=== design 1 ===
design_1/layers.png
(6 px per micron) Two of the layers only.
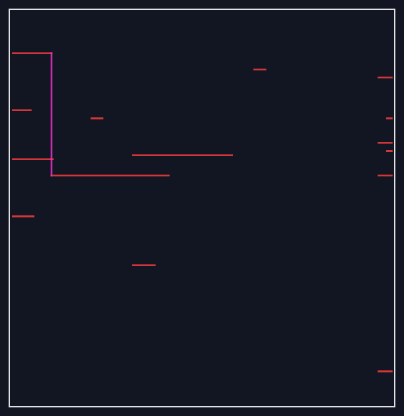

==> config.mk <==
export PLATFORM = sky130hd
export DESIGN_NAME = hamming_serial_decoder
export DESIGN_NICKNAME = d
export VERILOG_FILES = /design/src/rtl/hamming_pkg.sv /design/src/rtl/hamming_corrector.sv /design/src/rtl/hamming_serial_decoder.sv
export SDC_FILE = /design/constraint.sdc
export NUM_CORES = 1
export LEC_CHECK = 0
export ABC_AREA = 1
export CAP_MARGIN = 30
export CELL_PAD_IN_SITES_DETAIL_PLACEMENT = 0
export CELL_PAD_IN_SITES_GLOBAL_PLACEMENT = 1
export CORE_AREA = 2 2 62 64
export DETAILED_ROUTE_END_ITERATION = 6
export DIE_AREA = 0 0 64 66
export PLACE_DENSITY = 0.81
export SLEW_MARGIN = 10
export SYNTH_ARGS = -nofsm -noshare
export SYNTH_HDL_FRONTEND = slang
export SYNTH_SLANG_ARGS = --single-unit
==> constraint.sdc <==
create_clock -name clock -period 3.14 [get_ports clock]
set_input_delay 0.628 -clock clock [delete_from_list [all_inputs] [get_ports clock]]
set_output_delay 0.628 -clock clock [all_outputs]
set_load 0.02 [all_outputs]
==> src/rtl/hamming_pkg.sv <==
// Shared Hamming(7,4) definitions used by both the serial encoder and decoder.
// Contents:
//   - code-position constants (positions 1..7 map to code[0..6])
//   - parity-check masks for s1, s2 and s4
//   - decoder FSM state encoding
//   - syndrome(code) -> {s4,s2,s1}
package hamming_pkg;

  localparam int CODE_W = 7;
  localparam int DATA_W = 4;

  // Bit index inside code[6:0] for each Hamming position.
  localparam int POS_P1 = 0;
  localparam int POS_P2 = 1;
  localparam int POS_D0 = 2;
  localparam int POS_P4 = 3;
  localparam int POS_D1 = 4;
  localparam int POS_D2 = 5;
  localparam int POS_D3 = 6;

  // Each mask selects the code bits covered by one parity check.
  localparam logic [CODE_W-1:0] MASK_S1 = 7'b1010101;
  localparam logic [CODE_W-1:0] MASK_S2 = 7'b1100110;
  localparam logic [CODE_W-1:0] MASK_S4 = 7'b1111000;

  typedef enum logic {
    S_SHIFT  = 1'b0,
    S_DECODE = 1'b1
  } state_t;

  // Nonzero result is the 1-based position of a single flipped bit.
  function automatic logic [2:0] syndrome(input logic [CODE_W-1:0] code);
    return {^(code & MASK_S4), ^(code & MASK_S2), ^(code & MASK_S1)};
  endfunction

endpackage

==> src/rtl/hamming_corrector.sv <==
// Combinational Hamming(7,4) single-error corrector.
// Ports:
//   code      in  7  received codeword, code[0] = position 1
//   data      out 4  corrected data {d3,d2,d1,d0}
//   corrected out 1  syndrome was nonzero and one bit was inverted
// Double errors are miscorrected silently; no detection is attempted.
module hamming_corrector
  import hamming_pkg::*;
(
  input  logic [CODE_W-1:0] code,
  output logic [DATA_W-1:0] data,
  output logic              corrected
);

  logic [2:0]        syn;
  logic [CODE_W-1:0] fixed;

  assign syn = syndrome(code);

  // Flip the one bit whose 1-based position equals the syndrome.
  genvar gi;
  for (gi = 0; gi < CODE_W; gi++) begin : g_fix
    assign fixed[gi] = code[gi] ^ (syn == 3'(gi + 1));
  end

  assign data      = {fixed[POS_D3], fixed[POS_D2], fixed[POS_D1], fixed[POS_D0]};
  assign corrected = |syn;

endmodule

==> src/rtl/hamming_serial_decoder.sv <==
// Bit-serial Hamming(7,4) decoder: assembles 7-bit frames (code[0] first),
// corrects single-bit errors and presents 4-bit words on a valid/ready port.
// Partial frames that stall for TIMEOUT_CYCLES idle cycles are discarded.
// Ports:
//   clock, reset                 clock and synchronous active-high reset
//   serial_in/valid/ready        bit-serial input handshake
//   data_out/valid/ready         corrected word output handshake (held until taken)
//   corrected                    word on data_out had a nonzero syndrome
//   frame_dropped                one-cycle pulse when a partial frame times out
//   error_count                  saturating count of corrected words
// Build option: define HAMMING_ERRCNT_EN to implement error_count; otherwise it is tied to 0.
module hamming_serial_decoder
  import hamming_pkg::*;
#(
  parameter int TIMEOUT_CYCLES = 16,
  parameter int ERR_CNT_W      = 8
) (
  input  logic                 clock,
  input  logic                 reset,
  input  logic                 serial_in,
  input  logic                 serial_valid,
  output logic                 serial_ready,
  output logic [DATA_W-1:0]    data_out,
  output logic                 data_valid,
  input  logic                 data_ready,
  output logic                 corrected,
  output logic                 frame_dropped,
  output logic [ERR_CNT_W-1:0] error_count
);

  // Idle counter only needs to count up to TIMEOUT_CYCLES-1; the next idle cycle drops.
  localparam int IDLE_W = (TIMEOUT_CYCLES > 1) ? $clog2(TIMEOUT_CYCLES) : 1;
  localparam logic [IDLE_W-1:0] IDLE_LAST = IDLE_W'((TIMEOUT_CYCLES > 0) ? TIMEOUT_CYCLES - 1 : 0);

  state_t              state_reg;
  logic [2:0]          cnt_reg;
  logic [CODE_W-1:0]   shift_reg;
  logic [IDLE_W-1:0]   idle_reg;
  logic [DATA_W-1:0]   data_out_reg;
  logic                data_valid_reg;
  logic                corrected_reg;
  logic                frame_dropped_reg;

  logic [DATA_W-1:0]   fix_data;
  logic                fix_corr;
  logic                accept;
  logic                take;
  logic                load;

  hamming_corrector u_corrector (
    .code      (shift_reg),
    .data      (fix_data),
    .corrected (fix_corr)
  );

  assign serial_ready = (state_reg == S_SHIFT);
  assign accept       = serial_valid & serial_ready;
  assign take         = data_valid_reg & data_ready;
  // The slot is free when empty or being emptied this very cycle.
  assign load         = (state_reg == S_DECODE) & (~data_valid_reg | data_ready);

  always_ff @(posedge clock) begin
    if (reset) begin
      state_reg         <= S_SHIFT;
      cnt_reg           <= '0;
      shift_reg         <= '0;
      idle_reg          <= '0;
      data_out_reg      <= '0;
      data_valid_reg    <= 1'b0;
      corrected_reg     <= 1'b0;
      frame_dropped_reg <= 1'b0;
    end else begin
      frame_dropped_reg <= 1'b0;

      if (load) begin
        data_out_reg   <= fix_data;
        corrected_reg  <= fix_corr;
        data_valid_reg <= 1'b1;
      end else if (take) begin
        data_valid_reg <= 1'b0;
      end

      case (state_reg)
        S_SHIFT: begin
          if (accept) begin
            shift_reg[cnt_reg] <= serial_in;
            cnt_reg            <= cnt_reg + 3'd1;
            idle_reg           <= '0;
            if (cnt_reg == 3'd6) begin
              state_reg <= S_DECODE;
            end
          end else if (TIMEOUT_CYCLES != 0 && cnt_reg != 3'd0) begin
            // Stall mid-frame: count idle cycles and drop the partial frame on expiry.
            if (idle_reg == IDLE_LAST) begin
              cnt_reg           <= '0;
              idle_reg          <= '0;
              frame_dropped_reg <= 1'b1;
            end else begin
              idle_reg <= idle_reg + 1'b1;
            end
          end
        end
        S_DECODE: begin
          if (load) begin
            cnt_reg   <= '0;
            state_reg <= S_SHIFT;
          end
        end
        default: state_reg <= S_SHIFT;
      endcase
    end
  end

  assign data_out      = data_out_reg;
  assign data_valid    = data_valid_reg;
  assign corrected     = corrected_reg;
  assign frame_dropped = frame_dropped_reg;

`ifdef HAMMING_ERRCNT_EN
  logic [ERR_CNT_W-1:0] err_cnt_reg;

  always_ff @(posedge clock) begin
    if (reset) begin
      err_cnt_reg <= '0;
    end else if (load && fix_corr && err_cnt_reg != '1) begin
      err_cnt_reg <= err_cnt_reg + 1'b1;
    end
  end

  assign error_count = err_cnt_reg;
`else
  assign error_count = '0;
`endif

endmodule
=== design 2 ===
`src/rtl/alu_8bit_if.sv`:
```
// Bundle of the ALU's operation code, result, flags and visible datapath/control state.
interface alu_8bit_if;
  logic [17:0] code;
  logic [15:0] rez;
  logic        flag_zero;
  logic        flag_overflow;
  logic [7:0]  A;
  logic [7:0]  Q;
  logic [7:0]  M;
  logic        Q1;
  logic [7:0]  cs;
  logic        start;
  logic [2:0]  countBooth;
  logic [2:0]  countNRD;
  logic        count7Booth;
  logic        count7NRD;

  modport master (
    output code,
    input  rez, flag_zero, flag_overflow, A, Q, M, Q1, cs, start,
           countBooth, countNRD, count7Booth, count7NRD
  );

  modport slave (
    input  code,
    output rez, flag_zero, flag_overflow, A, Q, M, Q1, cs, start,
           countBooth, countNRD, count7Booth, count7NRD
  );
endinterface

```
`src/rtl/alu_8bit.sv`:
```
// Sequential 8-bit ALU: add/sub, signed Booth multiply, unsigned non-restoring divide.
// A new operation launches whenever the idle ALU sees code differ from the last launched code.
module alu_8bit (
  input  logic      clk,
  input  logic      rst,
  alu_8bit_if.slave bus
);
  localparam int unsigned OpW  = 8;
  localparam int unsigned AccW = 9;
  localparam int unsigned RezW = 16;
  localparam int unsigned CntW = 3;
  localparam int unsigned CsW  = 8;

  typedef enum logic [3:0] {
    S_IDLE, S_LOAD, S_EXEC, S_BOOTH_OP, S_BOOTH_SHIFT,
    S_NRD_SHIFT, S_NRD_OP, S_NRD_SETQ, S_NRD_CORR, S_DONE
  } state_e;

  state_e          state_q;
  logic [17:0]     code_q;
  logic [AccW-1:0] a_q, a_d;
  logic [OpW-1:0]  q_q, q_d, m_q, m_d;
  logic            q1_q, q1_d;
  logic            sgn_q, sgn_d;
  logic [CntW-1:0] cnt_booth_q, cnt_booth_d, cnt_nrd_q, cnt_nrd_d;
  logic [RezW-1:0] rez_q, rez_d;
  logic            fz_q, fo_q, ovf_d;

  logic [OpW-1:0]  x_c, y_c;
  logic [1:0]      op_c;
  logic [AccW-1:0] m_ext_c;
  logic [CsW-1:0]  cs_c;
  logic            start_c;
  logic            c7_booth_c, c7_nrd_c;

  assign x_c        = code_q[17:10];
  assign y_c        = code_q[9:2];
  assign op_c       = code_q[1:0];
  // Multiply treats M as signed, divide (and add/sub low byte) as unsigned.
  assign m_ext_c    = (op_c == 2'b10) ? {m_q[OpW-1], m_q} : {1'b0, m_q};
  assign c7_booth_c = (cnt_booth_q == 3'd7);
  assign c7_nrd_c   = (cnt_nrd_q == 3'd7);
  assign start_c    = !rst && (state_q == S_IDLE) && (bus.code != code_q);

  // Control word decoded from the current state.
  always_comb begin
    cs_c = '0;
    if (!rst) begin
      unique case (state_q)
        S_LOAD:        cs_c = 8'h01;
        S_EXEC:        cs_c = op_c[0] ? 8'h04 : 8'h02;
        S_BOOTH_OP: begin
          unique case ({q_q[0], q1_q})
            2'b01:   cs_c = 8'h02;
            2'b10:   cs_c = 8'h04;
            default: cs_c = 8'h00;
          endcase
        end
        S_BOOTH_SHIFT: cs_c = 8'h28;
        S_NRD_SHIFT:   cs_c = 8'h10;
        S_NRD_OP:      cs_c = sgn_q ? 8'h02 : 8'h04;
        S_NRD_SETQ:    cs_c = 8'h60;
        S_NRD_CORR:    cs_c = a_q[AccW-1] ? 8'h02 : 8'h00;
        S_DONE:        cs_c = 8'h80;
        default:       cs_c = 8'h00;
      endcase
    end
  end

  // Datapath next values driven by the control word bits.
  always_comb begin
    a_d         = a_q;
    q_d         = q_q;
    m_d         = m_q;
    q1_d        = q1_q;
    sgn_d       = sgn_q;
    cnt_booth_d = cnt_booth_q;
    cnt_nrd_d   = cnt_nrd_q;
    if (cs_c[0]) begin
      q_d         = x_c;
      m_d         = y_c;
      q1_d        = 1'b0;
      cnt_booth_d = '0;
      cnt_nrd_d   = '0;
      a_d         = op_c[1] ? '0 : {1'b0, x_c};
    end
    if (cs_c[1]) a_d = a_q + m_ext_c;
    if (cs_c[2]) a_d = a_q - m_ext_c;
    if (cs_c[3]) begin
      a_d  = {a_q[AccW-1], a_q[AccW-1:1]};
      q_d  = {a_q[0], q_q[OpW-1:1]};
      q1_d = q_q[0];
    end
    if (cs_c[4]) begin
      {a_d, q_d} = {a_q[AccW-2:0], q_q, 1'b0};
      sgn_d      = a_q[AccW-1];
    end
    if (cs_c[5]) begin
      if (op_c == 2'b10) cnt_booth_d = cnt_booth_q + 3'd1;
      else               cnt_nrd_d   = cnt_nrd_q + 3'd1;
    end
    if (cs_c[6]) q_d[0] = ~a_q[AccW-1];
  end

  // Result and overflow selected by the launched operation.
  always_comb begin
    rez_d = '0;
    ovf_d = 1'b0;
    unique case (op_c)
      2'b00: begin
        rez_d = {{8{a_q[7]}}, a_q[7:0]};
        ovf_d = (q_q[7] == m_q[7]) && (a_q[7] != q_q[7]);
      end
      2'b01: begin
        rez_d = {{8{a_q[7]}}, a_q[7:0]};
        ovf_d = (q_q[7] != m_q[7]) && (a_q[7] != q_q[7]);
      end
      2'b10: rez_d = {a_q[7:0], q_q};
      default: begin
        ovf_d = (m_q == '0);
        rez_d = ovf_d ? 16'hFFFF : {a_q[7:0], q_q};
      end
    endcase
  end

  always_ff @(posedge clk) begin
    if (rst) begin
      state_q     <= S_IDLE;
      code_q      <= bus.code;
      a_q         <= '0;
      q_q         <= '0;
      m_q         <= '0;
      q1_q        <= 1'b0;
      sgn_q       <= 1'b0;
      cnt_booth_q <= '0;
      cnt_nrd_q   <= '0;
      rez_q       <= '0;
      fz_q        <= 1'b0;
      fo_q        <= 1'b0;
    end else begin
      a_q         <= a_d;
      q_q         <= q_d;
      m_q         <= m_d;
      q1_q        <= q1_d;
      sgn_q       <= sgn_d;
      cnt_booth_q <= cnt_booth_d;
      cnt_nrd_q   <= cnt_nrd_d;
      if (cs_c[7]) begin
        rez_q <= rez_d;
        fz_q  <= (rez_d == '0);
        fo_q  <= ovf_d;
      end
      unique case (state_q)
        S_IDLE: begin
          if (start_c) begin
            code_q  <= bus.code;
            state_q <= S_LOAD;
          end
        end
        S_LOAD: begin
          unique case (op_c)
            2'b00, 2'b01: state_q <= S_EXEC;
            2'b10:        state_q <= S_BOOTH_OP;
            default:      state_q <= (y_c == '0) ? S_DONE : S_NRD_SHIFT;
          endcase
        end
        S_EXEC:        state_q <= S_DONE;
        S_BOOTH_OP:    state_q <= S_BOOTH_SHIFT;
        S_BOOTH_SHIFT: state_q <= c7_booth_c ? S_DONE : S_BOOTH_OP;
        S_NRD_SHIFT:   state_q <= S_NRD_OP;
        S_NRD_OP:      state_q <= S_NRD_SETQ;
        S_NRD_SETQ:    state_q <= c7_nrd_c ? S_NRD_CORR : S_NRD_SHIFT;
        S_NRD_CORR:    state_q <= S_DONE;
        S_DONE:        state_q <= S_IDLE;
        default:       state_q <= S_IDLE;
      endcase
    end
  end

  assign bus.rez           = rez_q;
  assign bus.flag_zero     = fz_q;
  assign bus.flag_overflow = fo_q;
  assign bus.A             = a_q[7:0];
  assign bus.Q             = q_q;
  assign bus.M             = m_q;
  assign bus.Q1            = q1_q;
  assign bus.cs            = cs_c;
  assign bus.start         = start_c;
  assign bus.countBooth    = cnt_booth_q;
  assign bus.countNRD      = cnt_nrd_q;
  assign bus.count7Booth   = c7_booth_c;
  assign bus.count7NRD     = c7_nrd_c;
endmodule

```
`src/flat_wrapper.sv`:
```
// flat-port wrapper written by rule: the top's interface ports become plain ports
module alu_8bit_flat 
  (clk, rst, bus_code, bus_rez, bus_flag_zero, bus_flag_overflow, bus_A, bus_Q, bus_M, bus_Q1, bus_cs, bus_start, bus_countBooth, bus_countNRD, bus_count7Booth, bus_count7NRD);
  alu_8bit_if bus_i ();
  input  logic clk;
  input  logic rst;
  input wire logic [$bits(bus_i.code)-1:0] bus_code;
  output wire logic [$bits(bus_i.rez)-1:0] bus_rez;
  output wire logic [$bits(bus_i.flag_zero)-1:0] bus_flag_zero;
  output wire logic [$bits(bus_i.flag_overflow)-1:0] bus_flag_overflow;
  output wire logic [$bits(bus_i.A)-1:0] bus_A;
  output wire logic [$bits(bus_i.Q)-1:0] bus_Q;
  output wire logic [$bits(bus_i.M)-1:0] bus_M;
  output wire logic [$bits(bus_i.Q1)-1:0] bus_Q1;
  output wire logic [$bits(bus_i.cs)-1:0] bus_cs;
  output wire logic [$bits(bus_i.start)-1:0] bus_start;
  output wire logic [$bits(bus_i.countBooth)-1:0] bus_countBooth;
  output wire logic [$bits(bus_i.countNRD)-1:0] bus_countNRD;
  output wire logic [$bits(bus_i.count7Booth)-1:0] bus_count7Booth;
  output wire logic [$bits(bus_i.count7NRD)-1:0] bus_count7NRD;
  assign bus_i.code = bus_code;
  assign bus_rez = bus_i.rez;
  assign bus_flag_zero = bus_i.flag_zero;
  assign bus_flag_overflow = bus_i.flag_overflow;
  assign bus_A = bus_i.A;
  assign bus_Q = bus_i.Q;
  assign bus_M = bus_i.M;
  assign bus_Q1 = bus_i.Q1;
  assign bus_cs = bus_i.cs;
  assign bus_start = bus_i.start;
  assign bus_countBooth = bus_i.countBooth;
  assign bus_countNRD = bus_i.countNRD;
  assign bus_count7Booth = bus_i.count7Booth;
  assign bus_count7NRD = bus_i.count7NRD;
  alu_8bit u_core (.clk(clk), .rst(rst), .bus(bus_i));
endmodule
```
`config.mk`:
```
export PLATFORM = sky130hd
export DESIGN_NAME = alu_8bit_flat
export DESIGN_NICKNAME = d
export VERILOG_FILES = /design/src/rtl/alu_8bit_if.sv /design/src/rtl/alu_8bit.sv /design/src/flat_wrapper.sv
export SDC_FILE = /design/constraint.sdc
export NUM_CORES = 1
export LEC_CHECK = 0
export CORE_ASPECT_RATIO = 1.1
export CORE_UTILIZATION = 50
export DETAILED_ROUTE_END_ITERATION = 12
export PLACE_DENSITY = 0.83
export SYNTH_ARGS = -nofsm -noshare
export SYNTH_HDL_FRONTEND = slang
export SYNTH_SLANG_ARGS = --single-unit
```
`constraint.sdc`:
```
create_clock -name clk -period 4 [get_ports clk]
set_clock_uncertainty 0.1 [all_clocks]
set_input_delay 0.6 -clock clk [delete_from_list [all_inputs] [get_ports clk]]
set_output_delay 0.6 -clock clk [all_outputs]
set_load 0.005 [all_outputs]
```
=== design 3 ===
===== src/rtl/mem_arbiter.sv =====
// Two-port arbiter in front of a small register bank. Each transaction walks
// IDLE -> SERVE -> RESP; a round-robin pointer decides simultaneous requests.
module mem_arbiter #(
    parameter int N_CELLS = 4,
    parameter int WIDTH   = 2,
    localparam int AW     = $clog2(N_CELLS)
) (
    input  logic             clk,
    input  logic             rst_n,
    input  logic             req_a,
    input  logic             req_b,
    input  logic             we_a,
    input  logic             we_b,
    input  logic [AW-1:0]    addr_a,
    input  logic [AW-1:0]    addr_b,
    input  logic [WIDTH-1:0] wdata_a,
    input  logic [WIDTH-1:0] wdata_b,
    output logic             ack_a,
    output logic             ack_b,
    output logic [WIDTH-1:0] rdata_a,
    output logic [WIDTH-1:0] rdata_b,
    output logic             busy,
    output logic             owner
);

    typedef enum logic [1:0] {IDLE, SERVE, RESP} state_t;

    state_t           state, state_nx;
    logic             rr;
    logic             win;
    logic             lat_we;
    logic [AW-1:0]    lat_addr;
    logic [WIDTH-1:0] lat_wdata;
    logic [WIDTH-1:0] bank [N_CELLS];

    // A lone request wins outright; a tie goes to the round-robin pointer
    assign win = (req_a && req_b) ? rr : req_b;

    // State register
    always_ff @(posedge clk or negedge rst_n) begin
        if (!rst_n) state <= IDLE;
        else        state <= state_nx;
    end

    // Next-state: SERVE and RESP are fixed single-cycle steps
    always_comb begin
        state_nx = state;
        case (state)
            IDLE:    if (req_a || req_b) state_nx = SERVE;
            SERVE:   state_nx = RESP;
            RESP:    state_nx = IDLE;
            default: state_nx = IDLE;
        endcase
    end

    // Outputs decoded from state and the current owner
    always_comb begin
        busy  = (state != IDLE);
        ack_a = (state == RESP) && !owner;
        ack_b = (state == RESP) &&  owner;
    end

    // Grant: capture the winner's command so later input changes cannot leak in
    always_ff @(posedge clk or negedge rst_n) begin
        if (!rst_n) begin
            owner     <= 1'b0;
            rr        <= 1'b0;
            lat_we    <= 1'b0;
            lat_addr  <= '0;
            lat_wdata <= '0;
        end else if (state == IDLE && (req_a || req_b)) begin
            owner     <= win;
            rr        <= ~win;
            lat_we    <= win ? we_b    : we_a;
            lat_addr  <= win ? addr_b  : addr_a;
            lat_wdata <= win ? wdata_b : wdata_a;
        end
    end

    // Bank write on the SERVE-exit edge; reset clears every cell
    always_ff @(posedge clk or negedge rst_n) begin
        if (!rst_n) begin
            for (int i = 0; i < N_CELLS; i++) bank[i] <= '0;
        end else if (state == SERVE && lat_we) begin
            bank[lat_addr] <= lat_wdata;
        end
    end

    // Read result lands only in the owner's rdata and is held until its next read
    always_ff @(posedge clk or negedge rst_n) begin
        if (!rst_n) begin
            rdata_a <= '0;
            rdata_b <= '0;
        end else if (state == SERVE && !lat_we) begin
            if (owner) rdata_b <= bank[lat_addr];
            else       rdata_a <= bank[lat_addr];
        end
    end

endmodule

===== config.mk =====
export PLATFORM = sky130hd
export DESIGN_NAME = mem_arbiter
export DESIGN_NICKNAME = d
export VERILOG_FILES = /design/src/rtl/mem_arbiter.sv
export SDC_FILE = /design/constraint.sdc
export NUM_CORES = 1
export LEC_CHECK = 0
export ABC_CLOCK_PERIOD_IN_PS = 2000
export CORE_MARGIN = 4
export CORE_UTILIZATION = 45
export CTS_CLUSTER_SIZE = 10
export DETAILED_ROUTE_END_ITERATION = 16
export DONT_BUFFER_PORTS = 1
export GPL_ROUTABILITY_DRIVEN = 0
export HOLD_SLACK_MARGIN = 0.15
export PLACE_DENSITY = 0.71
export SLEW_MARGIN = 20
export SYNTH_ARGS = -nofsm -noshare
export SYNTH_HDL_FRONTEND = slang
export SYNTH_SLANG_ARGS = --single-unit

===== constraint.sdc =====
create_clock -name clk -period 2 [get_ports clk]
set_input_delay 0.4 -clock clk [delete_from_list [all_inputs] [get_ports clk]]
set_output_delay 0.4 -clock clk [all_outputs]
set_load 0.02 [all_outputs]

design_1/class_map.png
(4 px per micron) Fill, decap, tap and diode cells in grey.
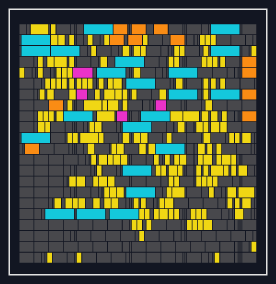
[magenta] clock drivers and dummy loads | cells: 4
[orange] remaining buffers and delay cells | cells: 12
[yellow] remaining logic cells | cells: 186
[cyan] sequential cells | cells: 22
Final Cell Area: 1530 sq um
Core Region: 3550 sq um
fraction of area in registers: 28.9%

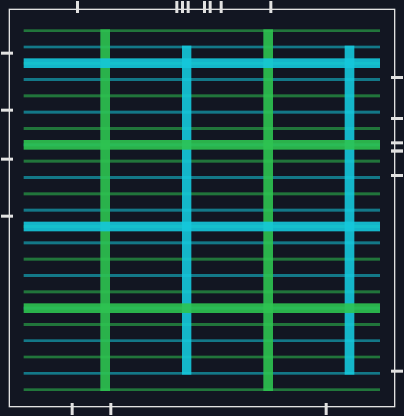
design_1/floorplan.png
(6 px per micron) Pins as bars on the die edge.
[green] VSS
[cyan] VDD
rows: 22
signal pins: 21
met5 straps: 4
die width: 64 microns
worst vdd ir: 0.227 mV
die span in y: 66 microns

## Picture notes: design_1/layers.png
[red] M3 | wire length: 73.4 microns
[magenta] M4 | wire length: 20.4 microns

==> results.py, design 1 <==
# Metrics from the implementation run
metrics = {
    "sta": {
        "fin_crit_sh_pct": 63.6,
        "worst_clock_skew_ns": 0.00116,
        "drv_slew": 0,
        "rsz0062_at_grt": "no",
    },
    "place": {
        "placed_area_sq_um": 1490,
        "dp_cells": 268,
        "globalplace.congestion": 0.785,
        "portBuffers": 12,
    },
    "layout": {
        "final_common_cell": "nand2_1",
        "buf_share_pct": 7.87,
        "fin_nets": 234,
        "antenna_cells": 0,
        "comb_area_share_pct": 50.8,
        "seq_area_sq_um": 440,
        "inverters_excl_clock": 25,
    },
    "clock_network": {
        "clkLatencyLatePin_ns": 0.30,
        "cts_buffer_depth": 2,
        "cts_resized": 0,
        "post-cts-setup-buffer-count": 0,
        "clkTransAtPathRegs_ns": 0.12,
    },
    "worst_setup_path": {
        "r2r_setup_slack_ns": 1.67,
        "worstSetupPathType": "reg -> out",
        "cpPeakStageDelay_ns": 0.61,
        "worst-path-buf-inv": 2,
        "worstPathArrival_ns": 1.37,
    },
    "synthesis": {
        "yosys.cell_types.count": 26,
        "adder_share_pct": 3.67,
        "synthArstFlopShare_pct": 0,
        "top_area_cell": "dfxtp_1",
        "synth.logic.top_family": "simple AND/OR/NAND/NOR gates",
        "ys_warn_count": 0,
    },
    "pwr": {
        "p_int_mw": 0.378,
        "powerComb_mw": 0.0744,
    },
    "die": {
        "fp_util_pct": 38.4,
    },
    "flow_run": {
        "cap_violations": 0,
    },
    "run_status": {
        "status": "finished clean",
    },
    "global_route": {
        "grt_pass1_vias": 1092,
        "grt_max_degree": 17,
    },
    "worst_hold_path": {
        "hold_path_startpoint": "idle_reg[3]$_SDFFE_PP0P_",
        "hp-class": "reg -> reg",
        "holdPathEnd": "idle_reg[3]$_SDFFE_PP0P_",
    },
    "route": {
        "met3_length_microns": 73,
        "ant_nets": 0,
    },
}
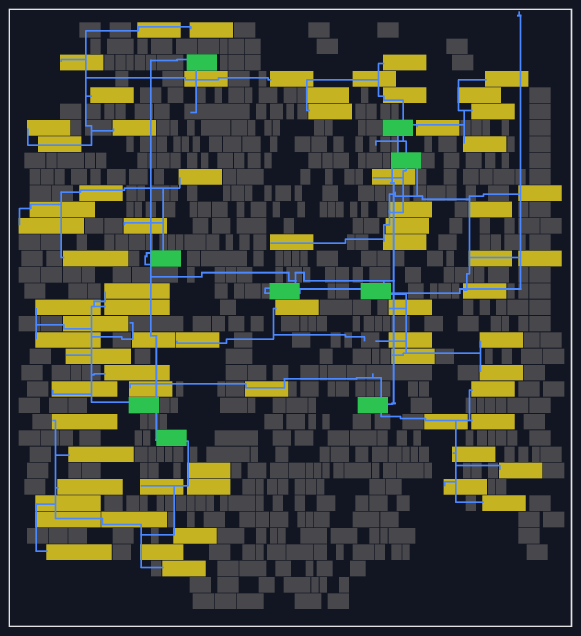
design_2/clock_wires.png
(6 px per micron)
[yellow] flip-flops | count: 73
[blue] clock wires | length: 967 microns
[green] clock-net drivers | count: 9
flops lie: all over the die
routed clock nets: 10
Clock Power Share: 29.1%
clk pwr: 0.688 mW

==> results.py, design 2 <==
# Metrics from the implementation run
metrics = {
    "run_status": {
        "status": "finished clean",
    },
    "sta": {
        "max_freq_mhz": 284,
        "worst_pin_slew_ns": 0.712,
        "fin_tns_setup_ns": 0,
        "whs_ns": 0.361,
    },
    "worst_setup_path": {
        "crit_chain": "nand2b_1, or4_1, a21o_1, inv_2, clkdlybuf4s50_1",
        "crit_required_ns": 3.30,
        "worst_setup_path_end_kind": "primary output",
    },
    "die": {
        "fp_util_pct": 51.6,
    },
    "layout": {
        "fin_cells": 741,
        "largest_reg_flops": 18,
        "clkbuf_count": 11,
        "dominant_cells": "multi-input combinational cells",
    },
    "pwr": {
        "ir_drop_mv": 0.238,
        "maxPowerGroup": "sequential cells",
    },
    "synthesis": {
        "adder_share_pct": 6.31,
        "top_cell_area_share_pct": 23.9,
    },
    "route": {
        "ant_nets": 0,
    },
    "place": {
        "dp_hpwl_microns": 9530,
    },
}
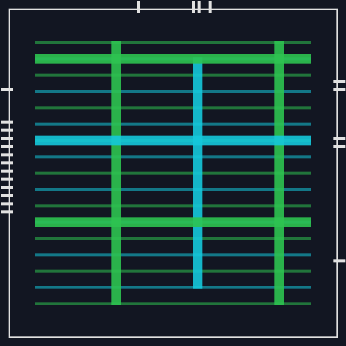
design_3/floorplan.png
(6 px per micron) Pins as bars on the die edge.
[green] VSS
[cyan] VDD
rows: 16
signal pins: 22
met5 straps: 3
met4 straps: 3
met1 rails: 17
die width: 54.4 microns
Core Region: 2000 sq um
worst vdd ir: 0.787 mV
die span in y: 54.4 microns

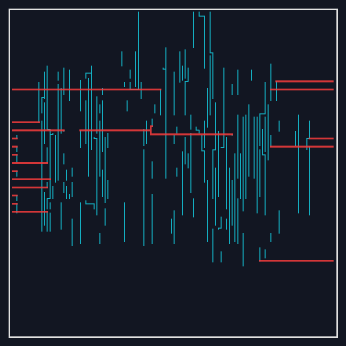
design_3/layers.png
(6 px per micron) Two of the layers only.
[red] M3 | wire length: 138 microns
[cyan] M2 | wire length: 836 microns

==> results.py, design 3 <==
# Metrics from the implementation run
metrics = {
    "layout": {
        "mi_logic_area_sq_um": 415,
        "buf_share_pct": 3.10,
        "layout_top_cells": "dfrtp_1, mux2_2, a21oi_1, a31oi_1",
        "area_growth_pct": 8.27,
    },
    "synthesis": {
        "synth_area_per_cell_sq_um": 12.0,
        "yosys.cell_count.top_type": "dfrtp_1",
    },
    "die": {
        "taps": 27,
        "fp_util_pct": 48.4,
        "ios": 22,
    },
    "global_route": {
        "grtUsageMet2_pct": 24.9,
    },
    "sta": {
        "drv_slew": 0,
        "rsz0062_at_grt": "no",
        "worst_pin_slew_ns": 0.911,
    },
    "place": {
        "placed_area_sq_um": 1010,
    },
    "worst_setup_path": {
        "worst-path-buf-inv": 2,
    },
    "run_status": {
        "status": "finished clean",
    },
    "clock_network": {
        "cts_buffers": 3,
        "clkLatencyLatePin_ns": 0.30,
        "cts_tree": "done",
    },
}

=== design 4 ===
design_4/clock_wires.png
(1.5 px per micron)
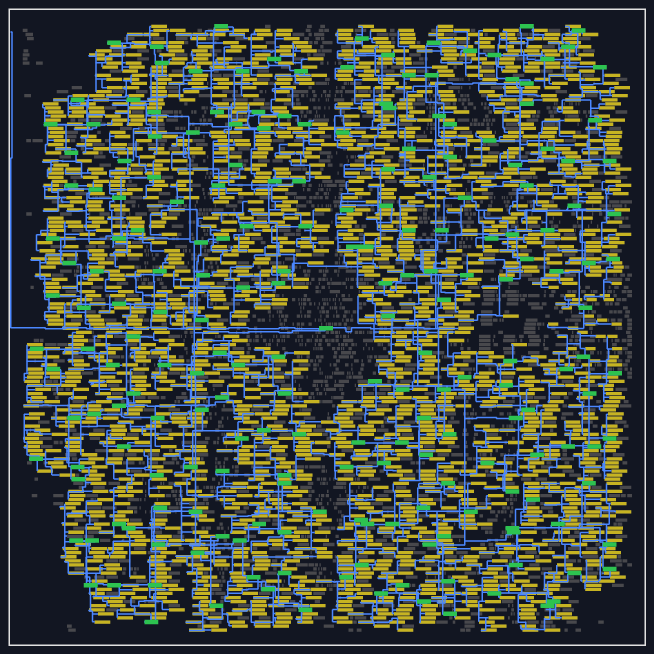

$ cat config.mk
export PLATFORM = sky130hd
export DESIGN_NAME = jtpopeye_prio_mix
export DESIGN_NICKNAME = d
export VERILOG_FILES = /design/src/rtl/jtpopeye_pkg.sv /design/src/rtl/jtpopeye_pal_ram.sv /design/src/rtl/jtpopeye_prio_mix.sv
export SDC_FILE = /design/constraint.sdc
export NUM_CORES = 2
export LEC_CHECK = 0
export ABC_AREA = 0
export CELL_PAD_IN_SITES_DETAIL_PLACEMENT = 0
export CELL_PAD_IN_SITES_GLOBAL_PLACEMENT = 2
export CORE_MARGIN = 8
export CORE_UTILIZATION = 50
export CTS_BUF_LIST = sky130_fd_sc_hd__clkbuf_16
export DETAILED_ROUTE_END_ITERATION = 8
export PLACE_DENSITY_LB_ADDON = 0.1
export SLEW_MARGIN = 20
export SYNTH_ARGS = -nofsm -noshare
export SYNTH_HDL_FRONTEND = slang
export SYNTH_SLANG_ARGS = --single-unit
$ cat constraint.sdc
create_clock -name clk -period 2.5 [get_ports clk]
set_input_delay 0.25 -clock clk [delete_from_list [all_inputs] [get_ports clk]]
set_output_delay 0.25 -clock clk [all_outputs]
set_load 0.03 [all_outputs]
$ cat src/rtl/jtpopeye_pkg.sv
// Shared helpers for the Popeye video mixer.
//   pw_of(layers)              : bits needed to name one layer (at least 1)
//   identity_order(layers, pw) : packed priority order with slot i = layer i,
//                                slot 0 in the LSBs, sized for the largest mixer
package jtpopeye_pkg;

  localparam int MAX_LAYERS = 8;
  localparam int MAX_PW     = 3;
  localparam int ORDER_W    = MAX_LAYERS * MAX_PW;

  function automatic int pw_of(input int layers);
    return (layers < 2) ? 1 : $clog2(layers);
  endfunction

  function automatic logic [ORDER_W-1:0] identity_order(input int layers, input int pw);
    logic [ORDER_W-1:0] r;
    r = '0;
    for (int i = 0; i < MAX_LAYERS; i++) begin
      if (i < layers) r = r | (ORDER_W'(i) << (i * pw));
    end
    return r;
  endfunction

endpackage

$ cat src/rtl/jtpopeye_pal_ram.sv
// One palette bank: 2^aw x dw, written from the programming port on any
// clk, read synchronously when cen is high. A read and a write of the same
// entry in one cycle return the old contents.
//   clk, cen       : clock and read enable
//   we, wr_addr, din : write port
//   rd_addr, q     : registered read port
//   simfile        : name of a preload image for simulation wrappers; the
//                    contents normally arrive through the write port
module jtpopeye_pal_ram #(
  parameter int    aw      = 6,
  parameter int    dw      = 8,
  parameter string simfile = ""
) (
  input  logic          clk,
  input  logic          cen,
  input  logic          we,
  input  logic [aw-1:0] wr_addr,
  input  logic [dw-1:0] din,
  input  logic [aw-1:0] rd_addr,
  output logic [dw-1:0] q
);

  logic [dw-1:0] mem [2**aw];

  // Contents are deliberately not reset: the CPU programs them once.
  always_ff @(posedge clk) begin
    if (we)  mem[wr_addr] <= din;
    if (cen) q <= mem[rd_addr];
  end

  if (simfile != "") begin : g_simfile
  end

endmodule

$ cat src/rtl/jtpopeye_prio_mix.sv
// Layer priority mixer. Each layer looks its colour index up in its own
// palette, the highest-priority valid layer wins and its (optionally
// inverted) palette word drives RGB. Blanking is delayed alongside.
//   clk, rst, pxl_cen          : clock, sync reset, pixel enable
//   prog_we/layer/addr/din     : palette programming (any clk)
//   prio_we, prio_din          : next priority order, applied at vblank start
//   HBD_n, VB_n                : active-low blanking inputs
//   lyr_col, lyr_vld           : per-layer colour index and pixel valid
//   red/green/blue, *_dly      : mixed colour and aligned blanking
// Pipeline: S1 palette read + input latch, S2 select (comb), S3 register.
module jtpopeye_prio_mix
  import jtpopeye_pkg::*;
#(
  parameter int LAYERS   = 4,
  parameter int CW       = 6,
  parameter int RW       = 3,
  parameter int GW       = 3,
  parameter int BW       = 2,
  parameter bit INVERT   = 1,
  parameter bit BG_SOLID = 1,
  localparam int PW = pw_of(LAYERS),
  localparam int DW = RW + GW + BW
) (
  input  logic                 clk,
  input  logic                 rst,
  input  logic                 pxl_cen,
  input  logic                 prog_we,
  input  logic [PW-1:0]        prog_layer,
  input  logic [CW-1:0]        prog_addr,
  input  logic [DW-1:0]        prog_din,
  input  logic                 prio_we,
  input  logic [LAYERS*PW-1:0] prio_din,
  input  logic                 HBD_n,
  input  logic                 VB_n,
  input  logic [LAYERS*CW-1:0] lyr_col,
  input  logic [LAYERS-1:0]    lyr_vld,
  output logic [RW-1:0]        red,
  output logic [GW-1:0]        green,
  output logic [BW-1:0]        blue,
  output logic                 HBD_n_dly,
  output logic                 VB_n_dly
);

  localparam logic [ORDER_W-1:0]   ID_FULL  = identity_order(LAYERS, PW);
  localparam logic [LAYERS*PW-1:0] ID_ORDER = ID_FULL[LAYERS*PW-1:0];

  logic [DW-1:0]        pal_q [LAYERS];
  logic [LAYERS*PW-1:0] prio_pend, prio_act;
  logic                 vb_last;
  logic [LAYERS-1:0]    vld1;
  logic                 hb1, vb1;
  logic [PW-1:0]        slot_lyr;
  logic                 sel_hit;
  logic [DW-1:0]        sel_col;
  logic [DW-1:0]        rgb;

  // S1: palette banks, one per layer
  for (genvar i = 0; i < LAYERS; i++) begin : g_pal
    jtpopeye_pal_ram #(.aw(CW), .dw(DW), .simfile("")) u_pal (
      .clk     (clk),
      .cen     (pxl_cen),
      .we      (prog_we && (prog_layer == PW'(i))),
      .wr_addr (prog_addr),
      .din     (prog_din),
      .rd_addr (lyr_col[i*CW +: CW]),
      .q       (pal_q[i])
    );
  end

  // Priority order: the CPU may rewrite the pending copy at any time, the
  // active copy only changes on the pixel where VB_n goes from high to low,
  // so a frame is always drawn with a single order.
  always_ff @(posedge clk) begin
    if (rst) begin
      prio_pend <= ID_ORDER;
      prio_act  <= ID_ORDER;
      vb_last   <= 1'b1;
    end else begin
      if (prio_we) prio_pend <= prio_din;
      if (pxl_cen) begin
        vb_last <= VB_n;
        if (vb_last && !VB_n) prio_act <= prio_pend;
      end
    end
  end

  // S1: latch valids and blanking alongside the palette read
  always_ff @(posedge clk) begin
    if (rst) begin
      vld1 <= '0;
      hb1  <= 1'b0;
      vb1  <= 1'b0;
    end else if (pxl_cen) begin
      vld1 <= lyr_vld;
      hb1  <= HBD_n;
      vb1  <= VB_n;
    end
  end

  // S2: walk from the lowest priority slot upwards so the last eligible
  // slot seen (the lowest-numbered one) wins; duplicates resolve the same way.
  always_comb begin
    sel_hit  = 1'b0;
    sel_col  = '0;
    slot_lyr = '0;
    for (int s = LAYERS - 1; s >= 0; s--) begin
      slot_lyr = prio_act[s*PW +: PW];
      if (int'(slot_lyr) < LAYERS) begin
        if (vld1[slot_lyr] || (BG_SOLID && (s == LAYERS - 1))) begin
          sel_hit = 1'b1;
          sel_col = pal_q[slot_lyr];
        end
      end
    end
  end

  // S3: output register
  always_ff @(posedge clk) begin
    if (rst) begin
      rgb       <= '0;
      HBD_n_dly <= 1'b0;
      VB_n_dly  <= 1'b0;
    end else if (pxl_cen) begin
      HBD_n_dly <= hb1;
      VB_n_dly  <= vb1;
      if (sel_hit && hb1 && vb1) rgb <= INVERT ? ~sel_col : sel_col;
      else                       rgb <= '0;
    end
  end

  // Palette word is {blue, green, red}, MSB to LSB
  assign red   = rgb[RW-1:0];
  assign green = rgb[RW +: GW];
  assign blue  = rgb[RW+GW +: BW];

endmodule

=== design 5 ===
--- src/rtl/output_file.sv ---
// Output FIFO between the CPU and a consumer: show-ahead read port, sticky
// overflow on dropped writes and a saturating count of accepted words.
module output_file #(
  parameter int unsigned DEPTH = 16,
  parameter int unsigned WIDTH = 16
) (
  input  logic                     clk,
  input  logic                     reset,
  input  logic                     write,
  input  logic [WIDTH-1:0]         data,
  input  logic                     flush,
  input  logic                     out_ready,
  output logic                     out_valid,
  output logic [WIDTH-1:0]         out_data,
  output logic                     full,
  output logic [$clog2(DEPTH):0]   count,
  output logic [15:0]              word_count,
  output logic                     overflow
);

  localparam int unsigned AW = $clog2(DEPTH);
  localparam logic [AW:0] FULL_COUNT = (AW+1)'(DEPTH);

  logic [WIDTH-1:0] mem [DEPTH];
  logic [AW-1:0]    head_q;
  logic [AW-1:0]    tail_q;
  logic [AW:0]      count_q;
  logic [15:0]      word_count_q;
  logic             overflow_q;

  logic pop;
  logic push;
  logic drop;

  // Status flags come from the registered occupancy only.
  assign out_valid  = (count_q != '0);
  assign full       = (count_q == FULL_COUNT);
  assign count      = count_q;
  assign out_data   = mem[head_q];
  assign word_count = word_count_q;
  assign overflow   = overflow_q;

  always_comb begin
    pop  = 1'b0;
    push = 1'b0;
    drop = 1'b0;
    if (!flush) begin
      pop  = out_valid & out_ready;
      // A pop in the same cycle frees the slot, so a full FIFO still accepts.
      push = write & (~full | pop);
      drop = write & full & ~pop;
    end
  end

  always_ff @(posedge clk or posedge reset) begin
    if (reset) begin
      head_q       <= '0;
      tail_q       <= '0;
      count_q      <= '0;
      word_count_q <= '0;
      overflow_q   <= 1'b0;
    end else if (flush) begin
      head_q  <= '0;
      tail_q  <= '0;
      count_q <= '0;
    end else begin
      if (pop) begin
        head_q <= head_q + 1'b1;
      end
      if (push) begin
        tail_q <= tail_q + 1'b1;
        if (word_count_q != '1) begin
          word_count_q <= word_count_q + 16'd1;
        end
      end
      if (push && !pop) begin
        count_q <= count_q + 1'b1;
      end else if (pop && !push) begin
        count_q <= count_q - 1'b1;
      end
      if (drop) begin
        overflow_q <= 1'b1;
      end
    end
  end

  // Storage is deliberately left out of reset.
  always_ff @(posedge clk) begin
    if (push) begin
      mem[tail_q] <= data;
    end
  end

endmodule

--- config.mk ---
export PLATFORM = sky130hd
export DESIGN_NAME = output_file
export DESIGN_NICKNAME = d
export VERILOG_FILES = /design/src/rtl/output_file.sv
export SDC_FILE = /design/constraint.sdc
export NUM_CORES = 1
export LEC_CHECK = 0
export ABC_AREA = 1
export CAP_MARGIN = 25
export CORE_UTILIZATION = 45
export CTS_CLUSTER_DIAMETER = 30
export DETAILED_ROUTE_END_ITERATION = 6
export DONT_BUFFER_PORTS = 1
export PLACE_DENSITY_LB_ADDON = 0.12
export SLEW_MARGIN = 20
export SYNTH_ARGS = -nofsm -noshare
export SYNTH_HDL_FRONTEND = slang
export SYNTH_SLANG_ARGS = --single-unit
export TNS_END_PERCENT = 20
--- constraint.sdc ---
create_clock -name clk -period 3.1 [get_ports clk]
set_clock_uncertainty 0.15 [all_clocks]
set_input_delay 0.62 -clock clk [delete_from_list [all_inputs] [get_ports clk]]
set_output_delay 0.62 -clock clk [all_outputs]
set_load 0.005 [all_outputs]
=== design 6 ===
### src/rtl/vc_arb_pkg.sv
// Shared types and sizing helpers for the VC send arbiter.
package vc_arb_pkg;

  typedef enum logic [0:0] {
    ARB_IDLE   = 1'b0,
    ARB_LOCKED = 1'b1
  } arb_state_e;

  localparam int STATS_WIDTH = 32;

  // Counter must hold every value 0..depth inclusive.
  function automatic int credit_width(input int depth);
    return $clog2(depth + 1);
  endfunction

  function automatic int ptr_width(input int num_req);
    return (num_req > 1) ? $clog2(num_req) : 1;
  endfunction

endpackage

### src/rtl/rr_arbiter.sv
// Round-robin grant: first set request at or above ptr, wrapping upward.
module rr_arbiter
  import vc_arb_pkg::*;
#(
  parameter int NUM_REQ = 4,
  parameter int PTR_W   = ptr_width(NUM_REQ)
) (
  input  logic [NUM_REQ-1:0] req,
  input  logic [PTR_W-1:0]   ptr,
  output logic [NUM_REQ-1:0] grant
);

  logic             found;
  logic [PTR_W-1:0] idx;

  // NOTE: every signal written in an always_comb gets a default first, so no latch is inferred.
  always_comb begin
    grant = '0;
    found = 1'b0;
    idx   = '0;
    for (int off = 0; off < NUM_REQ; off++) begin
      idx = PTR_W'((int'(ptr) + off) % NUM_REQ);
      if (!found && req[idx]) begin
        grant[idx] = 1'b1;
        found      = 1'b1;
      end
    end
  end

endmodule

### src/rtl/vc_send_arbiter.sv
// Shares one router injection port among NUM_REQ bundles with per-VC credits and wormhole locking.
// Optional stall counter port enabled by defining VC_SEND_ARB_STATS_EN.
module vc_send_arbiter
  import vc_arb_pkg::*;
#(
  parameter int NUM_REQ       = 4,
  parameter int N_ADDR_WIDTH  = 4,
  parameter int VC_ADDR_WIDTH = 2,
  parameter int WIDTH_DATA    = 32,
  parameter int VC_DEPTH      = 4
) (
  input  logic                              clk,
  input  logic                              rst,
  input  logic [NUM_REQ-1:0]                req_valid,
  input  logic [NUM_REQ-1:0]                req_last,
  input  logic [NUM_REQ*WIDTH_DATA-1:0]     req_data,
  input  logic [NUM_REQ*N_ADDR_WIDTH-1:0]   req_dest,
  input  logic [NUM_REQ*VC_ADDR_WIDTH-1:0]  req_vc,
  output logic [NUM_REQ-1:0]                req_ready,
  output logic                              out_valid,
  output logic [WIDTH_DATA-1:0]             out_data,
  output logic [N_ADDR_WIDTH-1:0]           out_dest,
  output logic [VC_ADDR_WIDTH-1:0]          out_vc,
  output logic                              out_last,
  input  logic                              credit_valid,
  input  logic [VC_ADDR_WIDTH-1:0]          credit_vc,
`ifdef VC_SEND_ARB_STATS_EN
  output logic [STATS_WIDTH-1:0]            stall_cycles,
`endif
  output logic                              credit_err
);

  localparam int              NUM_VC      = 1 << VC_ADDR_WIDTH;
  localparam int              CW          = credit_width(VC_DEPTH);
  localparam int              PTR_W       = ptr_width(NUM_REQ);
  localparam logic [CW-1:0]   CREDIT_FULL = CW'(VC_DEPTH);

  arb_state_e               state_q, state_d;
  logic [PTR_W-1:0]         ptr_q, ptr_d;
  logic [PTR_W-1:0]         owner_q, owner_d;
  logic [VC_ADDR_WIDTH-1:0] lock_vc_q, lock_vc_d;
  logic [CW-1:0]            credit_q [NUM_VC];
  logic [CW-1:0]            credit_d [NUM_VC];
  logic                     credit_err_q, credit_err_d;

  logic                     out_valid_q, out_valid_d;
  logic [WIDTH_DATA-1:0]    out_data_q, out_data_d;
  logic [N_ADDR_WIDTH-1:0]  out_dest_q, out_dest_d;
  logic [VC_ADDR_WIDTH-1:0] out_vc_q, out_vc_d;
  logic                     out_last_q, out_last_d;

  logic [VC_ADDR_WIDTH-1:0] vc_a   [NUM_REQ];
  logic [WIDTH_DATA-1:0]    data_a [NUM_REQ];
  logic [N_ADDR_WIDTH-1:0]  dest_a [NUM_REQ];
  logic [NUM_REQ-1:0]       eligible, rr_grant, grant_vec;
  logic                     accept;
  logic [PTR_W-1:0]         sel_idx;
  logic [VC_ADDR_WIDTH-1:0] sel_vc;
  logic [NUM_VC-1:0]        credit_inc, credit_dec;

  always_comb begin : unpack_requests
    for (int i = 0; i < NUM_REQ; i++) begin
      vc_a[i]     = req_vc[i*VC_ADDR_WIDTH +: VC_ADDR_WIDTH];
      data_a[i]   = req_data[i*WIDTH_DATA +: WIDTH_DATA];
      dest_a[i]   = req_dest[i*N_ADDR_WIDTH +: N_ADDR_WIDTH];
      eligible[i] = req_valid[i] && (credit_q[vc_a[i]] != '0);
    end
  end

  rr_arbiter #(
    .NUM_REQ (NUM_REQ),
    .PTR_W   (PTR_W)
  ) u_rr (
    .req   (eligible),
    .ptr   (ptr_q),
    .grant (rr_grant)
  );

  always_comb begin : arb_fsm
    grant_vec = '0;
    state_d   = state_q;
    ptr_d     = ptr_q;
    owner_d   = owner_q;
    lock_vc_d = lock_vc_q;
    sel_idx   = '0;

    case (state_q)
      ARB_IDLE:   grant_vec = rr_grant;
      ARB_LOCKED: grant_vec[owner_q] = req_valid[owner_q] && (credit_q[lock_vc_q] != '0);
      default:    grant_vec = '0;
    endcase
    if (rst) grant_vec = '0;

    accept = |grant_vec;
    for (int i = 0; i < NUM_REQ; i++) begin
      if (grant_vec[i]) sel_idx = PTR_W'(i);
    end
    // Body flits travel on the VC chosen for the head, whatever the shim says now.
    sel_vc = (state_q == ARB_LOCKED) ? lock_vc_q : vc_a[sel_idx];

    if (accept) begin
      if (!req_last[sel_idx]) begin
        state_d   = ARB_LOCKED;
        owner_d   = sel_idx;
        lock_vc_d = sel_vc;
      end else begin
        state_d = ARB_IDLE;
        ptr_d   = (sel_idx == PTR_W'(NUM_REQ - 1)) ? '0 : sel_idx + PTR_W'(1);
      end
    end
  end

  always_comb begin : credit_next
    credit_err_d = credit_err_q;
    credit_inc   = '0;
    credit_dec   = '0;
    for (int v = 0; v < NUM_VC; v++) begin
      credit_d[v]   = credit_q[v];
      credit_inc[v] = credit_valid && (credit_vc == VC_ADDR_WIDTH'(v));
      credit_dec[v] = accept && (sel_vc == VC_ADDR_WIDTH'(v));
      if (credit_inc[v] && !credit_dec[v]) begin
        if (credit_q[v] == CREDIT_FULL) credit_err_d = 1'b1;
        else                            credit_d[v]  = credit_q[v] + CW'(1);
      end else if (credit_dec[v] && !credit_inc[v]) begin
        credit_d[v] = credit_q[v] - CW'(1);
      end
    end
  end

  always_comb begin : out_next
    out_valid_d = accept;
    out_data_d  = accept ? data_a[sel_idx]   : out_data_q;
    out_dest_d  = accept ? dest_a[sel_idx]   : out_dest_q;
    out_vc_d    = accept ? sel_vc            : out_vc_q;
    out_last_d  = accept ? req_last[sel_idx] : out_last_q;
  end

  // NOTE: sequential state uses non-blocking assignments only, so every flop samples pre-edge values.
  always_ff @(posedge clk) begin
    if (rst) begin
      state_q      <= ARB_IDLE;
      ptr_q        <= '0;
      owner_q      <= '0;
      lock_vc_q    <= '0;
      credit_err_q <= 1'b0;
      out_valid_q  <= 1'b0;
      out_data_q   <= '0;
      out_dest_q   <= '0;
      out_vc_q     <= '0;
      out_last_q   <= 1'b0;
      // NOTE: the credit array is a handful of flops, not RAM, so it is reset to refill the window.
      for (int v = 0; v < NUM_VC; v++) credit_q[v] <= CREDIT_FULL;
    end else begin
      state_q      <= state_d;
      ptr_q        <= ptr_d;
      owner_q      <= owner_d;
      lock_vc_q    <= lock_vc_d;
      credit_err_q <= credit_err_d;
      out_valid_q  <= out_valid_d;
      out_data_q   <= out_data_d;
      out_dest_q   <= out_dest_d;
      out_vc_q     <= out_vc_d;
      out_last_q   <= out_last_d;
      for (int v = 0; v < NUM_VC; v++) credit_q[v] <= credit_d[v];
    end
  end

`ifdef VC_SEND_ARB_STATS_EN
  logic [STATS_WIDTH-1:0] stall_q, stall_d;

  always_comb begin : stall_next
    stall_d = stall_q;
    if ((|req_valid) && !accept && (stall_q != '1)) stall_d = stall_q + STATS_WIDTH'(1);
  end

  always_ff @(posedge clk) begin
    if (rst) stall_q <= '0;
    else     stall_q <= stall_d;
  end

  assign stall_cycles = stall_q;
`endif

  assign req_ready  = grant_vec;
  assign out_valid  = out_valid_q;
  assign out_data   = out_data_q;
  assign out_dest   = out_dest_q;
  assign out_vc     = out_vc_q;
  assign out_last   = out_last_q;
  assign credit_err = credit_err_q;

endmodule

### config.mk
export PLATFORM = sky130hd
export DESIGN_NAME = vc_send_arbiter
export DESIGN_NICKNAME = d
export VERILOG_FILES = /design/src/rtl/vc_arb_pkg.sv /design/src/rtl/rr_arbiter.sv /design/src/rtl/vc_send_arbiter.sv
export SDC_FILE = /design/constraint.sdc
export NUM_CORES = 1
export LEC_CHECK = 0
export ABC_CLOCK_PERIOD_IN_PS = 8400
export CORE_ASPECT_RATIO = 1.1
export CORE_MARGIN = 2
export CORE_UTILIZATION = 40
export CTS_BUF_LIST = sky130_fd_sc_hd__clkbuf_8 sky130_fd_sc_hd__clkbuf_16
export DETAILED_ROUTE_END_ITERATION = 8
export PLACE_DENSITY = 0.8
export SYNTH_ARGS = -nofsm -noshare
export SYNTH_HDL_FRONTEND = slang
export SYNTH_HIERARCHICAL = 1
export SYNTH_SLANG_ARGS = --single-unit
### constraint.sdc
create_clock -name clk -period 8.4 [get_ports clk]
set_clock_uncertainty 0.15 [all_clocks]
set_input_delay 2.52 -clock clk [delete_from_list [all_inputs] [get_ports clk]]
set_output_delay 2.52 -clock clk [all_outputs]
set_load 0.05 [all_outputs]
design_4/floorplan.png
(1 px per micron) Pins as bars on the die edge.
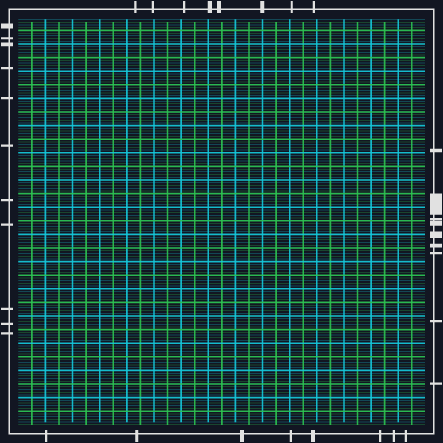
[cyan] VDD
[green] VSS
met1 rails: 150
met5 straps: 29
met4 straps: 29
rows: 149
signal pins: 69

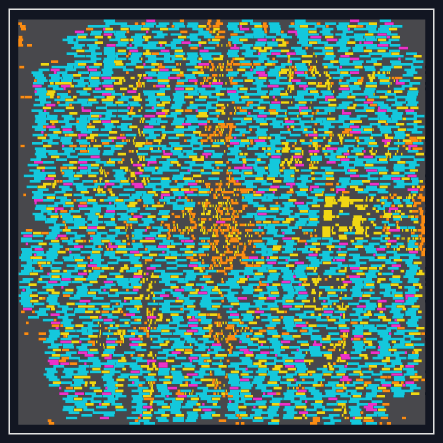
design_4/class_map.png
(1 px per micron) Fill, decap, tap and diode cells in grey.
[orange] remaining buffers and delay cells | cells: 648
[magenta] clock drivers and dummy loads | cells: 393
[yellow] remaining logic cells | cells: 1595
[cyan] sequential cells | cells: 2113

## Picture notes: design_4/clock_wires.png
[yellow] flip-flops | count: 2113
[blue] clock wires | length: 23.2 mm
[green] clock-net drivers | count: 213
routed clock nets: 214
flops lie: all over the die

==> results.py, design 4 <==
# Metrics from the implementation run
metrics = {
    "run_status": {
        "status": "finished clean",
    },
    "pwr": {
        "p_switching_mw": 15.5,
    },
    "clock_network": {
        "cts_resized": 1,
        "holdBufCountCts": 15,
    },
    "synthesis": {
        "synthCells": 3938,
        "flop_cell": "edfxtp_1",
        "top_area_cell": "edfxtp_1",
        "yosys-top-cells-area": "edfxtp_1, mux4_2, mux2i_1",
    },
    "layout": {
        "seq_area_sq_um": 63100,
        "final_common_cell": "edfxtp_1",
    },
    "die": {
        "taps": 2189,
        "ios": 69,
        "rows": 149,
        "fp.dieH_microns": 423,
    },
    "place": {
        "dp_hpwl_microns": 141000,
    },
    "route": {
        "first_pass_iters": 5,
        "via_per_inst": 6.01,
        "m1WireLength_microns": 95200,
    },
    "worst_setup_path": {
        "crit_chain": "clkdlybuf4s50_1",
    },
}
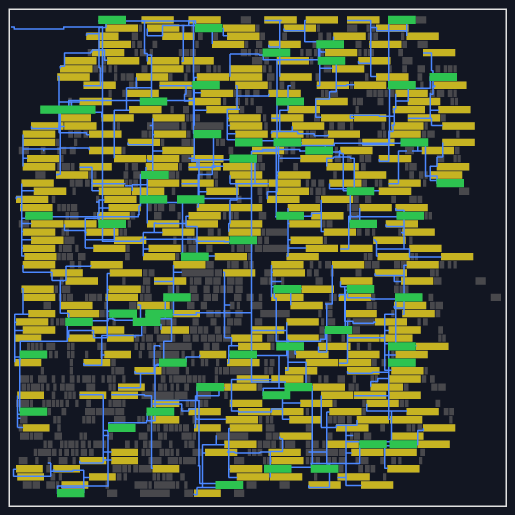
design_5/clock_wires.png
(3 px per micron)
[yellow] flip-flops | count: 286
[green] clock-net drivers | count: 58
[blue] clock wires | length: 3870 microns
flops lie: all over the die
clk pwr: 5.91 mW
clk latency of the worst-skew pair: 0.55 ns
Clock Power Share: 47.0%

==> results.py, design 5 <==
# Metrics from the implementation run
metrics = {
    "route": {
        "met3_length_microns": 2010,
        "post_drt_wl_per_cell_microns": 21.0,
        "first_pass_iters": 5,
        "via_per_inst": 5.46,
    },
    "layout": {
        "comb.multi_input.count": 588,
        "fin_nets": 1108,
        "ff_count": 286,
        "seq_area_sq_um": 8440,
    },
    "synthesis": {
        "synth.logic.top_family": "simple AND/OR/NAND/NOR gates",
        "top_area_cell": "edfxtp_1",
        "top_cell_area_share_pct": 64.2,
        "synthArstFlopShare_pct": 10.5,
    },
    "die": {
        "ios": 61,
    },
    "clock_network": {
        "cts_buffer_depth": 3,
        "cts-root-buf": "clkbuf_16",
    },
    "flow_run": {
        "warning_count": 31,
    },
    "worst_setup_path": {
        "endpoint": "out_data[3]",
        "worst_path_most_repeated_cell": "nor2_1",
        "cp_slowest_cell": "dfrtp_4",
    },
    "run_status": {
        "status": "finished clean",
    },
    "sta": {
        "layout_setup_ws_ns": 0.155,
        "setup_viol": 0,
    },
    "worst_hold_path": {
        "holdPathEnd": "count[4]$_DFFE_PP0P_",
    },
    "place": {
        "globalplace.congestion": 0.745,
    },
    "global_route": {
        "grt_pass1_wl_microns": 46600,
    },
    "pwr": {
        "maxPowerGroup": "the clock network",
    },
}
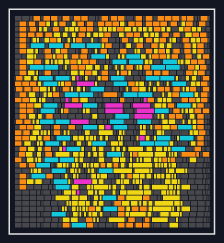
design_6/class_map.png
(2 px per micron) Fill, decap, tap and diode cells in grey.
[orange] remaining buffers and delay cells | cells: 219
[yellow] remaining logic cells | cells: 411
[magenta] clock drivers and dummy loads | cells: 16
[cyan] sequential cells | cells: 62
Core Util, Final: 65.0%
row count: 39

==> results.py, design 6 <==
# Metrics from the implementation run
metrics = {
    "synthesis": {
        "synth-edff-count": 0,
        "yosys-top-cells-area": "dfxtp_1, mux2i_1, o22ai_1",
        "synth_nets": 686,
        "ys_seq_share_pct": 29.5,
        "ys_area_sq_um": 4210,
        "ys_ff": 62,
        "synthArstFlopShare_pct": 0,
        "compound_area_share_pct": 30.3,
    },
    "route": {
        "via_per_inst": 5.72,
        "first_pass_iters": 5,
        "met3_length_microns": 995,
    },
    "sta": {
        "layout_setup_ws_ns": 0.349,
        "fin_crit_sh_pct": 95.8,
        "relSlewSlack_pct": 48.1,
        "hold_violations": 0,
    },
    "layout": {
        "comb.multi_input.count": 398,
        "fin_cells": 851,
        "ff_count": 62,
        "clk_share_pct": 3.96,
        "fin_area_sq_um": 6730,
    },
    "worst_setup_path": {
        "reg2reg_from": "credit_q[0][0]$_SDFFE_PP0P_",
        "crit_chain": "clkdlybuf4s50_1, mux4_2, nor2b_1, mux4_2, nor4b_4, nand2_1, o211ai_1, inv_1, nor3_1, a41oi_2, inv_1, buf_4",
        "cp_slowest_cell": "mux4_2",
        "worst-path-buf-inv": 4,
        "cpPeakStageDelay_ns": 0.61,
        "r2r-end": "credit_q[2][2]$_SDFFE_PP1P_",
        "r2r_cells": 17,
        "crit_family": "multiplexers",
    },
    "clock_network": {
        "holdBufCountCts": 0,
        "cts_tree": "done",
        "cts_sinks": 62,
        "cts_max_level": 3,
        "cts_buffers": 9,
    },
    "pwr": {
        "comb_power_share_pct": 67.4,
        "maxPowerGroup": "combinational logic",
    },
    "global_route": {
        "grtUsageMet2_pct": 46.2,
        "track_usage_pct": 25.5,
    },
    "flow_run": {
        "warning_count": 31,
    },
    "run_status": {
        "status": "finished clean",
    },
    "die": {
        "ios": 210,
        "core_sq_um": 10300,
    },
}

==> screenshots <==
Placed standard cells.
Plate I
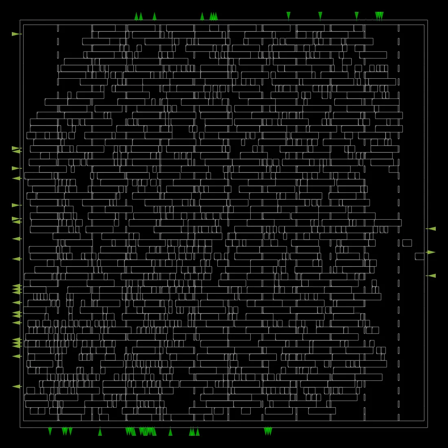
Plate II
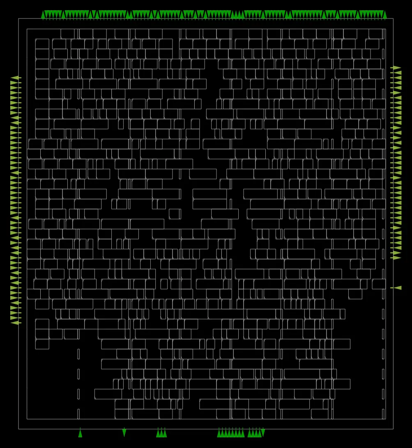
Plate III
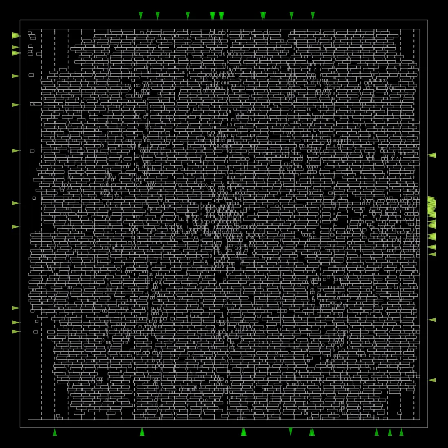
Of these, fewest cells: Plate II
Of these, most cells: Plate III
- Plate III = design 4
- Plate II = design 6
- Plate I = design 5


=== design 7 ===
design_7/placed.png
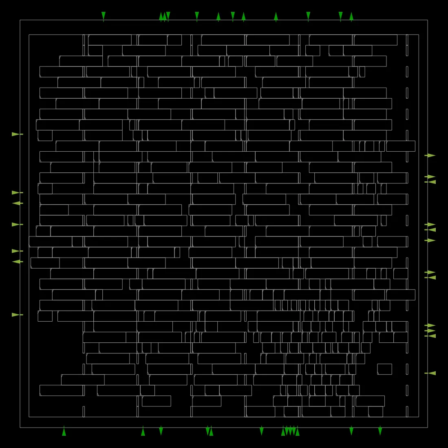

File: config.mk
export PLATFORM = sky130hd
export DESIGN_NAME = mu0_reg_stack
export DESIGN_NICKNAME = d
export VERILOG_FILES = /design/src/rtl/mu0_reg_stack.sv
export SDC_FILE = /design/constraint.sdc
export NUM_CORES = 1
export LEC_CHECK = 0
export CAP_MARGIN = 15
export CORE_MARGIN = 2
export CORE_UTILIZATION = 55
export DETAILED_ROUTE_END_ITERATION = 7
export HOLD_SLACK_MARGIN = 0.08
export PLACE_DENSITY = 0.78
export RECOVER_POWER = 25
export SLEW_MARGIN = 10
export SYNTH_ARGS = -nofsm -noshare
export SYNTH_HDL_FRONTEND = slang
export SYNTH_SLANG_ARGS = --single-unit
File: constraint.sdc
create_clock -name Clk -period 4.33 [get_ports Clk]
set_input_delay 0.866 -clock Clk [delete_from_list [all_inputs] [get_ports Clk]]
set_output_delay 0.866 -clock Clk [all_outputs]
set_load 0.05 [all_outputs]
File: src/rtl/mu0_reg_stack.sv
// mu0_reg_stack: WIDTH x DEPTH LIFO with push/pop, occupancy flags and sticky error.
// Define MU0_STACK_WRAP_EN for a circular store where a push on a full stack drops the oldest entry.
module mu0_reg_stack #(
  parameter int unsigned WIDTH = 16,
  parameter int unsigned DEPTH = 8,
  localparam int unsigned CW = $clog2(DEPTH + 1)
) (
  input  logic             Clk,
  input  logic             Reset,
  input  logic             Push,
  input  logic             Pop,
  input  logic [WIDTH-1:0] D,
  output logic [WIDTH-1:0] Q,
  output logic             Empty,
  output logic             Full,
  output logic [CW-1:0]    Count,
  output logic             Err,
  input  logic             ErrClr
);

  localparam int unsigned   AW      = $clog2(DEPTH);
  localparam logic [CW-1:0] DEPTH_C = CW'(DEPTH);

  typedef enum logic [2:0] {
    OP_HOLD,
    OP_PUSH,
    OP_POP,
    OP_REPLACE,
    OP_OVERFLOW,
    OP_UNDERFLOW,
    OP_WRAP_PUSH
  } op_e;

  logic [WIDTH-1:0] mem_q [DEPTH];
  logic [CW-1:0]    count_q, count_d;
  logic             err_q, err_d;
  logic [AW-1:0]    top_idx, push_idx, wr_idx;
  logic             wr_en;
  logic             empty, full;
  op_e              op;

  assign empty = (count_q == '0);
  assign full  = (count_q == DEPTH_C);

`ifdef MU0_STACK_WRAP_EN
  logic [AW-1:0] bottom_q, bottom_d;
  localparam logic [AW-1:0] LAST_IDX = AW'(DEPTH - 1);

  // Sum of two values below DEPTH folds back into range with one subtraction.
  function automatic logic [AW-1:0] ring_idx(input logic [CW:0] s);
    logic [CW:0] r;
    r = (s >= {1'b0, DEPTH_C}) ? s - {1'b0, DEPTH_C} : s;
    return r[AW-1:0];
  endfunction

  assign top_idx  = ring_idx((CW+1)'(bottom_q) + (CW+1)'(count_q) - (CW+1)'(1));
  assign push_idx = ring_idx((CW+1)'(bottom_q) + (CW+1)'(count_q));
`else
  logic [CW-1:0] count_m1;

  assign count_m1 = count_q - CW'(1);
  assign top_idx  = count_m1[AW-1:0];
  assign push_idx = count_q[AW-1:0];
`endif

  always_comb begin
    op = OP_HOLD;
    unique case ({Push, Pop})
      2'b10: begin
        if (!full) begin
          op = OP_PUSH;
        end else begin
`ifdef MU0_STACK_WRAP_EN
          op = OP_WRAP_PUSH;
`else
          op = OP_OVERFLOW;
`endif
        end
      end
      2'b01:   op = empty ? OP_UNDERFLOW : OP_POP;
      2'b11:   op = empty ? OP_PUSH : OP_REPLACE;
      default: op = OP_HOLD;
    endcase
  end

  always_comb begin
    count_d = count_q;
    err_d   = ErrClr ? 1'b0 : err_q;
    wr_en   = 1'b0;
    wr_idx  = push_idx;
`ifdef MU0_STACK_WRAP_EN
    bottom_d = bottom_q;
`endif
    unique case (op)
      OP_PUSH: begin
        wr_en   = 1'b1;
        count_d = count_q + CW'(1);
      end
      OP_POP:       count_d = count_q - CW'(1);
      OP_REPLACE: begin
        wr_en  = 1'b1;
        wr_idx = top_idx;
      end
      OP_OVERFLOW:  err_d = 1'b1;
      OP_UNDERFLOW: err_d = 1'b1;
      OP_WRAP_PUSH: begin
        wr_en = 1'b1;
`ifdef MU0_STACK_WRAP_EN
        bottom_d = (bottom_q == LAST_IDX) ? '0 : bottom_q + AW'(1);
`endif
      end
      default: ;
    endcase
  end

  always_ff @(posedge Clk) begin
    if (Reset) begin
      count_q <= '0;
      err_q   <= 1'b0;
    end else begin
      count_q <= count_d;
      err_q   <= err_d;
    end
  end

`ifdef MU0_STACK_WRAP_EN
  always_ff @(posedge Clk) begin
    if (Reset) begin
      bottom_q <= '0;
    end else begin
      bottom_q <= bottom_d;
    end
  end
`endif

  // Storage is deliberately left uncleared by reset; Reset only blocks the write.
  always_ff @(posedge Clk) begin
    if (wr_en && !Reset) begin
      mem_q[wr_idx] <= D;
    end
  end

  assign Q     = empty ? '0 : mem_q[top_idx];
  assign Empty = empty;
  assign Full  = full;
  assign Count = count_q;
  assign Err   = err_q;

endmodule
=== design 8 ===
===== src/rtl/tdm_pkg.sv =====
// Shared TDM link definitions: frame geometry and frame-state encoding.
// Used by both the master and the converter side of the F0/C4 link.
package tdm_pkg;

   localparam int BITS_PER_FRAME  = 32;
   localparam int SLOTS_PER_FRAME = 2 * BITS_PER_FRAME + 1;
   localparam int SLOT_W          = $clog2(SLOTS_PER_FRAME);

   typedef logic [SLOT_W-1:0] slot_t;

   typedef enum logic [1:0] {
      IDLE,
      GAP,
      DATA
   } tdm_state_e;

endpackage


===== src/rtl/tdm_clk_gen.sv =====
// C4 bit-clock divider with one-cycle fall/rise strobes.
// A strobe is high in the clk50 cycle whose closing edge moves c4.
module tdm_clk_gen #(
   parameter int CLK_DIV = 6
) (
   input  logic clk50,
   input  logic reset_n,
   output logic c4,
   output logic c4_fall,
   output logic c4_rise
);

   localparam int CW = (CLK_DIV > 1) ? $clog2(CLK_DIV) : 1;
   localparam logic [CW-1:0] LAST = CW'(CLK_DIV - 1);

   logic [CW-1:0] cnt;
   logic          wrap;

   assign wrap    = (cnt == LAST);
   assign c4_fall = wrap & c4;
   assign c4_rise = wrap & ~c4;

   always_ff @(posedge clk50 or negedge reset_n) begin
      if (!reset_n) begin
         cnt <= '0;
         c4  <= 1'b0;
      end else if (wrap) begin
         cnt <= '0;
         c4  <= ~c4;
      end else begin
         cnt <= cnt + 1'b1;
      end
   end

endmodule


===== src/rtl/tdm_frame_master.sv =====
// Master end of the F0/C4 TDM link: frame gating, word serialise/deserialise,
// and 8-frame buffer marking. All state advances on the C4 strobes.
module tdm_frame_master
   import tdm_pkg::*;
#(
   parameter int CLK_DIV        = 6,
   parameter int FRAMES_PER_BUF = 8,
   parameter logic [BITS_PER_FRAME-1:0] IDLE_WORD = '0
) (
   input  logic                              clk50,
   input  logic                              reset_n,
   input  logic                              run,
   input  logic [BITS_PER_FRAME-1:0]         tx_data,
   input  logic                              tx_valid,
   output logic                              tx_ready,
   output logic                              tx_underrun,
   output logic [BITS_PER_FRAME-1:0]         rx_data,
   output logic                              rx_valid,
   output logic [$clog2(FRAMES_PER_BUF)-1:0] frame_idx,
   output logic                              buffer_done,
   output logic                              c4_o,
   output logic                              f0_o,
   output logic                              tdm_tx,
   input  logic                              tdm_rx
);

   localparam int FW = $clog2(FRAMES_PER_BUF);
   localparam slot_t LAST_SLOT = slot_t'(SLOTS_PER_FRAME - 1);
   localparam logic [FW-1:0] LAST_FRAME = FW'(FRAMES_PER_BUF - 1);

   tdm_state_e state, state_nx;
   slot_t      slot, slot_nx;
   logic       load;
   logic       c4, c4_fall, c4_rise;
   logic       sample, rx_pend;

   logic [BITS_PER_FRAME-1:0] tx_sh;
   logic [BITS_PER_FRAME-1:0] rx_sh;
   logic [FW-1:0]             fcnt;

   tdm_clk_gen #(
      .CLK_DIV (CLK_DIV)
   ) u_clk_gen (
      .clk50   (clk50),
      .reset_n (reset_n),
      .c4      (c4),
      .c4_fall (c4_fall),
      .c4_rise (c4_rise)
   );

   always_comb begin
      state_nx = state;
      slot_nx  = slot;
      load     = 1'b0;
      if (c4_fall) begin
         unique case (state)
            IDLE: begin
               if (run) begin
                  state_nx = GAP;
                  slot_nx  = '0;
                  load     = 1'b1;
               end
            end
            GAP: begin
               state_nx = DATA;
               slot_nx  = slot_t'(1);
            end
            DATA: begin
               if (slot != LAST_SLOT) begin
                  slot_nx = slot + 1'b1;
               end else if (run) begin
                  state_nx = GAP;
                  slot_nx  = '0;
                  load     = 1'b1;
               end else begin
                  state_nx = IDLE;
                  slot_nx  = '0;
               end
            end
            default: begin
               state_nx = IDLE;
               slot_nx  = '0;
            end
         endcase
      end
   end

   // Even data slots carry the returned bits; slot 64 holds the last one.
   assign sample = c4_rise & (state == DATA) & ~slot[0];

   assign c4_o        = c4 & (state != IDLE);
   assign f0_o        = (state == DATA);
   assign tx_ready    = load & tx_valid;
   assign tx_underrun = load & ~tx_valid;

   always_ff @(posedge clk50 or negedge reset_n) begin
      if (!reset_n) begin
         state <= IDLE;
         slot  <= '0;
      end else begin
         state <= state_nx;
         slot  <= slot_nx;
      end
   end

   always_ff @(posedge clk50 or negedge reset_n) begin
      if (!reset_n) begin
         tx_sh  <= '0;
         tdm_tx <= 1'b0;
      end else if (load) begin
         tx_sh  <= tx_valid ? tx_data : IDLE_WORD;
         tdm_tx <= 1'b0;
      end else if (c4_fall) begin
         if (state_nx == DATA && slot_nx[0]) begin
            tdm_tx <= tx_sh[0];
            tx_sh  <= {1'b0, tx_sh[BITS_PER_FRAME-1:1]};
         end else if (state_nx != DATA) begin
            tdm_tx <= 1'b0;
         end
      end
   end

   always_ff @(posedge clk50 or negedge reset_n) begin
      if (!reset_n) begin
         rx_sh       <= '0;
         rx_pend     <= 1'b0;
         rx_data     <= '0;
         rx_valid    <= 1'b0;
         buffer_done <= 1'b0;
         frame_idx   <= '0;
         fcnt        <= '0;
      end else begin
         if (sample) begin
            rx_sh <= {tdm_rx, rx_sh[BITS_PER_FRAME-1:1]};
         end
         rx_pend     <= sample & (slot == LAST_SLOT);
         rx_valid    <= rx_pend;
         buffer_done <= rx_pend & (fcnt == LAST_FRAME);
         if (rx_pend) begin
            rx_data   <= rx_sh;
            frame_idx <= fcnt;
            fcnt      <= (fcnt == LAST_FRAME) ? '0 : fcnt + 1'b1;
         end
      end
   end

endmodule

===== config.mk =====
export PLATFORM = sky130hd
export DESIGN_NAME = tdm_frame_master
export DESIGN_NICKNAME = d
export VERILOG_FILES = /design/src/rtl/tdm_pkg.sv /design/src/rtl/tdm_clk_gen.sv /design/src/rtl/tdm_frame_master.sv
export SDC_FILE = /design/constraint.sdc
export NUM_CORES = 1
export LEC_CHECK = 0
export ABC_AREA = 0
export CAP_MARGIN = 20
export CORE_MARGIN = 3
export CORE_UTILIZATION = 54
export CTS_CLUSTER_DIAMETER = 120
export DETAILED_ROUTE_END_ITERATION = 7
export PLACE_DENSITY = 0.8
export SETUP_SLACK_MARGIN = 0.05
export SLEW_MARGIN = 20
export SYNTH_ARGS = -nofsm -noshare
export SYNTH_HDL_FRONTEND = slang
export SYNTH_HIERARCHICAL = 1
export SYNTH_SLANG_ARGS = --single-unit

===== constraint.sdc =====
create_clock -name clk50 -period 2.2 [get_ports clk50]
set_input_delay 0.22 -clock clk50 [delete_from_list [all_inputs] [get_ports clk50]]
set_output_delay 0.22 -clock clk50 [all_outputs]
set_load 0.05 [all_outputs]

=== design 9 ===
`config.mk`:
```
export PLATFORM = sky130hd
export DESIGN_NAME = hard_llr_seq_flat
export DESIGN_NICKNAME = d
export VERILOG_FILES = /design/src/rtl/hard_llr_seq_pkg.sv /design/src/rtl/hard_llr_seq_if.sv /design/src/rtl/hard_llr_seq_vt_mod_acc.sv /design/src/rtl/hard_llr_seq.sv /design/src/flat_wrapper.sv
export SDC_FILE = /design/constraint.sdc
export NUM_CORES = 1
export LEC_CHECK = 0
export CORE_AREA = 2 2 419 421
export DETAILED_ROUTE_END_ITERATION = 8
export DIE_AREA = 0 0 421 423
export SYNTH_ARGS = -nofsm -noshare
export SYNTH_HDL_FRONTEND = slang
export SYNTH_SLANG_ARGS = --single-unit
```
`constraint.sdc`:
```
create_clock -name clk -period 9.35 [get_ports clk]
set_input_delay 1.87 -clock clk [delete_from_list [all_inputs] [get_ports clk]]
set_output_delay 1.87 -clock clk [all_outputs]
set_load 0.01 [all_outputs]
```
`src/rtl/hard_llr_seq_pkg.sv`:
```
// hard_llr_pkg: shared FSM states, LLR magnitudes and sign helpers for the hard-to-LLR mapper
package hard_llr_pkg;
  localparam int LLR_W = 32;
  localparam int FRAC_W = 23;
  localparam int LO_SHIFT = 2;
  localparam logic signed [LLR_W-1:0] MAG_HI = LLR_W'(1) << FRAC_W;
  localparam logic signed [LLR_W-1:0] MAG_LO = MAG_HI >>> LO_SHIFT;
  typedef enum logic [1:0] {IDLE, ACCUM, CHECK, DONE} state_t;
  function automatic logic signed [LLR_W-1:0] llr_hi(input logic b);
    return b ? -MAG_HI : MAG_HI;
  endfunction
  function automatic logic signed [LLR_W-1:0] llr_lo(input logic b);
    return b ? -MAG_LO : MAG_LO;
  endfunction
endpackage

```
`src/rtl/hard_llr_seq_if.sv`:
```
// hard_llr_seq_if: request/result bundle between the hard decoder and the LLR mapper
interface hard_llr_seq_if
  import hard_llr_pkg::*;
#(
  parameter int DATA_WIDTH = 32,
  parameter int LEN_W = $clog2(DATA_WIDTH + 1) + 1
);
  logic start;
  logic [DATA_WIDTH-1:0] data_in;
  logic [LEN_W-1:0] len_in;
  logic [LEN_W-1:0] a_in;
  logic mode_in;
  logic busy;
  logic [DATA_WIDTH-1:0][LLR_W-1:0] llr_out;
  logic done;
  logic syndrome_ok;
  logic cfg_err;
  modport master (output start, data_in, len_in, a_in, mode_in,
                  input busy, llr_out, done, syndrome_ok, cfg_err);
  modport slave (input start, data_in, len_in, a_in, mode_in,
                 output busy, llr_out, done, syndrome_ok, cfg_err);
endinterface

```
`src/rtl/hard_llr_seq_vt_mod_acc.sv`:
```
// vt_mod_acc: registered accumulator adding inc modulo modulus with one conditional subtract
module vt_mod_acc #(
  parameter int W = 6
) (
  input  logic clk,
  input  logic rst_n,
  input  logic clr,
  input  logic en,
  input  logic [W-1:0] inc,
  input  logic [W-1:0] modulus,
  output logic [W-1:0] acc
);
  logic [W-1:0] acc_q, acc_d;
  logic [W:0] sum;
  always_comb begin
    sum = {1'b0, acc_q} + {1'b0, inc};
    acc_d = clr ? '0
          : !en ? acc_q
          : (sum >= {1'b0, modulus}) ? W'(sum - {1'b0, modulus})
          : sum[W-1:0];
  end
  always_ff @(posedge clk or negedge rst_n)
    if (!rst_n) acc_q <= '0;
    else acc_q <= acc_d;
  assign acc = acc_q;
endmodule

```
`src/rtl/hard_llr_seq.sv`:
```
// hard_llr_seq: walks a hard codeword bit by bit, emitting LLRs and checking its VT residue
module hard_llr_seq
  import hard_llr_pkg::*;
#(
  parameter int DATA_WIDTH = 32,
  parameter int LEN_W = $clog2(DATA_WIDTH + 1) + 1
) (
  input logic clk,
  input logic rst_n,
  hard_llr_seq_if.slave bus
);
  localparam int IW = $clog2(DATA_WIDTH);
  state_t state_q, state_d;
  logic [LEN_W-1:0] idx_q, idx_d, len_q, len_d, a_q, a_d, acc;
  logic [DATA_WIDTH-1:0] data_q, data_d;
  logic [DATA_WIDTH-1:0][LLR_W-1:0] llr_q, llr_d;
  logic mode_q, mode_d, syn_q, syn_d, cfg_q, cfg_d;
  logic clr, en, bad, bit_v;
  assign bit_v = data_q[idx_q[IW-1:0]];
  vt_mod_acc #(.W(LEN_W)) u_acc (
    .clk(clk),
    .rst_n(rst_n),
    .clr(clr),
    .en(en),
    .inc(idx_q + 1'b1),
    .modulus(len_q + 1'b1),
    .acc(acc)
  );
  always_comb begin
    state_d = state_q;
    idx_d = idx_q;
    len_d = len_q;
    a_d = a_q;
    data_d = data_q;
    mode_d = mode_q;
    llr_d = llr_q;
    syn_d = syn_q;
    cfg_d = cfg_q;
    clr = 1'b0;
    en = 1'b0;
    bad = bus.len_in == '0 || bus.len_in > LEN_W'(DATA_WIDTH) || bus.a_in > bus.len_in;
    case (state_q)
      IDLE: if (bus.start) begin
        data_d = bus.data_in;
        len_d = bus.len_in;
        a_d = bus.a_in;
        mode_d = bus.mode_in;
        llr_d = '0;
        syn_d = 1'b0;
        cfg_d = bad;
        idx_d = '0;
        clr = 1'b1;
        // an illegal config still spends one cycle in CHECK so done keeps a fixed 2-cycle latency
        state_d = bad ? CHECK : ACCUM;
      end
      ACCUM: begin
        llr_d[idx_q[IW-1:0]] = llr_hi(bit_v);
        en = bit_v;
        idx_d = idx_q + 1'b1;
        state_d = (idx_q == len_q - 1'b1) ? CHECK : ACCUM;
      end
      CHECK: begin
        syn_d = !cfg_q && acc == a_q;
        for (int i = 0; i < DATA_WIDTH; i++)
          if (mode_q && !cfg_q && !syn_d && LEN_W'(i) < len_q) llr_d[i] = llr_lo(data_q[i]);
        state_d = DONE;
      end
      default: state_d = IDLE;
    endcase
  end
  always_ff @(posedge clk or negedge rst_n)
    if (!rst_n) begin
      state_q <= IDLE;
      idx_q <= '0;
      len_q <= '0;
      a_q <= '0;
      data_q <= '0;
      mode_q <= 1'b0;
      llr_q <= '0;
      syn_q <= 1'b0;
      cfg_q <= 1'b0;
    end else begin
      state_q <= state_d;
      idx_q <= idx_d;
      len_q <= len_d;
      a_q <= a_d;
      data_q <= data_d;
      mode_q <= mode_d;
      llr_q <= llr_d;
      syn_q <= syn_d;
      cfg_q <= cfg_d;
    end
  assign bus.busy = state_q != IDLE;
  assign bus.done = state_q == DONE;
  assign bus.llr_out = llr_q;
  assign bus.syndrome_ok = syn_q;
  assign bus.cfg_err = cfg_q;
endmodule

```
`src/flat_wrapper.sv`:
```
// flat-port wrapper written by rule: the top's interface ports become plain ports
module hard_llr_seq_flat import hard_llr_pkg::*;
#(
  parameter int DATA_WIDTH = 32,
  parameter int LEN_W = $clog2(DATA_WIDTH + 1) + 1
)
  (clk, rst_n, bus_start, bus_data_in, bus_len_in, bus_a_in, bus_mode_in, bus_busy, bus_llr_out, bus_done, bus_syndrome_ok, bus_cfg_err);
  hard_llr_seq_if #(.DATA_WIDTH(DATA_WIDTH), .LEN_W(LEN_W)) bus_i ();
  input logic clk;
  input logic rst_n;
  input wire logic [$bits(bus_i.start)-1:0] bus_start;
  input wire logic [$bits(bus_i.data_in)-1:0] bus_data_in;
  input wire logic [$bits(bus_i.len_in)-1:0] bus_len_in;
  input wire logic [$bits(bus_i.a_in)-1:0] bus_a_in;
  input wire logic [$bits(bus_i.mode_in)-1:0] bus_mode_in;
  output wire logic [$bits(bus_i.busy)-1:0] bus_busy;
  output wire logic [$bits(bus_i.llr_out)-1:0] bus_llr_out;
  output wire logic [$bits(bus_i.done)-1:0] bus_done;
  output wire logic [$bits(bus_i.syndrome_ok)-1:0] bus_syndrome_ok;
  output wire logic [$bits(bus_i.cfg_err)-1:0] bus_cfg_err;
  assign bus_i.start = bus_start;
  assign bus_i.data_in = bus_data_in;
  assign bus_i.len_in = bus_len_in;
  assign bus_i.a_in = bus_a_in;
  assign bus_i.mode_in = bus_mode_in;
  assign bus_busy = bus_i.busy;
  assign bus_llr_out = bus_i.llr_out;
  assign bus_done = bus_i.done;
  assign bus_syndrome_ok = bus_i.syndrome_ok;
  assign bus_cfg_err = bus_i.cfg_err;
  hard_llr_seq #(.DATA_WIDTH(DATA_WIDTH), .LEN_W(LEN_W)) u_core (.clk(clk), .rst_n(rst_n), .bus(bus_i));
endmodule
```
=== design 10 ===
--- src/rtl/ahb_sram_ctrl.sv ---
// rtl/ahb_sram_ctrl.sv - AHB-Lite slave timing accesses to an asynchronous SRAM/flash device
module ahb_sram_ctrl #(
  parameter int BUSD_WIDTH = 8,
  parameter int BUSA_WIDTH = 24,
  parameter int MEM_AW     = 19,
  parameter int WAIT_RD    = 2,
  parameter int WAIT_WR    = 1,
  parameter int READ_ONLY  = 0
) (
  input  logic                  clk,
  input  logic                  hreset_n,
  input  logic                  hsel,
  input  logic [BUSA_WIDTH-1:0] haddr,
  input  logic                  hwrite,
  input  logic [2:0]            hburst,
  input  logic [1:0]            htrans,
  input  logic [BUSD_WIDTH-1:0] hwdata,
  output logic                  hready,
  output logic                  hresp,
  output logic [BUSD_WIDTH-1:0] hrdata,
  output logic [MEM_AW-1:0]     sram_addr,
  output logic [BUSD_WIDTH-1:0] sram_dq_out,
  output logic                  sram_dq_oe,
  input  logic [BUSD_WIDTH-1:0] sram_dq_in,
  output logic                  sram_ce_n,
  output logic                  sram_oe_n,
  output logic                  sram_we_n
);

  typedef enum logic [2:0] {
    S_IDLE, S_RD, S_RD_LAST, S_WR_SETUP, S_WR, S_WR_LAST, S_ERR1, S_ERR2
  } state_t;

  state_t     state;
  state_t     state_nxt;
  logic [3:0] cnt;
  logic       accept;
  logic       acc_err;
  logic       unused_hburst;

  // Bursts carry no extra meaning here: every beat is a standalone access.
  assign unused_hburst = ^hburst;

  // Address phase is taken only while we are presenting hready; decode errors at that moment.
  always_comb begin
    accept  = hready && hsel && htrans[1];
    acc_err = (haddr[BUSA_WIDTH-1:MEM_AW] != '0) || ((READ_ONLY != 0) && hwrite);
  end

  // Next state: the hready=1 states all behave alike, either starting a new beat or idling.
  always_comb begin
    state_nxt = S_IDLE;
    case (state)
      S_RD:       state_nxt = (cnt == 4'(WAIT_RD)) ? S_RD_LAST : S_RD;
      S_WR_SETUP: state_nxt = S_WR;
      S_WR:       state_nxt = (cnt == 4'(WAIT_WR)) ? S_WR_LAST : S_WR;
      S_ERR1:     state_nxt = S_ERR2;
      default: begin
        if (accept) begin
          if (acc_err)     state_nxt = S_ERR1;
          else if (hwrite) state_nxt = S_WR_SETUP;
          else             state_nxt = S_RD;
        end
      end
    endcase
  end

  // State register with all bus and device outputs registered from the upcoming state.
  always_ff @(posedge clk or negedge hreset_n) begin
    if (!hreset_n) begin
      state       <= S_IDLE;
      cnt         <= 4'd0;
      hready      <= 1'b1;
      hresp       <= 1'b0;
      hrdata      <= '0;
      sram_addr   <= '0;
      sram_dq_out <= '0;
      sram_dq_oe  <= 1'b0;
      sram_ce_n   <= 1'b1;
      sram_oe_n   <= 1'b1;
      sram_we_n   <= 1'b1;
    end else begin
      state <= state_nxt;
      // Counter runs only while dwelling in a strobe state; any exit clears it for the next beat.
      if ((state == S_RD && state_nxt == S_RD) || (state == S_WR && state_nxt == S_WR)) begin
        cnt <= cnt + 4'd1;
      end else begin
        cnt <= 4'd0;
      end
      if (accept && !acc_err) begin
        sram_addr <= haddr[MEM_AW-1:0];
      end
      // Device data is captured on the edge that closes the final read strobe cycle.
      if (state == S_RD && state_nxt == S_RD_LAST) begin
        hrdata <= sram_dq_in;
      end
      // hwdata is only valid in the data phase, which WR_SETUP is the first cycle of.
      if (state == S_WR_SETUP) begin
        sram_dq_out <= hwdata;
      end
      hready     <= state_nxt inside {S_IDLE, S_RD_LAST, S_WR_LAST, S_ERR2};
      hresp      <= state_nxt inside {S_ERR1, S_ERR2};
      sram_ce_n  <= !(state_nxt inside {S_RD, S_WR_SETUP, S_WR, S_WR_LAST});
      sram_oe_n  <= (state_nxt != S_RD);
      sram_we_n  <= (state_nxt != S_WR);
      sram_dq_oe <= state_nxt inside {S_WR_SETUP, S_WR, S_WR_LAST};
    end
  end

endmodule

--- config.mk ---
export PLATFORM = sky130hd
export DESIGN_NAME = ahb_sram_ctrl
export DESIGN_NICKNAME = d
export VERILOG_FILES = /design/src/rtl/ahb_sram_ctrl.sv
export SDC_FILE = /design/constraint.sdc
export NUM_CORES = 1
export LEC_CHECK = 0
export CORE_ASPECT_RATIO = 0.5
export CORE_UTILIZATION = 43
export CTS_BUF_LIST = sky130_fd_sc_hd__clkbuf_8
export CTS_CLUSTER_SIZE = 8
export DETAILED_ROUTE_END_ITERATION = 10
export PLACE_DENSITY = 0.82
export RECOVER_POWER = 100
export SLEW_MARGIN = 20
export SYNTH_ARGS = -nofsm -noshare
export SYNTH_HDL_FRONTEND = slang
export SYNTH_SLANG_ARGS = --single-unit
--- constraint.sdc ---
create_clock -name clk -period 2.5 [get_ports clk]
set_clock_uncertainty 0.1 [all_clocks]
set_input_delay 0.5 -clock clk [delete_from_list [all_inputs] [get_ports clk]]
set_output_delay 0.5 -clock clk [all_outputs]
set_load 0.1 [all_outputs]

==> layout pictures side by side <==
Placed cells, one colour a class.
panel A
(4 px per micron) Fill, decap, tap and diode cells in grey.
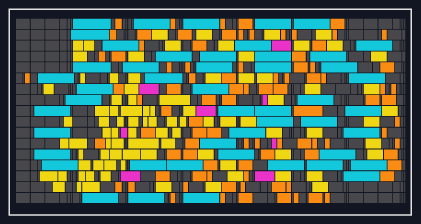
panel B
(3 px per micron) Fill, decap, tap and diode cells in grey.
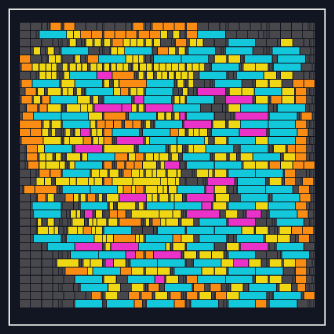
panel C
(3 px per micron) Fill, decap, tap and diode cells in grey.
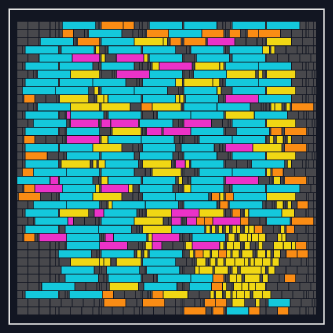
panel D
(1 px per micron) Fill, decap, tap and diode cells in grey.
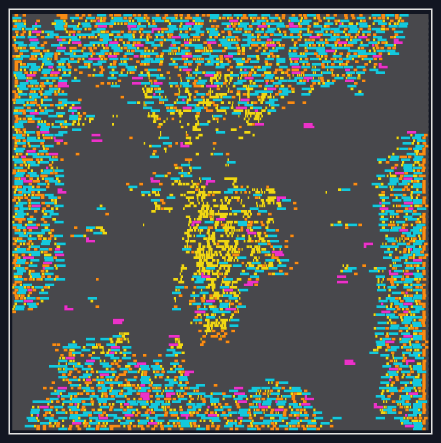
- lowest utilization: panel D
- panel C = design 7
- panel B = design 8
- panel A = design 10
- panel D = design 9

Key to panel C:
[orange] remaining buffers and delay cells | cells: 54
[yellow] remaining logic cells | cells: 149
[magenta] clock drivers and dummy loads | cells: 32
[cyan] sequential cells | cells: 133

design_7/clock_wires.png
(6 px per micron)
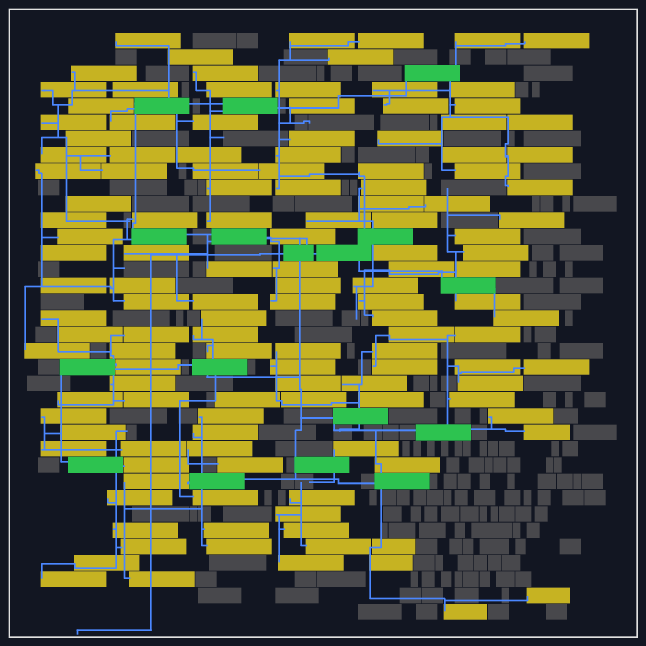
[yellow] flip-flops | count: 133
[green] clock-net drivers | count: 17
[blue] clock wires | length: 1440 microns
flops lie: all over the die
Clock Power Share: 29.7%
Worst Skew: 0.00541 ns
clk latency of the worst-skew pair: 0.51 ns

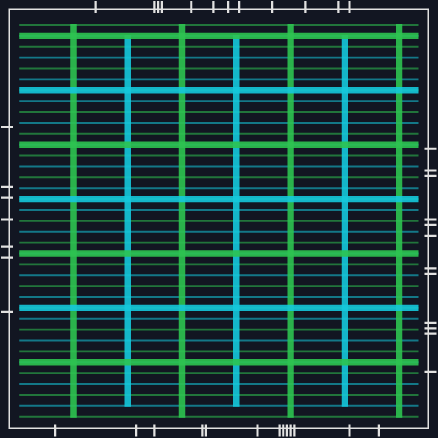
design_7/floorplan.png
(4 px per micron) Pins as bars on the die edge.
[cyan] VDD
[green] VSS
signal pins: 44
met5 straps: 7
die span in y: 104 microns
worst vdd ir: 0.567 mV
die width: 104 microns
Core Region: 9770 sq um

## Picture notes: design_7/placed.png
Core Util, Final: 70.6%
Tap Cells: 133

==> results.py, design 7 <==
# Metrics from the implementation run
metrics = {
    "run_status": {
        "status": "finished clean",
    },
    "worst_setup_path": {
        "cp_slowest_cell": "nor2_2",
        "r2r_setup_slack_ns": 1.91,
        "crit_cells": 7,
        "reg2reg_from": "Count[1]$_SDFFE_PP0P_",
        "endpoint": "Q[11]",
        "cp-start-kind": "flop",
        "cpPeakStageDelay_ns": 0.69,
    },
    "worst_hold_path": {
        "hp-class": "reg -> reg",
        "holdPathEnd": "Err$_SDFFE_PP0P_",
    },
    "clock_network": {
        "cts_buffer_depth": 2,
        "post-cts-setup-buffer-count": 0,
    },
    "global_route": {
        "grt_pass1_vias": 2934,
        "grt_remaining_overflow": 0,
        "antenna_found_initial": 0,
    },
    "route": {
        "vias": 2872,
        "drtIter0Drc": 232,
        "met2_wirelength_microns": 5370,
        "via_per_inst": 5.73,
        "top_layer": "met4",
        "m1WireLength_microns": 4460,
        "met3_length_microns": 614,
    },
    "layout": {
        "final_common_cell": "edfxtp_1",
        "fillers": 618,
        "comb_area_share_pct": 19.3,
        "sh_seq_area_pct": 57.2,
        "clk_share_pct": 9.29,
        "ff_count": 133,
        "n_all_buffers": 54,
        "dominant_cells": "flip-flops and latches",
        "largest_reg_flops": 128,
    },
    "sta": {
        "setup_viol": 0,
        "layout_setup_ws_ns": 0.579,
        "whs_ns": 0.607,
    },
    "synthesis": {
        "synthCells": 297,
        "synthXorXnorAreaFrac_pct": 0.158,
        "mux_area_share_pct": 15.2,
    },
    "die": {
        "dieArea_sq_um": 10900,
        "fp_util_pct": 56.7,
        "rows": 36,
    },
    "pwr": {
        "total_power_mw": 5.15,
        "p_int_mw": 3.41,
    },
    "place": {
        "placed_area_sq_um": 6260,
    },
}
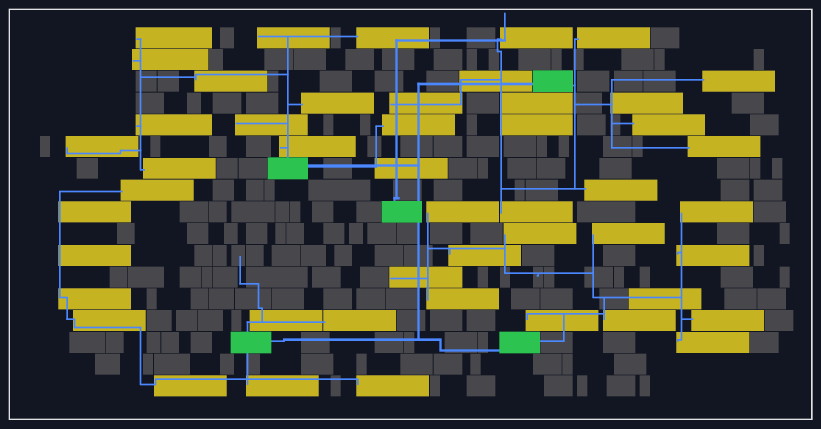
design_10/clock_wires.png
(8 px per micron)
[blue] clock wires | length: 556 microns
[green] clock-net drivers | count: 5
[yellow] flip-flops | count: 48
flops lie: all over the die
Clock Power Share: 12.7%
clk latency of the worst-skew pair: 0.30 ns
clk pwr: 0.435 mW

==> results.py, design 10 <==
# Metrics from the implementation run
metrics = {
    "run_status": {
        "status": "finished clean",
    },
    "synthesis": {
        "yosys-top-cells-count": "dfrtp_1, mux2_2, inv_1",
        "adder_share_pct": 2.42,
        "syn_area_sq_um": 2070,
        "synth_area_per_cell_sq_um": 14.8,
        "synth.logic.top_family": "multiplexers",
    },
    "sta": {
        "hold_violations": 0,
        "rsz0062_at_grt": "no",
        "fin_crit_sh_pct": 94.5,
        "whs_ns": 0.397,
        "relSlewSlack_pct": 20.6,
    },
    "worst_setup_path": {
        "startpoint": "haddr[19]",
        "r2r_cells": 5,
        "reg2reg_from": "state[0]$_DFF_PN0_",
        "crit_required_ns": 2.59,
        "cp-start-kind": "input pin",
        "endpoint": "sram_addr[3]$_DFFE_PN0N_",
    },
    "layout": {
        "ff_count": 48,
        "seq_area_sq_um": 1210,
        "area_growth_pct": 36.6,
        "comb_area_share_pct": 28.0,
        "fin_cells": 301,
        "comb.multi_input.count": 82,
        "dominant_cells": "flip-flops and latches",
        "inverters_excl_clock": 6,
    },
    "clock_network": {
        "cts_resized": 0,
        "post-cts-setup-buffer-count": 0,
        "cts_buffers": 5,
        "holdBufCountCts": 0,
    },
    "route": {
        "vias": 1454,
        "m1WireLength_microns": 1840,
        "met3_length_microns": 149,
        "post_drt_wl_per_cell_microns": 14.3,
    },
    "place": {
        "dp_slack_ns": -0.0488,
        "placed_area_sq_um": 2920,
    },
    "global_route": {
        "antenna_found_initial": 0,
        "track_usage_pct": 17.7,
        "grtUsageMet2_pct": 32.0,
    },
    "die": {
        "rows": 17,
    },
    "worst_hold_path": {
        "holdPathEnd": "hrdata[6]$_DFFE_PN0P_",
    },
}
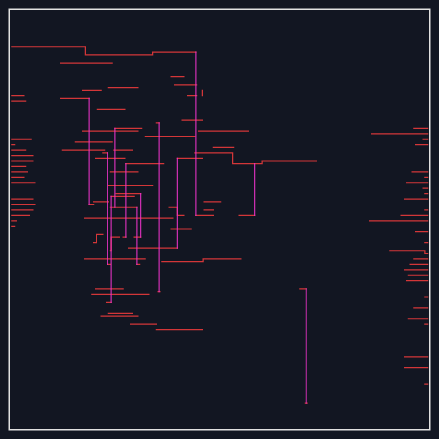
design_8/layers.png
(4 px per micron) Two of the layers only.
[magenta] M4 | wire length: 291 microns
[red] M3 | wire length: 631 microns
Via Count: 4039
routed wire length: 12900 microns

==> results.py, design 8 <==
# Metrics from the implementation run
metrics = {
    "run_status": {
        "status": "complete, but fails checks",
        "violations": "setup timing",
    },
    "place": {
        "portBuffers": 78,
        "dp_hpwl_microns": 7180,
    },
    "route": {
        "top_layer": "met4",
        "met3_length_microns": 631,
        "met2_wirelength_microns": 6740,
    },
    "die": {
        "fp.dieH_microns": 105,
    },
    "layout": {
        "top_regs": "rx_data x32, rx_sh x32, tx_sh x32",
        "layout_top_cells": "dfrtp_1, clkdlybuf4s50_1, mux2_2",
        "fin_cells": 680,
    },
    "worst_setup_path": {
        "worst-path-buf-inv": 2,
        "r2r_setup_slack_ns": 0.04,
    },
    "sta": {
        "setup_viol": 1,
        "layout_setup_ws_ns": -0.00312,
    },
    "synthesis": {
        "synth-edff-count": 0,
        "yosys.cell_count.top_type": "dfrtp_1",
        "synth_area_per_cell_sq_um": 12.0,
    },
    "clock_network": {
        "post-cts-setup-buffer-count": 5,
    },
}
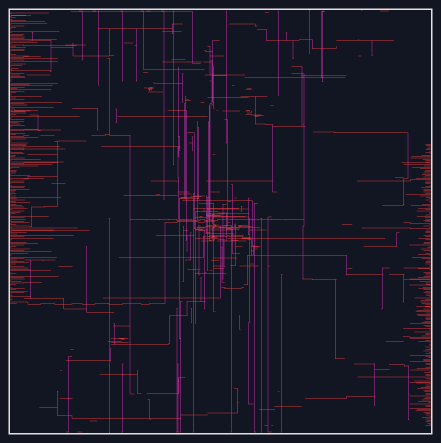
design_9/layers.png
(1 px per micron) Two of the layers only.
[magenta] M4 | wire length: 7640 microns
[red] M3 | wire length: 10300 microns
Global Route Usage Sum: 17.2%
Via Count: 28427
average wire per standard cell: 23.0 microns
routed wire length: 156000 microns

==> results.py, design 9 <==
# Metrics from the implementation run
metrics = {
    "synthesis": {
        "synthArstFlopShare_pct": 100,
        "yosys.cell_types.count": 94,
        "yosys.cell_count.top_type": "dfrtp_1",
        "synthXorXnorAreaFrac_pct": 0.700,
        "synth_nets": 3309,
        "flop_cell": "dfrtp_1",
        "syn_area_sq_um": 40000,
    },
    "sta": {
        "drv_slew": 0,
        "fin_crit_sh_pct": 52.0,
        "relSlewSlack_pct": 15.7,
    },
    "die": {
        "taps": 2325,
        "rows": 153,
    },
    "layout": {
        "post-route-util_pct": 33.3,
        "ff_count": 1089,
        "n_all_buffers": 1132,
        "dominant_cells": "flip-flops and latches",
        "fillers": 17153,
        "buf_share_pct": 19.5,
        "final_common_cell": "dfrtp_1",
        "largest_reg_flops": 1024,
        "seq_area_sq_um": 27300,
        "fin_cells": 6762,
        "clk_share_pct": 7.08,
    },
    "worst_setup_path": {
        "crit_required_ns": 10.02,
        "reg2reg_from": "u_core.idx_q[2]$_DFFE_PN0P_",
        "r2r_setup_slack_ns": 4.49,
        "cp_max_fo": 16,
        "r2r-end": "u_core.u_acc.acc[0]$_DFFE_PN0P_",
        "startpoint": "u_core.idx_q[2]$_DFFE_PN0P_",
    },
    "route": {
        "drc": 0,
    },
    "global_route": {
        "met3_usage_pct": 4.47,
    },
    "worst_hold_path": {
        "hold_depth": 2,
    },
    "clock_network": {
        "cts_sinks": 1089,
        "clkLatencyLatePin_ns": 0.77,
        "clkTransAtPathRegs_ns": 0.06,
    },
    "pwr": {
        "ir_drop_mv": 0.181,
        "total_power_mw": 16.3,
    },
    "run_status": {
        "status": "finished clean",
    },
}

=== design 11 ===
design_11/class_map.png
(2 px per micron) Fill, decap, tap and diode cells in grey.
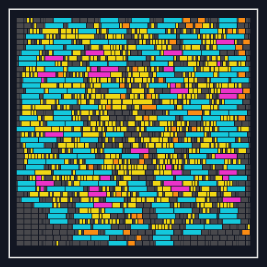

--- config.mk ---
export PLATFORM = sky130hd
export DESIGN_NAME = down_sample
export DESIGN_NICKNAME = d
export VERILOG_FILES = /design/src/rtl/down_sample.sv
export SDC_FILE = /design/constraint.sdc
export NUM_CORES = 1
export LEC_CHECK = 0
export CAP_MARGIN = 5
export CORE_MARGIN = 3
export CORE_UTILIZATION = 60
export CTS_CLUSTER_SIZE = 12
export DETAILED_ROUTE_END_ITERATION = 10
export PLACE_DENSITY = 0.78
export SYNTH_ARGS = -nofsm -noshare
export SYNTH_HDL_FRONTEND = slang
export SYNTH_SLANG_ARGS = --single-unit
--- constraint.sdc ---
create_clock -name sclk -period 4.65 [get_ports sclk]
set_clock_uncertainty 0.15 [all_clocks]
set_input_delay 0.93 -clock sclk [delete_from_list [all_inputs] [get_ports sclk]]
set_output_delay 0.93 -clock sclk [all_outputs]
set_load 0.05 [all_outputs]
--- src/rtl/down_sample.sv ---
// Binarized 112x112 -> 28x28 down-sampler: one output bit per 4x4 block (count >= THRESH).
// Define DOWN_MAXPOOL_EN to make each output the OR of its block instead of a threshold.
module down_sample #(
    parameter int THRESH = 8
) (
    input  logic       sclk,
    input  logic       s_rst_n,
    input  logic       pix_data,
    input  logic       pix_valid,
    input  logic       pix_sof,
    output logic       dowm_data,
    output logic       dowm_data_valid,
    output logic [6:0] dowm_col_cnt,
    output logic [6:0] dowm_row_cnt,
    output logic       frame_done,
    output logic       busy
);

    typedef enum logic {IDLE, RUN} state_t;

    localparam logic [6:0] LP_LAST    = 7'd111;
    localparam logic [4:0] LP_THRESH  = 5'(THRESH);

    state_t     r_state;
    state_t     w_next_state;
    logic [6:0] r_in_col;
    logic [6:0] r_in_row;
    logic [4:0] r_acc [28];

    logic       w_start;
    logic       w_accept;
    logic [6:0] w_col;
    logic [6:0] w_row;
    logic       w_last;
    logic       w_blk_first;
    logic       w_blk_done;
    logic [4:0] w_sum;

    function automatic logic f_decide(input logic [4:0] sum);
`ifdef DOWN_MAXPOOL_EN
        return (sum != 5'd0);
`else
        return (sum >= LP_THRESH);
`endif
    endfunction

    // A sof pixel is always taken as (0,0), which also abandons any frame in progress.
    always_comb begin
        w_start     = pix_valid & pix_sof;
        w_accept    = w_start | (pix_valid & (r_state == RUN));
        w_col       = w_start ? 7'd0 : r_in_col;
        w_row       = w_start ? 7'd0 : r_in_row;
        w_last      = w_accept && (w_col == LP_LAST) && (w_row == LP_LAST);
        w_blk_first = (w_row[1:0] == 2'd0) && (w_col[1:0] == 2'd0);
        w_blk_done  = w_accept && (w_row[1:0] == 2'd3) && (w_col[1:0] == 2'd3);
        w_sum       = r_acc[w_col[6:2]] + {4'd0, pix_data};
    end

    always_comb begin
        w_next_state = r_state;
        busy         = (r_state == RUN);
        case (r_state)
            IDLE:    if (w_start) w_next_state = RUN;
            RUN:     if (w_last)  w_next_state = IDLE;
            default: w_next_state = IDLE;
        endcase
    end

    always_ff @(posedge sclk or negedge s_rst_n) begin
        if (!s_rst_n) begin
            r_state <= IDLE;
        end else begin
            r_state <= w_next_state;
        end
    end

    always_ff @(posedge sclk or negedge s_rst_n) begin
        if (!s_rst_n) begin
            r_in_col <= '0;
            r_in_row <= '0;
            for (int i = 0; i < 28; i++) begin
                r_acc[i] <= '0;
            end
        end else if (w_accept) begin
            if (w_col == LP_LAST) begin
                r_in_col <= '0;
                r_in_row <= (w_row == LP_LAST) ? 7'd0 : w_row + 7'd1;
            end else begin
                r_in_col <= w_col + 7'd1;
                r_in_row <= w_row;
            end
            r_acc[w_col[6:2]] <= w_blk_first ? {4'd0, pix_data} : w_sum;
        end
    end

    // Output stage: one cycle after the pixel that completes a block.
    always_ff @(posedge sclk or negedge s_rst_n) begin
        if (!s_rst_n) begin
            dowm_data       <= 1'b0;
            dowm_data_valid <= 1'b0;
            dowm_col_cnt    <= '0;
            dowm_row_cnt    <= '0;
            frame_done      <= 1'b0;
        end else begin
            dowm_data_valid <= w_blk_done;
            frame_done      <= w_blk_done && w_last;
            if (w_blk_done) begin
                dowm_data    <= f_decide(w_sum);
                dowm_col_cnt <= {2'b00, w_col[6:2]};
                dowm_row_cnt <= {2'b00, w_row[6:2]};
            end
        end
    end

endmodule
=== design 12 ===
[src/rtl/display_scan_ctrl_pkg.sv]
// display_scan_ctrl_pkg: scan FSM state encoding and index-width helper shared by the display scan controller.
package display_scan_ctrl_pkg;
  typedef enum logic [1:0] {IDLE = 2'd0, ON = 2'd1, GUARD = 2'd2} state_t;
  function automatic int clog2(input int n);
    return (n <= 1) ? 1 : $clog2(n);
  endfunction
endpackage

[src/rtl/display_scan_ctrl_scan_timer.sv]
// scan_timer: loadable down-counter with terminal-count flag, cleared on rst or clr.
module scan_timer #(
  parameter int W = 4
) (
  input  logic         clk,
  input  logic         rst,
  input  logic         clr,
  input  logic         load,
  input  logic [W-1:0] load_val,
  output logic [W-1:0] cnt,
  output logic         tc
);
  assign tc = cnt == '0;
  always_ff @(posedge clk) begin
    if (rst || clr) cnt <= '0;
    else if (load) cnt <= load_val;
    else if (!tc) cnt <= cnt - 1'b1;
  end
endmodule

[src/rtl/display_scan_ctrl.sv]
// display_scan_ctrl: multiplexes one seven-segment decoder across NUM_DIGITS digits with guard gaps and leading-zero blanking;
// `define DISPLAY_SCAN_BLINK_EN adds a blink input that darkens every other frame.
module display_scan_ctrl
  import display_scan_ctrl_pkg::*;
#(
  parameter int NUM_DIGITS = 4,
  parameter int TICK_DIV   = 50000,
  parameter int GUARD_CYC  = 16
) (
  input  logic                    clk,
  input  logic                    rst,
  input  logic                    en,
  input  logic                    load,
  input  logic [4*NUM_DIGITS-1:0] value_in,
  input  logic                    lz_blank,
`ifdef DISPLAY_SCAN_BLINK_EN
  input  logic                    blink,
`endif
  output logic [3:0]              hex_out,
  output logic [NUM_DIGITS-1:0]   digit_sel_n,
  output logic                    frame_done
);
  localparam int IW = clog2(NUM_DIGITS);
  localparam int CW = clog2((TICK_DIV > GUARD_CYC ? TICK_DIV : GUARD_CYC) + 1);
  state_t state, nxt_state;
  logic [IW-1:0] idx, nxt_idx;
  logic [4*NUM_DIGITS-1:0] shadow, active, nxt_active;
  logic [NUM_DIGITS-1:0] sel_d;
  logic [CW-1:0] cnt;
  logic pending, frame_start, tmr_load, tc, last_dig, blank, dark, fd_d;
  assign hex_out  = active[{idx, 2'b00} +: 4];
  assign last_dig = idx == IW'(NUM_DIGITS - 1);
`ifdef DISPLAY_SCAN_BLINK_EN
  logic parity;
  // parity flips on the edge that starts the next frame, so a whole frame sees one value
  assign dark = blink & (parity ^ frame_done);
  always_ff @(posedge clk) begin
    if (rst) parity <= 1'b0;
    else parity <= parity ^ frame_done;
  end
`else
  assign dark = 1'b0;
`endif
  always_comb begin
    nxt_state = state;
    if (!en) nxt_state = IDLE;
    else if (state == IDLE) nxt_state = ON;
    else if (state == ON && tc) nxt_state = GUARD;
    else if (state == GUARD && tc) nxt_state = ON;
    nxt_idx     = (!en || state == IDLE) ? '0 : (state == GUARD && tc) ? (last_dig ? '0 : idx + 1'b1) : idx;
    frame_start = nxt_state == ON && nxt_idx == '0 && state != ON;
    nxt_active  = (frame_start && pending) ? shadow : active;
    tmr_load    = nxt_state != state && nxt_state != IDLE;
    fd_d        = en && last_dig && ((state == ON && tc && GUARD_CYC == 1) || (state == GUARD && cnt == CW'(1)));
    blank       = (lz_blank && nxt_idx != '0 && (nxt_active >> {nxt_idx, 2'b00}) == '0) || dark;
    sel_d       = (nxt_state == ON && !blank) ? ~(NUM_DIGITS'(1) << nxt_idx) : '1;
  end
  scan_timer #(.W(CW)) u_timer (
    .clk      (clk),
    .rst      (rst),
    .clr      (!en),
    .load     (tmr_load),
    .load_val (nxt_state == ON ? CW'(TICK_DIV - 1) : CW'(GUARD_CYC - 1)),
    .cnt      (cnt),
    .tc       (tc)
  );
  always_ff @(posedge clk) begin
    if (rst) begin
      state       <= IDLE;
      idx         <= '0;
      shadow      <= '0;
      active      <= '0;
      pending     <= 1'b0;
      digit_sel_n <= '1;
      frame_done  <= 1'b0;
    end else begin
      state       <= nxt_state;
      idx         <= nxt_idx;
      active      <= nxt_active;
      if (load) shadow <= value_in;
      pending     <= load | (pending & ~frame_start);
      digit_sel_n <= sel_d;
      frame_done  <= fd_d;
    end
  end
endmodule

[config.mk]
export PLATFORM = sky130hd
export DESIGN_NAME = display_scan_ctrl
export DESIGN_NICKNAME = d
export VERILOG_FILES = /design/src/rtl/display_scan_ctrl_pkg.sv /design/src/rtl/display_scan_ctrl_scan_timer.sv /design/src/rtl/display_scan_ctrl.sv
export SDC_FILE = /design/constraint.sdc
export NUM_CORES = 1
export LEC_CHECK = 0
export CAP_MARGIN = 10
export CORE_MARGIN = 8
export CORE_UTILIZATION = 51
export DETAILED_ROUTE_END_ITERATION = 12
export GPL_ROUTABILITY_DRIVEN = 0
export PLACE_DENSITY = 0.71
export SLEW_MARGIN = 20
export SYNTH_ARGS = -nofsm -noshare
export SYNTH_HDL_FRONTEND = slang
export SYNTH_SLANG_ARGS = --single-unit
[constraint.sdc]
create_clock -name clk -period 2.7 [get_ports clk]
set_input_delay 0.405 -clock clk [delete_from_list [all_inputs] [get_ports clk]]
set_output_delay 0.405 -clock clk [all_outputs]
set_load 0.05 [all_outputs]
=== design 13 ===
File: src/rtl/multicycle_control_fsm.sv
// Multicycle RV32I main control unit.
// Moore-style sequencer: one state per clock, datapath strobes decoded from the
// current state, ImmSrc decoded straight from the opcode.
//
// state    | meaning
// ---------+--------------------------------------------------
// FETCH    | read instruction, PC <= PC + 4, latch IR/OldPC
// DECODE   | read registers, ALUOut <= OldPC + imm (branch target)
// MEMADR   | ALUOut <= rs1 + imm (load/store address)
// MEMREAD  | read data memory at ALUOut
// MEMWB    | rd <= Data
// MEMWRITE | write rs2 to data memory at ALUOut
// EXECUTER | ALUOut <= rs1 op rs2
// EXECUTEI | ALUOut <= rs1 op imm
// ALUWB    | rd <= ALUOut
// BEQ      | compare rs1 - rs2, PC <= ALUOut when Zero
// JAL      | ALUOut <= OldPC + 4, PC <= jump target
// HALT     | stopped after an illegal opcode, left only by reset
module multicycle_control_fsm #(
  parameter bit HALT_ON_ILLEGAL = 1'b0,
  parameter int STATE_W         = 4
) (
  input  logic               clk,
  input  logic               reset,
  input  logic [6:0]         operation,
  input  logic               Zero,
  output logic               PCWrite,
  output logic               AdrSrc,
  output logic               MemWrite,
  output logic               IRWrite,
  output logic [1:0]         ResultSrc,
  output logic [1:0]         ALUSrcA,
  output logic [1:0]         ALUSrcB,
  output logic [1:0]         ALUOP,
  output logic [1:0]         ImmSrc,
  output logic               RegWrite,
  output logic               illegal_op,
  output logic               halted,
  output logic [STATE_W-1:0] state_dbg
);

  localparam logic [6:0] OP_LW   = 7'b0000011;
  localparam logic [6:0] OP_SW   = 7'b0100011;
  localparam logic [6:0] OP_R    = 7'b0110011;
  localparam logic [6:0] OP_I    = 7'b0010011;
  localparam logic [6:0] OP_BEQ  = 7'b1100011;
  localparam logic [6:0] OP_JAL  = 7'b1101111;

  typedef enum logic [3:0] {
    FETCH    = 4'd0,
    DECODE   = 4'd1,
    MEMADR   = 4'd2,
    MEMREAD  = 4'd3,
    MEMWB    = 4'd4,
    MEMWRITE = 4'd5,
    EXECUTER = 4'd6,
    EXECUTEI = 4'd7,
    ALUWB    = 4'd8,
    BEQ      = 4'd9,
    JAL      = 4'd10,
    HALT     = 4'd11
  } state_t;

  state_t state_q, state_d;
  logic   op_legal;

  assign op_legal  = (operation == OP_LW) || (operation == OP_SW) ||
                     (operation == OP_R)  || (operation == OP_I)  ||
                     (operation == OP_BEQ) || (operation == OP_JAL);
  assign state_dbg = STATE_W'(state_q);

  // Next-state selection; opcode is only consulted in DECODE and MEMADR.
  always_comb begin
    state_d = state_q;
    case (state_q)
      FETCH:    state_d = DECODE;
      DECODE: begin
        case (operation)
          OP_LW, OP_SW: state_d = MEMADR;
          OP_R:         state_d = EXECUTER;
          OP_I:         state_d = EXECUTEI;
          OP_BEQ:       state_d = BEQ;
          OP_JAL:       state_d = JAL;
          default:      state_d = HALT_ON_ILLEGAL ? HALT : FETCH;
        endcase
      end
      MEMADR:   state_d = (operation == OP_LW) ? MEMREAD : MEMWRITE;
      MEMREAD:  state_d = MEMWB;
      EXECUTER: state_d = ALUWB;
      EXECUTEI: state_d = ALUWB;
      JAL:      state_d = ALUWB;
      MEMWB, MEMWRITE, ALUWB, BEQ: state_d = FETCH;
      HALT:     state_d = HALT;
      default:  state_d = FETCH;
    endcase
  end

  // State register; reset aborts whatever instruction is in flight.
  always_ff @(posedge clk or posedge reset) begin
    if (reset) state_q <= FETCH;
    else       state_q <= state_d;
  end

  // Datapath strobes decoded from the current state; write enables are
  // masked by reset so nothing is written once reset rises.
  always_comb begin
    PCWrite    = 1'b0;
    AdrSrc     = 1'b0;
    MemWrite   = 1'b0;
    IRWrite    = 1'b0;
    ResultSrc  = 2'b00;
    ALUSrcA    = 2'b00;
    ALUSrcB    = 2'b00;
    ALUOP      = 2'b00;
    RegWrite   = 1'b0;
    illegal_op = 1'b0;
    halted     = 1'b0;
    case (state_q)
      FETCH: begin
        IRWrite   = 1'b1;
        PCWrite   = 1'b1;
        ALUSrcB   = 2'b10;
        ResultSrc = 2'b10;
      end
      DECODE: begin
        ALUSrcA    = 2'b01;
        ALUSrcB    = 2'b01;
        illegal_op = ~op_legal;
      end
      MEMADR: begin
        ALUSrcA = 2'b10;
        ALUSrcB = 2'b01;
      end
      MEMREAD:  AdrSrc = 1'b1;
      MEMWB: begin
        ResultSrc = 2'b01;
        RegWrite  = 1'b1;
      end
      MEMWRITE: begin
        AdrSrc   = 1'b1;
        MemWrite = 1'b1;
      end
      EXECUTER: begin
        ALUSrcA = 2'b10;
        ALUOP   = 2'b10;
      end
      EXECUTEI: begin
        ALUSrcA = 2'b10;
        ALUSrcB = 2'b01;
        ALUOP   = 2'b10;
      end
      ALUWB:    RegWrite = 1'b1;
      BEQ: begin
        ALUSrcA = 2'b10;
        ALUOP   = 2'b01;
        PCWrite = Zero;
      end
      JAL: begin
        ALUSrcA = 2'b01;
        ALUSrcB = 2'b10;
        PCWrite = 1'b1;
      end
      HALT:     halted = 1'b1;
      default: ;
    endcase
    if (reset) begin
      PCWrite    = 1'b0;
      IRWrite    = 1'b0;
      MemWrite   = 1'b0;
      RegWrite   = 1'b0;
      illegal_op = 1'b0;
      halted     = 1'b0;
    end
  end

  // Immediate format follows the opcode in every state.
  always_comb begin
    case (operation)
      OP_SW:   ImmSrc = 2'b01;
      OP_BEQ:  ImmSrc = 2'b10;
      OP_JAL:  ImmSrc = 2'b11;
      default: ImmSrc = 2'b00;
    endcase
  end

endmodule

File: config.mk
export PLATFORM = sky130hd
export DESIGN_NAME = multicycle_control_fsm
export DESIGN_NICKNAME = d
export VERILOG_FILES = /design/src/rtl/multicycle_control_fsm.sv
export SDC_FILE = /design/constraint.sdc
export NUM_CORES = 1
export LEC_CHECK = 0
export CAP_MARGIN = 20
export CORE_UTILIZATION = 36
export DETAILED_ROUTE_END_ITERATION = 6
export PLACE_DENSITY = 0.8
export SYNTH_ARGS = -nofsm -noshare
export SYNTH_HDL_FRONTEND = slang
export SYNTH_SLANG_ARGS = --single-unit
File: constraint.sdc
create_clock -name clk -period 1.95 [get_ports clk]
set_input_delay 0.4875 -clock clk [delete_from_list [all_inputs] [get_ports clk]]
set_output_delay 0.4875 -clock clk [all_outputs]
set_load 0.02 [all_outputs]
=== design 14 ===
### config.mk
export PLATFORM = sky130hd
export DESIGN_NAME = sample_pairer
export DESIGN_NICKNAME = d
export VERILOG_FILES = /design/src/rtl/sample_pairer_pkg.sv /design/src/rtl/sample_pairer.sv
export SDC_FILE = /design/constraint.sdc
export NUM_CORES = 1
export LEC_CHECK = 0
export CAP_MARGIN = 20
export CORE_ASPECT_RATIO = 0.7
export CORE_MARGIN = 2
export CORE_UTILIZATION = 41
export CTS_CLUSTER_SIZE = 20
export DETAILED_ROUTE_END_ITERATION = 12
export GPL_ROUTABILITY_DRIVEN = 0
export PLACE_DENSITY_LB_ADDON = 0.05
export SLEW_MARGIN = 20
export SYNTH_ARGS = -nofsm -noshare
export SYNTH_HDL_FRONTEND = slang
export SYNTH_SLANG_ARGS = --single-unit
### constraint.sdc
create_clock -name clk -period 1.5 [get_ports clk]
set_clock_uncertainty 0.15 [all_clocks]
set_input_delay 0.3 -clock clk [delete_from_list [all_inputs] [get_ports clk]]
set_output_delay 0.3 -clock clk [all_outputs]
set_load 0.05 [all_outputs]
### src/rtl/sample_pairer_pkg.sv
// Shared FSM state encoding and default widths for the sample pairer.
package sample_pairer_pkg;

    localparam int DEF_DATA_SIZE = 10;
    localparam int DEF_CNT_SIZE  = 16;

    typedef enum logic [1:0] {
        ST_EMPTY = 2'd0,
        ST_HALF  = 2'd1,
        ST_FULL  = 2'd2
    } state_e;

endpackage

### src/rtl/sample_pairer.sv
// Groups a sample stream into (older, newer) pairs for a two-input averager, 0-cycle accept / 1-cycle pair latency.
// Stalls input only while a pair is held and the consumer is not ready; SAMPLE_PAIRER_SLIDING_EN selects overlapping pairs.
module sample_pairer
    import sample_pairer_pkg::*;
#(
    parameter int G_DATA_SIZE = DEF_DATA_SIZE,
    parameter int G_CNT_SIZE  = DEF_CNT_SIZE
) (
    input  logic                   clk,
    input  logic                   reset_n,
    input  logic [G_DATA_SIZE-1:0] s_data,
    input  logic                   s_valid,
    output logic                   s_ready,
    input  logic                   flush,
    output logic [G_DATA_SIZE-1:0] a_out,
    output logic [G_DATA_SIZE-1:0] b_out,
    output logic                   pair_valid,
    input  logic                   pair_ready,
    output logic [G_CNT_SIZE-1:0]  pair_count
);

    state_e                 state_q, state_d;
    logic [G_DATA_SIZE-1:0] a_q, a_d;
    logic [G_DATA_SIZE-1:0] b_q, b_d;
    logic                   pv_q, pv_d;
    logic [G_CNT_SIZE-1:0]  cnt_q, cnt_d;

    logic s_xfer;
    logic p_xfer;

    // A held pair may be consumed and replaced in the same cycle.
    assign s_ready = (state_q != ST_FULL) || pair_ready;
    assign s_xfer  = s_valid && s_ready;
    assign p_xfer  = pv_q && pair_ready;

    always_comb begin
        state_d = state_q;
        a_d     = a_q;
        b_d     = b_q;
        unique case (state_q)
            ST_EMPTY: begin
                if (s_xfer) begin
                    a_d     = s_data;
                    state_d = ST_HALF;
                end
            end
            ST_HALF: begin
                if (flush) begin
                    state_d = ST_EMPTY;
                end else if (s_xfer) begin
                    b_d     = s_data;
                    state_d = ST_FULL;
                end
            end
            ST_FULL: begin
                if (p_xfer) begin
`ifdef SAMPLE_PAIRER_SLIDING_EN
                    a_d = b_q;
                    if (s_xfer) begin
                        b_d     = s_data;
                        state_d = ST_FULL;
                    end else begin
                        state_d = ST_HALF;
                    end
`else
                    if (s_xfer) begin
                        a_d     = s_data;
                        state_d = ST_HALF;
                    end else begin
                        state_d = ST_EMPTY;
                    end
`endif
                end
            end
            default: state_d = ST_EMPTY;
        endcase
        pv_d  = (state_d == ST_FULL);
        cnt_d = cnt_q + {{(G_CNT_SIZE-1){1'b0}}, p_xfer};
    end

    always_ff @(posedge clk or negedge reset_n) begin
        if (!reset_n) begin
            state_q <= ST_EMPTY;
            a_q     <= '0;
            b_q     <= '0;
            pv_q    <= 1'b0;
            cnt_q   <= '0;
        end else begin
            state_q <= state_d;
            a_q     <= a_d;
            b_q     <= b_d;
            pv_q    <= pv_d;
            cnt_q   <= cnt_d;
        end
    end

    assign a_out      = a_q;
    assign b_out      = b_q;
    assign pair_valid = pv_q;
    assign pair_count = cnt_q;

endmodule

=== design 15 ===
==> config.mk <==
export PLATFORM = sky130hd
export DESIGN_NAME = systolic_feeder_ws
export DESIGN_NICKNAME = d
export VERILOG_FILES = /design/src/rtl/systolic_feeder_ws.sv
export SDC_FILE = /design/constraint.sdc
export NUM_CORES = 1
export LEC_CHECK = 0
export CORE_UTILIZATION = 45
export DETAILED_ROUTE_END_ITERATION = 16
export GPL_TIMING_DRIVEN = 0
export MAX_ROUTING_LAYER = met4
export PLACE_DENSITY = 0.75
export RECOVER_POWER = 25
export SYNTH_ARGS = -nofsm -noshare
export SYNTH_HDL_FRONTEND = slang
export SYNTH_SLANG_ARGS = --single-unit
==> constraint.sdc <==
create_clock -name clk_i -period 5.8 [get_ports clk_i]
set_clock_uncertainty 0.2 [all_clocks]
set_input_delay 0.58 -clock clk_i [delete_from_list [all_inputs] [get_ports clk_i]]
set_output_delay 0.58 -clock clk_i [all_outputs]
set_load 0.01 [all_outputs]
==> src/rtl/systolic_feeder_ws.sv <==
// Weight-stationary feeder for a systolic array: loads one broadcast weight, then
// streams activation vectors into the rows with a per-row skew of r cycles.
module systolic_feeder_ws #(
    parameter int WORDWIDTH = 8,
    parameter int ROWS      = 4
) (
    input  logic                              clk_i,
    input  logic                              reset_i,
    input  logic                              start_i,
    input  logic [15:0]                       vec_count_i,
    input  logic                              w_valid_i,
    output logic                              w_ready_o,
    input  logic [WORDWIDTH:0]                w_data_i,
    input  logic                              a_valid_i,
    output logic                              a_ready_o,
    input  logic [ROWS*(WORDWIDTH+1)-1:0]     a_data_i,
    output logic                              mode_out_o,
    output logic [WORDWIDTH:0]                w_out_o,
    output logic [ROWS*(WORDWIDTH+1)-1:0]     a_out_o,
    output logic                              busy_o,
    output logic                              done_o
);
    localparam int WW = WORDWIDTH + 1;
    localparam int DW = (ROWS > 2) ? $clog2(ROWS - 1) : 1;

    typedef enum logic [2:0] {S_IDLE, S_LOAD_W, S_COMPUTE, S_DRAIN, S_DONE} state_e;

    state_e          state_q, state_d;
    logic [15:0]     cnt_q, cnt_d;
    logic [DW-1:0]   drain_q, drain_d;
    logic            w_ready_q, w_ready_d;
    logic            a_ready_q, a_ready_d;
    logic            mode_q, mode_d;
    logic [WW-1:0]   w_out_q, w_out_d;
    logic            busy_q, busy_d;
    logic            done_q, done_d;

    logic            w_fire, a_fire;
    logic [ROWS*WW-1:0] inj;

    // ready registers mirror the current state, so they qualify the handshakes directly
    assign w_fire = w_valid_i & w_ready_q;
    assign a_fire = a_valid_i & a_ready_q;
    assign inj    = a_fire ? a_data_i : '0;

    always_ff @(posedge clk_i) begin
        if (reset_i) begin
            state_q   <= S_IDLE;
            cnt_q     <= '0;
            drain_q   <= '0;
            w_ready_q <= 1'b0;
            a_ready_q <= 1'b0;
            mode_q    <= 1'b1;
            w_out_q   <= '0;
            busy_q    <= 1'b0;
            done_q    <= 1'b0;
        end else begin
            state_q   <= state_d;
            cnt_q     <= cnt_d;
            drain_q   <= drain_d;
            w_ready_q <= w_ready_d;
            a_ready_q <= a_ready_d;
            mode_q    <= mode_d;
            w_out_q   <= w_out_d;
            busy_q    <= busy_d;
            done_q    <= done_d;
        end
    end

    always_comb begin
        state_d = state_q;
        cnt_d   = cnt_q;
        drain_d = drain_q;
        case (state_q)
            S_IDLE: begin
                if (start_i) begin
                    state_d = S_LOAD_W;
                    cnt_d   = vec_count_i;
                end
            end
            S_LOAD_W: begin
                if (w_fire) begin
                    if (cnt_q == 16'd0) begin
                        state_d = S_DRAIN;
                        drain_d = DW'(ROWS - 2);
                    end else begin
                        state_d = S_COMPUTE;
                    end
                end
            end
            S_COMPUTE: begin
                if (a_fire && cnt_q != 16'd0) begin
                    cnt_d = cnt_q - 16'd1;
                    if (cnt_q == 16'd1) begin
                        state_d = S_DRAIN;
                        drain_d = DW'(ROWS - 2);
                    end
                end
            end
            // drain counter runs ROWS-2 down to 0, i.e. ROWS-1 cycles
            S_DRAIN: begin
                if (drain_q == '0) state_d = S_DONE;
                else               drain_d = drain_q - DW'(1);
            end
            S_DONE:  state_d = S_IDLE;
            default: state_d = S_IDLE;
        endcase
    end

    always_comb begin
        w_ready_d = (state_d == S_LOAD_W);
        a_ready_d = (state_d == S_COMPUTE);
        busy_d    = (state_d != S_IDLE);
        done_d    = (state_d == S_DONE);
        mode_d    = ~w_fire;
        w_out_d   = w_fire ? w_data_i : w_out_q;
    end

    for (genvar r = 0; r < ROWS; r++) begin : g_row
        logic [r:0][WW-1:0] pipe_q;
        always_ff @(posedge clk_i) begin
            if (reset_i) begin
                pipe_q <= '0;
            end else begin
                pipe_q[0] <= inj[r*WW +: WW];
                for (int k = 1; k <= r; k++) pipe_q[k] <= pipe_q[k-1];
            end
        end
        assign a_out_o[r*WW +: WW] = pipe_q[r];
    end

    assign w_ready_o  = w_ready_q;
    assign a_ready_o  = a_ready_q;
    assign mode_out_o = mode_q;
    assign w_out_o    = w_out_q;
    assign busy_o     = busy_q;
    assign done_o     = done_q;
endmodule

design_13/class_map.png
(6 px per micron) Fill, decap, tap and diode cells in grey.
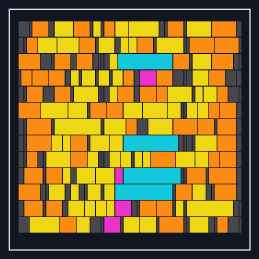
[cyan] sequential cells | cells: 4
[magenta] clock drivers and dummy loads | cells: 4
[yellow] remaining logic cells | cells: 65
[orange] remaining buffers and delay cells | cells: 59

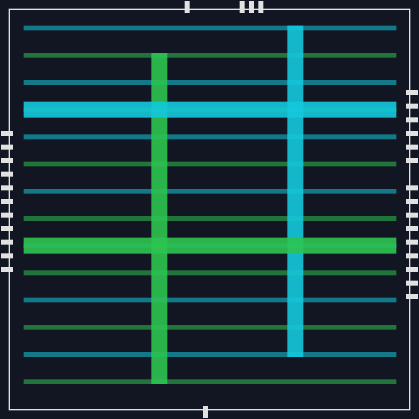
design_13/floorplan.png
(10 px per micron) Pins as bars on the die edge.
[green] VSS
[cyan] VDD
met5 straps: 2
signal pins: 31
met1 rails: 14
rows: 13
met4 straps: 2

==> results.py, design 13 <==
# Metrics from the implementation run
metrics = {
    "run_status": {
        "status": "complete, but fails checks",
        "violations": "setup timing",
    },
    "synthesis": {
        "synthArstFlopShare_pct": 100,
        "ys_ff": 4,
        "mux_area_share_pct": 0,
        "yosys.cell_count.top_type": "nor2_1",
        "yosys.cell_types.count": 30,
        "synthXorXnorAreaFrac_pct": 6.78,
    },
    "pwr": {
        "p_leak_nw": 0.513,
        "p_clk_share_pct": 8.4,
    },
    "layout": {
        "comb.multi_input.count": 62,
        "dominant_cells": "multi-input combinational cells",
        "drive_gt1_share_pct": 53.8,
        "mi_logic_area_sq_um": 478,
        "layout_top_cells": "buf_4, buf_2, buf_6",
        "post-route-util_pct": 84.0,
        "final_common_cell": "buf_4",
        "sh_seq_area_pct": 9.28,
        "fillers": 99,
        "inverters_excl_clock": 3,
    },
    "worst_setup_path": {
        "cpPeakStageDelay_ns": 0.43,
        "r2r_setup_slack_ns": 0.30,
        "cp_slowest_cell": "dfrtp_2",
        "worstSetupPathType": "reg -> out",
        "startpoint": "state_dbg[1]$_DFF_PP0_",
        "crit_chain": "nand2b_4, or4_4, a31oi_4, buf_6",
        "crit_family": "simple AND/OR/NAND/NOR gates",
    },
    "global_route": {
        "grt_pass1_wl_microns": 2680,
    },
    "flow_run": {
        "cap_violations": 0,
    },
    "sta": {
        "setup_viol": 4,
        "layout_setup_ws_ns": -0.0976,
    },
    "route": {
        "top_layer": "met4",
        "post_drt_wl_per_cell_microns": 14.2,
    },
    "place": {
        "globalplace.congestion": 0.771,
        "portBuffers": 30,
    },
    "die": {
        "fp.dieH_microns": 39.9,
        "taps": 15,
    },
    "clock_network": {
        "cts_max_level": 1,
        "post-cts-setup-buffer-count": 2,
        "clkLatencyLatePin_ns": 0.25,
        "cts_sinks": 4,
        "cts_resized": 94,
    },
}
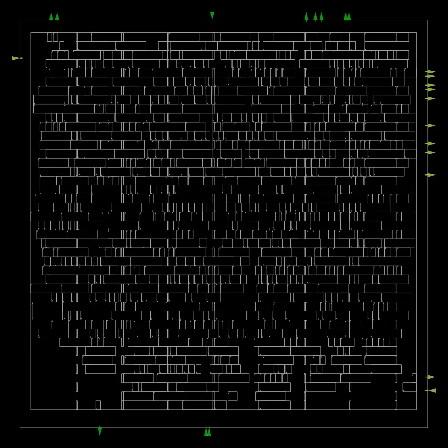
design_11/placed.png
fraction of area in registers: 45.4%
Core Util, Final: 69.4%
Tap Cells: 176
row count: 42
sequential cells: 168

Notes on design_11/class_map.png above:
[orange] remaining buffers and delay cells | cells: 44
[magenta] clock drivers and dummy loads | cells: 32
[yellow] remaining logic cells | cells: 618
[cyan] sequential cells | cells: 168

==> results.py, design 11 <==
# Metrics from the implementation run
metrics = {
    "pwr": {
        "swShare_pct": 36.2,
        "p_leak_nw": 4.10,
        "p_seq_mw": 1.69,
        "power_density_nw_per_um2": 492,
        "comb_power_share_pct": 30.3,
    },
    "synthesis": {
        "ys_area_sq_um": 8270,
        "adder_share_pct": 0.756,
        "mux_area_share_pct": 9.03,
        "synth_area_per_cell_sq_um": 9.90,
    },
    "route": {
        "met2_wirelength_microns": 10800,
        "drtIter0Drc": 830,
        "wl_microns": 22600,
    },
    "flow_run": {
        "warning_count": 28,
        "cap_violations": 0,
    },
    "worst_setup_path": {
        "worstSetupPathType": "in -> reg",
        "reg2reg_from": "r_in_col[2]$_DFFE_PN0N_",
        "worst_path_most_repeated_cell": "a21oi_1",
    },
    "clock_network": {
        "clkTransAtPathRegs_ns": 0.06,
        "clkLatencyLatePin_ns": 0.44,
        "post-cts-setup-buffer-count": 0,
    },
    "run_status": {
        "status": "finished clean",
    },
    "layout": {
        "buf_share_pct": 4.47,
        "comb_area_share_pct": 40.6,
        "fin_nets": 859,
        "top_regs": "r_acc x140, r_in_col x7, r_in_row x7",
        "mi_logic_area_sq_um": 3760,
        "drive_gt1_share_pct": 16.8,
        "largest_reg_flops": 140,
    },
    "place": {
        "placed_area_sq_um": 8630,
        "dp_slack_ns": -0.0578,
    },
    "sta": {
        "relSlewSlack_pct": 28.6,
        "rsz0062_at_grt": "no",
    },
    "global_route": {
        "grt_max_degree": 93,
        "track_usage_pct": 31.4,
    },
    "worst_hold_path": {
        "hold_path_startpoint": "r_acc[23]$_DFFE_PN0P_",
    },
    "die": {
        "fp_util_pct": 62.0,
    },
}
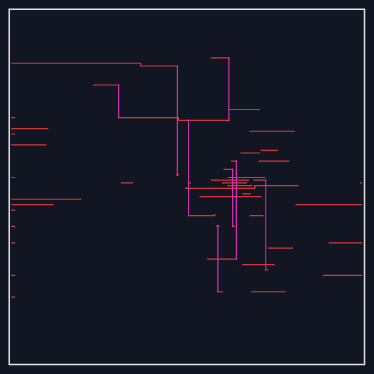
design_12/layers.png
(4 px per micron) Two of the layers only.
[red] M3 | wire length: 327 microns
[magenta] M4 | wire length: 153 microns
routed wire length: 6090 microns
Global Route Usage Sum: 17.8%
Via Count: 2238
average wire per standard cell: 15.3 microns

==> results.py, design 12 <==
# Metrics from the implementation run
metrics = {
    "layout": {
        "n_all_buffers": 38,
        "fillers": 437,
        "final_common_cell": "dfxtp_1",
    },
    "die": {
        "fp_util_pct": 52.8,
        "core_sq_um": 5070,
    },
    "synthesis": {
        "synthArstFlopShare_pct": 0,
        "top_cell_area_share_pct": 43.4,
        "yosys-top-cells-count": "dfxtp_1, nor2_1, mux2i_1, nand2_1, nor4_1",
        "ys_warn_count": 0,
        "synth.logic.top_family": "simple AND/OR/NAND/NOR gates",
        "ys_seq_share_pct": 43.4,
    },
    "worst_setup_path": {
        "cp_slowest_cell": "clkdlybuf4s50_1",
        "worstSetupPathType": "reg -> out",
        "r2r_cells": 5,
        "startpoint": "idx[0]$_SDFF_PP0_",
        "endpoint": "hex_out[1]",
    },
    "worst_hold_path": {
        "holdPathEnd": "pending$_SDFF_PP0_",
        "hp-class": "reg -> reg",
    },
    "route": {
        "m1WireLength_microns": 2740,
        "drc": 0,
        "ant_nets": 0,
        "via_per_inst": 5.61,
        "first_pass_iters": 5,
    },
    "sta": {
        "worst_clock_skew_ns": 0.00821,
        "min_period_ns": 2.50,
        "layout_setup_ws_ns": 0.199,
        "whs_ns": 0.481,
    },
    "run_status": {
        "status": "finished clean",
    },
    "pwr": {
        "ir_drop_mv": 0.371,
        "p_switching_mw": 0.550,
        "seqPwrFrac_pct": 44.9,
        "p_leak_nw": 1.40,
    },
    "clock_network": {
        "clkTransAtPathRegs_ns": 0.07,
        "cts-root-buf": "clkbuf_8",
    },
    "place": {
        "dp_slack_ns": 0.433,
    },
    "global_route": {
        "grt_remaining_overflow": 0,
    },
}
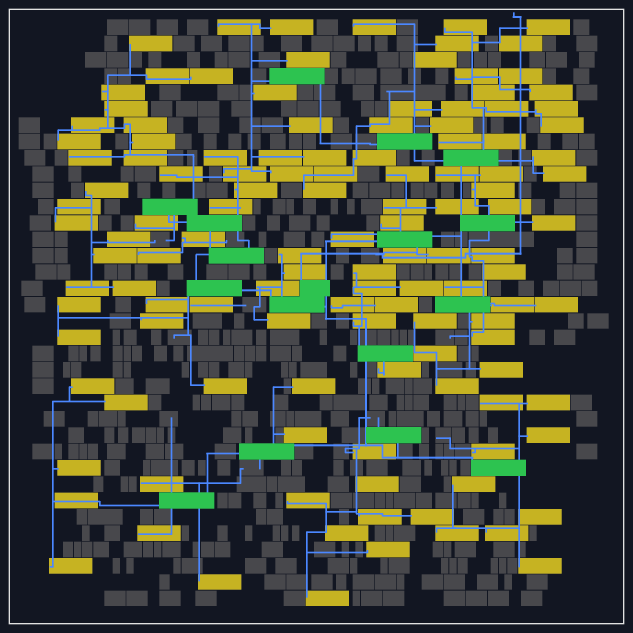
design_15/clock_wires.png
(6 px per micron)
[yellow] flip-flops | count: 125
[blue] clock wires | length: 1400 microns
[green] clock-net drivers | count: 17
routed clock nets: 18
flops lie: all over the die

==> results.py, design 15 <==
# Metrics from the implementation run
metrics = {
    "worst_hold_path": {
        "hold_depth": 1,
    },
    "worst_setup_path": {
        "worstPathArrival_ns": 2.69,
        "crit_family": "simple AND/OR/NAND/NOR gates",
        "r2r_cells": 7,
        "startpoint": "cnt_q[0]$_SDFFE_PP0P_",
        "worst-path-buf-inv": 1,
        "cp_slowest_cell": "or4b_4",
    },
    "synthesis": {
        "synthCells": 453,
        "mux_area_share_pct": 0,
        "synthXorXnorAreaFrac_pct": 0,
        "yosys.area_share.simple_pct": 25.0,
    },
    "layout": {
        "fin_nets": 657,
        "comb_area_share_pct": 25.9,
        "fillers": 803,
    },
    "place": {
        "globalplace.congestion": 0.885,
        "portBuffers": 115,
    },
    "die": {
        "core_sq_um": 9730,
        "taps": 133,
        "rows": 36,
    },
    "run_status": {
        "status": "finished clean",
    },
    "pwr": {
        "p_leak_nw": 2.50,
    },
    "route": {
        "via_per_inst": 4.82,
    },
    "sta": {
        "layout_setup_ws_ns": 3.28,
        "drv_slew": 0,
    },
    "flow_run": {
        "warning_count": 28,
    },
}
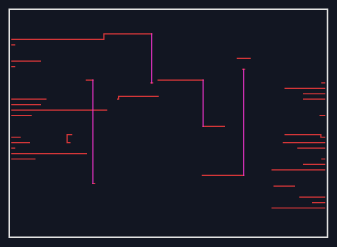
design_14/layers.png
(4 px per micron) Two of the layers only.
[magenta] M4 | wire length: 76.2 microns
[red] M3 | wire length: 264 microns
Via Count: 1263
Global Route Usage Sum: 20.3%
average wire per standard cell: 18.2 microns

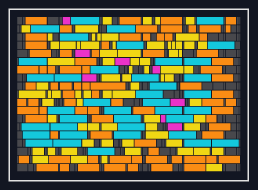
design_14/class_map.png
(3 px per micron) Fill, decap, tap and diode cells in grey.
[magenta] clock drivers and dummy loads | cells: 8
[yellow] remaining logic cells | cells: 74
[orange] remaining buffers and delay cells | cells: 80
[cyan] sequential cells | cells: 39

==> results.py, design 14 <==
# Metrics from the implementation run
metrics = {
    "layout": {
        "ff_count": 39,
    },
    "clock_network": {
        "clkTransAtPathRegs_ns": 0.08,
        "cts_buffer_depth": 2,
        "post-cts-setup-buffer-count": 5,
    },
    "pwr": {
        "p_seq_mw": 1.86,
    },
    "global_route": {
        "grt_pass1_wl_microns": 6870,
        "busiest_layer": "met2",
    },
    "run_status": {
        "status": "complete, but fails checks",
        "violations": "setup timing",
    },
    "worst_hold_path": {
        "holdPathEnd": "state_q[0]$_DFF_PN0_",
        "hold_path_startpoint": "s_valid",
    },
    "synthesis": {
        "compound_area_share_pct": 1.85,
        "syn_area_sq_um": 1620,
        "ys_cells": 114,
        "yosys.area_share.simple_pct": 12.7,
        "mux_area_share_pct": 13.9,
    },
    "sta": {
        "setup_viol": 18,
        "whs_ns": 0.282,
        "layout_setup_ws_ns": -0.134,
        "fin_tns_setup_ns": -1.14,
        "hold_violations": 0,
    },
    "worst_setup_path": {
        "endpoint": "s_ready",
        "worstSetupPathType": "reg -> out",
    },
    "die": {
        "fp_util_pct": 42.1,
    },
}

=== design 16 ===
design_16/class_map.png
(3 px per micron) Fill, decap, tap and diode cells in grey.
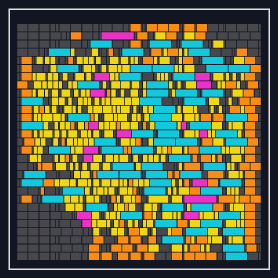

### src/rtl/vgacpu_pkg.sv
// Shared CPU definitions used by the fetch stage: PC and instruction widths,
// the fetch FSM state encoding and the instruction buffer depth.
// Build option: FETCH_PREFETCH_EN selects a two-entry buffer so a new request
// can overlap an instruction waiting for decode (one instruction per cycle
// with a single-cycle memory). Without it the buffer holds one instruction.
package vgacpu_pkg;

   localparam int PC_W   = 16;
   localparam int INST_W = 16;

   typedef enum logic [1:0] {
      IDLE,
      REQ,
      DISCARD
   } fetch_state_t;

`ifdef FETCH_PREFETCH_EN
   localparam int FETCH_BUF_DEPTH = 2;
`else
   localparam int FETCH_BUF_DEPTH = 1;
`endif

endpackage

### src/rtl/fetch_if.sv
// Fetch-stage bus: instruction-memory read port plus the decode-facing head
// instruction. The master side is the fetch stage; the slave side groups the
// memory and decode unit.
interface fetch_if import vgacpu_pkg::*; #(
   parameter int PC_WIDTH = PC_W
) ();

   logic                mem_req;
   logic [PC_WIDTH-1:0] mem_addr;
   logic                mem_ack;
   logic [INST_W-1:0]   mem_data;
   logic [INST_W-1:0]   inst;
   logic [PC_WIDTH-1:0] inst_pc;
   logic                inst_valid;
   logic                inst_consume;

   modport master (
      output mem_req, mem_addr, inst, inst_pc, inst_valid,
      input  mem_ack, mem_data, inst_consume
   );

   modport slave (
      input  mem_req, mem_addr, inst, inst_pc, inst_valid,
      output mem_ack, mem_data, inst_consume
   );

endinterface

### src/rtl/fetch_buffer.sv
// Shift-style FIFO of {instruction, pc}. Entry 0 is always the head, so the
// decode-facing outputs come straight from flops. Pop and push may happen in
// the same cycle at any occupancy; flush empties the buffer and wins over both.
module fetch_buffer #(
   parameter int DEPTH    = 1,
   parameter int DATA_W   = 16,
   parameter int PC_WIDTH = 16,
   localparam int CNT_W   = $clog2(DEPTH + 1)
) (
   input  logic                clk,
   input  logic                rst_n,
   input  logic                push,
   input  logic [DATA_W-1:0]   push_inst,
   input  logic [PC_WIDTH-1:0] push_pc,
   input  logic                pop,
   input  logic                flush,
   output logic [DATA_W-1:0]   head_inst,
   output logic [PC_WIDTH-1:0] head_pc,
   output logic                head_valid,
   output logic                full,
   output logic                empty,
   output logic [CNT_W-1:0]    count
);

   logic [DEPTH-1:0]    valid_q, valid_d;
   logic [DATA_W-1:0]   inst_q [DEPTH];
   logic [DATA_W-1:0]   inst_d [DEPTH];
   logic [PC_WIDTH-1:0] pc_q   [DEPTH];
   logic [PC_WIDTH-1:0] pc_d   [DEPTH];
   logic                do_pop;
   logic                slot_taken;

   // Next buffer contents: shift out the head on pop, then drop the pushed
   // entry into the first free slot, then apply flush.
   always_comb begin
      // NOTE: every combinational output gets a default before any branch so
      // no path leaves it unassigned and no latch is inferred.
      valid_d    = valid_q;
      inst_d     = inst_q;
      pc_d       = pc_q;
      do_pop     = pop && valid_q[0];
      slot_taken = 1'b0;

      if (do_pop) begin
         for (int i = 0; i < DEPTH - 1; i++) begin
            valid_d[i] = valid_q[i + 1];
            inst_d[i]  = inst_q[i + 1];
            pc_d[i]    = pc_q[i + 1];
         end
         valid_d[DEPTH - 1] = 1'b0;
      end

      if (push) begin
         for (int i = 0; i < DEPTH; i++) begin
            if (!valid_d[i] && !slot_taken) begin
               valid_d[i] = 1'b1;
               inst_d[i]  = push_inst;
               pc_d[i]    = push_pc;
               slot_taken = 1'b1;
            end
         end
      end

      if (flush) begin
         valid_d = '0;
      end
   end

   // Occupancy, used by the fetch FSM to decide whether a request fits.
   always_comb begin
      count = '0;
      for (int i = 0; i < DEPTH; i++) begin
         count = count + CNT_W'(valid_q[i]);
      end
   end

   // Buffer storage registers.
   always_ff @(posedge clk) begin
      // NOTE: the payload is reset as well as the valid bits because the head
      // entry drives inst/inst_pc directly and those must read zero after reset.
      if (!rst_n) begin
         valid_q <= '0;
         for (int i = 0; i < DEPTH; i++) begin
            inst_q[i] <= '0;
            pc_q[i]   <= '0;
         end
      end else begin
         // NOTE: state is updated with non-blocking assignments so every flop
         // samples the pre-edge values regardless of statement order.
         valid_q <= valid_d;
         inst_q  <= inst_d;
         pc_q    <= pc_d;
      end
   end

   assign head_inst  = inst_q[0];
   assign head_pc    = pc_q[0];
   assign head_valid = valid_q[0];
   assign full       = valid_q[DEPTH - 1];
   assign empty      = !valid_q[0];

endmodule

### src/rtl/fetch.sv
// Instruction fetch stage. Owns the fetch PC, issues one outstanding word
// read at a time and buffers returned instructions for decode. A branch
// flushes the buffer and retargets the PC; a read already in flight is never
// aborted, its data is dropped on return instead.
// Build option: FETCH_PREFETCH_EN (see vgacpu_pkg) deepens the buffer to two
// entries so requests can run back to back.
module fetch import vgacpu_pkg::*; #(
   parameter int                  PC_WIDTH = PC_W,
   parameter logic [PC_WIDTH-1:0] RESET_PC = '0
) (
   input  logic                clk,
   input  logic                rst_n,
   input  logic                fetch_en,
   input  logic                branch_en,
   input  logic [PC_WIDTH-1:0] branch_addr,
   fetch_if.master             bus
);

   localparam int CNT_W = $clog2(FETCH_BUF_DEPTH + 1);

   fetch_state_t        state_q, state_d;
   logic [PC_WIDTH-1:0] pc_q, pc_d;
   logic                mem_req_q, mem_req_d;
   logic [PC_WIDTH-1:0] mem_addr_q, mem_addr_d;

   logic                ack;
   logic                pop;
   logic                push;
   logic                room_idle;
   logic                room_push;
   logic [PC_WIDTH-1:0] pc_inc;

   logic                buf_full;
   logic                buf_empty;
   logic [CNT_W-1:0]    buf_count;
   logic [INST_W-1:0]   buf_inst;
   logic [PC_WIDTH-1:0] buf_pc;
   logic                buf_valid;

   // Handshake qualifiers and buffer-space checks for the FSM.
   always_comb begin
      // An ack only counts while a request is actually outstanding.
      ack       = bus.mem_ack && mem_req_q;
      pop       = bus.inst_consume && !buf_empty;
      pc_inc    = pc_q + PC_WIDTH'(1);
      // From IDLE nothing is pushed this cycle; a consume frees the slot.
      room_idle = !buf_full || pop;
      // Chaining straight into the next request must leave a slot for it
      // after this cycle's push and pop.
      room_push = (int'(buf_count) + 1 - int'(pop)) < FETCH_BUF_DEPTH;
   end

   // Fetch FSM next-state, PC and request-port update.
   always_comb begin
      state_d    = state_q;
      pc_d       = pc_q;
      mem_req_d  = mem_req_q;
      mem_addr_d = mem_addr_q;
      push       = 1'b0;

      unique case (state_q)
         IDLE: begin
            if (branch_en) begin
               pc_d = branch_addr;
            end else if (fetch_en && room_idle) begin
               state_d    = REQ;
               mem_req_d  = 1'b1;
               mem_addr_d = pc_q;
            end
         end

         REQ: begin
            if (branch_en) begin
               pc_d = branch_addr;
               if (ack) begin
                  state_d   = IDLE;
                  mem_req_d = 1'b0;
               end else begin
                  state_d = DISCARD;
               end
            end else if (ack) begin
               push = 1'b1;
               pc_d = pc_inc;
               if (fetch_en && room_push) begin
                  mem_addr_d = pc_inc;
               end else begin
                  state_d   = IDLE;
                  mem_req_d = 1'b0;
               end
            end
         end

         DISCARD: begin
            if (branch_en) begin
               pc_d = branch_addr;
            end
            if (ack) begin
               state_d   = IDLE;
               mem_req_d = 1'b0;
            end
         end

         default: begin
            state_d   = IDLE;
            mem_req_d = 1'b0;
         end
      endcase
   end

   // FSM, PC and memory request registers.
   always_ff @(posedge clk) begin
      if (!rst_n) begin
         state_q    <= IDLE;
         pc_q       <= RESET_PC;
         mem_req_q  <= 1'b0;
         mem_addr_q <= RESET_PC;
      end else begin
         state_q    <= state_d;
         pc_q       <= pc_d;
         mem_req_q  <= mem_req_d;
         mem_addr_q <= mem_addr_d;
      end
   end

   fetch_buffer #(
      .DEPTH    (FETCH_BUF_DEPTH),
      .DATA_W   (INST_W),
      .PC_WIDTH (PC_WIDTH)
   ) u_buffer (
      .clk        (clk),
      .rst_n      (rst_n),
      .push       (push),
      .push_inst  (bus.mem_data),
      .push_pc    (mem_addr_q),
      .pop        (pop),
      .flush      (branch_en),
      .head_inst  (buf_inst),
      .head_pc    (buf_pc),
      .head_valid (buf_valid),
      .full       (buf_full),
      .empty      (buf_empty),
      .count      (buf_count)
   );

   assign bus.mem_req    = mem_req_q;
   assign bus.mem_addr   = mem_addr_q;
   assign bus.inst       = buf_inst;
   assign bus.inst_pc    = buf_pc;
   assign bus.inst_valid = buf_valid;

endmodule

### src/flat_wrapper.sv
// flat-port wrapper written by rule: the top's interface ports become plain ports
module fetch_flat import vgacpu_pkg::*;
#(
   parameter int                  PC_WIDTH = PC_W,
   parameter logic [PC_WIDTH-1:0] RESET_PC = '0
)
  (clk, rst_n, fetch_en, branch_en, branch_addr, bus_mem_req, bus_mem_addr, bus_inst, bus_inst_pc, bus_inst_valid, bus_mem_ack, bus_mem_data, bus_inst_consume);
  fetch_if #(.PC_WIDTH(PC_WIDTH)) bus_i ();
  input  logic clk;
  input  logic rst_n;
  input  logic fetch_en;
  input  logic branch_en;
  input  logic [PC_WIDTH-1:0] branch_addr;
  output wire logic [$bits(bus_i.mem_req)-1:0] bus_mem_req;
  output wire logic [$bits(bus_i.mem_addr)-1:0] bus_mem_addr;
  output wire logic [$bits(bus_i.inst)-1:0] bus_inst;
  output wire logic [$bits(bus_i.inst_pc)-1:0] bus_inst_pc;
  output wire logic [$bits(bus_i.inst_valid)-1:0] bus_inst_valid;
  input wire logic [$bits(bus_i.mem_ack)-1:0] bus_mem_ack;
  input wire logic [$bits(bus_i.mem_data)-1:0] bus_mem_data;
  input wire logic [$bits(bus_i.inst_consume)-1:0] bus_inst_consume;
  assign bus_mem_req = bus_i.mem_req;
  assign bus_mem_addr = bus_i.mem_addr;
  assign bus_inst = bus_i.inst;
  assign bus_inst_pc = bus_i.inst_pc;
  assign bus_inst_valid = bus_i.inst_valid;
  assign bus_i.mem_ack = bus_mem_ack;
  assign bus_i.mem_data = bus_mem_data;
  assign bus_i.inst_consume = bus_inst_consume;
  fetch #(.PC_WIDTH(PC_WIDTH), .RESET_PC(RESET_PC)) u_core (.clk(clk), .rst_n(rst_n), .fetch_en(fetch_en), .branch_en(branch_en), .branch_addr(branch_addr), .bus(bus_i));
endmodule
### config.mk
export PLATFORM = sky130hd
export DESIGN_NAME = fetch_flat
export DESIGN_NICKNAME = d
export VERILOG_FILES = /design/src/rtl/vgacpu_pkg.sv /design/src/rtl/fetch_if.sv /design/src/rtl/fetch_buffer.sv /design/src/rtl/fetch.sv /design/src/flat_wrapper.sv
export SDC_FILE = /design/constraint.sdc
export NUM_CORES = 1
export LEC_CHECK = 0
export CORE_MARGIN = 2
export CORE_UTILIZATION = 49
export DETAILED_ROUTE_END_ITERATION = 7
export GPL_TIMING_DRIVEN = 0
export MAX_ROUTING_LAYER = met4
export PLACE_DENSITY = 0.9
export SLEW_MARGIN = 15
export SYNTH_ARGS = -nofsm -noshare
export SYNTH_HDL_FRONTEND = slang
export SYNTH_HIERARCHICAL = 1
export SYNTH_SLANG_ARGS = --single-unit
### constraint.sdc
create_clock -name clk -period 2.6 [get_ports clk]
set_input_delay 0.65 -clock clk [delete_from_list [all_inputs] [get_ports clk]]
set_output_delay 0.65 -clock clk [all_outputs]
set_load 0.005 [all_outputs]
=== design 17 ===
[src/rtl/alarm_controller_if.sv]
// alarm_controller_if
//   Handshake between the alarm sequencer and its countdown timer.
//   start_timer : one-cycle start pulse (sequencer -> timer)
//   value       : delay to load, valid while start_timer=1 (sequencer -> timer)
//   expired     : one-cycle expiry pulse (timer -> sequencer)
//   modport master : sequencer side
//   modport slave  : timer side
interface alarm_controller_if;
    logic       start_timer;
    logic [3:0] value;
    logic       expired;

    modport master (output start_timer, output value, input expired);
    modport slave  (input start_timer, input value, output expired);
endinterface

[src/rtl/alarm_controller.sv]
// alarm_controller
//   Anti-theft alarm sequencer. Drives one external countdown timer through
//   alarm_controller_if, holds a 4-entry programmable delay table and produces
//   registered (Moore) siren / status LED outputs.
// Ports
//   clk_104mhz      system clock
//   reset           synchronous, active-high
//   ignition        ignition switch level
//   driver_door     1 = driver door open
//   passenger_door  1 = passenger door open
//   reprogram       pulse: table[time_param_sel] <= time_value
//   time_param_sel  table index (0 arm, 1 driver, 2 passenger, 3 alarm)
//   time_value      value to write
//   brake           brake pedal (FUEL_PUMP_EN builds only)
//   hidden_sw       hidden switch (FUEL_PUMP_EN builds only)
//   tmr             timer handshake (master side)
//   siren           sounder enable
//   status_led      armed / alarm indicator
//   fuel_pump       fuel pump power
// Build option
//   FUEL_PUMP_EN : adds brake / hidden_sw and the fuel pump interlock;
//                  without it fuel_pump is tied low.
module alarm_controller #(
    parameter logic [3:0] T_ARM_DEF    = 4'd6,
    parameter logic [3:0] T_DRIVER_DEF = 4'd8,
    parameter logic [3:0] T_PASS_DEF   = 4'd15,
    parameter logic [3:0] T_ALARM_DEF  = 4'd10
) (
    input  logic                clk_104mhz,
    input  logic                reset,
    input  logic                ignition,
    input  logic                driver_door,
    input  logic                passenger_door,
    input  logic                reprogram,
    input  logic [1:0]          time_param_sel,
    input  logic [3:0]          time_value,
`ifdef FUEL_PUMP_EN
    input  logic                brake,
    input  logic                hidden_sw,
`endif
    alarm_controller_if.master  tmr,
    output logic                siren,
    output logic                status_led,
    output logic                fuel_pump
);

    localparam logic [2:0] S_ARMED      = 3'd0;
    localparam logic [2:0] S_TRIGGERED  = 3'd1;
    localparam logic [2:0] S_SOUND      = 3'd2;
    localparam logic [2:0] S_HOLD       = 3'd3;
    localparam logic [2:0] S_DISARMED   = 3'd4;
    localparam logic [2:0] S_WAIT_OPEN  = 3'd5;
    localparam logic [2:0] S_WAIT_CLOSE = 3'd6;
    localparam logic [2:0] S_ARM_DLY    = 3'd7;

    logic [2:0] state_q, state_d;
    logic [3:0] tbl_q [4];
    logic       start_q, start_d;
    logic [3:0] value_q, value_d;
    logic       siren_q, siren_d;
    logic       led_q, led_d;
    logic       exp_ok;

    // An expiry arriving while our own start pulse is still on the bus
    // belongs to the previous run and is dropped.
    assign exp_ok = tmr.expired & ~start_q;

    always_comb begin
        state_d = state_q;
        start_d = 1'b0;
        value_d = 4'd0;
        if (reprogram) begin
            state_d = S_ARMED;
        end else if (ignition && state_q != S_DISARMED) begin
            state_d = S_DISARMED;
        end else begin
            case (state_q)
                S_ARMED: begin
                    // driver door has priority when both open together
                    if (driver_door) begin
                        state_d = S_TRIGGERED;
                        start_d = 1'b1;
                        value_d = tbl_q[1];
                    end else if (passenger_door) begin
                        state_d = S_TRIGGERED;
                        start_d = 1'b1;
                        value_d = tbl_q[2];
                    end
                end
                S_TRIGGERED: if (exp_ok) state_d = S_SOUND;
                S_SOUND: begin
                    if (!driver_door && !passenger_door) begin
                        state_d = S_HOLD;
                        start_d = 1'b1;
                        value_d = tbl_q[3];
                    end
                end
                S_HOLD: begin
                    if (driver_door || passenger_door) state_d = S_SOUND;
                    else if (exp_ok)                   state_d = S_ARMED;
                end
                S_DISARMED:  if (!ignition)   state_d = S_WAIT_OPEN;
                S_WAIT_OPEN: if (driver_door) state_d = S_WAIT_CLOSE;
                S_WAIT_CLOSE: begin
                    if (!driver_door) begin
                        state_d = S_ARM_DLY;
                        start_d = 1'b1;
                        value_d = tbl_q[0];
                    end
                end
                S_ARM_DLY: begin
                    if (driver_door)  state_d = S_WAIT_CLOSE;
                    else if (exp_ok)  state_d = S_ARMED;
                end
                default: state_d = S_ARMED;
            endcase
        end
        // Moore outputs computed from the next state so they register
        // alongside it.
        siren_d = (state_d == S_SOUND) || (state_d == S_HOLD);
        led_d   = ~state_d[2];
    end

    always_ff @(posedge clk_104mhz) begin
        if (reset) begin
            state_q  <= S_ARMED;
            start_q  <= 1'b0;
            value_q  <= 4'd0;
            siren_q  <= 1'b0;
            led_q    <= 1'b1;
            tbl_q[0] <= T_ARM_DEF;
            tbl_q[1] <= T_DRIVER_DEF;
            tbl_q[2] <= T_PASS_DEF;
            tbl_q[3] <= T_ALARM_DEF;
        end else begin
            state_q <= state_d;
            start_q <= start_d;
            value_q <= value_d;
            siren_q <= siren_d;
            led_q   <= led_d;
            if (reprogram) tbl_q[time_param_sel] <= time_value;
        end
    end

    assign tmr.start_timer = start_q;
    assign tmr.value       = value_q;
    assign siren           = siren_q;
    assign status_led      = led_q;

`ifdef FUEL_PUMP_EN
    logic fuel_q, fuel_d;

    always_comb begin
        fuel_d = fuel_q;
        if (reprogram)                         fuel_d = 1'b0;
        else if (ignition && brake && hidden_sw) fuel_d = 1'b1;
        else if (!ignition)                    fuel_d = 1'b0;
    end

    always_ff @(posedge clk_104mhz) begin
        if (reset) fuel_q <= 1'b0;
        else       fuel_q <= fuel_d;
    end

    assign fuel_pump = fuel_q;
`else
    assign fuel_pump = 1'b0;
`endif

endmodule
[src/flat_wrapper.sv]
// flat-port wrapper written by rule: the top's interface ports become plain ports
module alarm_controller_flat 
#(
    parameter logic [3:0] T_ARM_DEF    = 4'd6,
    parameter logic [3:0] T_DRIVER_DEF = 4'd8,
    parameter logic [3:0] T_PASS_DEF   = 4'd15,
    parameter logic [3:0] T_ALARM_DEF  = 4'd10
)
  (clk_104mhz, reset, ignition, driver_door, passenger_door, reprogram, time_param_sel, time_value, siren, status_led, fuel_pump, tmr_start_timer, tmr_value, tmr_expired);
  alarm_controller_if tmr_i ();
  input  logic clk_104mhz;
  input  logic reset;
  input  logic ignition;
  input  logic driver_door;
  input  logic passenger_door;
  input  logic reprogram;
  input  logic [1:0] time_param_sel;
  input  logic [3:0] time_value;
  output logic siren;
  output logic status_led;
  output logic fuel_pump;
  output wire logic [$bits(tmr_i.start_timer)-1:0] tmr_start_timer;
  output wire logic [$bits(tmr_i.value)-1:0] tmr_value;
  input wire logic [$bits(tmr_i.expired)-1:0] tmr_expired;
  assign tmr_start_timer = tmr_i.start_timer;
  assign tmr_value = tmr_i.value;
  assign tmr_i.expired = tmr_expired;
  alarm_controller #(.T_ARM_DEF(T_ARM_DEF), .T_DRIVER_DEF(T_DRIVER_DEF), .T_PASS_DEF(T_PASS_DEF), .T_ALARM_DEF(T_ALARM_DEF)) u_core (.clk_104mhz(clk_104mhz), .reset(reset), .ignition(ignition), .driver_door(driver_door), .passenger_door(passenger_door), .reprogram(reprogram), .time_param_sel(time_param_sel), .time_value(time_value), .tmr(tmr_i), .siren(siren), .status_led(status_led), .fuel_pump(fuel_pump));
endmodule
[config.mk]
export PLATFORM = sky130hd
export DESIGN_NAME = alarm_controller_flat
export DESIGN_NICKNAME = d
export VERILOG_FILES = /design/src/rtl/alarm_controller_if.sv /design/src/rtl/alarm_controller.sv /design/src/flat_wrapper.sv
export SDC_FILE = /design/constraint.sdc
export NUM_CORES = 1
export LEC_CHECK = 0
export ABC_AREA = 1
export CAP_MARGIN = 10
export CORE_MARGIN = 2
export CORE_UTILIZATION = 40
export CTS_BUF_LIST = sky130_fd_sc_hd__clkbuf_4
export CTS_CLUSTER_SIZE = 10
export DETAILED_ROUTE_END_ITERATION = 10
export GPL_TIMING_DRIVEN = 0
export HOLD_SLACK_MARGIN = 0.03
export PLACE_DENSITY = 0.64
export SLEW_MARGIN = 10
export SYNTH_ARGS = -nofsm -noshare
export SYNTH_HDL_FRONTEND = slang
export SYNTH_SLANG_ARGS = --single-unit
[constraint.sdc]
create_clock -name clk_104mhz -period 2.77 [get_ports clk_104mhz]
set_input_delay 0.4155 -clock clk_104mhz [delete_from_list [all_inputs] [get_ports clk_104mhz]]
set_output_delay 0.4155 -clock clk_104mhz [all_outputs]
set_load 0.02 [all_outputs]
=== design 18 ===
==> config.mk <==
export PLATFORM = sky130hd
export DESIGN_NAME = oam_dma_controller
export DESIGN_NICKNAME = d
export VERILOG_FILES = /design/src/rtl/oam_dma_controller.sv
export SDC_FILE = /design/constraint.sdc
export NUM_CORES = 1
export LEC_CHECK = 0
export CORE_ASPECT_RATIO = 0.7
export CORE_MARGIN = 1
export CORE_UTILIZATION = 33
export CTS_BUF_LIST = sky130_fd_sc_hd__clkbuf_4
export DETAILED_ROUTE_END_ITERATION = 16
export GPL_ROUTABILITY_DRIVEN = 0
export PLACE_DENSITY = 0.68
export SLEW_MARGIN = 15
export SYNTH_ARGS = -nofsm -noshare
export SYNTH_HDL_FRONTEND = slang
export SYNTH_SLANG_ARGS = --single-unit
==> constraint.sdc <==
create_clock -name i_Clk -period 1.7 [get_ports i_Clk]
set_input_delay 0.17 -clock i_Clk [delete_from_list [all_inputs] [get_ports i_Clk]]
set_output_delay 0.17 -clock i_Clk [all_outputs]
set_load 0.01 [all_outputs]
==> src/rtl/oam_dma_controller.sv <==
// OAM DMA sequencer: copies LENGTH bytes from page {src_page,00} into OAM after an
// FF46 write, owning the shared bus and fencing off non-HRAM CPU accesses meanwhile.
module oam_dma_controller #(
  parameter int LENGTH      = 160,
  parameter int START_DELAY = 1
) (
  input  logic        i_Clk,
  input  logic        i_Rst,
  input  logic        i_Enable,
  input  logic [15:0] i_CPU_Address,
  input  logic        i_CPU_Read,
  input  logic        i_CPU_Write,
  input  logic [7:0]  i_CPU_Data,
  output logic [7:0]  o_CPU_Data,
  output logic        o_CPU_Blocked,
  output logic [15:0] o_Bus_Address,
  output logic        o_Bus_Read,
  output logic        o_Bus_Write,
  output logic [7:0]  o_Bus_Data,
  input  logic [7:0]  i_Bus_Data,
  output logic [7:0]  o_OAM_Address,
  output logic [7:0]  o_OAM_Data,
  output logic        o_OAM_Write,
  output logic        o_DMA_Active
);

  typedef enum logic [1:0] {IDLE, START, TRANSFER} state_t;

  state_t     state, next_state;
  logic [7:0] reg_page;
  logic [7:0] src_page;
  logic [7:0] idx;
  logic [7:0] delay;
  logic       is_page_reg;
  logic       is_hram;
  logic       page_write;
  logic       last_byte;

  assign is_page_reg = (i_CPU_Address == 16'hFF46);
  assign is_hram     = (i_CPU_Address >= 16'hFF80) && (i_CPU_Address != 16'hFFFF);
  assign page_write  = i_Enable && i_CPU_Write && is_page_reg;
  assign last_byte   = (idx == 8'(LENGTH - 1));

  // A page write restarts the sequence from any state, overriding the final-byte exit.
  always_comb begin
    next_state = state;
    if (i_Enable) begin
      case (state)
        START:    if (delay == 8'd1) next_state = TRANSFER;
        TRANSFER: if (last_byte) next_state = IDLE;
        default:  next_state = state;
      endcase
    end
    if (page_write) next_state = START;
  end

  always_ff @(posedge i_Clk or posedge i_Rst) begin
    if (i_Rst) begin
      state        <= IDLE;
      o_DMA_Active <= 1'b0;
    end else begin
      state        <= next_state;
      o_DMA_Active <= (next_state != IDLE);
    end
  end

  always_ff @(posedge i_Clk or posedge i_Rst) begin
    if (i_Rst) begin
      reg_page      <= 8'h00;
      src_page      <= 8'h00;
      idx           <= 8'h00;
      delay         <= 8'h00;
      o_OAM_Address <= 8'h00;
      o_OAM_Data    <= 8'h00;
      o_OAM_Write   <= 1'b0;
    end else begin
      o_OAM_Write <= i_Enable && (state == TRANSFER);
      if (i_Enable) begin
        if (state == START) delay <= delay - 8'd1;
        if (state == TRANSFER) begin
          o_OAM_Data    <= i_Bus_Data;
          o_OAM_Address <= idx;
          idx           <= idx + 8'd1;
        end
        // E0-FF source pages alias onto the C0-DF WRAM echo.
        if (page_write) begin
          reg_page <= i_CPU_Data;
          src_page <= (i_CPU_Data >= 8'hE0) ? (i_CPU_Data & 8'hDF) : i_CPU_Data;
          idx      <= 8'h00;
          delay    <= 8'(START_DELAY);
        end
      end
    end
  end

  always_comb begin
    o_Bus_Address = i_CPU_Address;
    o_Bus_Read    = i_CPU_Read;
    o_Bus_Write   = i_CPU_Write;
    o_Bus_Data    = i_CPU_Data;
    o_CPU_Data    = i_Bus_Data;
    o_CPU_Blocked = 1'b0;
    if (state == TRANSFER) begin
      o_Bus_Address = {src_page, idx};
      o_Bus_Read    = 1'b1;
      o_Bus_Write   = 1'b0;
      if (!is_page_reg && !is_hram) begin
        o_CPU_Blocked = i_CPU_Read || i_CPU_Write;
        o_CPU_Data    = 8'hFF;
      end
    end
    if (is_page_reg) begin
      o_CPU_Data    = reg_page;
      o_CPU_Blocked = 1'b0;
      if (state != TRANSFER) begin
        o_Bus_Read  = 1'b0;
        o_Bus_Write = 1'b0;
      end
    end
  end

endmodule

=== design 19 ===
[src/rtl/stamp_pkg.sv]
// Shared constants, slot state encoding and flat-bus slicing for the
// stamp/take pool and the write-back conveyor.
package stamp_pkg;

    localparam int NUM_REGS = 8;
    localparam int STAMP_W  = 3;
    localparam int TAKE_W   = 5;
    localparam int IDX_W    = $clog2(NUM_REGS);

    typedef enum logic [1:0] {
        S_IDLE,
        S_COUNT,
        S_DUE
    } slot_st_e;

    function automatic logic [STAMP_W-1:0] stamp_slice(
        input logic [NUM_REGS*STAMP_W-1:0] flat,
        input int unsigned                 i
    );
        return flat[i*STAMP_W +: STAMP_W];
    endfunction

    function automatic logic [TAKE_W-1:0] take_slice(
        input logic [NUM_REGS*TAKE_W-1:0] flat,
        input int unsigned                i
    );
        return flat[i*TAKE_W +: TAKE_W];
    endfunction

endpackage

[src/rtl/stamp_conveyor_if.sv]
// Write-back ready/valid port of the conveyor.
interface stamp_conveyor_if;

    logic                          wb_valid;
    logic [stamp_pkg::IDX_W-1:0]   wb_reg;
    logic [stamp_pkg::TAKE_W-1:0]  wb_take;
    logic                          wb_ready;

    modport master (
        output wb_valid,
        output wb_reg,
        output wb_take,
        input  wb_ready
    );

    modport slave (
        input  wb_valid,
        input  wb_reg,
        input  wb_take,
        output wb_ready
    );

endinterface

[src/rtl/stamp_slot.sv]
// One register slot: latency countdown, pending take and load collision.
module stamp_slot
    import stamp_pkg::*;
(
    input  logic              clk,
    input  logic              rst_n,
    input  logic              stamp_vld_i,
    input  logic [STAMP_W-1:0] stamp_i,
    input  logic              take_vld_i,
    input  logic [TAKE_W-1:0] take_i,
    input  logic              accept_i,
    output logic              busy_o,
    output logic              due_o,
    output logic [TAKE_W-1:0] take_val_o,
    output logic              coll_o
);

    slot_st_e           state_q, state_d;
    logic [STAMP_W-1:0] cnt_q, cnt_d;
    logic [TAKE_W-1:0]  take_q, take_d;
    logic               pend_q, pend_d;
    logic               load;
    logic               pend_nx;

    assign load    = stamp_vld_i | take_vld_i;
    assign pend_nx = take_vld_i | (pend_q & ~stamp_vld_i);

    always_comb begin
        state_d = state_q;
        cnt_d   = cnt_q;
        take_d  = take_q;
        pend_d  = pend_q;
        unique case (1'b1)
            load: begin
                if (take_vld_i) take_d = take_i;
                pend_d = pend_nx;
                if (stamp_vld_i && stamp_i != '0) begin
                    state_d = S_COUNT;
                    cnt_d   = stamp_i;
                end else begin
                    state_d = pend_nx ? S_DUE : S_IDLE;
                    cnt_d   = '0;
                end
            end
            (!load && accept_i): begin
                state_d = S_IDLE;
                pend_d  = 1'b0;
            end
            (!load && !accept_i && state_q == S_COUNT): begin
                if (cnt_q > STAMP_W'(1)) begin
                    cnt_d = cnt_q - STAMP_W'(1);
                end else begin
                    state_d = pend_q ? S_DUE : S_IDLE;
                    cnt_d   = '0;
                end
            end
            default: ;
        endcase
    end

    always_ff @(posedge clk or negedge rst_n) begin
        if (!rst_n) begin
            state_q <= S_IDLE;
            cnt_q   <= '0;
            take_q  <= '0;
            pend_q  <= 1'b0;
        end else begin
            state_q <= state_d;
            cnt_q   <= cnt_d;
            take_q  <= take_d;
            pend_q  <= pend_d;
        end
    end

    assign busy_o     = (state_q != S_IDLE);
    assign due_o      = (state_q == S_DUE);
    assign take_val_o = take_q;
    // An accept on the same edge retires the old result, so it is no collision.
    assign coll_o     = load & (state_q != S_IDLE) & ~accept_i;

endmodule

[src/rtl/stamp_conveyor.sv]
// Per-register write-back sequencer: slot countdowns plus a round-robin
// arbiter with a held grant driving a single ready/valid port.
module stamp_conveyor
    import stamp_pkg::*;
(
    input  logic                         clk,
    input  logic                         rst_n,
    input  logic [NUM_REGS*STAMP_W-1:0]  conveyor_stamp_flat,
    input  logic [NUM_REGS-1:0]          conveyor_stamp_in,
    input  logic [NUM_REGS*TAKE_W-1:0]   conveyor_take_flat,
    input  logic [NUM_REGS-1:0]          conveyor_take_in,
    output logic [NUM_REGS-1:0]          reg_busy,
    output logic                         collision,
    stamp_conveyor_if.master             wb
);

    logic [NUM_REGS-1:0] due;
    logic [NUM_REGS-1:0] coll;
    logic [NUM_REGS-1:0] acc_vec;
    logic [NUM_REGS-1:0] load_vec;
    logic [TAKE_W-1:0]   take_val [NUM_REGS];

    logic [IDX_W-1:0] rr_q, rr_d;
    logic             held_q, held_d;
    logic [IDX_W-1:0] held_idx_q, held_idx_d;
    logic             drop_q, drop_d;
    logic             coll_q;

    logic [IDX_W-1:0] pick;
    logic [IDX_W-1:0] idx;
    logic [IDX_W-1:0] j;
    logic             found;
    logic             valid;
    logic             accept;
    logic             hit;

    for (genvar g = 0; g < NUM_REGS; g++) begin : g_slot
        stamp_slot u_slot (
            .clk        (clk),
            .rst_n      (rst_n),
            .stamp_vld_i(conveyor_stamp_in[g]),
            .stamp_i    (stamp_slice(conveyor_stamp_flat, g)),
            .take_vld_i (conveyor_take_in[g]),
            .take_i     (take_slice(conveyor_take_flat, g)),
            .accept_i   (acc_vec[g]),
            .busy_o     (reg_busy[g]),
            .due_o      (due[g]),
            .take_val_o (take_val[g]),
            .coll_o     (coll[g])
        );
    end

    always_comb begin
        pick  = rr_q;
        found = 1'b0;
        j     = '0;
        for (int k = 0; k < NUM_REGS; k++) begin
            j = rr_q + IDX_W'(k);
            if (!found && due[j]) begin
                pick  = j;
                found = 1'b1;
            end
        end
    end

    assign load_vec = conveyor_stamp_in | conveyor_take_in;
    assign idx      = held_q ? held_idx_q : pick;
    assign valid    = ~drop_q & (held_q | found);
    assign accept   = valid & wb.wb_ready;
    assign acc_vec  = accept ? (NUM_REGS'(1) << idx) : '0;
    assign hit      = valid & ~accept & load_vec[idx];

    always_comb begin
        rr_d       = rr_q;
        held_d     = held_q;
        held_idx_d = held_idx_q;
        drop_d     = hit;
        unique case (1'b1)
            accept: begin
                held_d = 1'b0;
                rr_d   = idx + IDX_W'(1);
            end
            hit:   held_d = 1'b0;
            (valid && !accept && !hit): begin
                held_d     = 1'b1;
                held_idx_d = idx;
            end
            default: ;
        endcase
    end

    always_ff @(posedge clk or negedge rst_n) begin
        if (!rst_n) begin
            rr_q       <= '0;
            held_q     <= 1'b0;
            held_idx_q <= '0;
            drop_q     <= 1'b0;
            coll_q     <= 1'b0;
        end else begin
            rr_q       <= rr_d;
            held_q     <= held_d;
            held_idx_q <= held_idx_d;
            drop_q     <= drop_d;
            coll_q     <= coll_q | (|coll);
        end
    end

    assign collision   = coll_q;
    assign wb.wb_valid = valid;
    assign wb.wb_reg   = valid ? idx : '0;
    assign wb.wb_take  = valid ? take_val[idx] : '0;

endmodule

[src/flat_wrapper.sv]
// flat-port wrapper written by rule: the top's interface ports become plain ports
module stamp_conveyor_flat import stamp_pkg::*;
  (clk, rst_n, conveyor_stamp_flat, conveyor_stamp_in, conveyor_take_flat, conveyor_take_in, reg_busy, collision, wb_wb_valid, wb_wb_reg, wb_wb_take, wb_wb_ready);
  stamp_conveyor_if wb_i ();
  input  logic clk;
  input  logic rst_n;
  input  logic [NUM_REGS*STAMP_W-1:0] conveyor_stamp_flat;
  input  logic [NUM_REGS-1:0] conveyor_stamp_in;
  input  logic [NUM_REGS*TAKE_W-1:0] conveyor_take_flat;
  input  logic [NUM_REGS-1:0] conveyor_take_in;
  output logic [NUM_REGS-1:0] reg_busy;
  output logic collision;
  output wire logic [$bits(wb_i.wb_valid)-1:0] wb_wb_valid;
  output wire logic [$bits(wb_i.wb_reg)-1:0] wb_wb_reg;
  output wire logic [$bits(wb_i.wb_take)-1:0] wb_wb_take;
  input wire logic [$bits(wb_i.wb_ready)-1:0] wb_wb_ready;
  assign wb_wb_valid = wb_i.wb_valid;
  assign wb_wb_reg = wb_i.wb_reg;
  assign wb_wb_take = wb_i.wb_take;
  assign wb_i.wb_ready = wb_wb_ready;
  stamp_conveyor u_core (.clk(clk), .rst_n(rst_n), .conveyor_stamp_flat(conveyor_stamp_flat), .conveyor_stamp_in(conveyor_stamp_in), .conveyor_take_flat(conveyor_take_flat), .conveyor_take_in(conveyor_take_in), .reg_busy(reg_busy), .collision(collision), .wb(wb_i));
endmodule
[config.mk]
export PLATFORM = sky130hd
export DESIGN_NAME = stamp_conveyor_flat
export DESIGN_NICKNAME = d
export VERILOG_FILES = /design/src/rtl/stamp_pkg.sv /design/src/rtl/stamp_conveyor_if.sv /design/src/rtl/stamp_slot.sv /design/src/rtl/stamp_conveyor.sv /design/src/flat_wrapper.sv
export SDC_FILE = /design/constraint.sdc
export NUM_CORES = 1
export LEC_CHECK = 0
export CAP_MARGIN = 20
export CELL_PAD_IN_SITES_DETAIL_PLACEMENT = 0
export CELL_PAD_IN_SITES_GLOBAL_PLACEMENT = 1
export CORE_UTILIZATION = 44
export CTS_BUF_LIST = sky130_fd_sc_hd__clkbuf_2 sky130_fd_sc_hd__clkbuf_4 sky130_fd_sc_hd__clkbuf_8
export CTS_CLUSTER_DIAMETER = 100
export DETAILED_ROUTE_END_ITERATION = 8
export GPL_TIMING_DRIVEN = 0
export PLACE_DENSITY_LB_ADDON = 0.1
export SLEW_MARGIN = 20
export SYNTH_ARGS = -nofsm -noshare
export SYNTH_HDL_FRONTEND = slang
export SYNTH_HIERARCHICAL = 1
export SYNTH_SLANG_ARGS = --single-unit
export TNS_END_PERCENT = 50
[constraint.sdc]
create_clock -name clk -period 5.8 [get_ports clk]
set_clock_uncertainty 0.05 [all_clocks]
set_input_delay 0.58 -clock clk [delete_from_list [all_inputs] [get_ports clk]]
set_output_delay 0.58 -clock clk [all_outputs]
set_load 0.005 [all_outputs]

==> notes/layouts.md <==
Pictures saved along the way, in no particular order.

Placed cells, one colour a class.
picture 1
(2 px per micron) Fill, decap, tap and diode cells in grey.
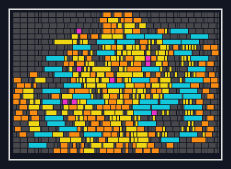
picture 2
(2 px per micron) Fill, decap, tap and diode cells in grey.
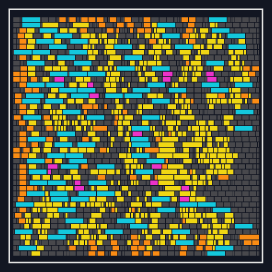
picture 3
(4 px per micron) Fill, decap, tap and diode cells in grey.
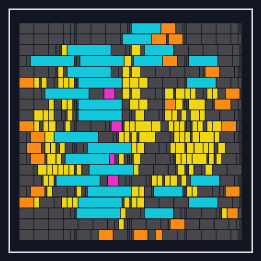
- smallest die: picture 3
- most cells: picture 2
For design 17, see picture 3.
For design 18, see picture 1.
For design 19, see picture 2.

Key to picture 3:
[magenta] clock drivers and dummy loads | cells: 4
[yellow] remaining logic cells | cells: 121
[cyan] sequential cells | cells: 26
[orange] remaining buffers and delay cells | cells: 22

design_18/placed.png
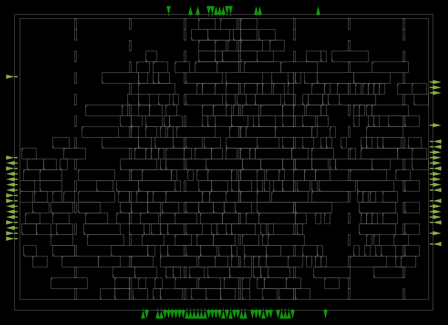
fraction of area in registers: 27.1%
Post-Layout Cell Count: 481
filler cell count: 636
Core Region: 7290 sq um

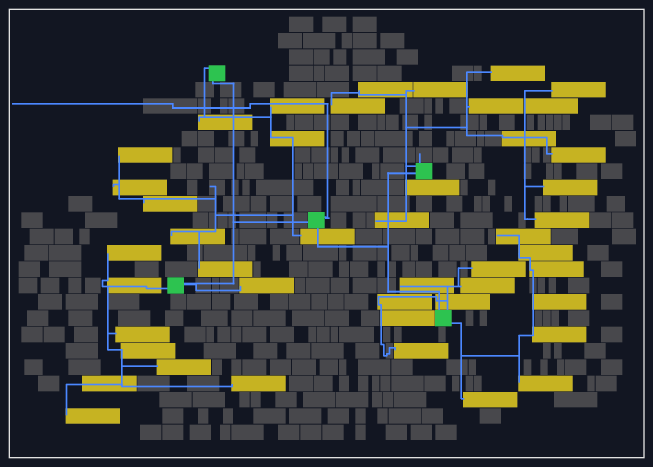
design_18/clock_wires.png
(6 px per micron)
[blue] clock wires | length: 617 microns
[green] clock-net drivers | count: 5
[yellow] flip-flops | count: 45
flops lie: all over the die
clk pwr: 0.558 mW
Worst Skew: 0.0147 ns

==> results.py, design 18 <==
# Metrics from the implementation run
metrics = {
    "worst_setup_path": {
        "cp_slowest_cell": "or4_4",
        "cp-start-kind": "flop",
        "crit_family": "simple AND/OR/NAND/NOR gates",
        "r2r-end": "state[1]$_DFF_PP0_",
        "startpoint": "delay[5]$_DFFE_PP0P_",
    },
    "run_status": {
        "status": "complete, but fails checks",
        "violations": "setup timing",
    },
    "synthesis": {
        "synthArstFlopShare_pct": 100,
        "synthXorXnorAreaFrac_pct": 4.95,
        "yosys-top-cells-area": "dfrtp_1, mux2_2, nand2_1",
        "syn_area_sq_um": 2480,
        "synth_nets": 297,
    },
    "global_route": {
        "grt_max_degree": 46,
        "grt_pass1_vias": 2439,
        "grt_pass1_wl_microns": 12600,
    },
    "sta": {
        "setup_viol": 37,
        "layout_setup_ws_ns": -0.267,
    },
    "pwr": {
        "p_clk_share_pct": 11.8,
        "p_leak_nw": 1.99,
        "p_int_mw": 3.01,
    },
    "layout": {
        "area_growth_pct": 67.6,
        "clk_share_pct": 1.45,
        "dominant_cells": "multi-input combinational cells",
        "inverters_excl_clock": 8,
        "drive_gt1_share_pct": 38.9,
    },
    "route": {
        "first_pass_iters": 4,
        "ant_nets": 0,
        "met2_wirelength_microns": 3750,
        "post_drt_wl_per_cell_microns": 16.7,
    },
    "flow_run": {
        "warning_count": 31,
    },
    "die": {
        "fp.dieW_microns": 106,
    },
}
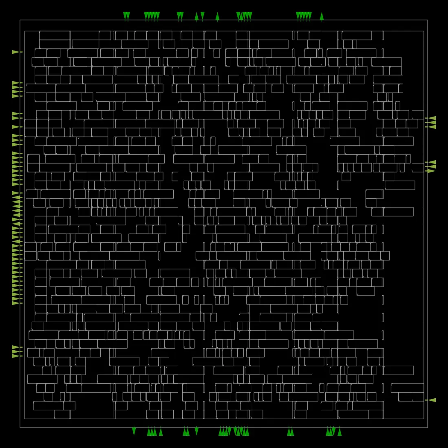
design_19/placed.png
Post-Layout Cell Count: 946
Tap Cells: 184
Core Region: 14800 sq um
row count: 44

==> results.py, design 19 <==
# Metrics from the implementation run
metrics = {
    "clock_network": {
        "clkTransAtPathRegs_ns": 0.10,
        "cts_tree": "done",
        "cts_buffer_depth": 2,
        "cts_sinks": 97,
        "clkLatencyLatePin_ns": 0.39,
    },
    "layout": {
        "fin_area_sq_um": 8350,
        "fillers": 1324,
        "clkbuf_count": 9,
        "clk_share_pct": 2.29,
        "comb.multi_input.count": 490,
        "final_common_cell": "clkdlybuf4s50_1",
        "ff_count": 97,
    },
    "synthesis": {
        "synth-edff-count": 0,
        "flop_cell": "dfrtp_1",
        "yosys-top-cells-count": "dfrtp_1, mux2_2, nand2_1, nor2_1, inv_1",
        "yosys-top-cells-area": "dfrtp_1, mux2_2, mux4_2",
        "synth_nets": 741,
        "top_cell_area_share_pct": 36.0,
        "ys_seq_share_pct": 36.0,
    },
    "worst_hold_path": {
        "hold_path_startpoint": "u_core/drop_q$_DFF_PN0_",
        "hold_depth": 2,
    },
    "pwr": {
        "seqPwrFrac_pct": 18.2,
        "p_clk_mw": 0.445,
        "power_density_nw_per_um2": 609,
        "total_power_mw": 5.08,
    },
    "worst_setup_path": {
        "worstPathArrival_ns": 4.92,
        "worst-path-buf-inv": 6,
        "reg2reg_from": "u_core/rr_q[0]$_DFFE_PN0P_",
        "r2r_setup_slack_ns": 0.49,
    },
    "sta": {
        "fin_crit_sh_pct": 95.7,
        "worst_pin_slew_ns": 0.865,
        "fin_tns_setup_ns": 0,
    },
    "flow_run": {
        "warning_count": 35,
    },
    "global_route": {
        "grt_pass1_vias": 5373,
        "antenna_found_initial": 0,
        "use_met1_pct": 27.3,
    },
    "route": {
        "drtIter0Drc": 439,
        "drc": 0,
    },
    "run_status": {
        "status": "finished clean",
    },
    "place": {
        "portBuffers": 100,
    },
    "die": {
        "dieArea_sq_um": 15800,
    },
}
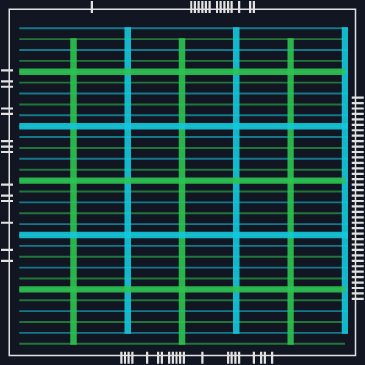
design_16/floorplan.png
(4 px per micron) Pins as bars on the die edge.
[cyan] VDD
[green] VSS
signal pins: 88
rows: 29
met1 rails: 30
met5 straps: 5
met4 straps: 6
worst vdd ir: 0.255 mV
Core Region: 6420 sq um
die span in y: 86.2 microns
die width: 86.2 microns

## Picture notes: design_16/class_map.png
[magenta] clock drivers and dummy loads | cells: 16
[orange] remaining buffers and delay cells | cells: 122
[yellow] remaining logic cells | cells: 305
[cyan] sequential cells | cells: 68

==> results.py, design 16 <==
# Metrics from the implementation run
metrics = {
    "global_route": {
        "antenna_found_initial": 0,
        "use_met1_pct": 30.3,
    },
    "worst_setup_path": {
        "crit_cells": 6,
        "cp_max_fo": 10,
        "cp-start-kind": "input pin",
        "cpPeakStageDelay_ns": 0.53,
        "crit_chain": "clkdlybuf4s50_1, clkbuf_1, o21ai_1, clkbuf_1, a32oi_1, a31oi_1",
        "worstPathArrival_ns": 2.76,
    },
    "route": {
        "met2_wirelength_microns": 4360,
        "via_per_inst": 5.80,
        "first_pass_iters": 6,
        "top_layer": "met4",
    },
    "sta": {
        "worst_pin_slew_ns": 0.556,
        "layout_setup_ws_ns": 0.102,
        "drv_slew": 0,
        "max_freq_mhz": 400,
        "rsz0062_at_grt": "no",
        "relSlewSlack_pct": 62.7,
    },
    "worst_hold_path": {
        "hp-class": "reg -> reg",
        "holdPathEnd": "u_core/u_buffer/head_inst[9]$_SDFFE_PN0P_",
    },
    "synthesis": {
        "yosys-top-cells-count": "nand2_1, dfxtp_1, mux2i_1, a21oi_1, nor2_1",
        "ys_warn_count": 6,
        "synth_nets": 447,
        "synth.logic.top_family": "simple AND/OR/NAND/NOR gates",
    },
    "layout": {
        "antenna_cells": 0,
        "drive_gt1_share_pct": 7.05,
        "fin_cells": 588,
        "buf_share_pct": 23.6,
    },
    "pwr": {
        "seqPwrFrac_pct": 46.6,
        "p_int_mw": 1.77,
    },
    "run_status": {
        "status": "finished clean",
    },
    "place": {
        "placed_area_sq_um": 4280,
    },
    "clock_network": {
        "cts_max_level": 3,
    },
}
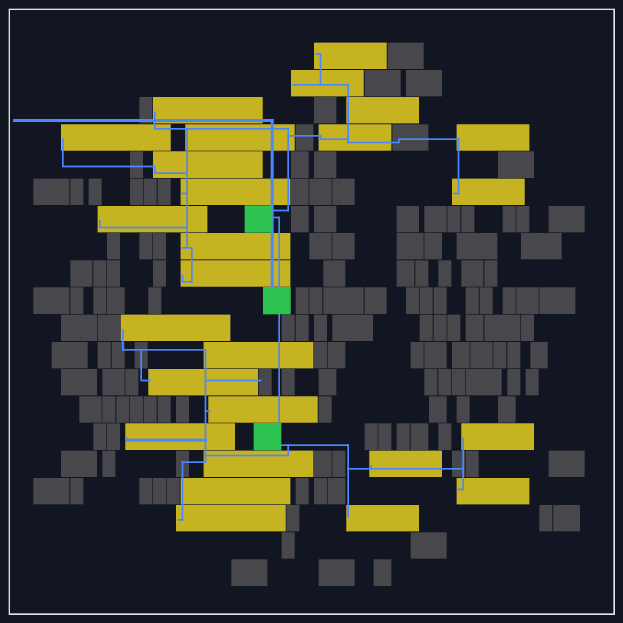
design_17/clock_wires.png
(10 px per micron)
[green] clock-net drivers | count: 3
[yellow] flip-flops | count: 26
[blue] clock wires | length: 268 microns
routed clock nets: 4

==> results.py, design 17 <==
# Metrics from the implementation run
metrics = {
    "run_status": {
        "status": "finished clean",
    },
    "global_route": {
        "grt_max_degree": 15,
        "track_usage_pct": 14.1,
        "met3_usage_pct": 2.99,
        "grt_pass1_vias": 938,
    },
    "synthesis": {
        "flop_cell": "edfxtp_1",
        "synthArstFlopShare_pct": 0,
        "synthXorXnorAreaFrac_pct": 0,
        "ys_area_sq_um": 1270,
        "ys_ff": 26,
        "mux_area_share_pct": 0,
    },
    "pwr": {
        "comb_power_share_pct": 13.7,
        "p_seq_mw": 0.443,
        "total_power_mw": 0.695,
    },
    "route": {
        "via_per_inst": 4.75,
    },
    "place": {
        "dp_hpwl_microns": 1870,
    },
    "sta": {
        "hold_violations": 0,
        "relSlewSlack_pct": 64.8,
        "min_period_ns": 1.75,
        "drv_slew": 0,
    },
    "worst_setup_path": {
        "worstSetupPathType": "in -> reg",
        "cp_slowest_cell": "clkdlybuf4s50_1",
        "worst-path-buf-inv": 5,
        "endpoint": "u_core.tbl_q[1][1]$_SDFFCE_PN0P_",
    },
    "clock_network": {
        "cts_max_level": 1,
    },
    "die": {
        "taps": 44,
        "fp.dieH_microns": 60.3,
        "rows": 20,
    },
    "layout": {
        "largest_reg_flops": 16,
        "comb.multi_input.count": 99,
        "layout_top_cells": "nand2_1, clkdlybuf4s50_1, nor2_1",
    },
}


==> screenshots <==
Placed standard cells.
(a)
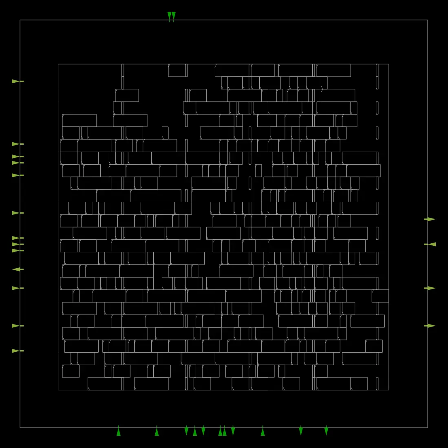
(b)
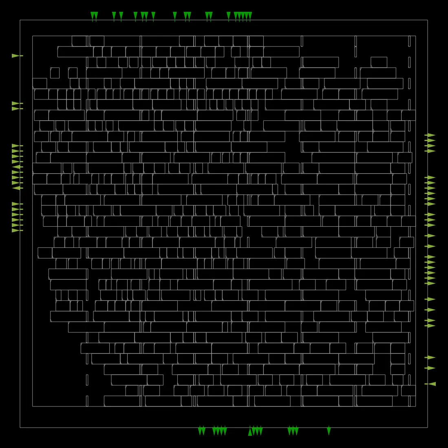
(c)
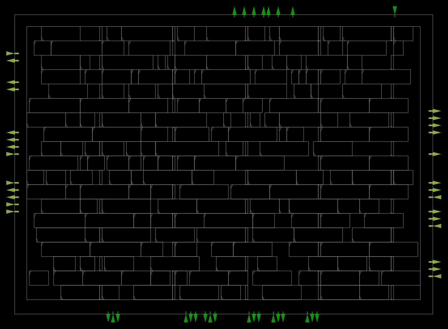
(d)
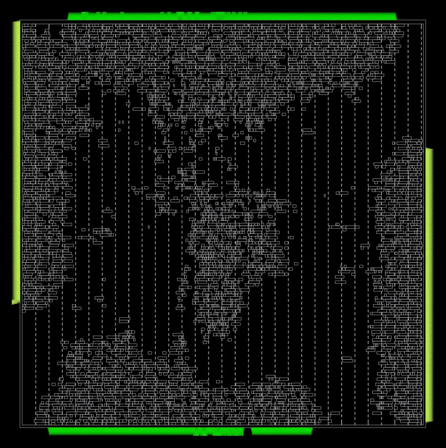
(e)
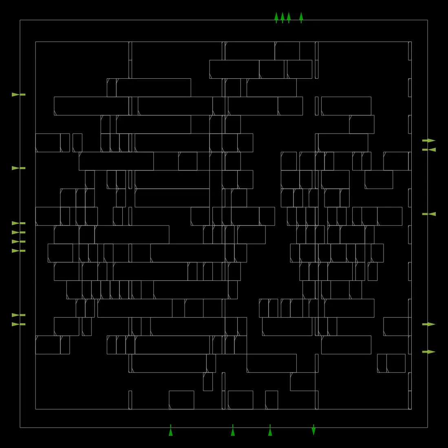
(f)
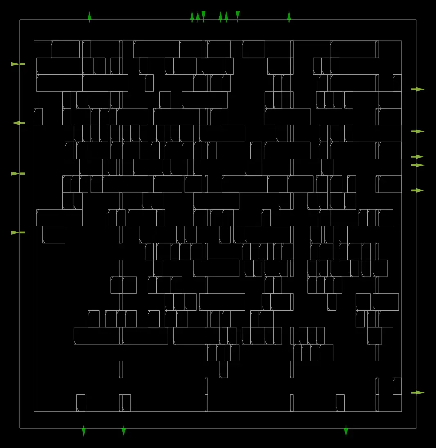
For design 14, see (c).
For design 12, see (a).
For design 1, see (f).
For design 8, see (b).
For design 17, see (e).
For design 9, see (d).
The one with the fewest cells is (e).
The one with the lowest utilization is (d).


==> screenshots <==
Placed cells, one colour a class.
image #1
(3 px per micron) Fill, decap, tap and diode cells in grey.
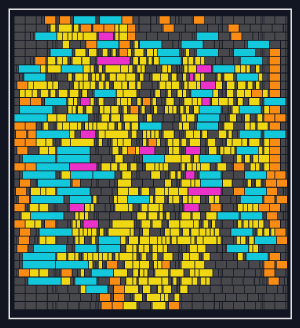
image #2
(1.5 px per micron) Fill, decap, tap and diode cells in grey.
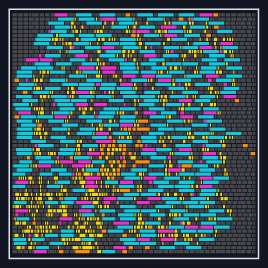
image #3
(3 px per micron) Fill, decap, tap and diode cells in grey.
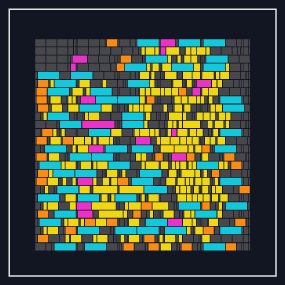
image #4
(3 px per micron) Fill, decap, tap and diode cells in grey.
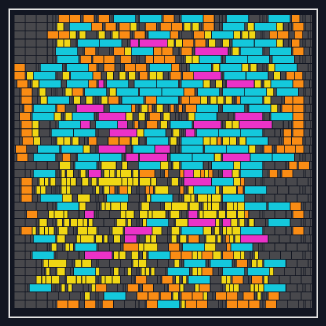
image #5
(4 px per micron) Fill, decap, tap and diode cells in grey.
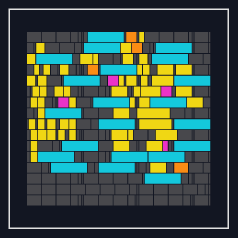
design 12 -> image #3
design 2 -> image #1
design 15 -> image #4
design 3 -> image #5
design 5 -> image #2
Of these, smallest die: image #5
Of these, fewest sequential cells: image #5

Power and IR drop assume default switching activity.
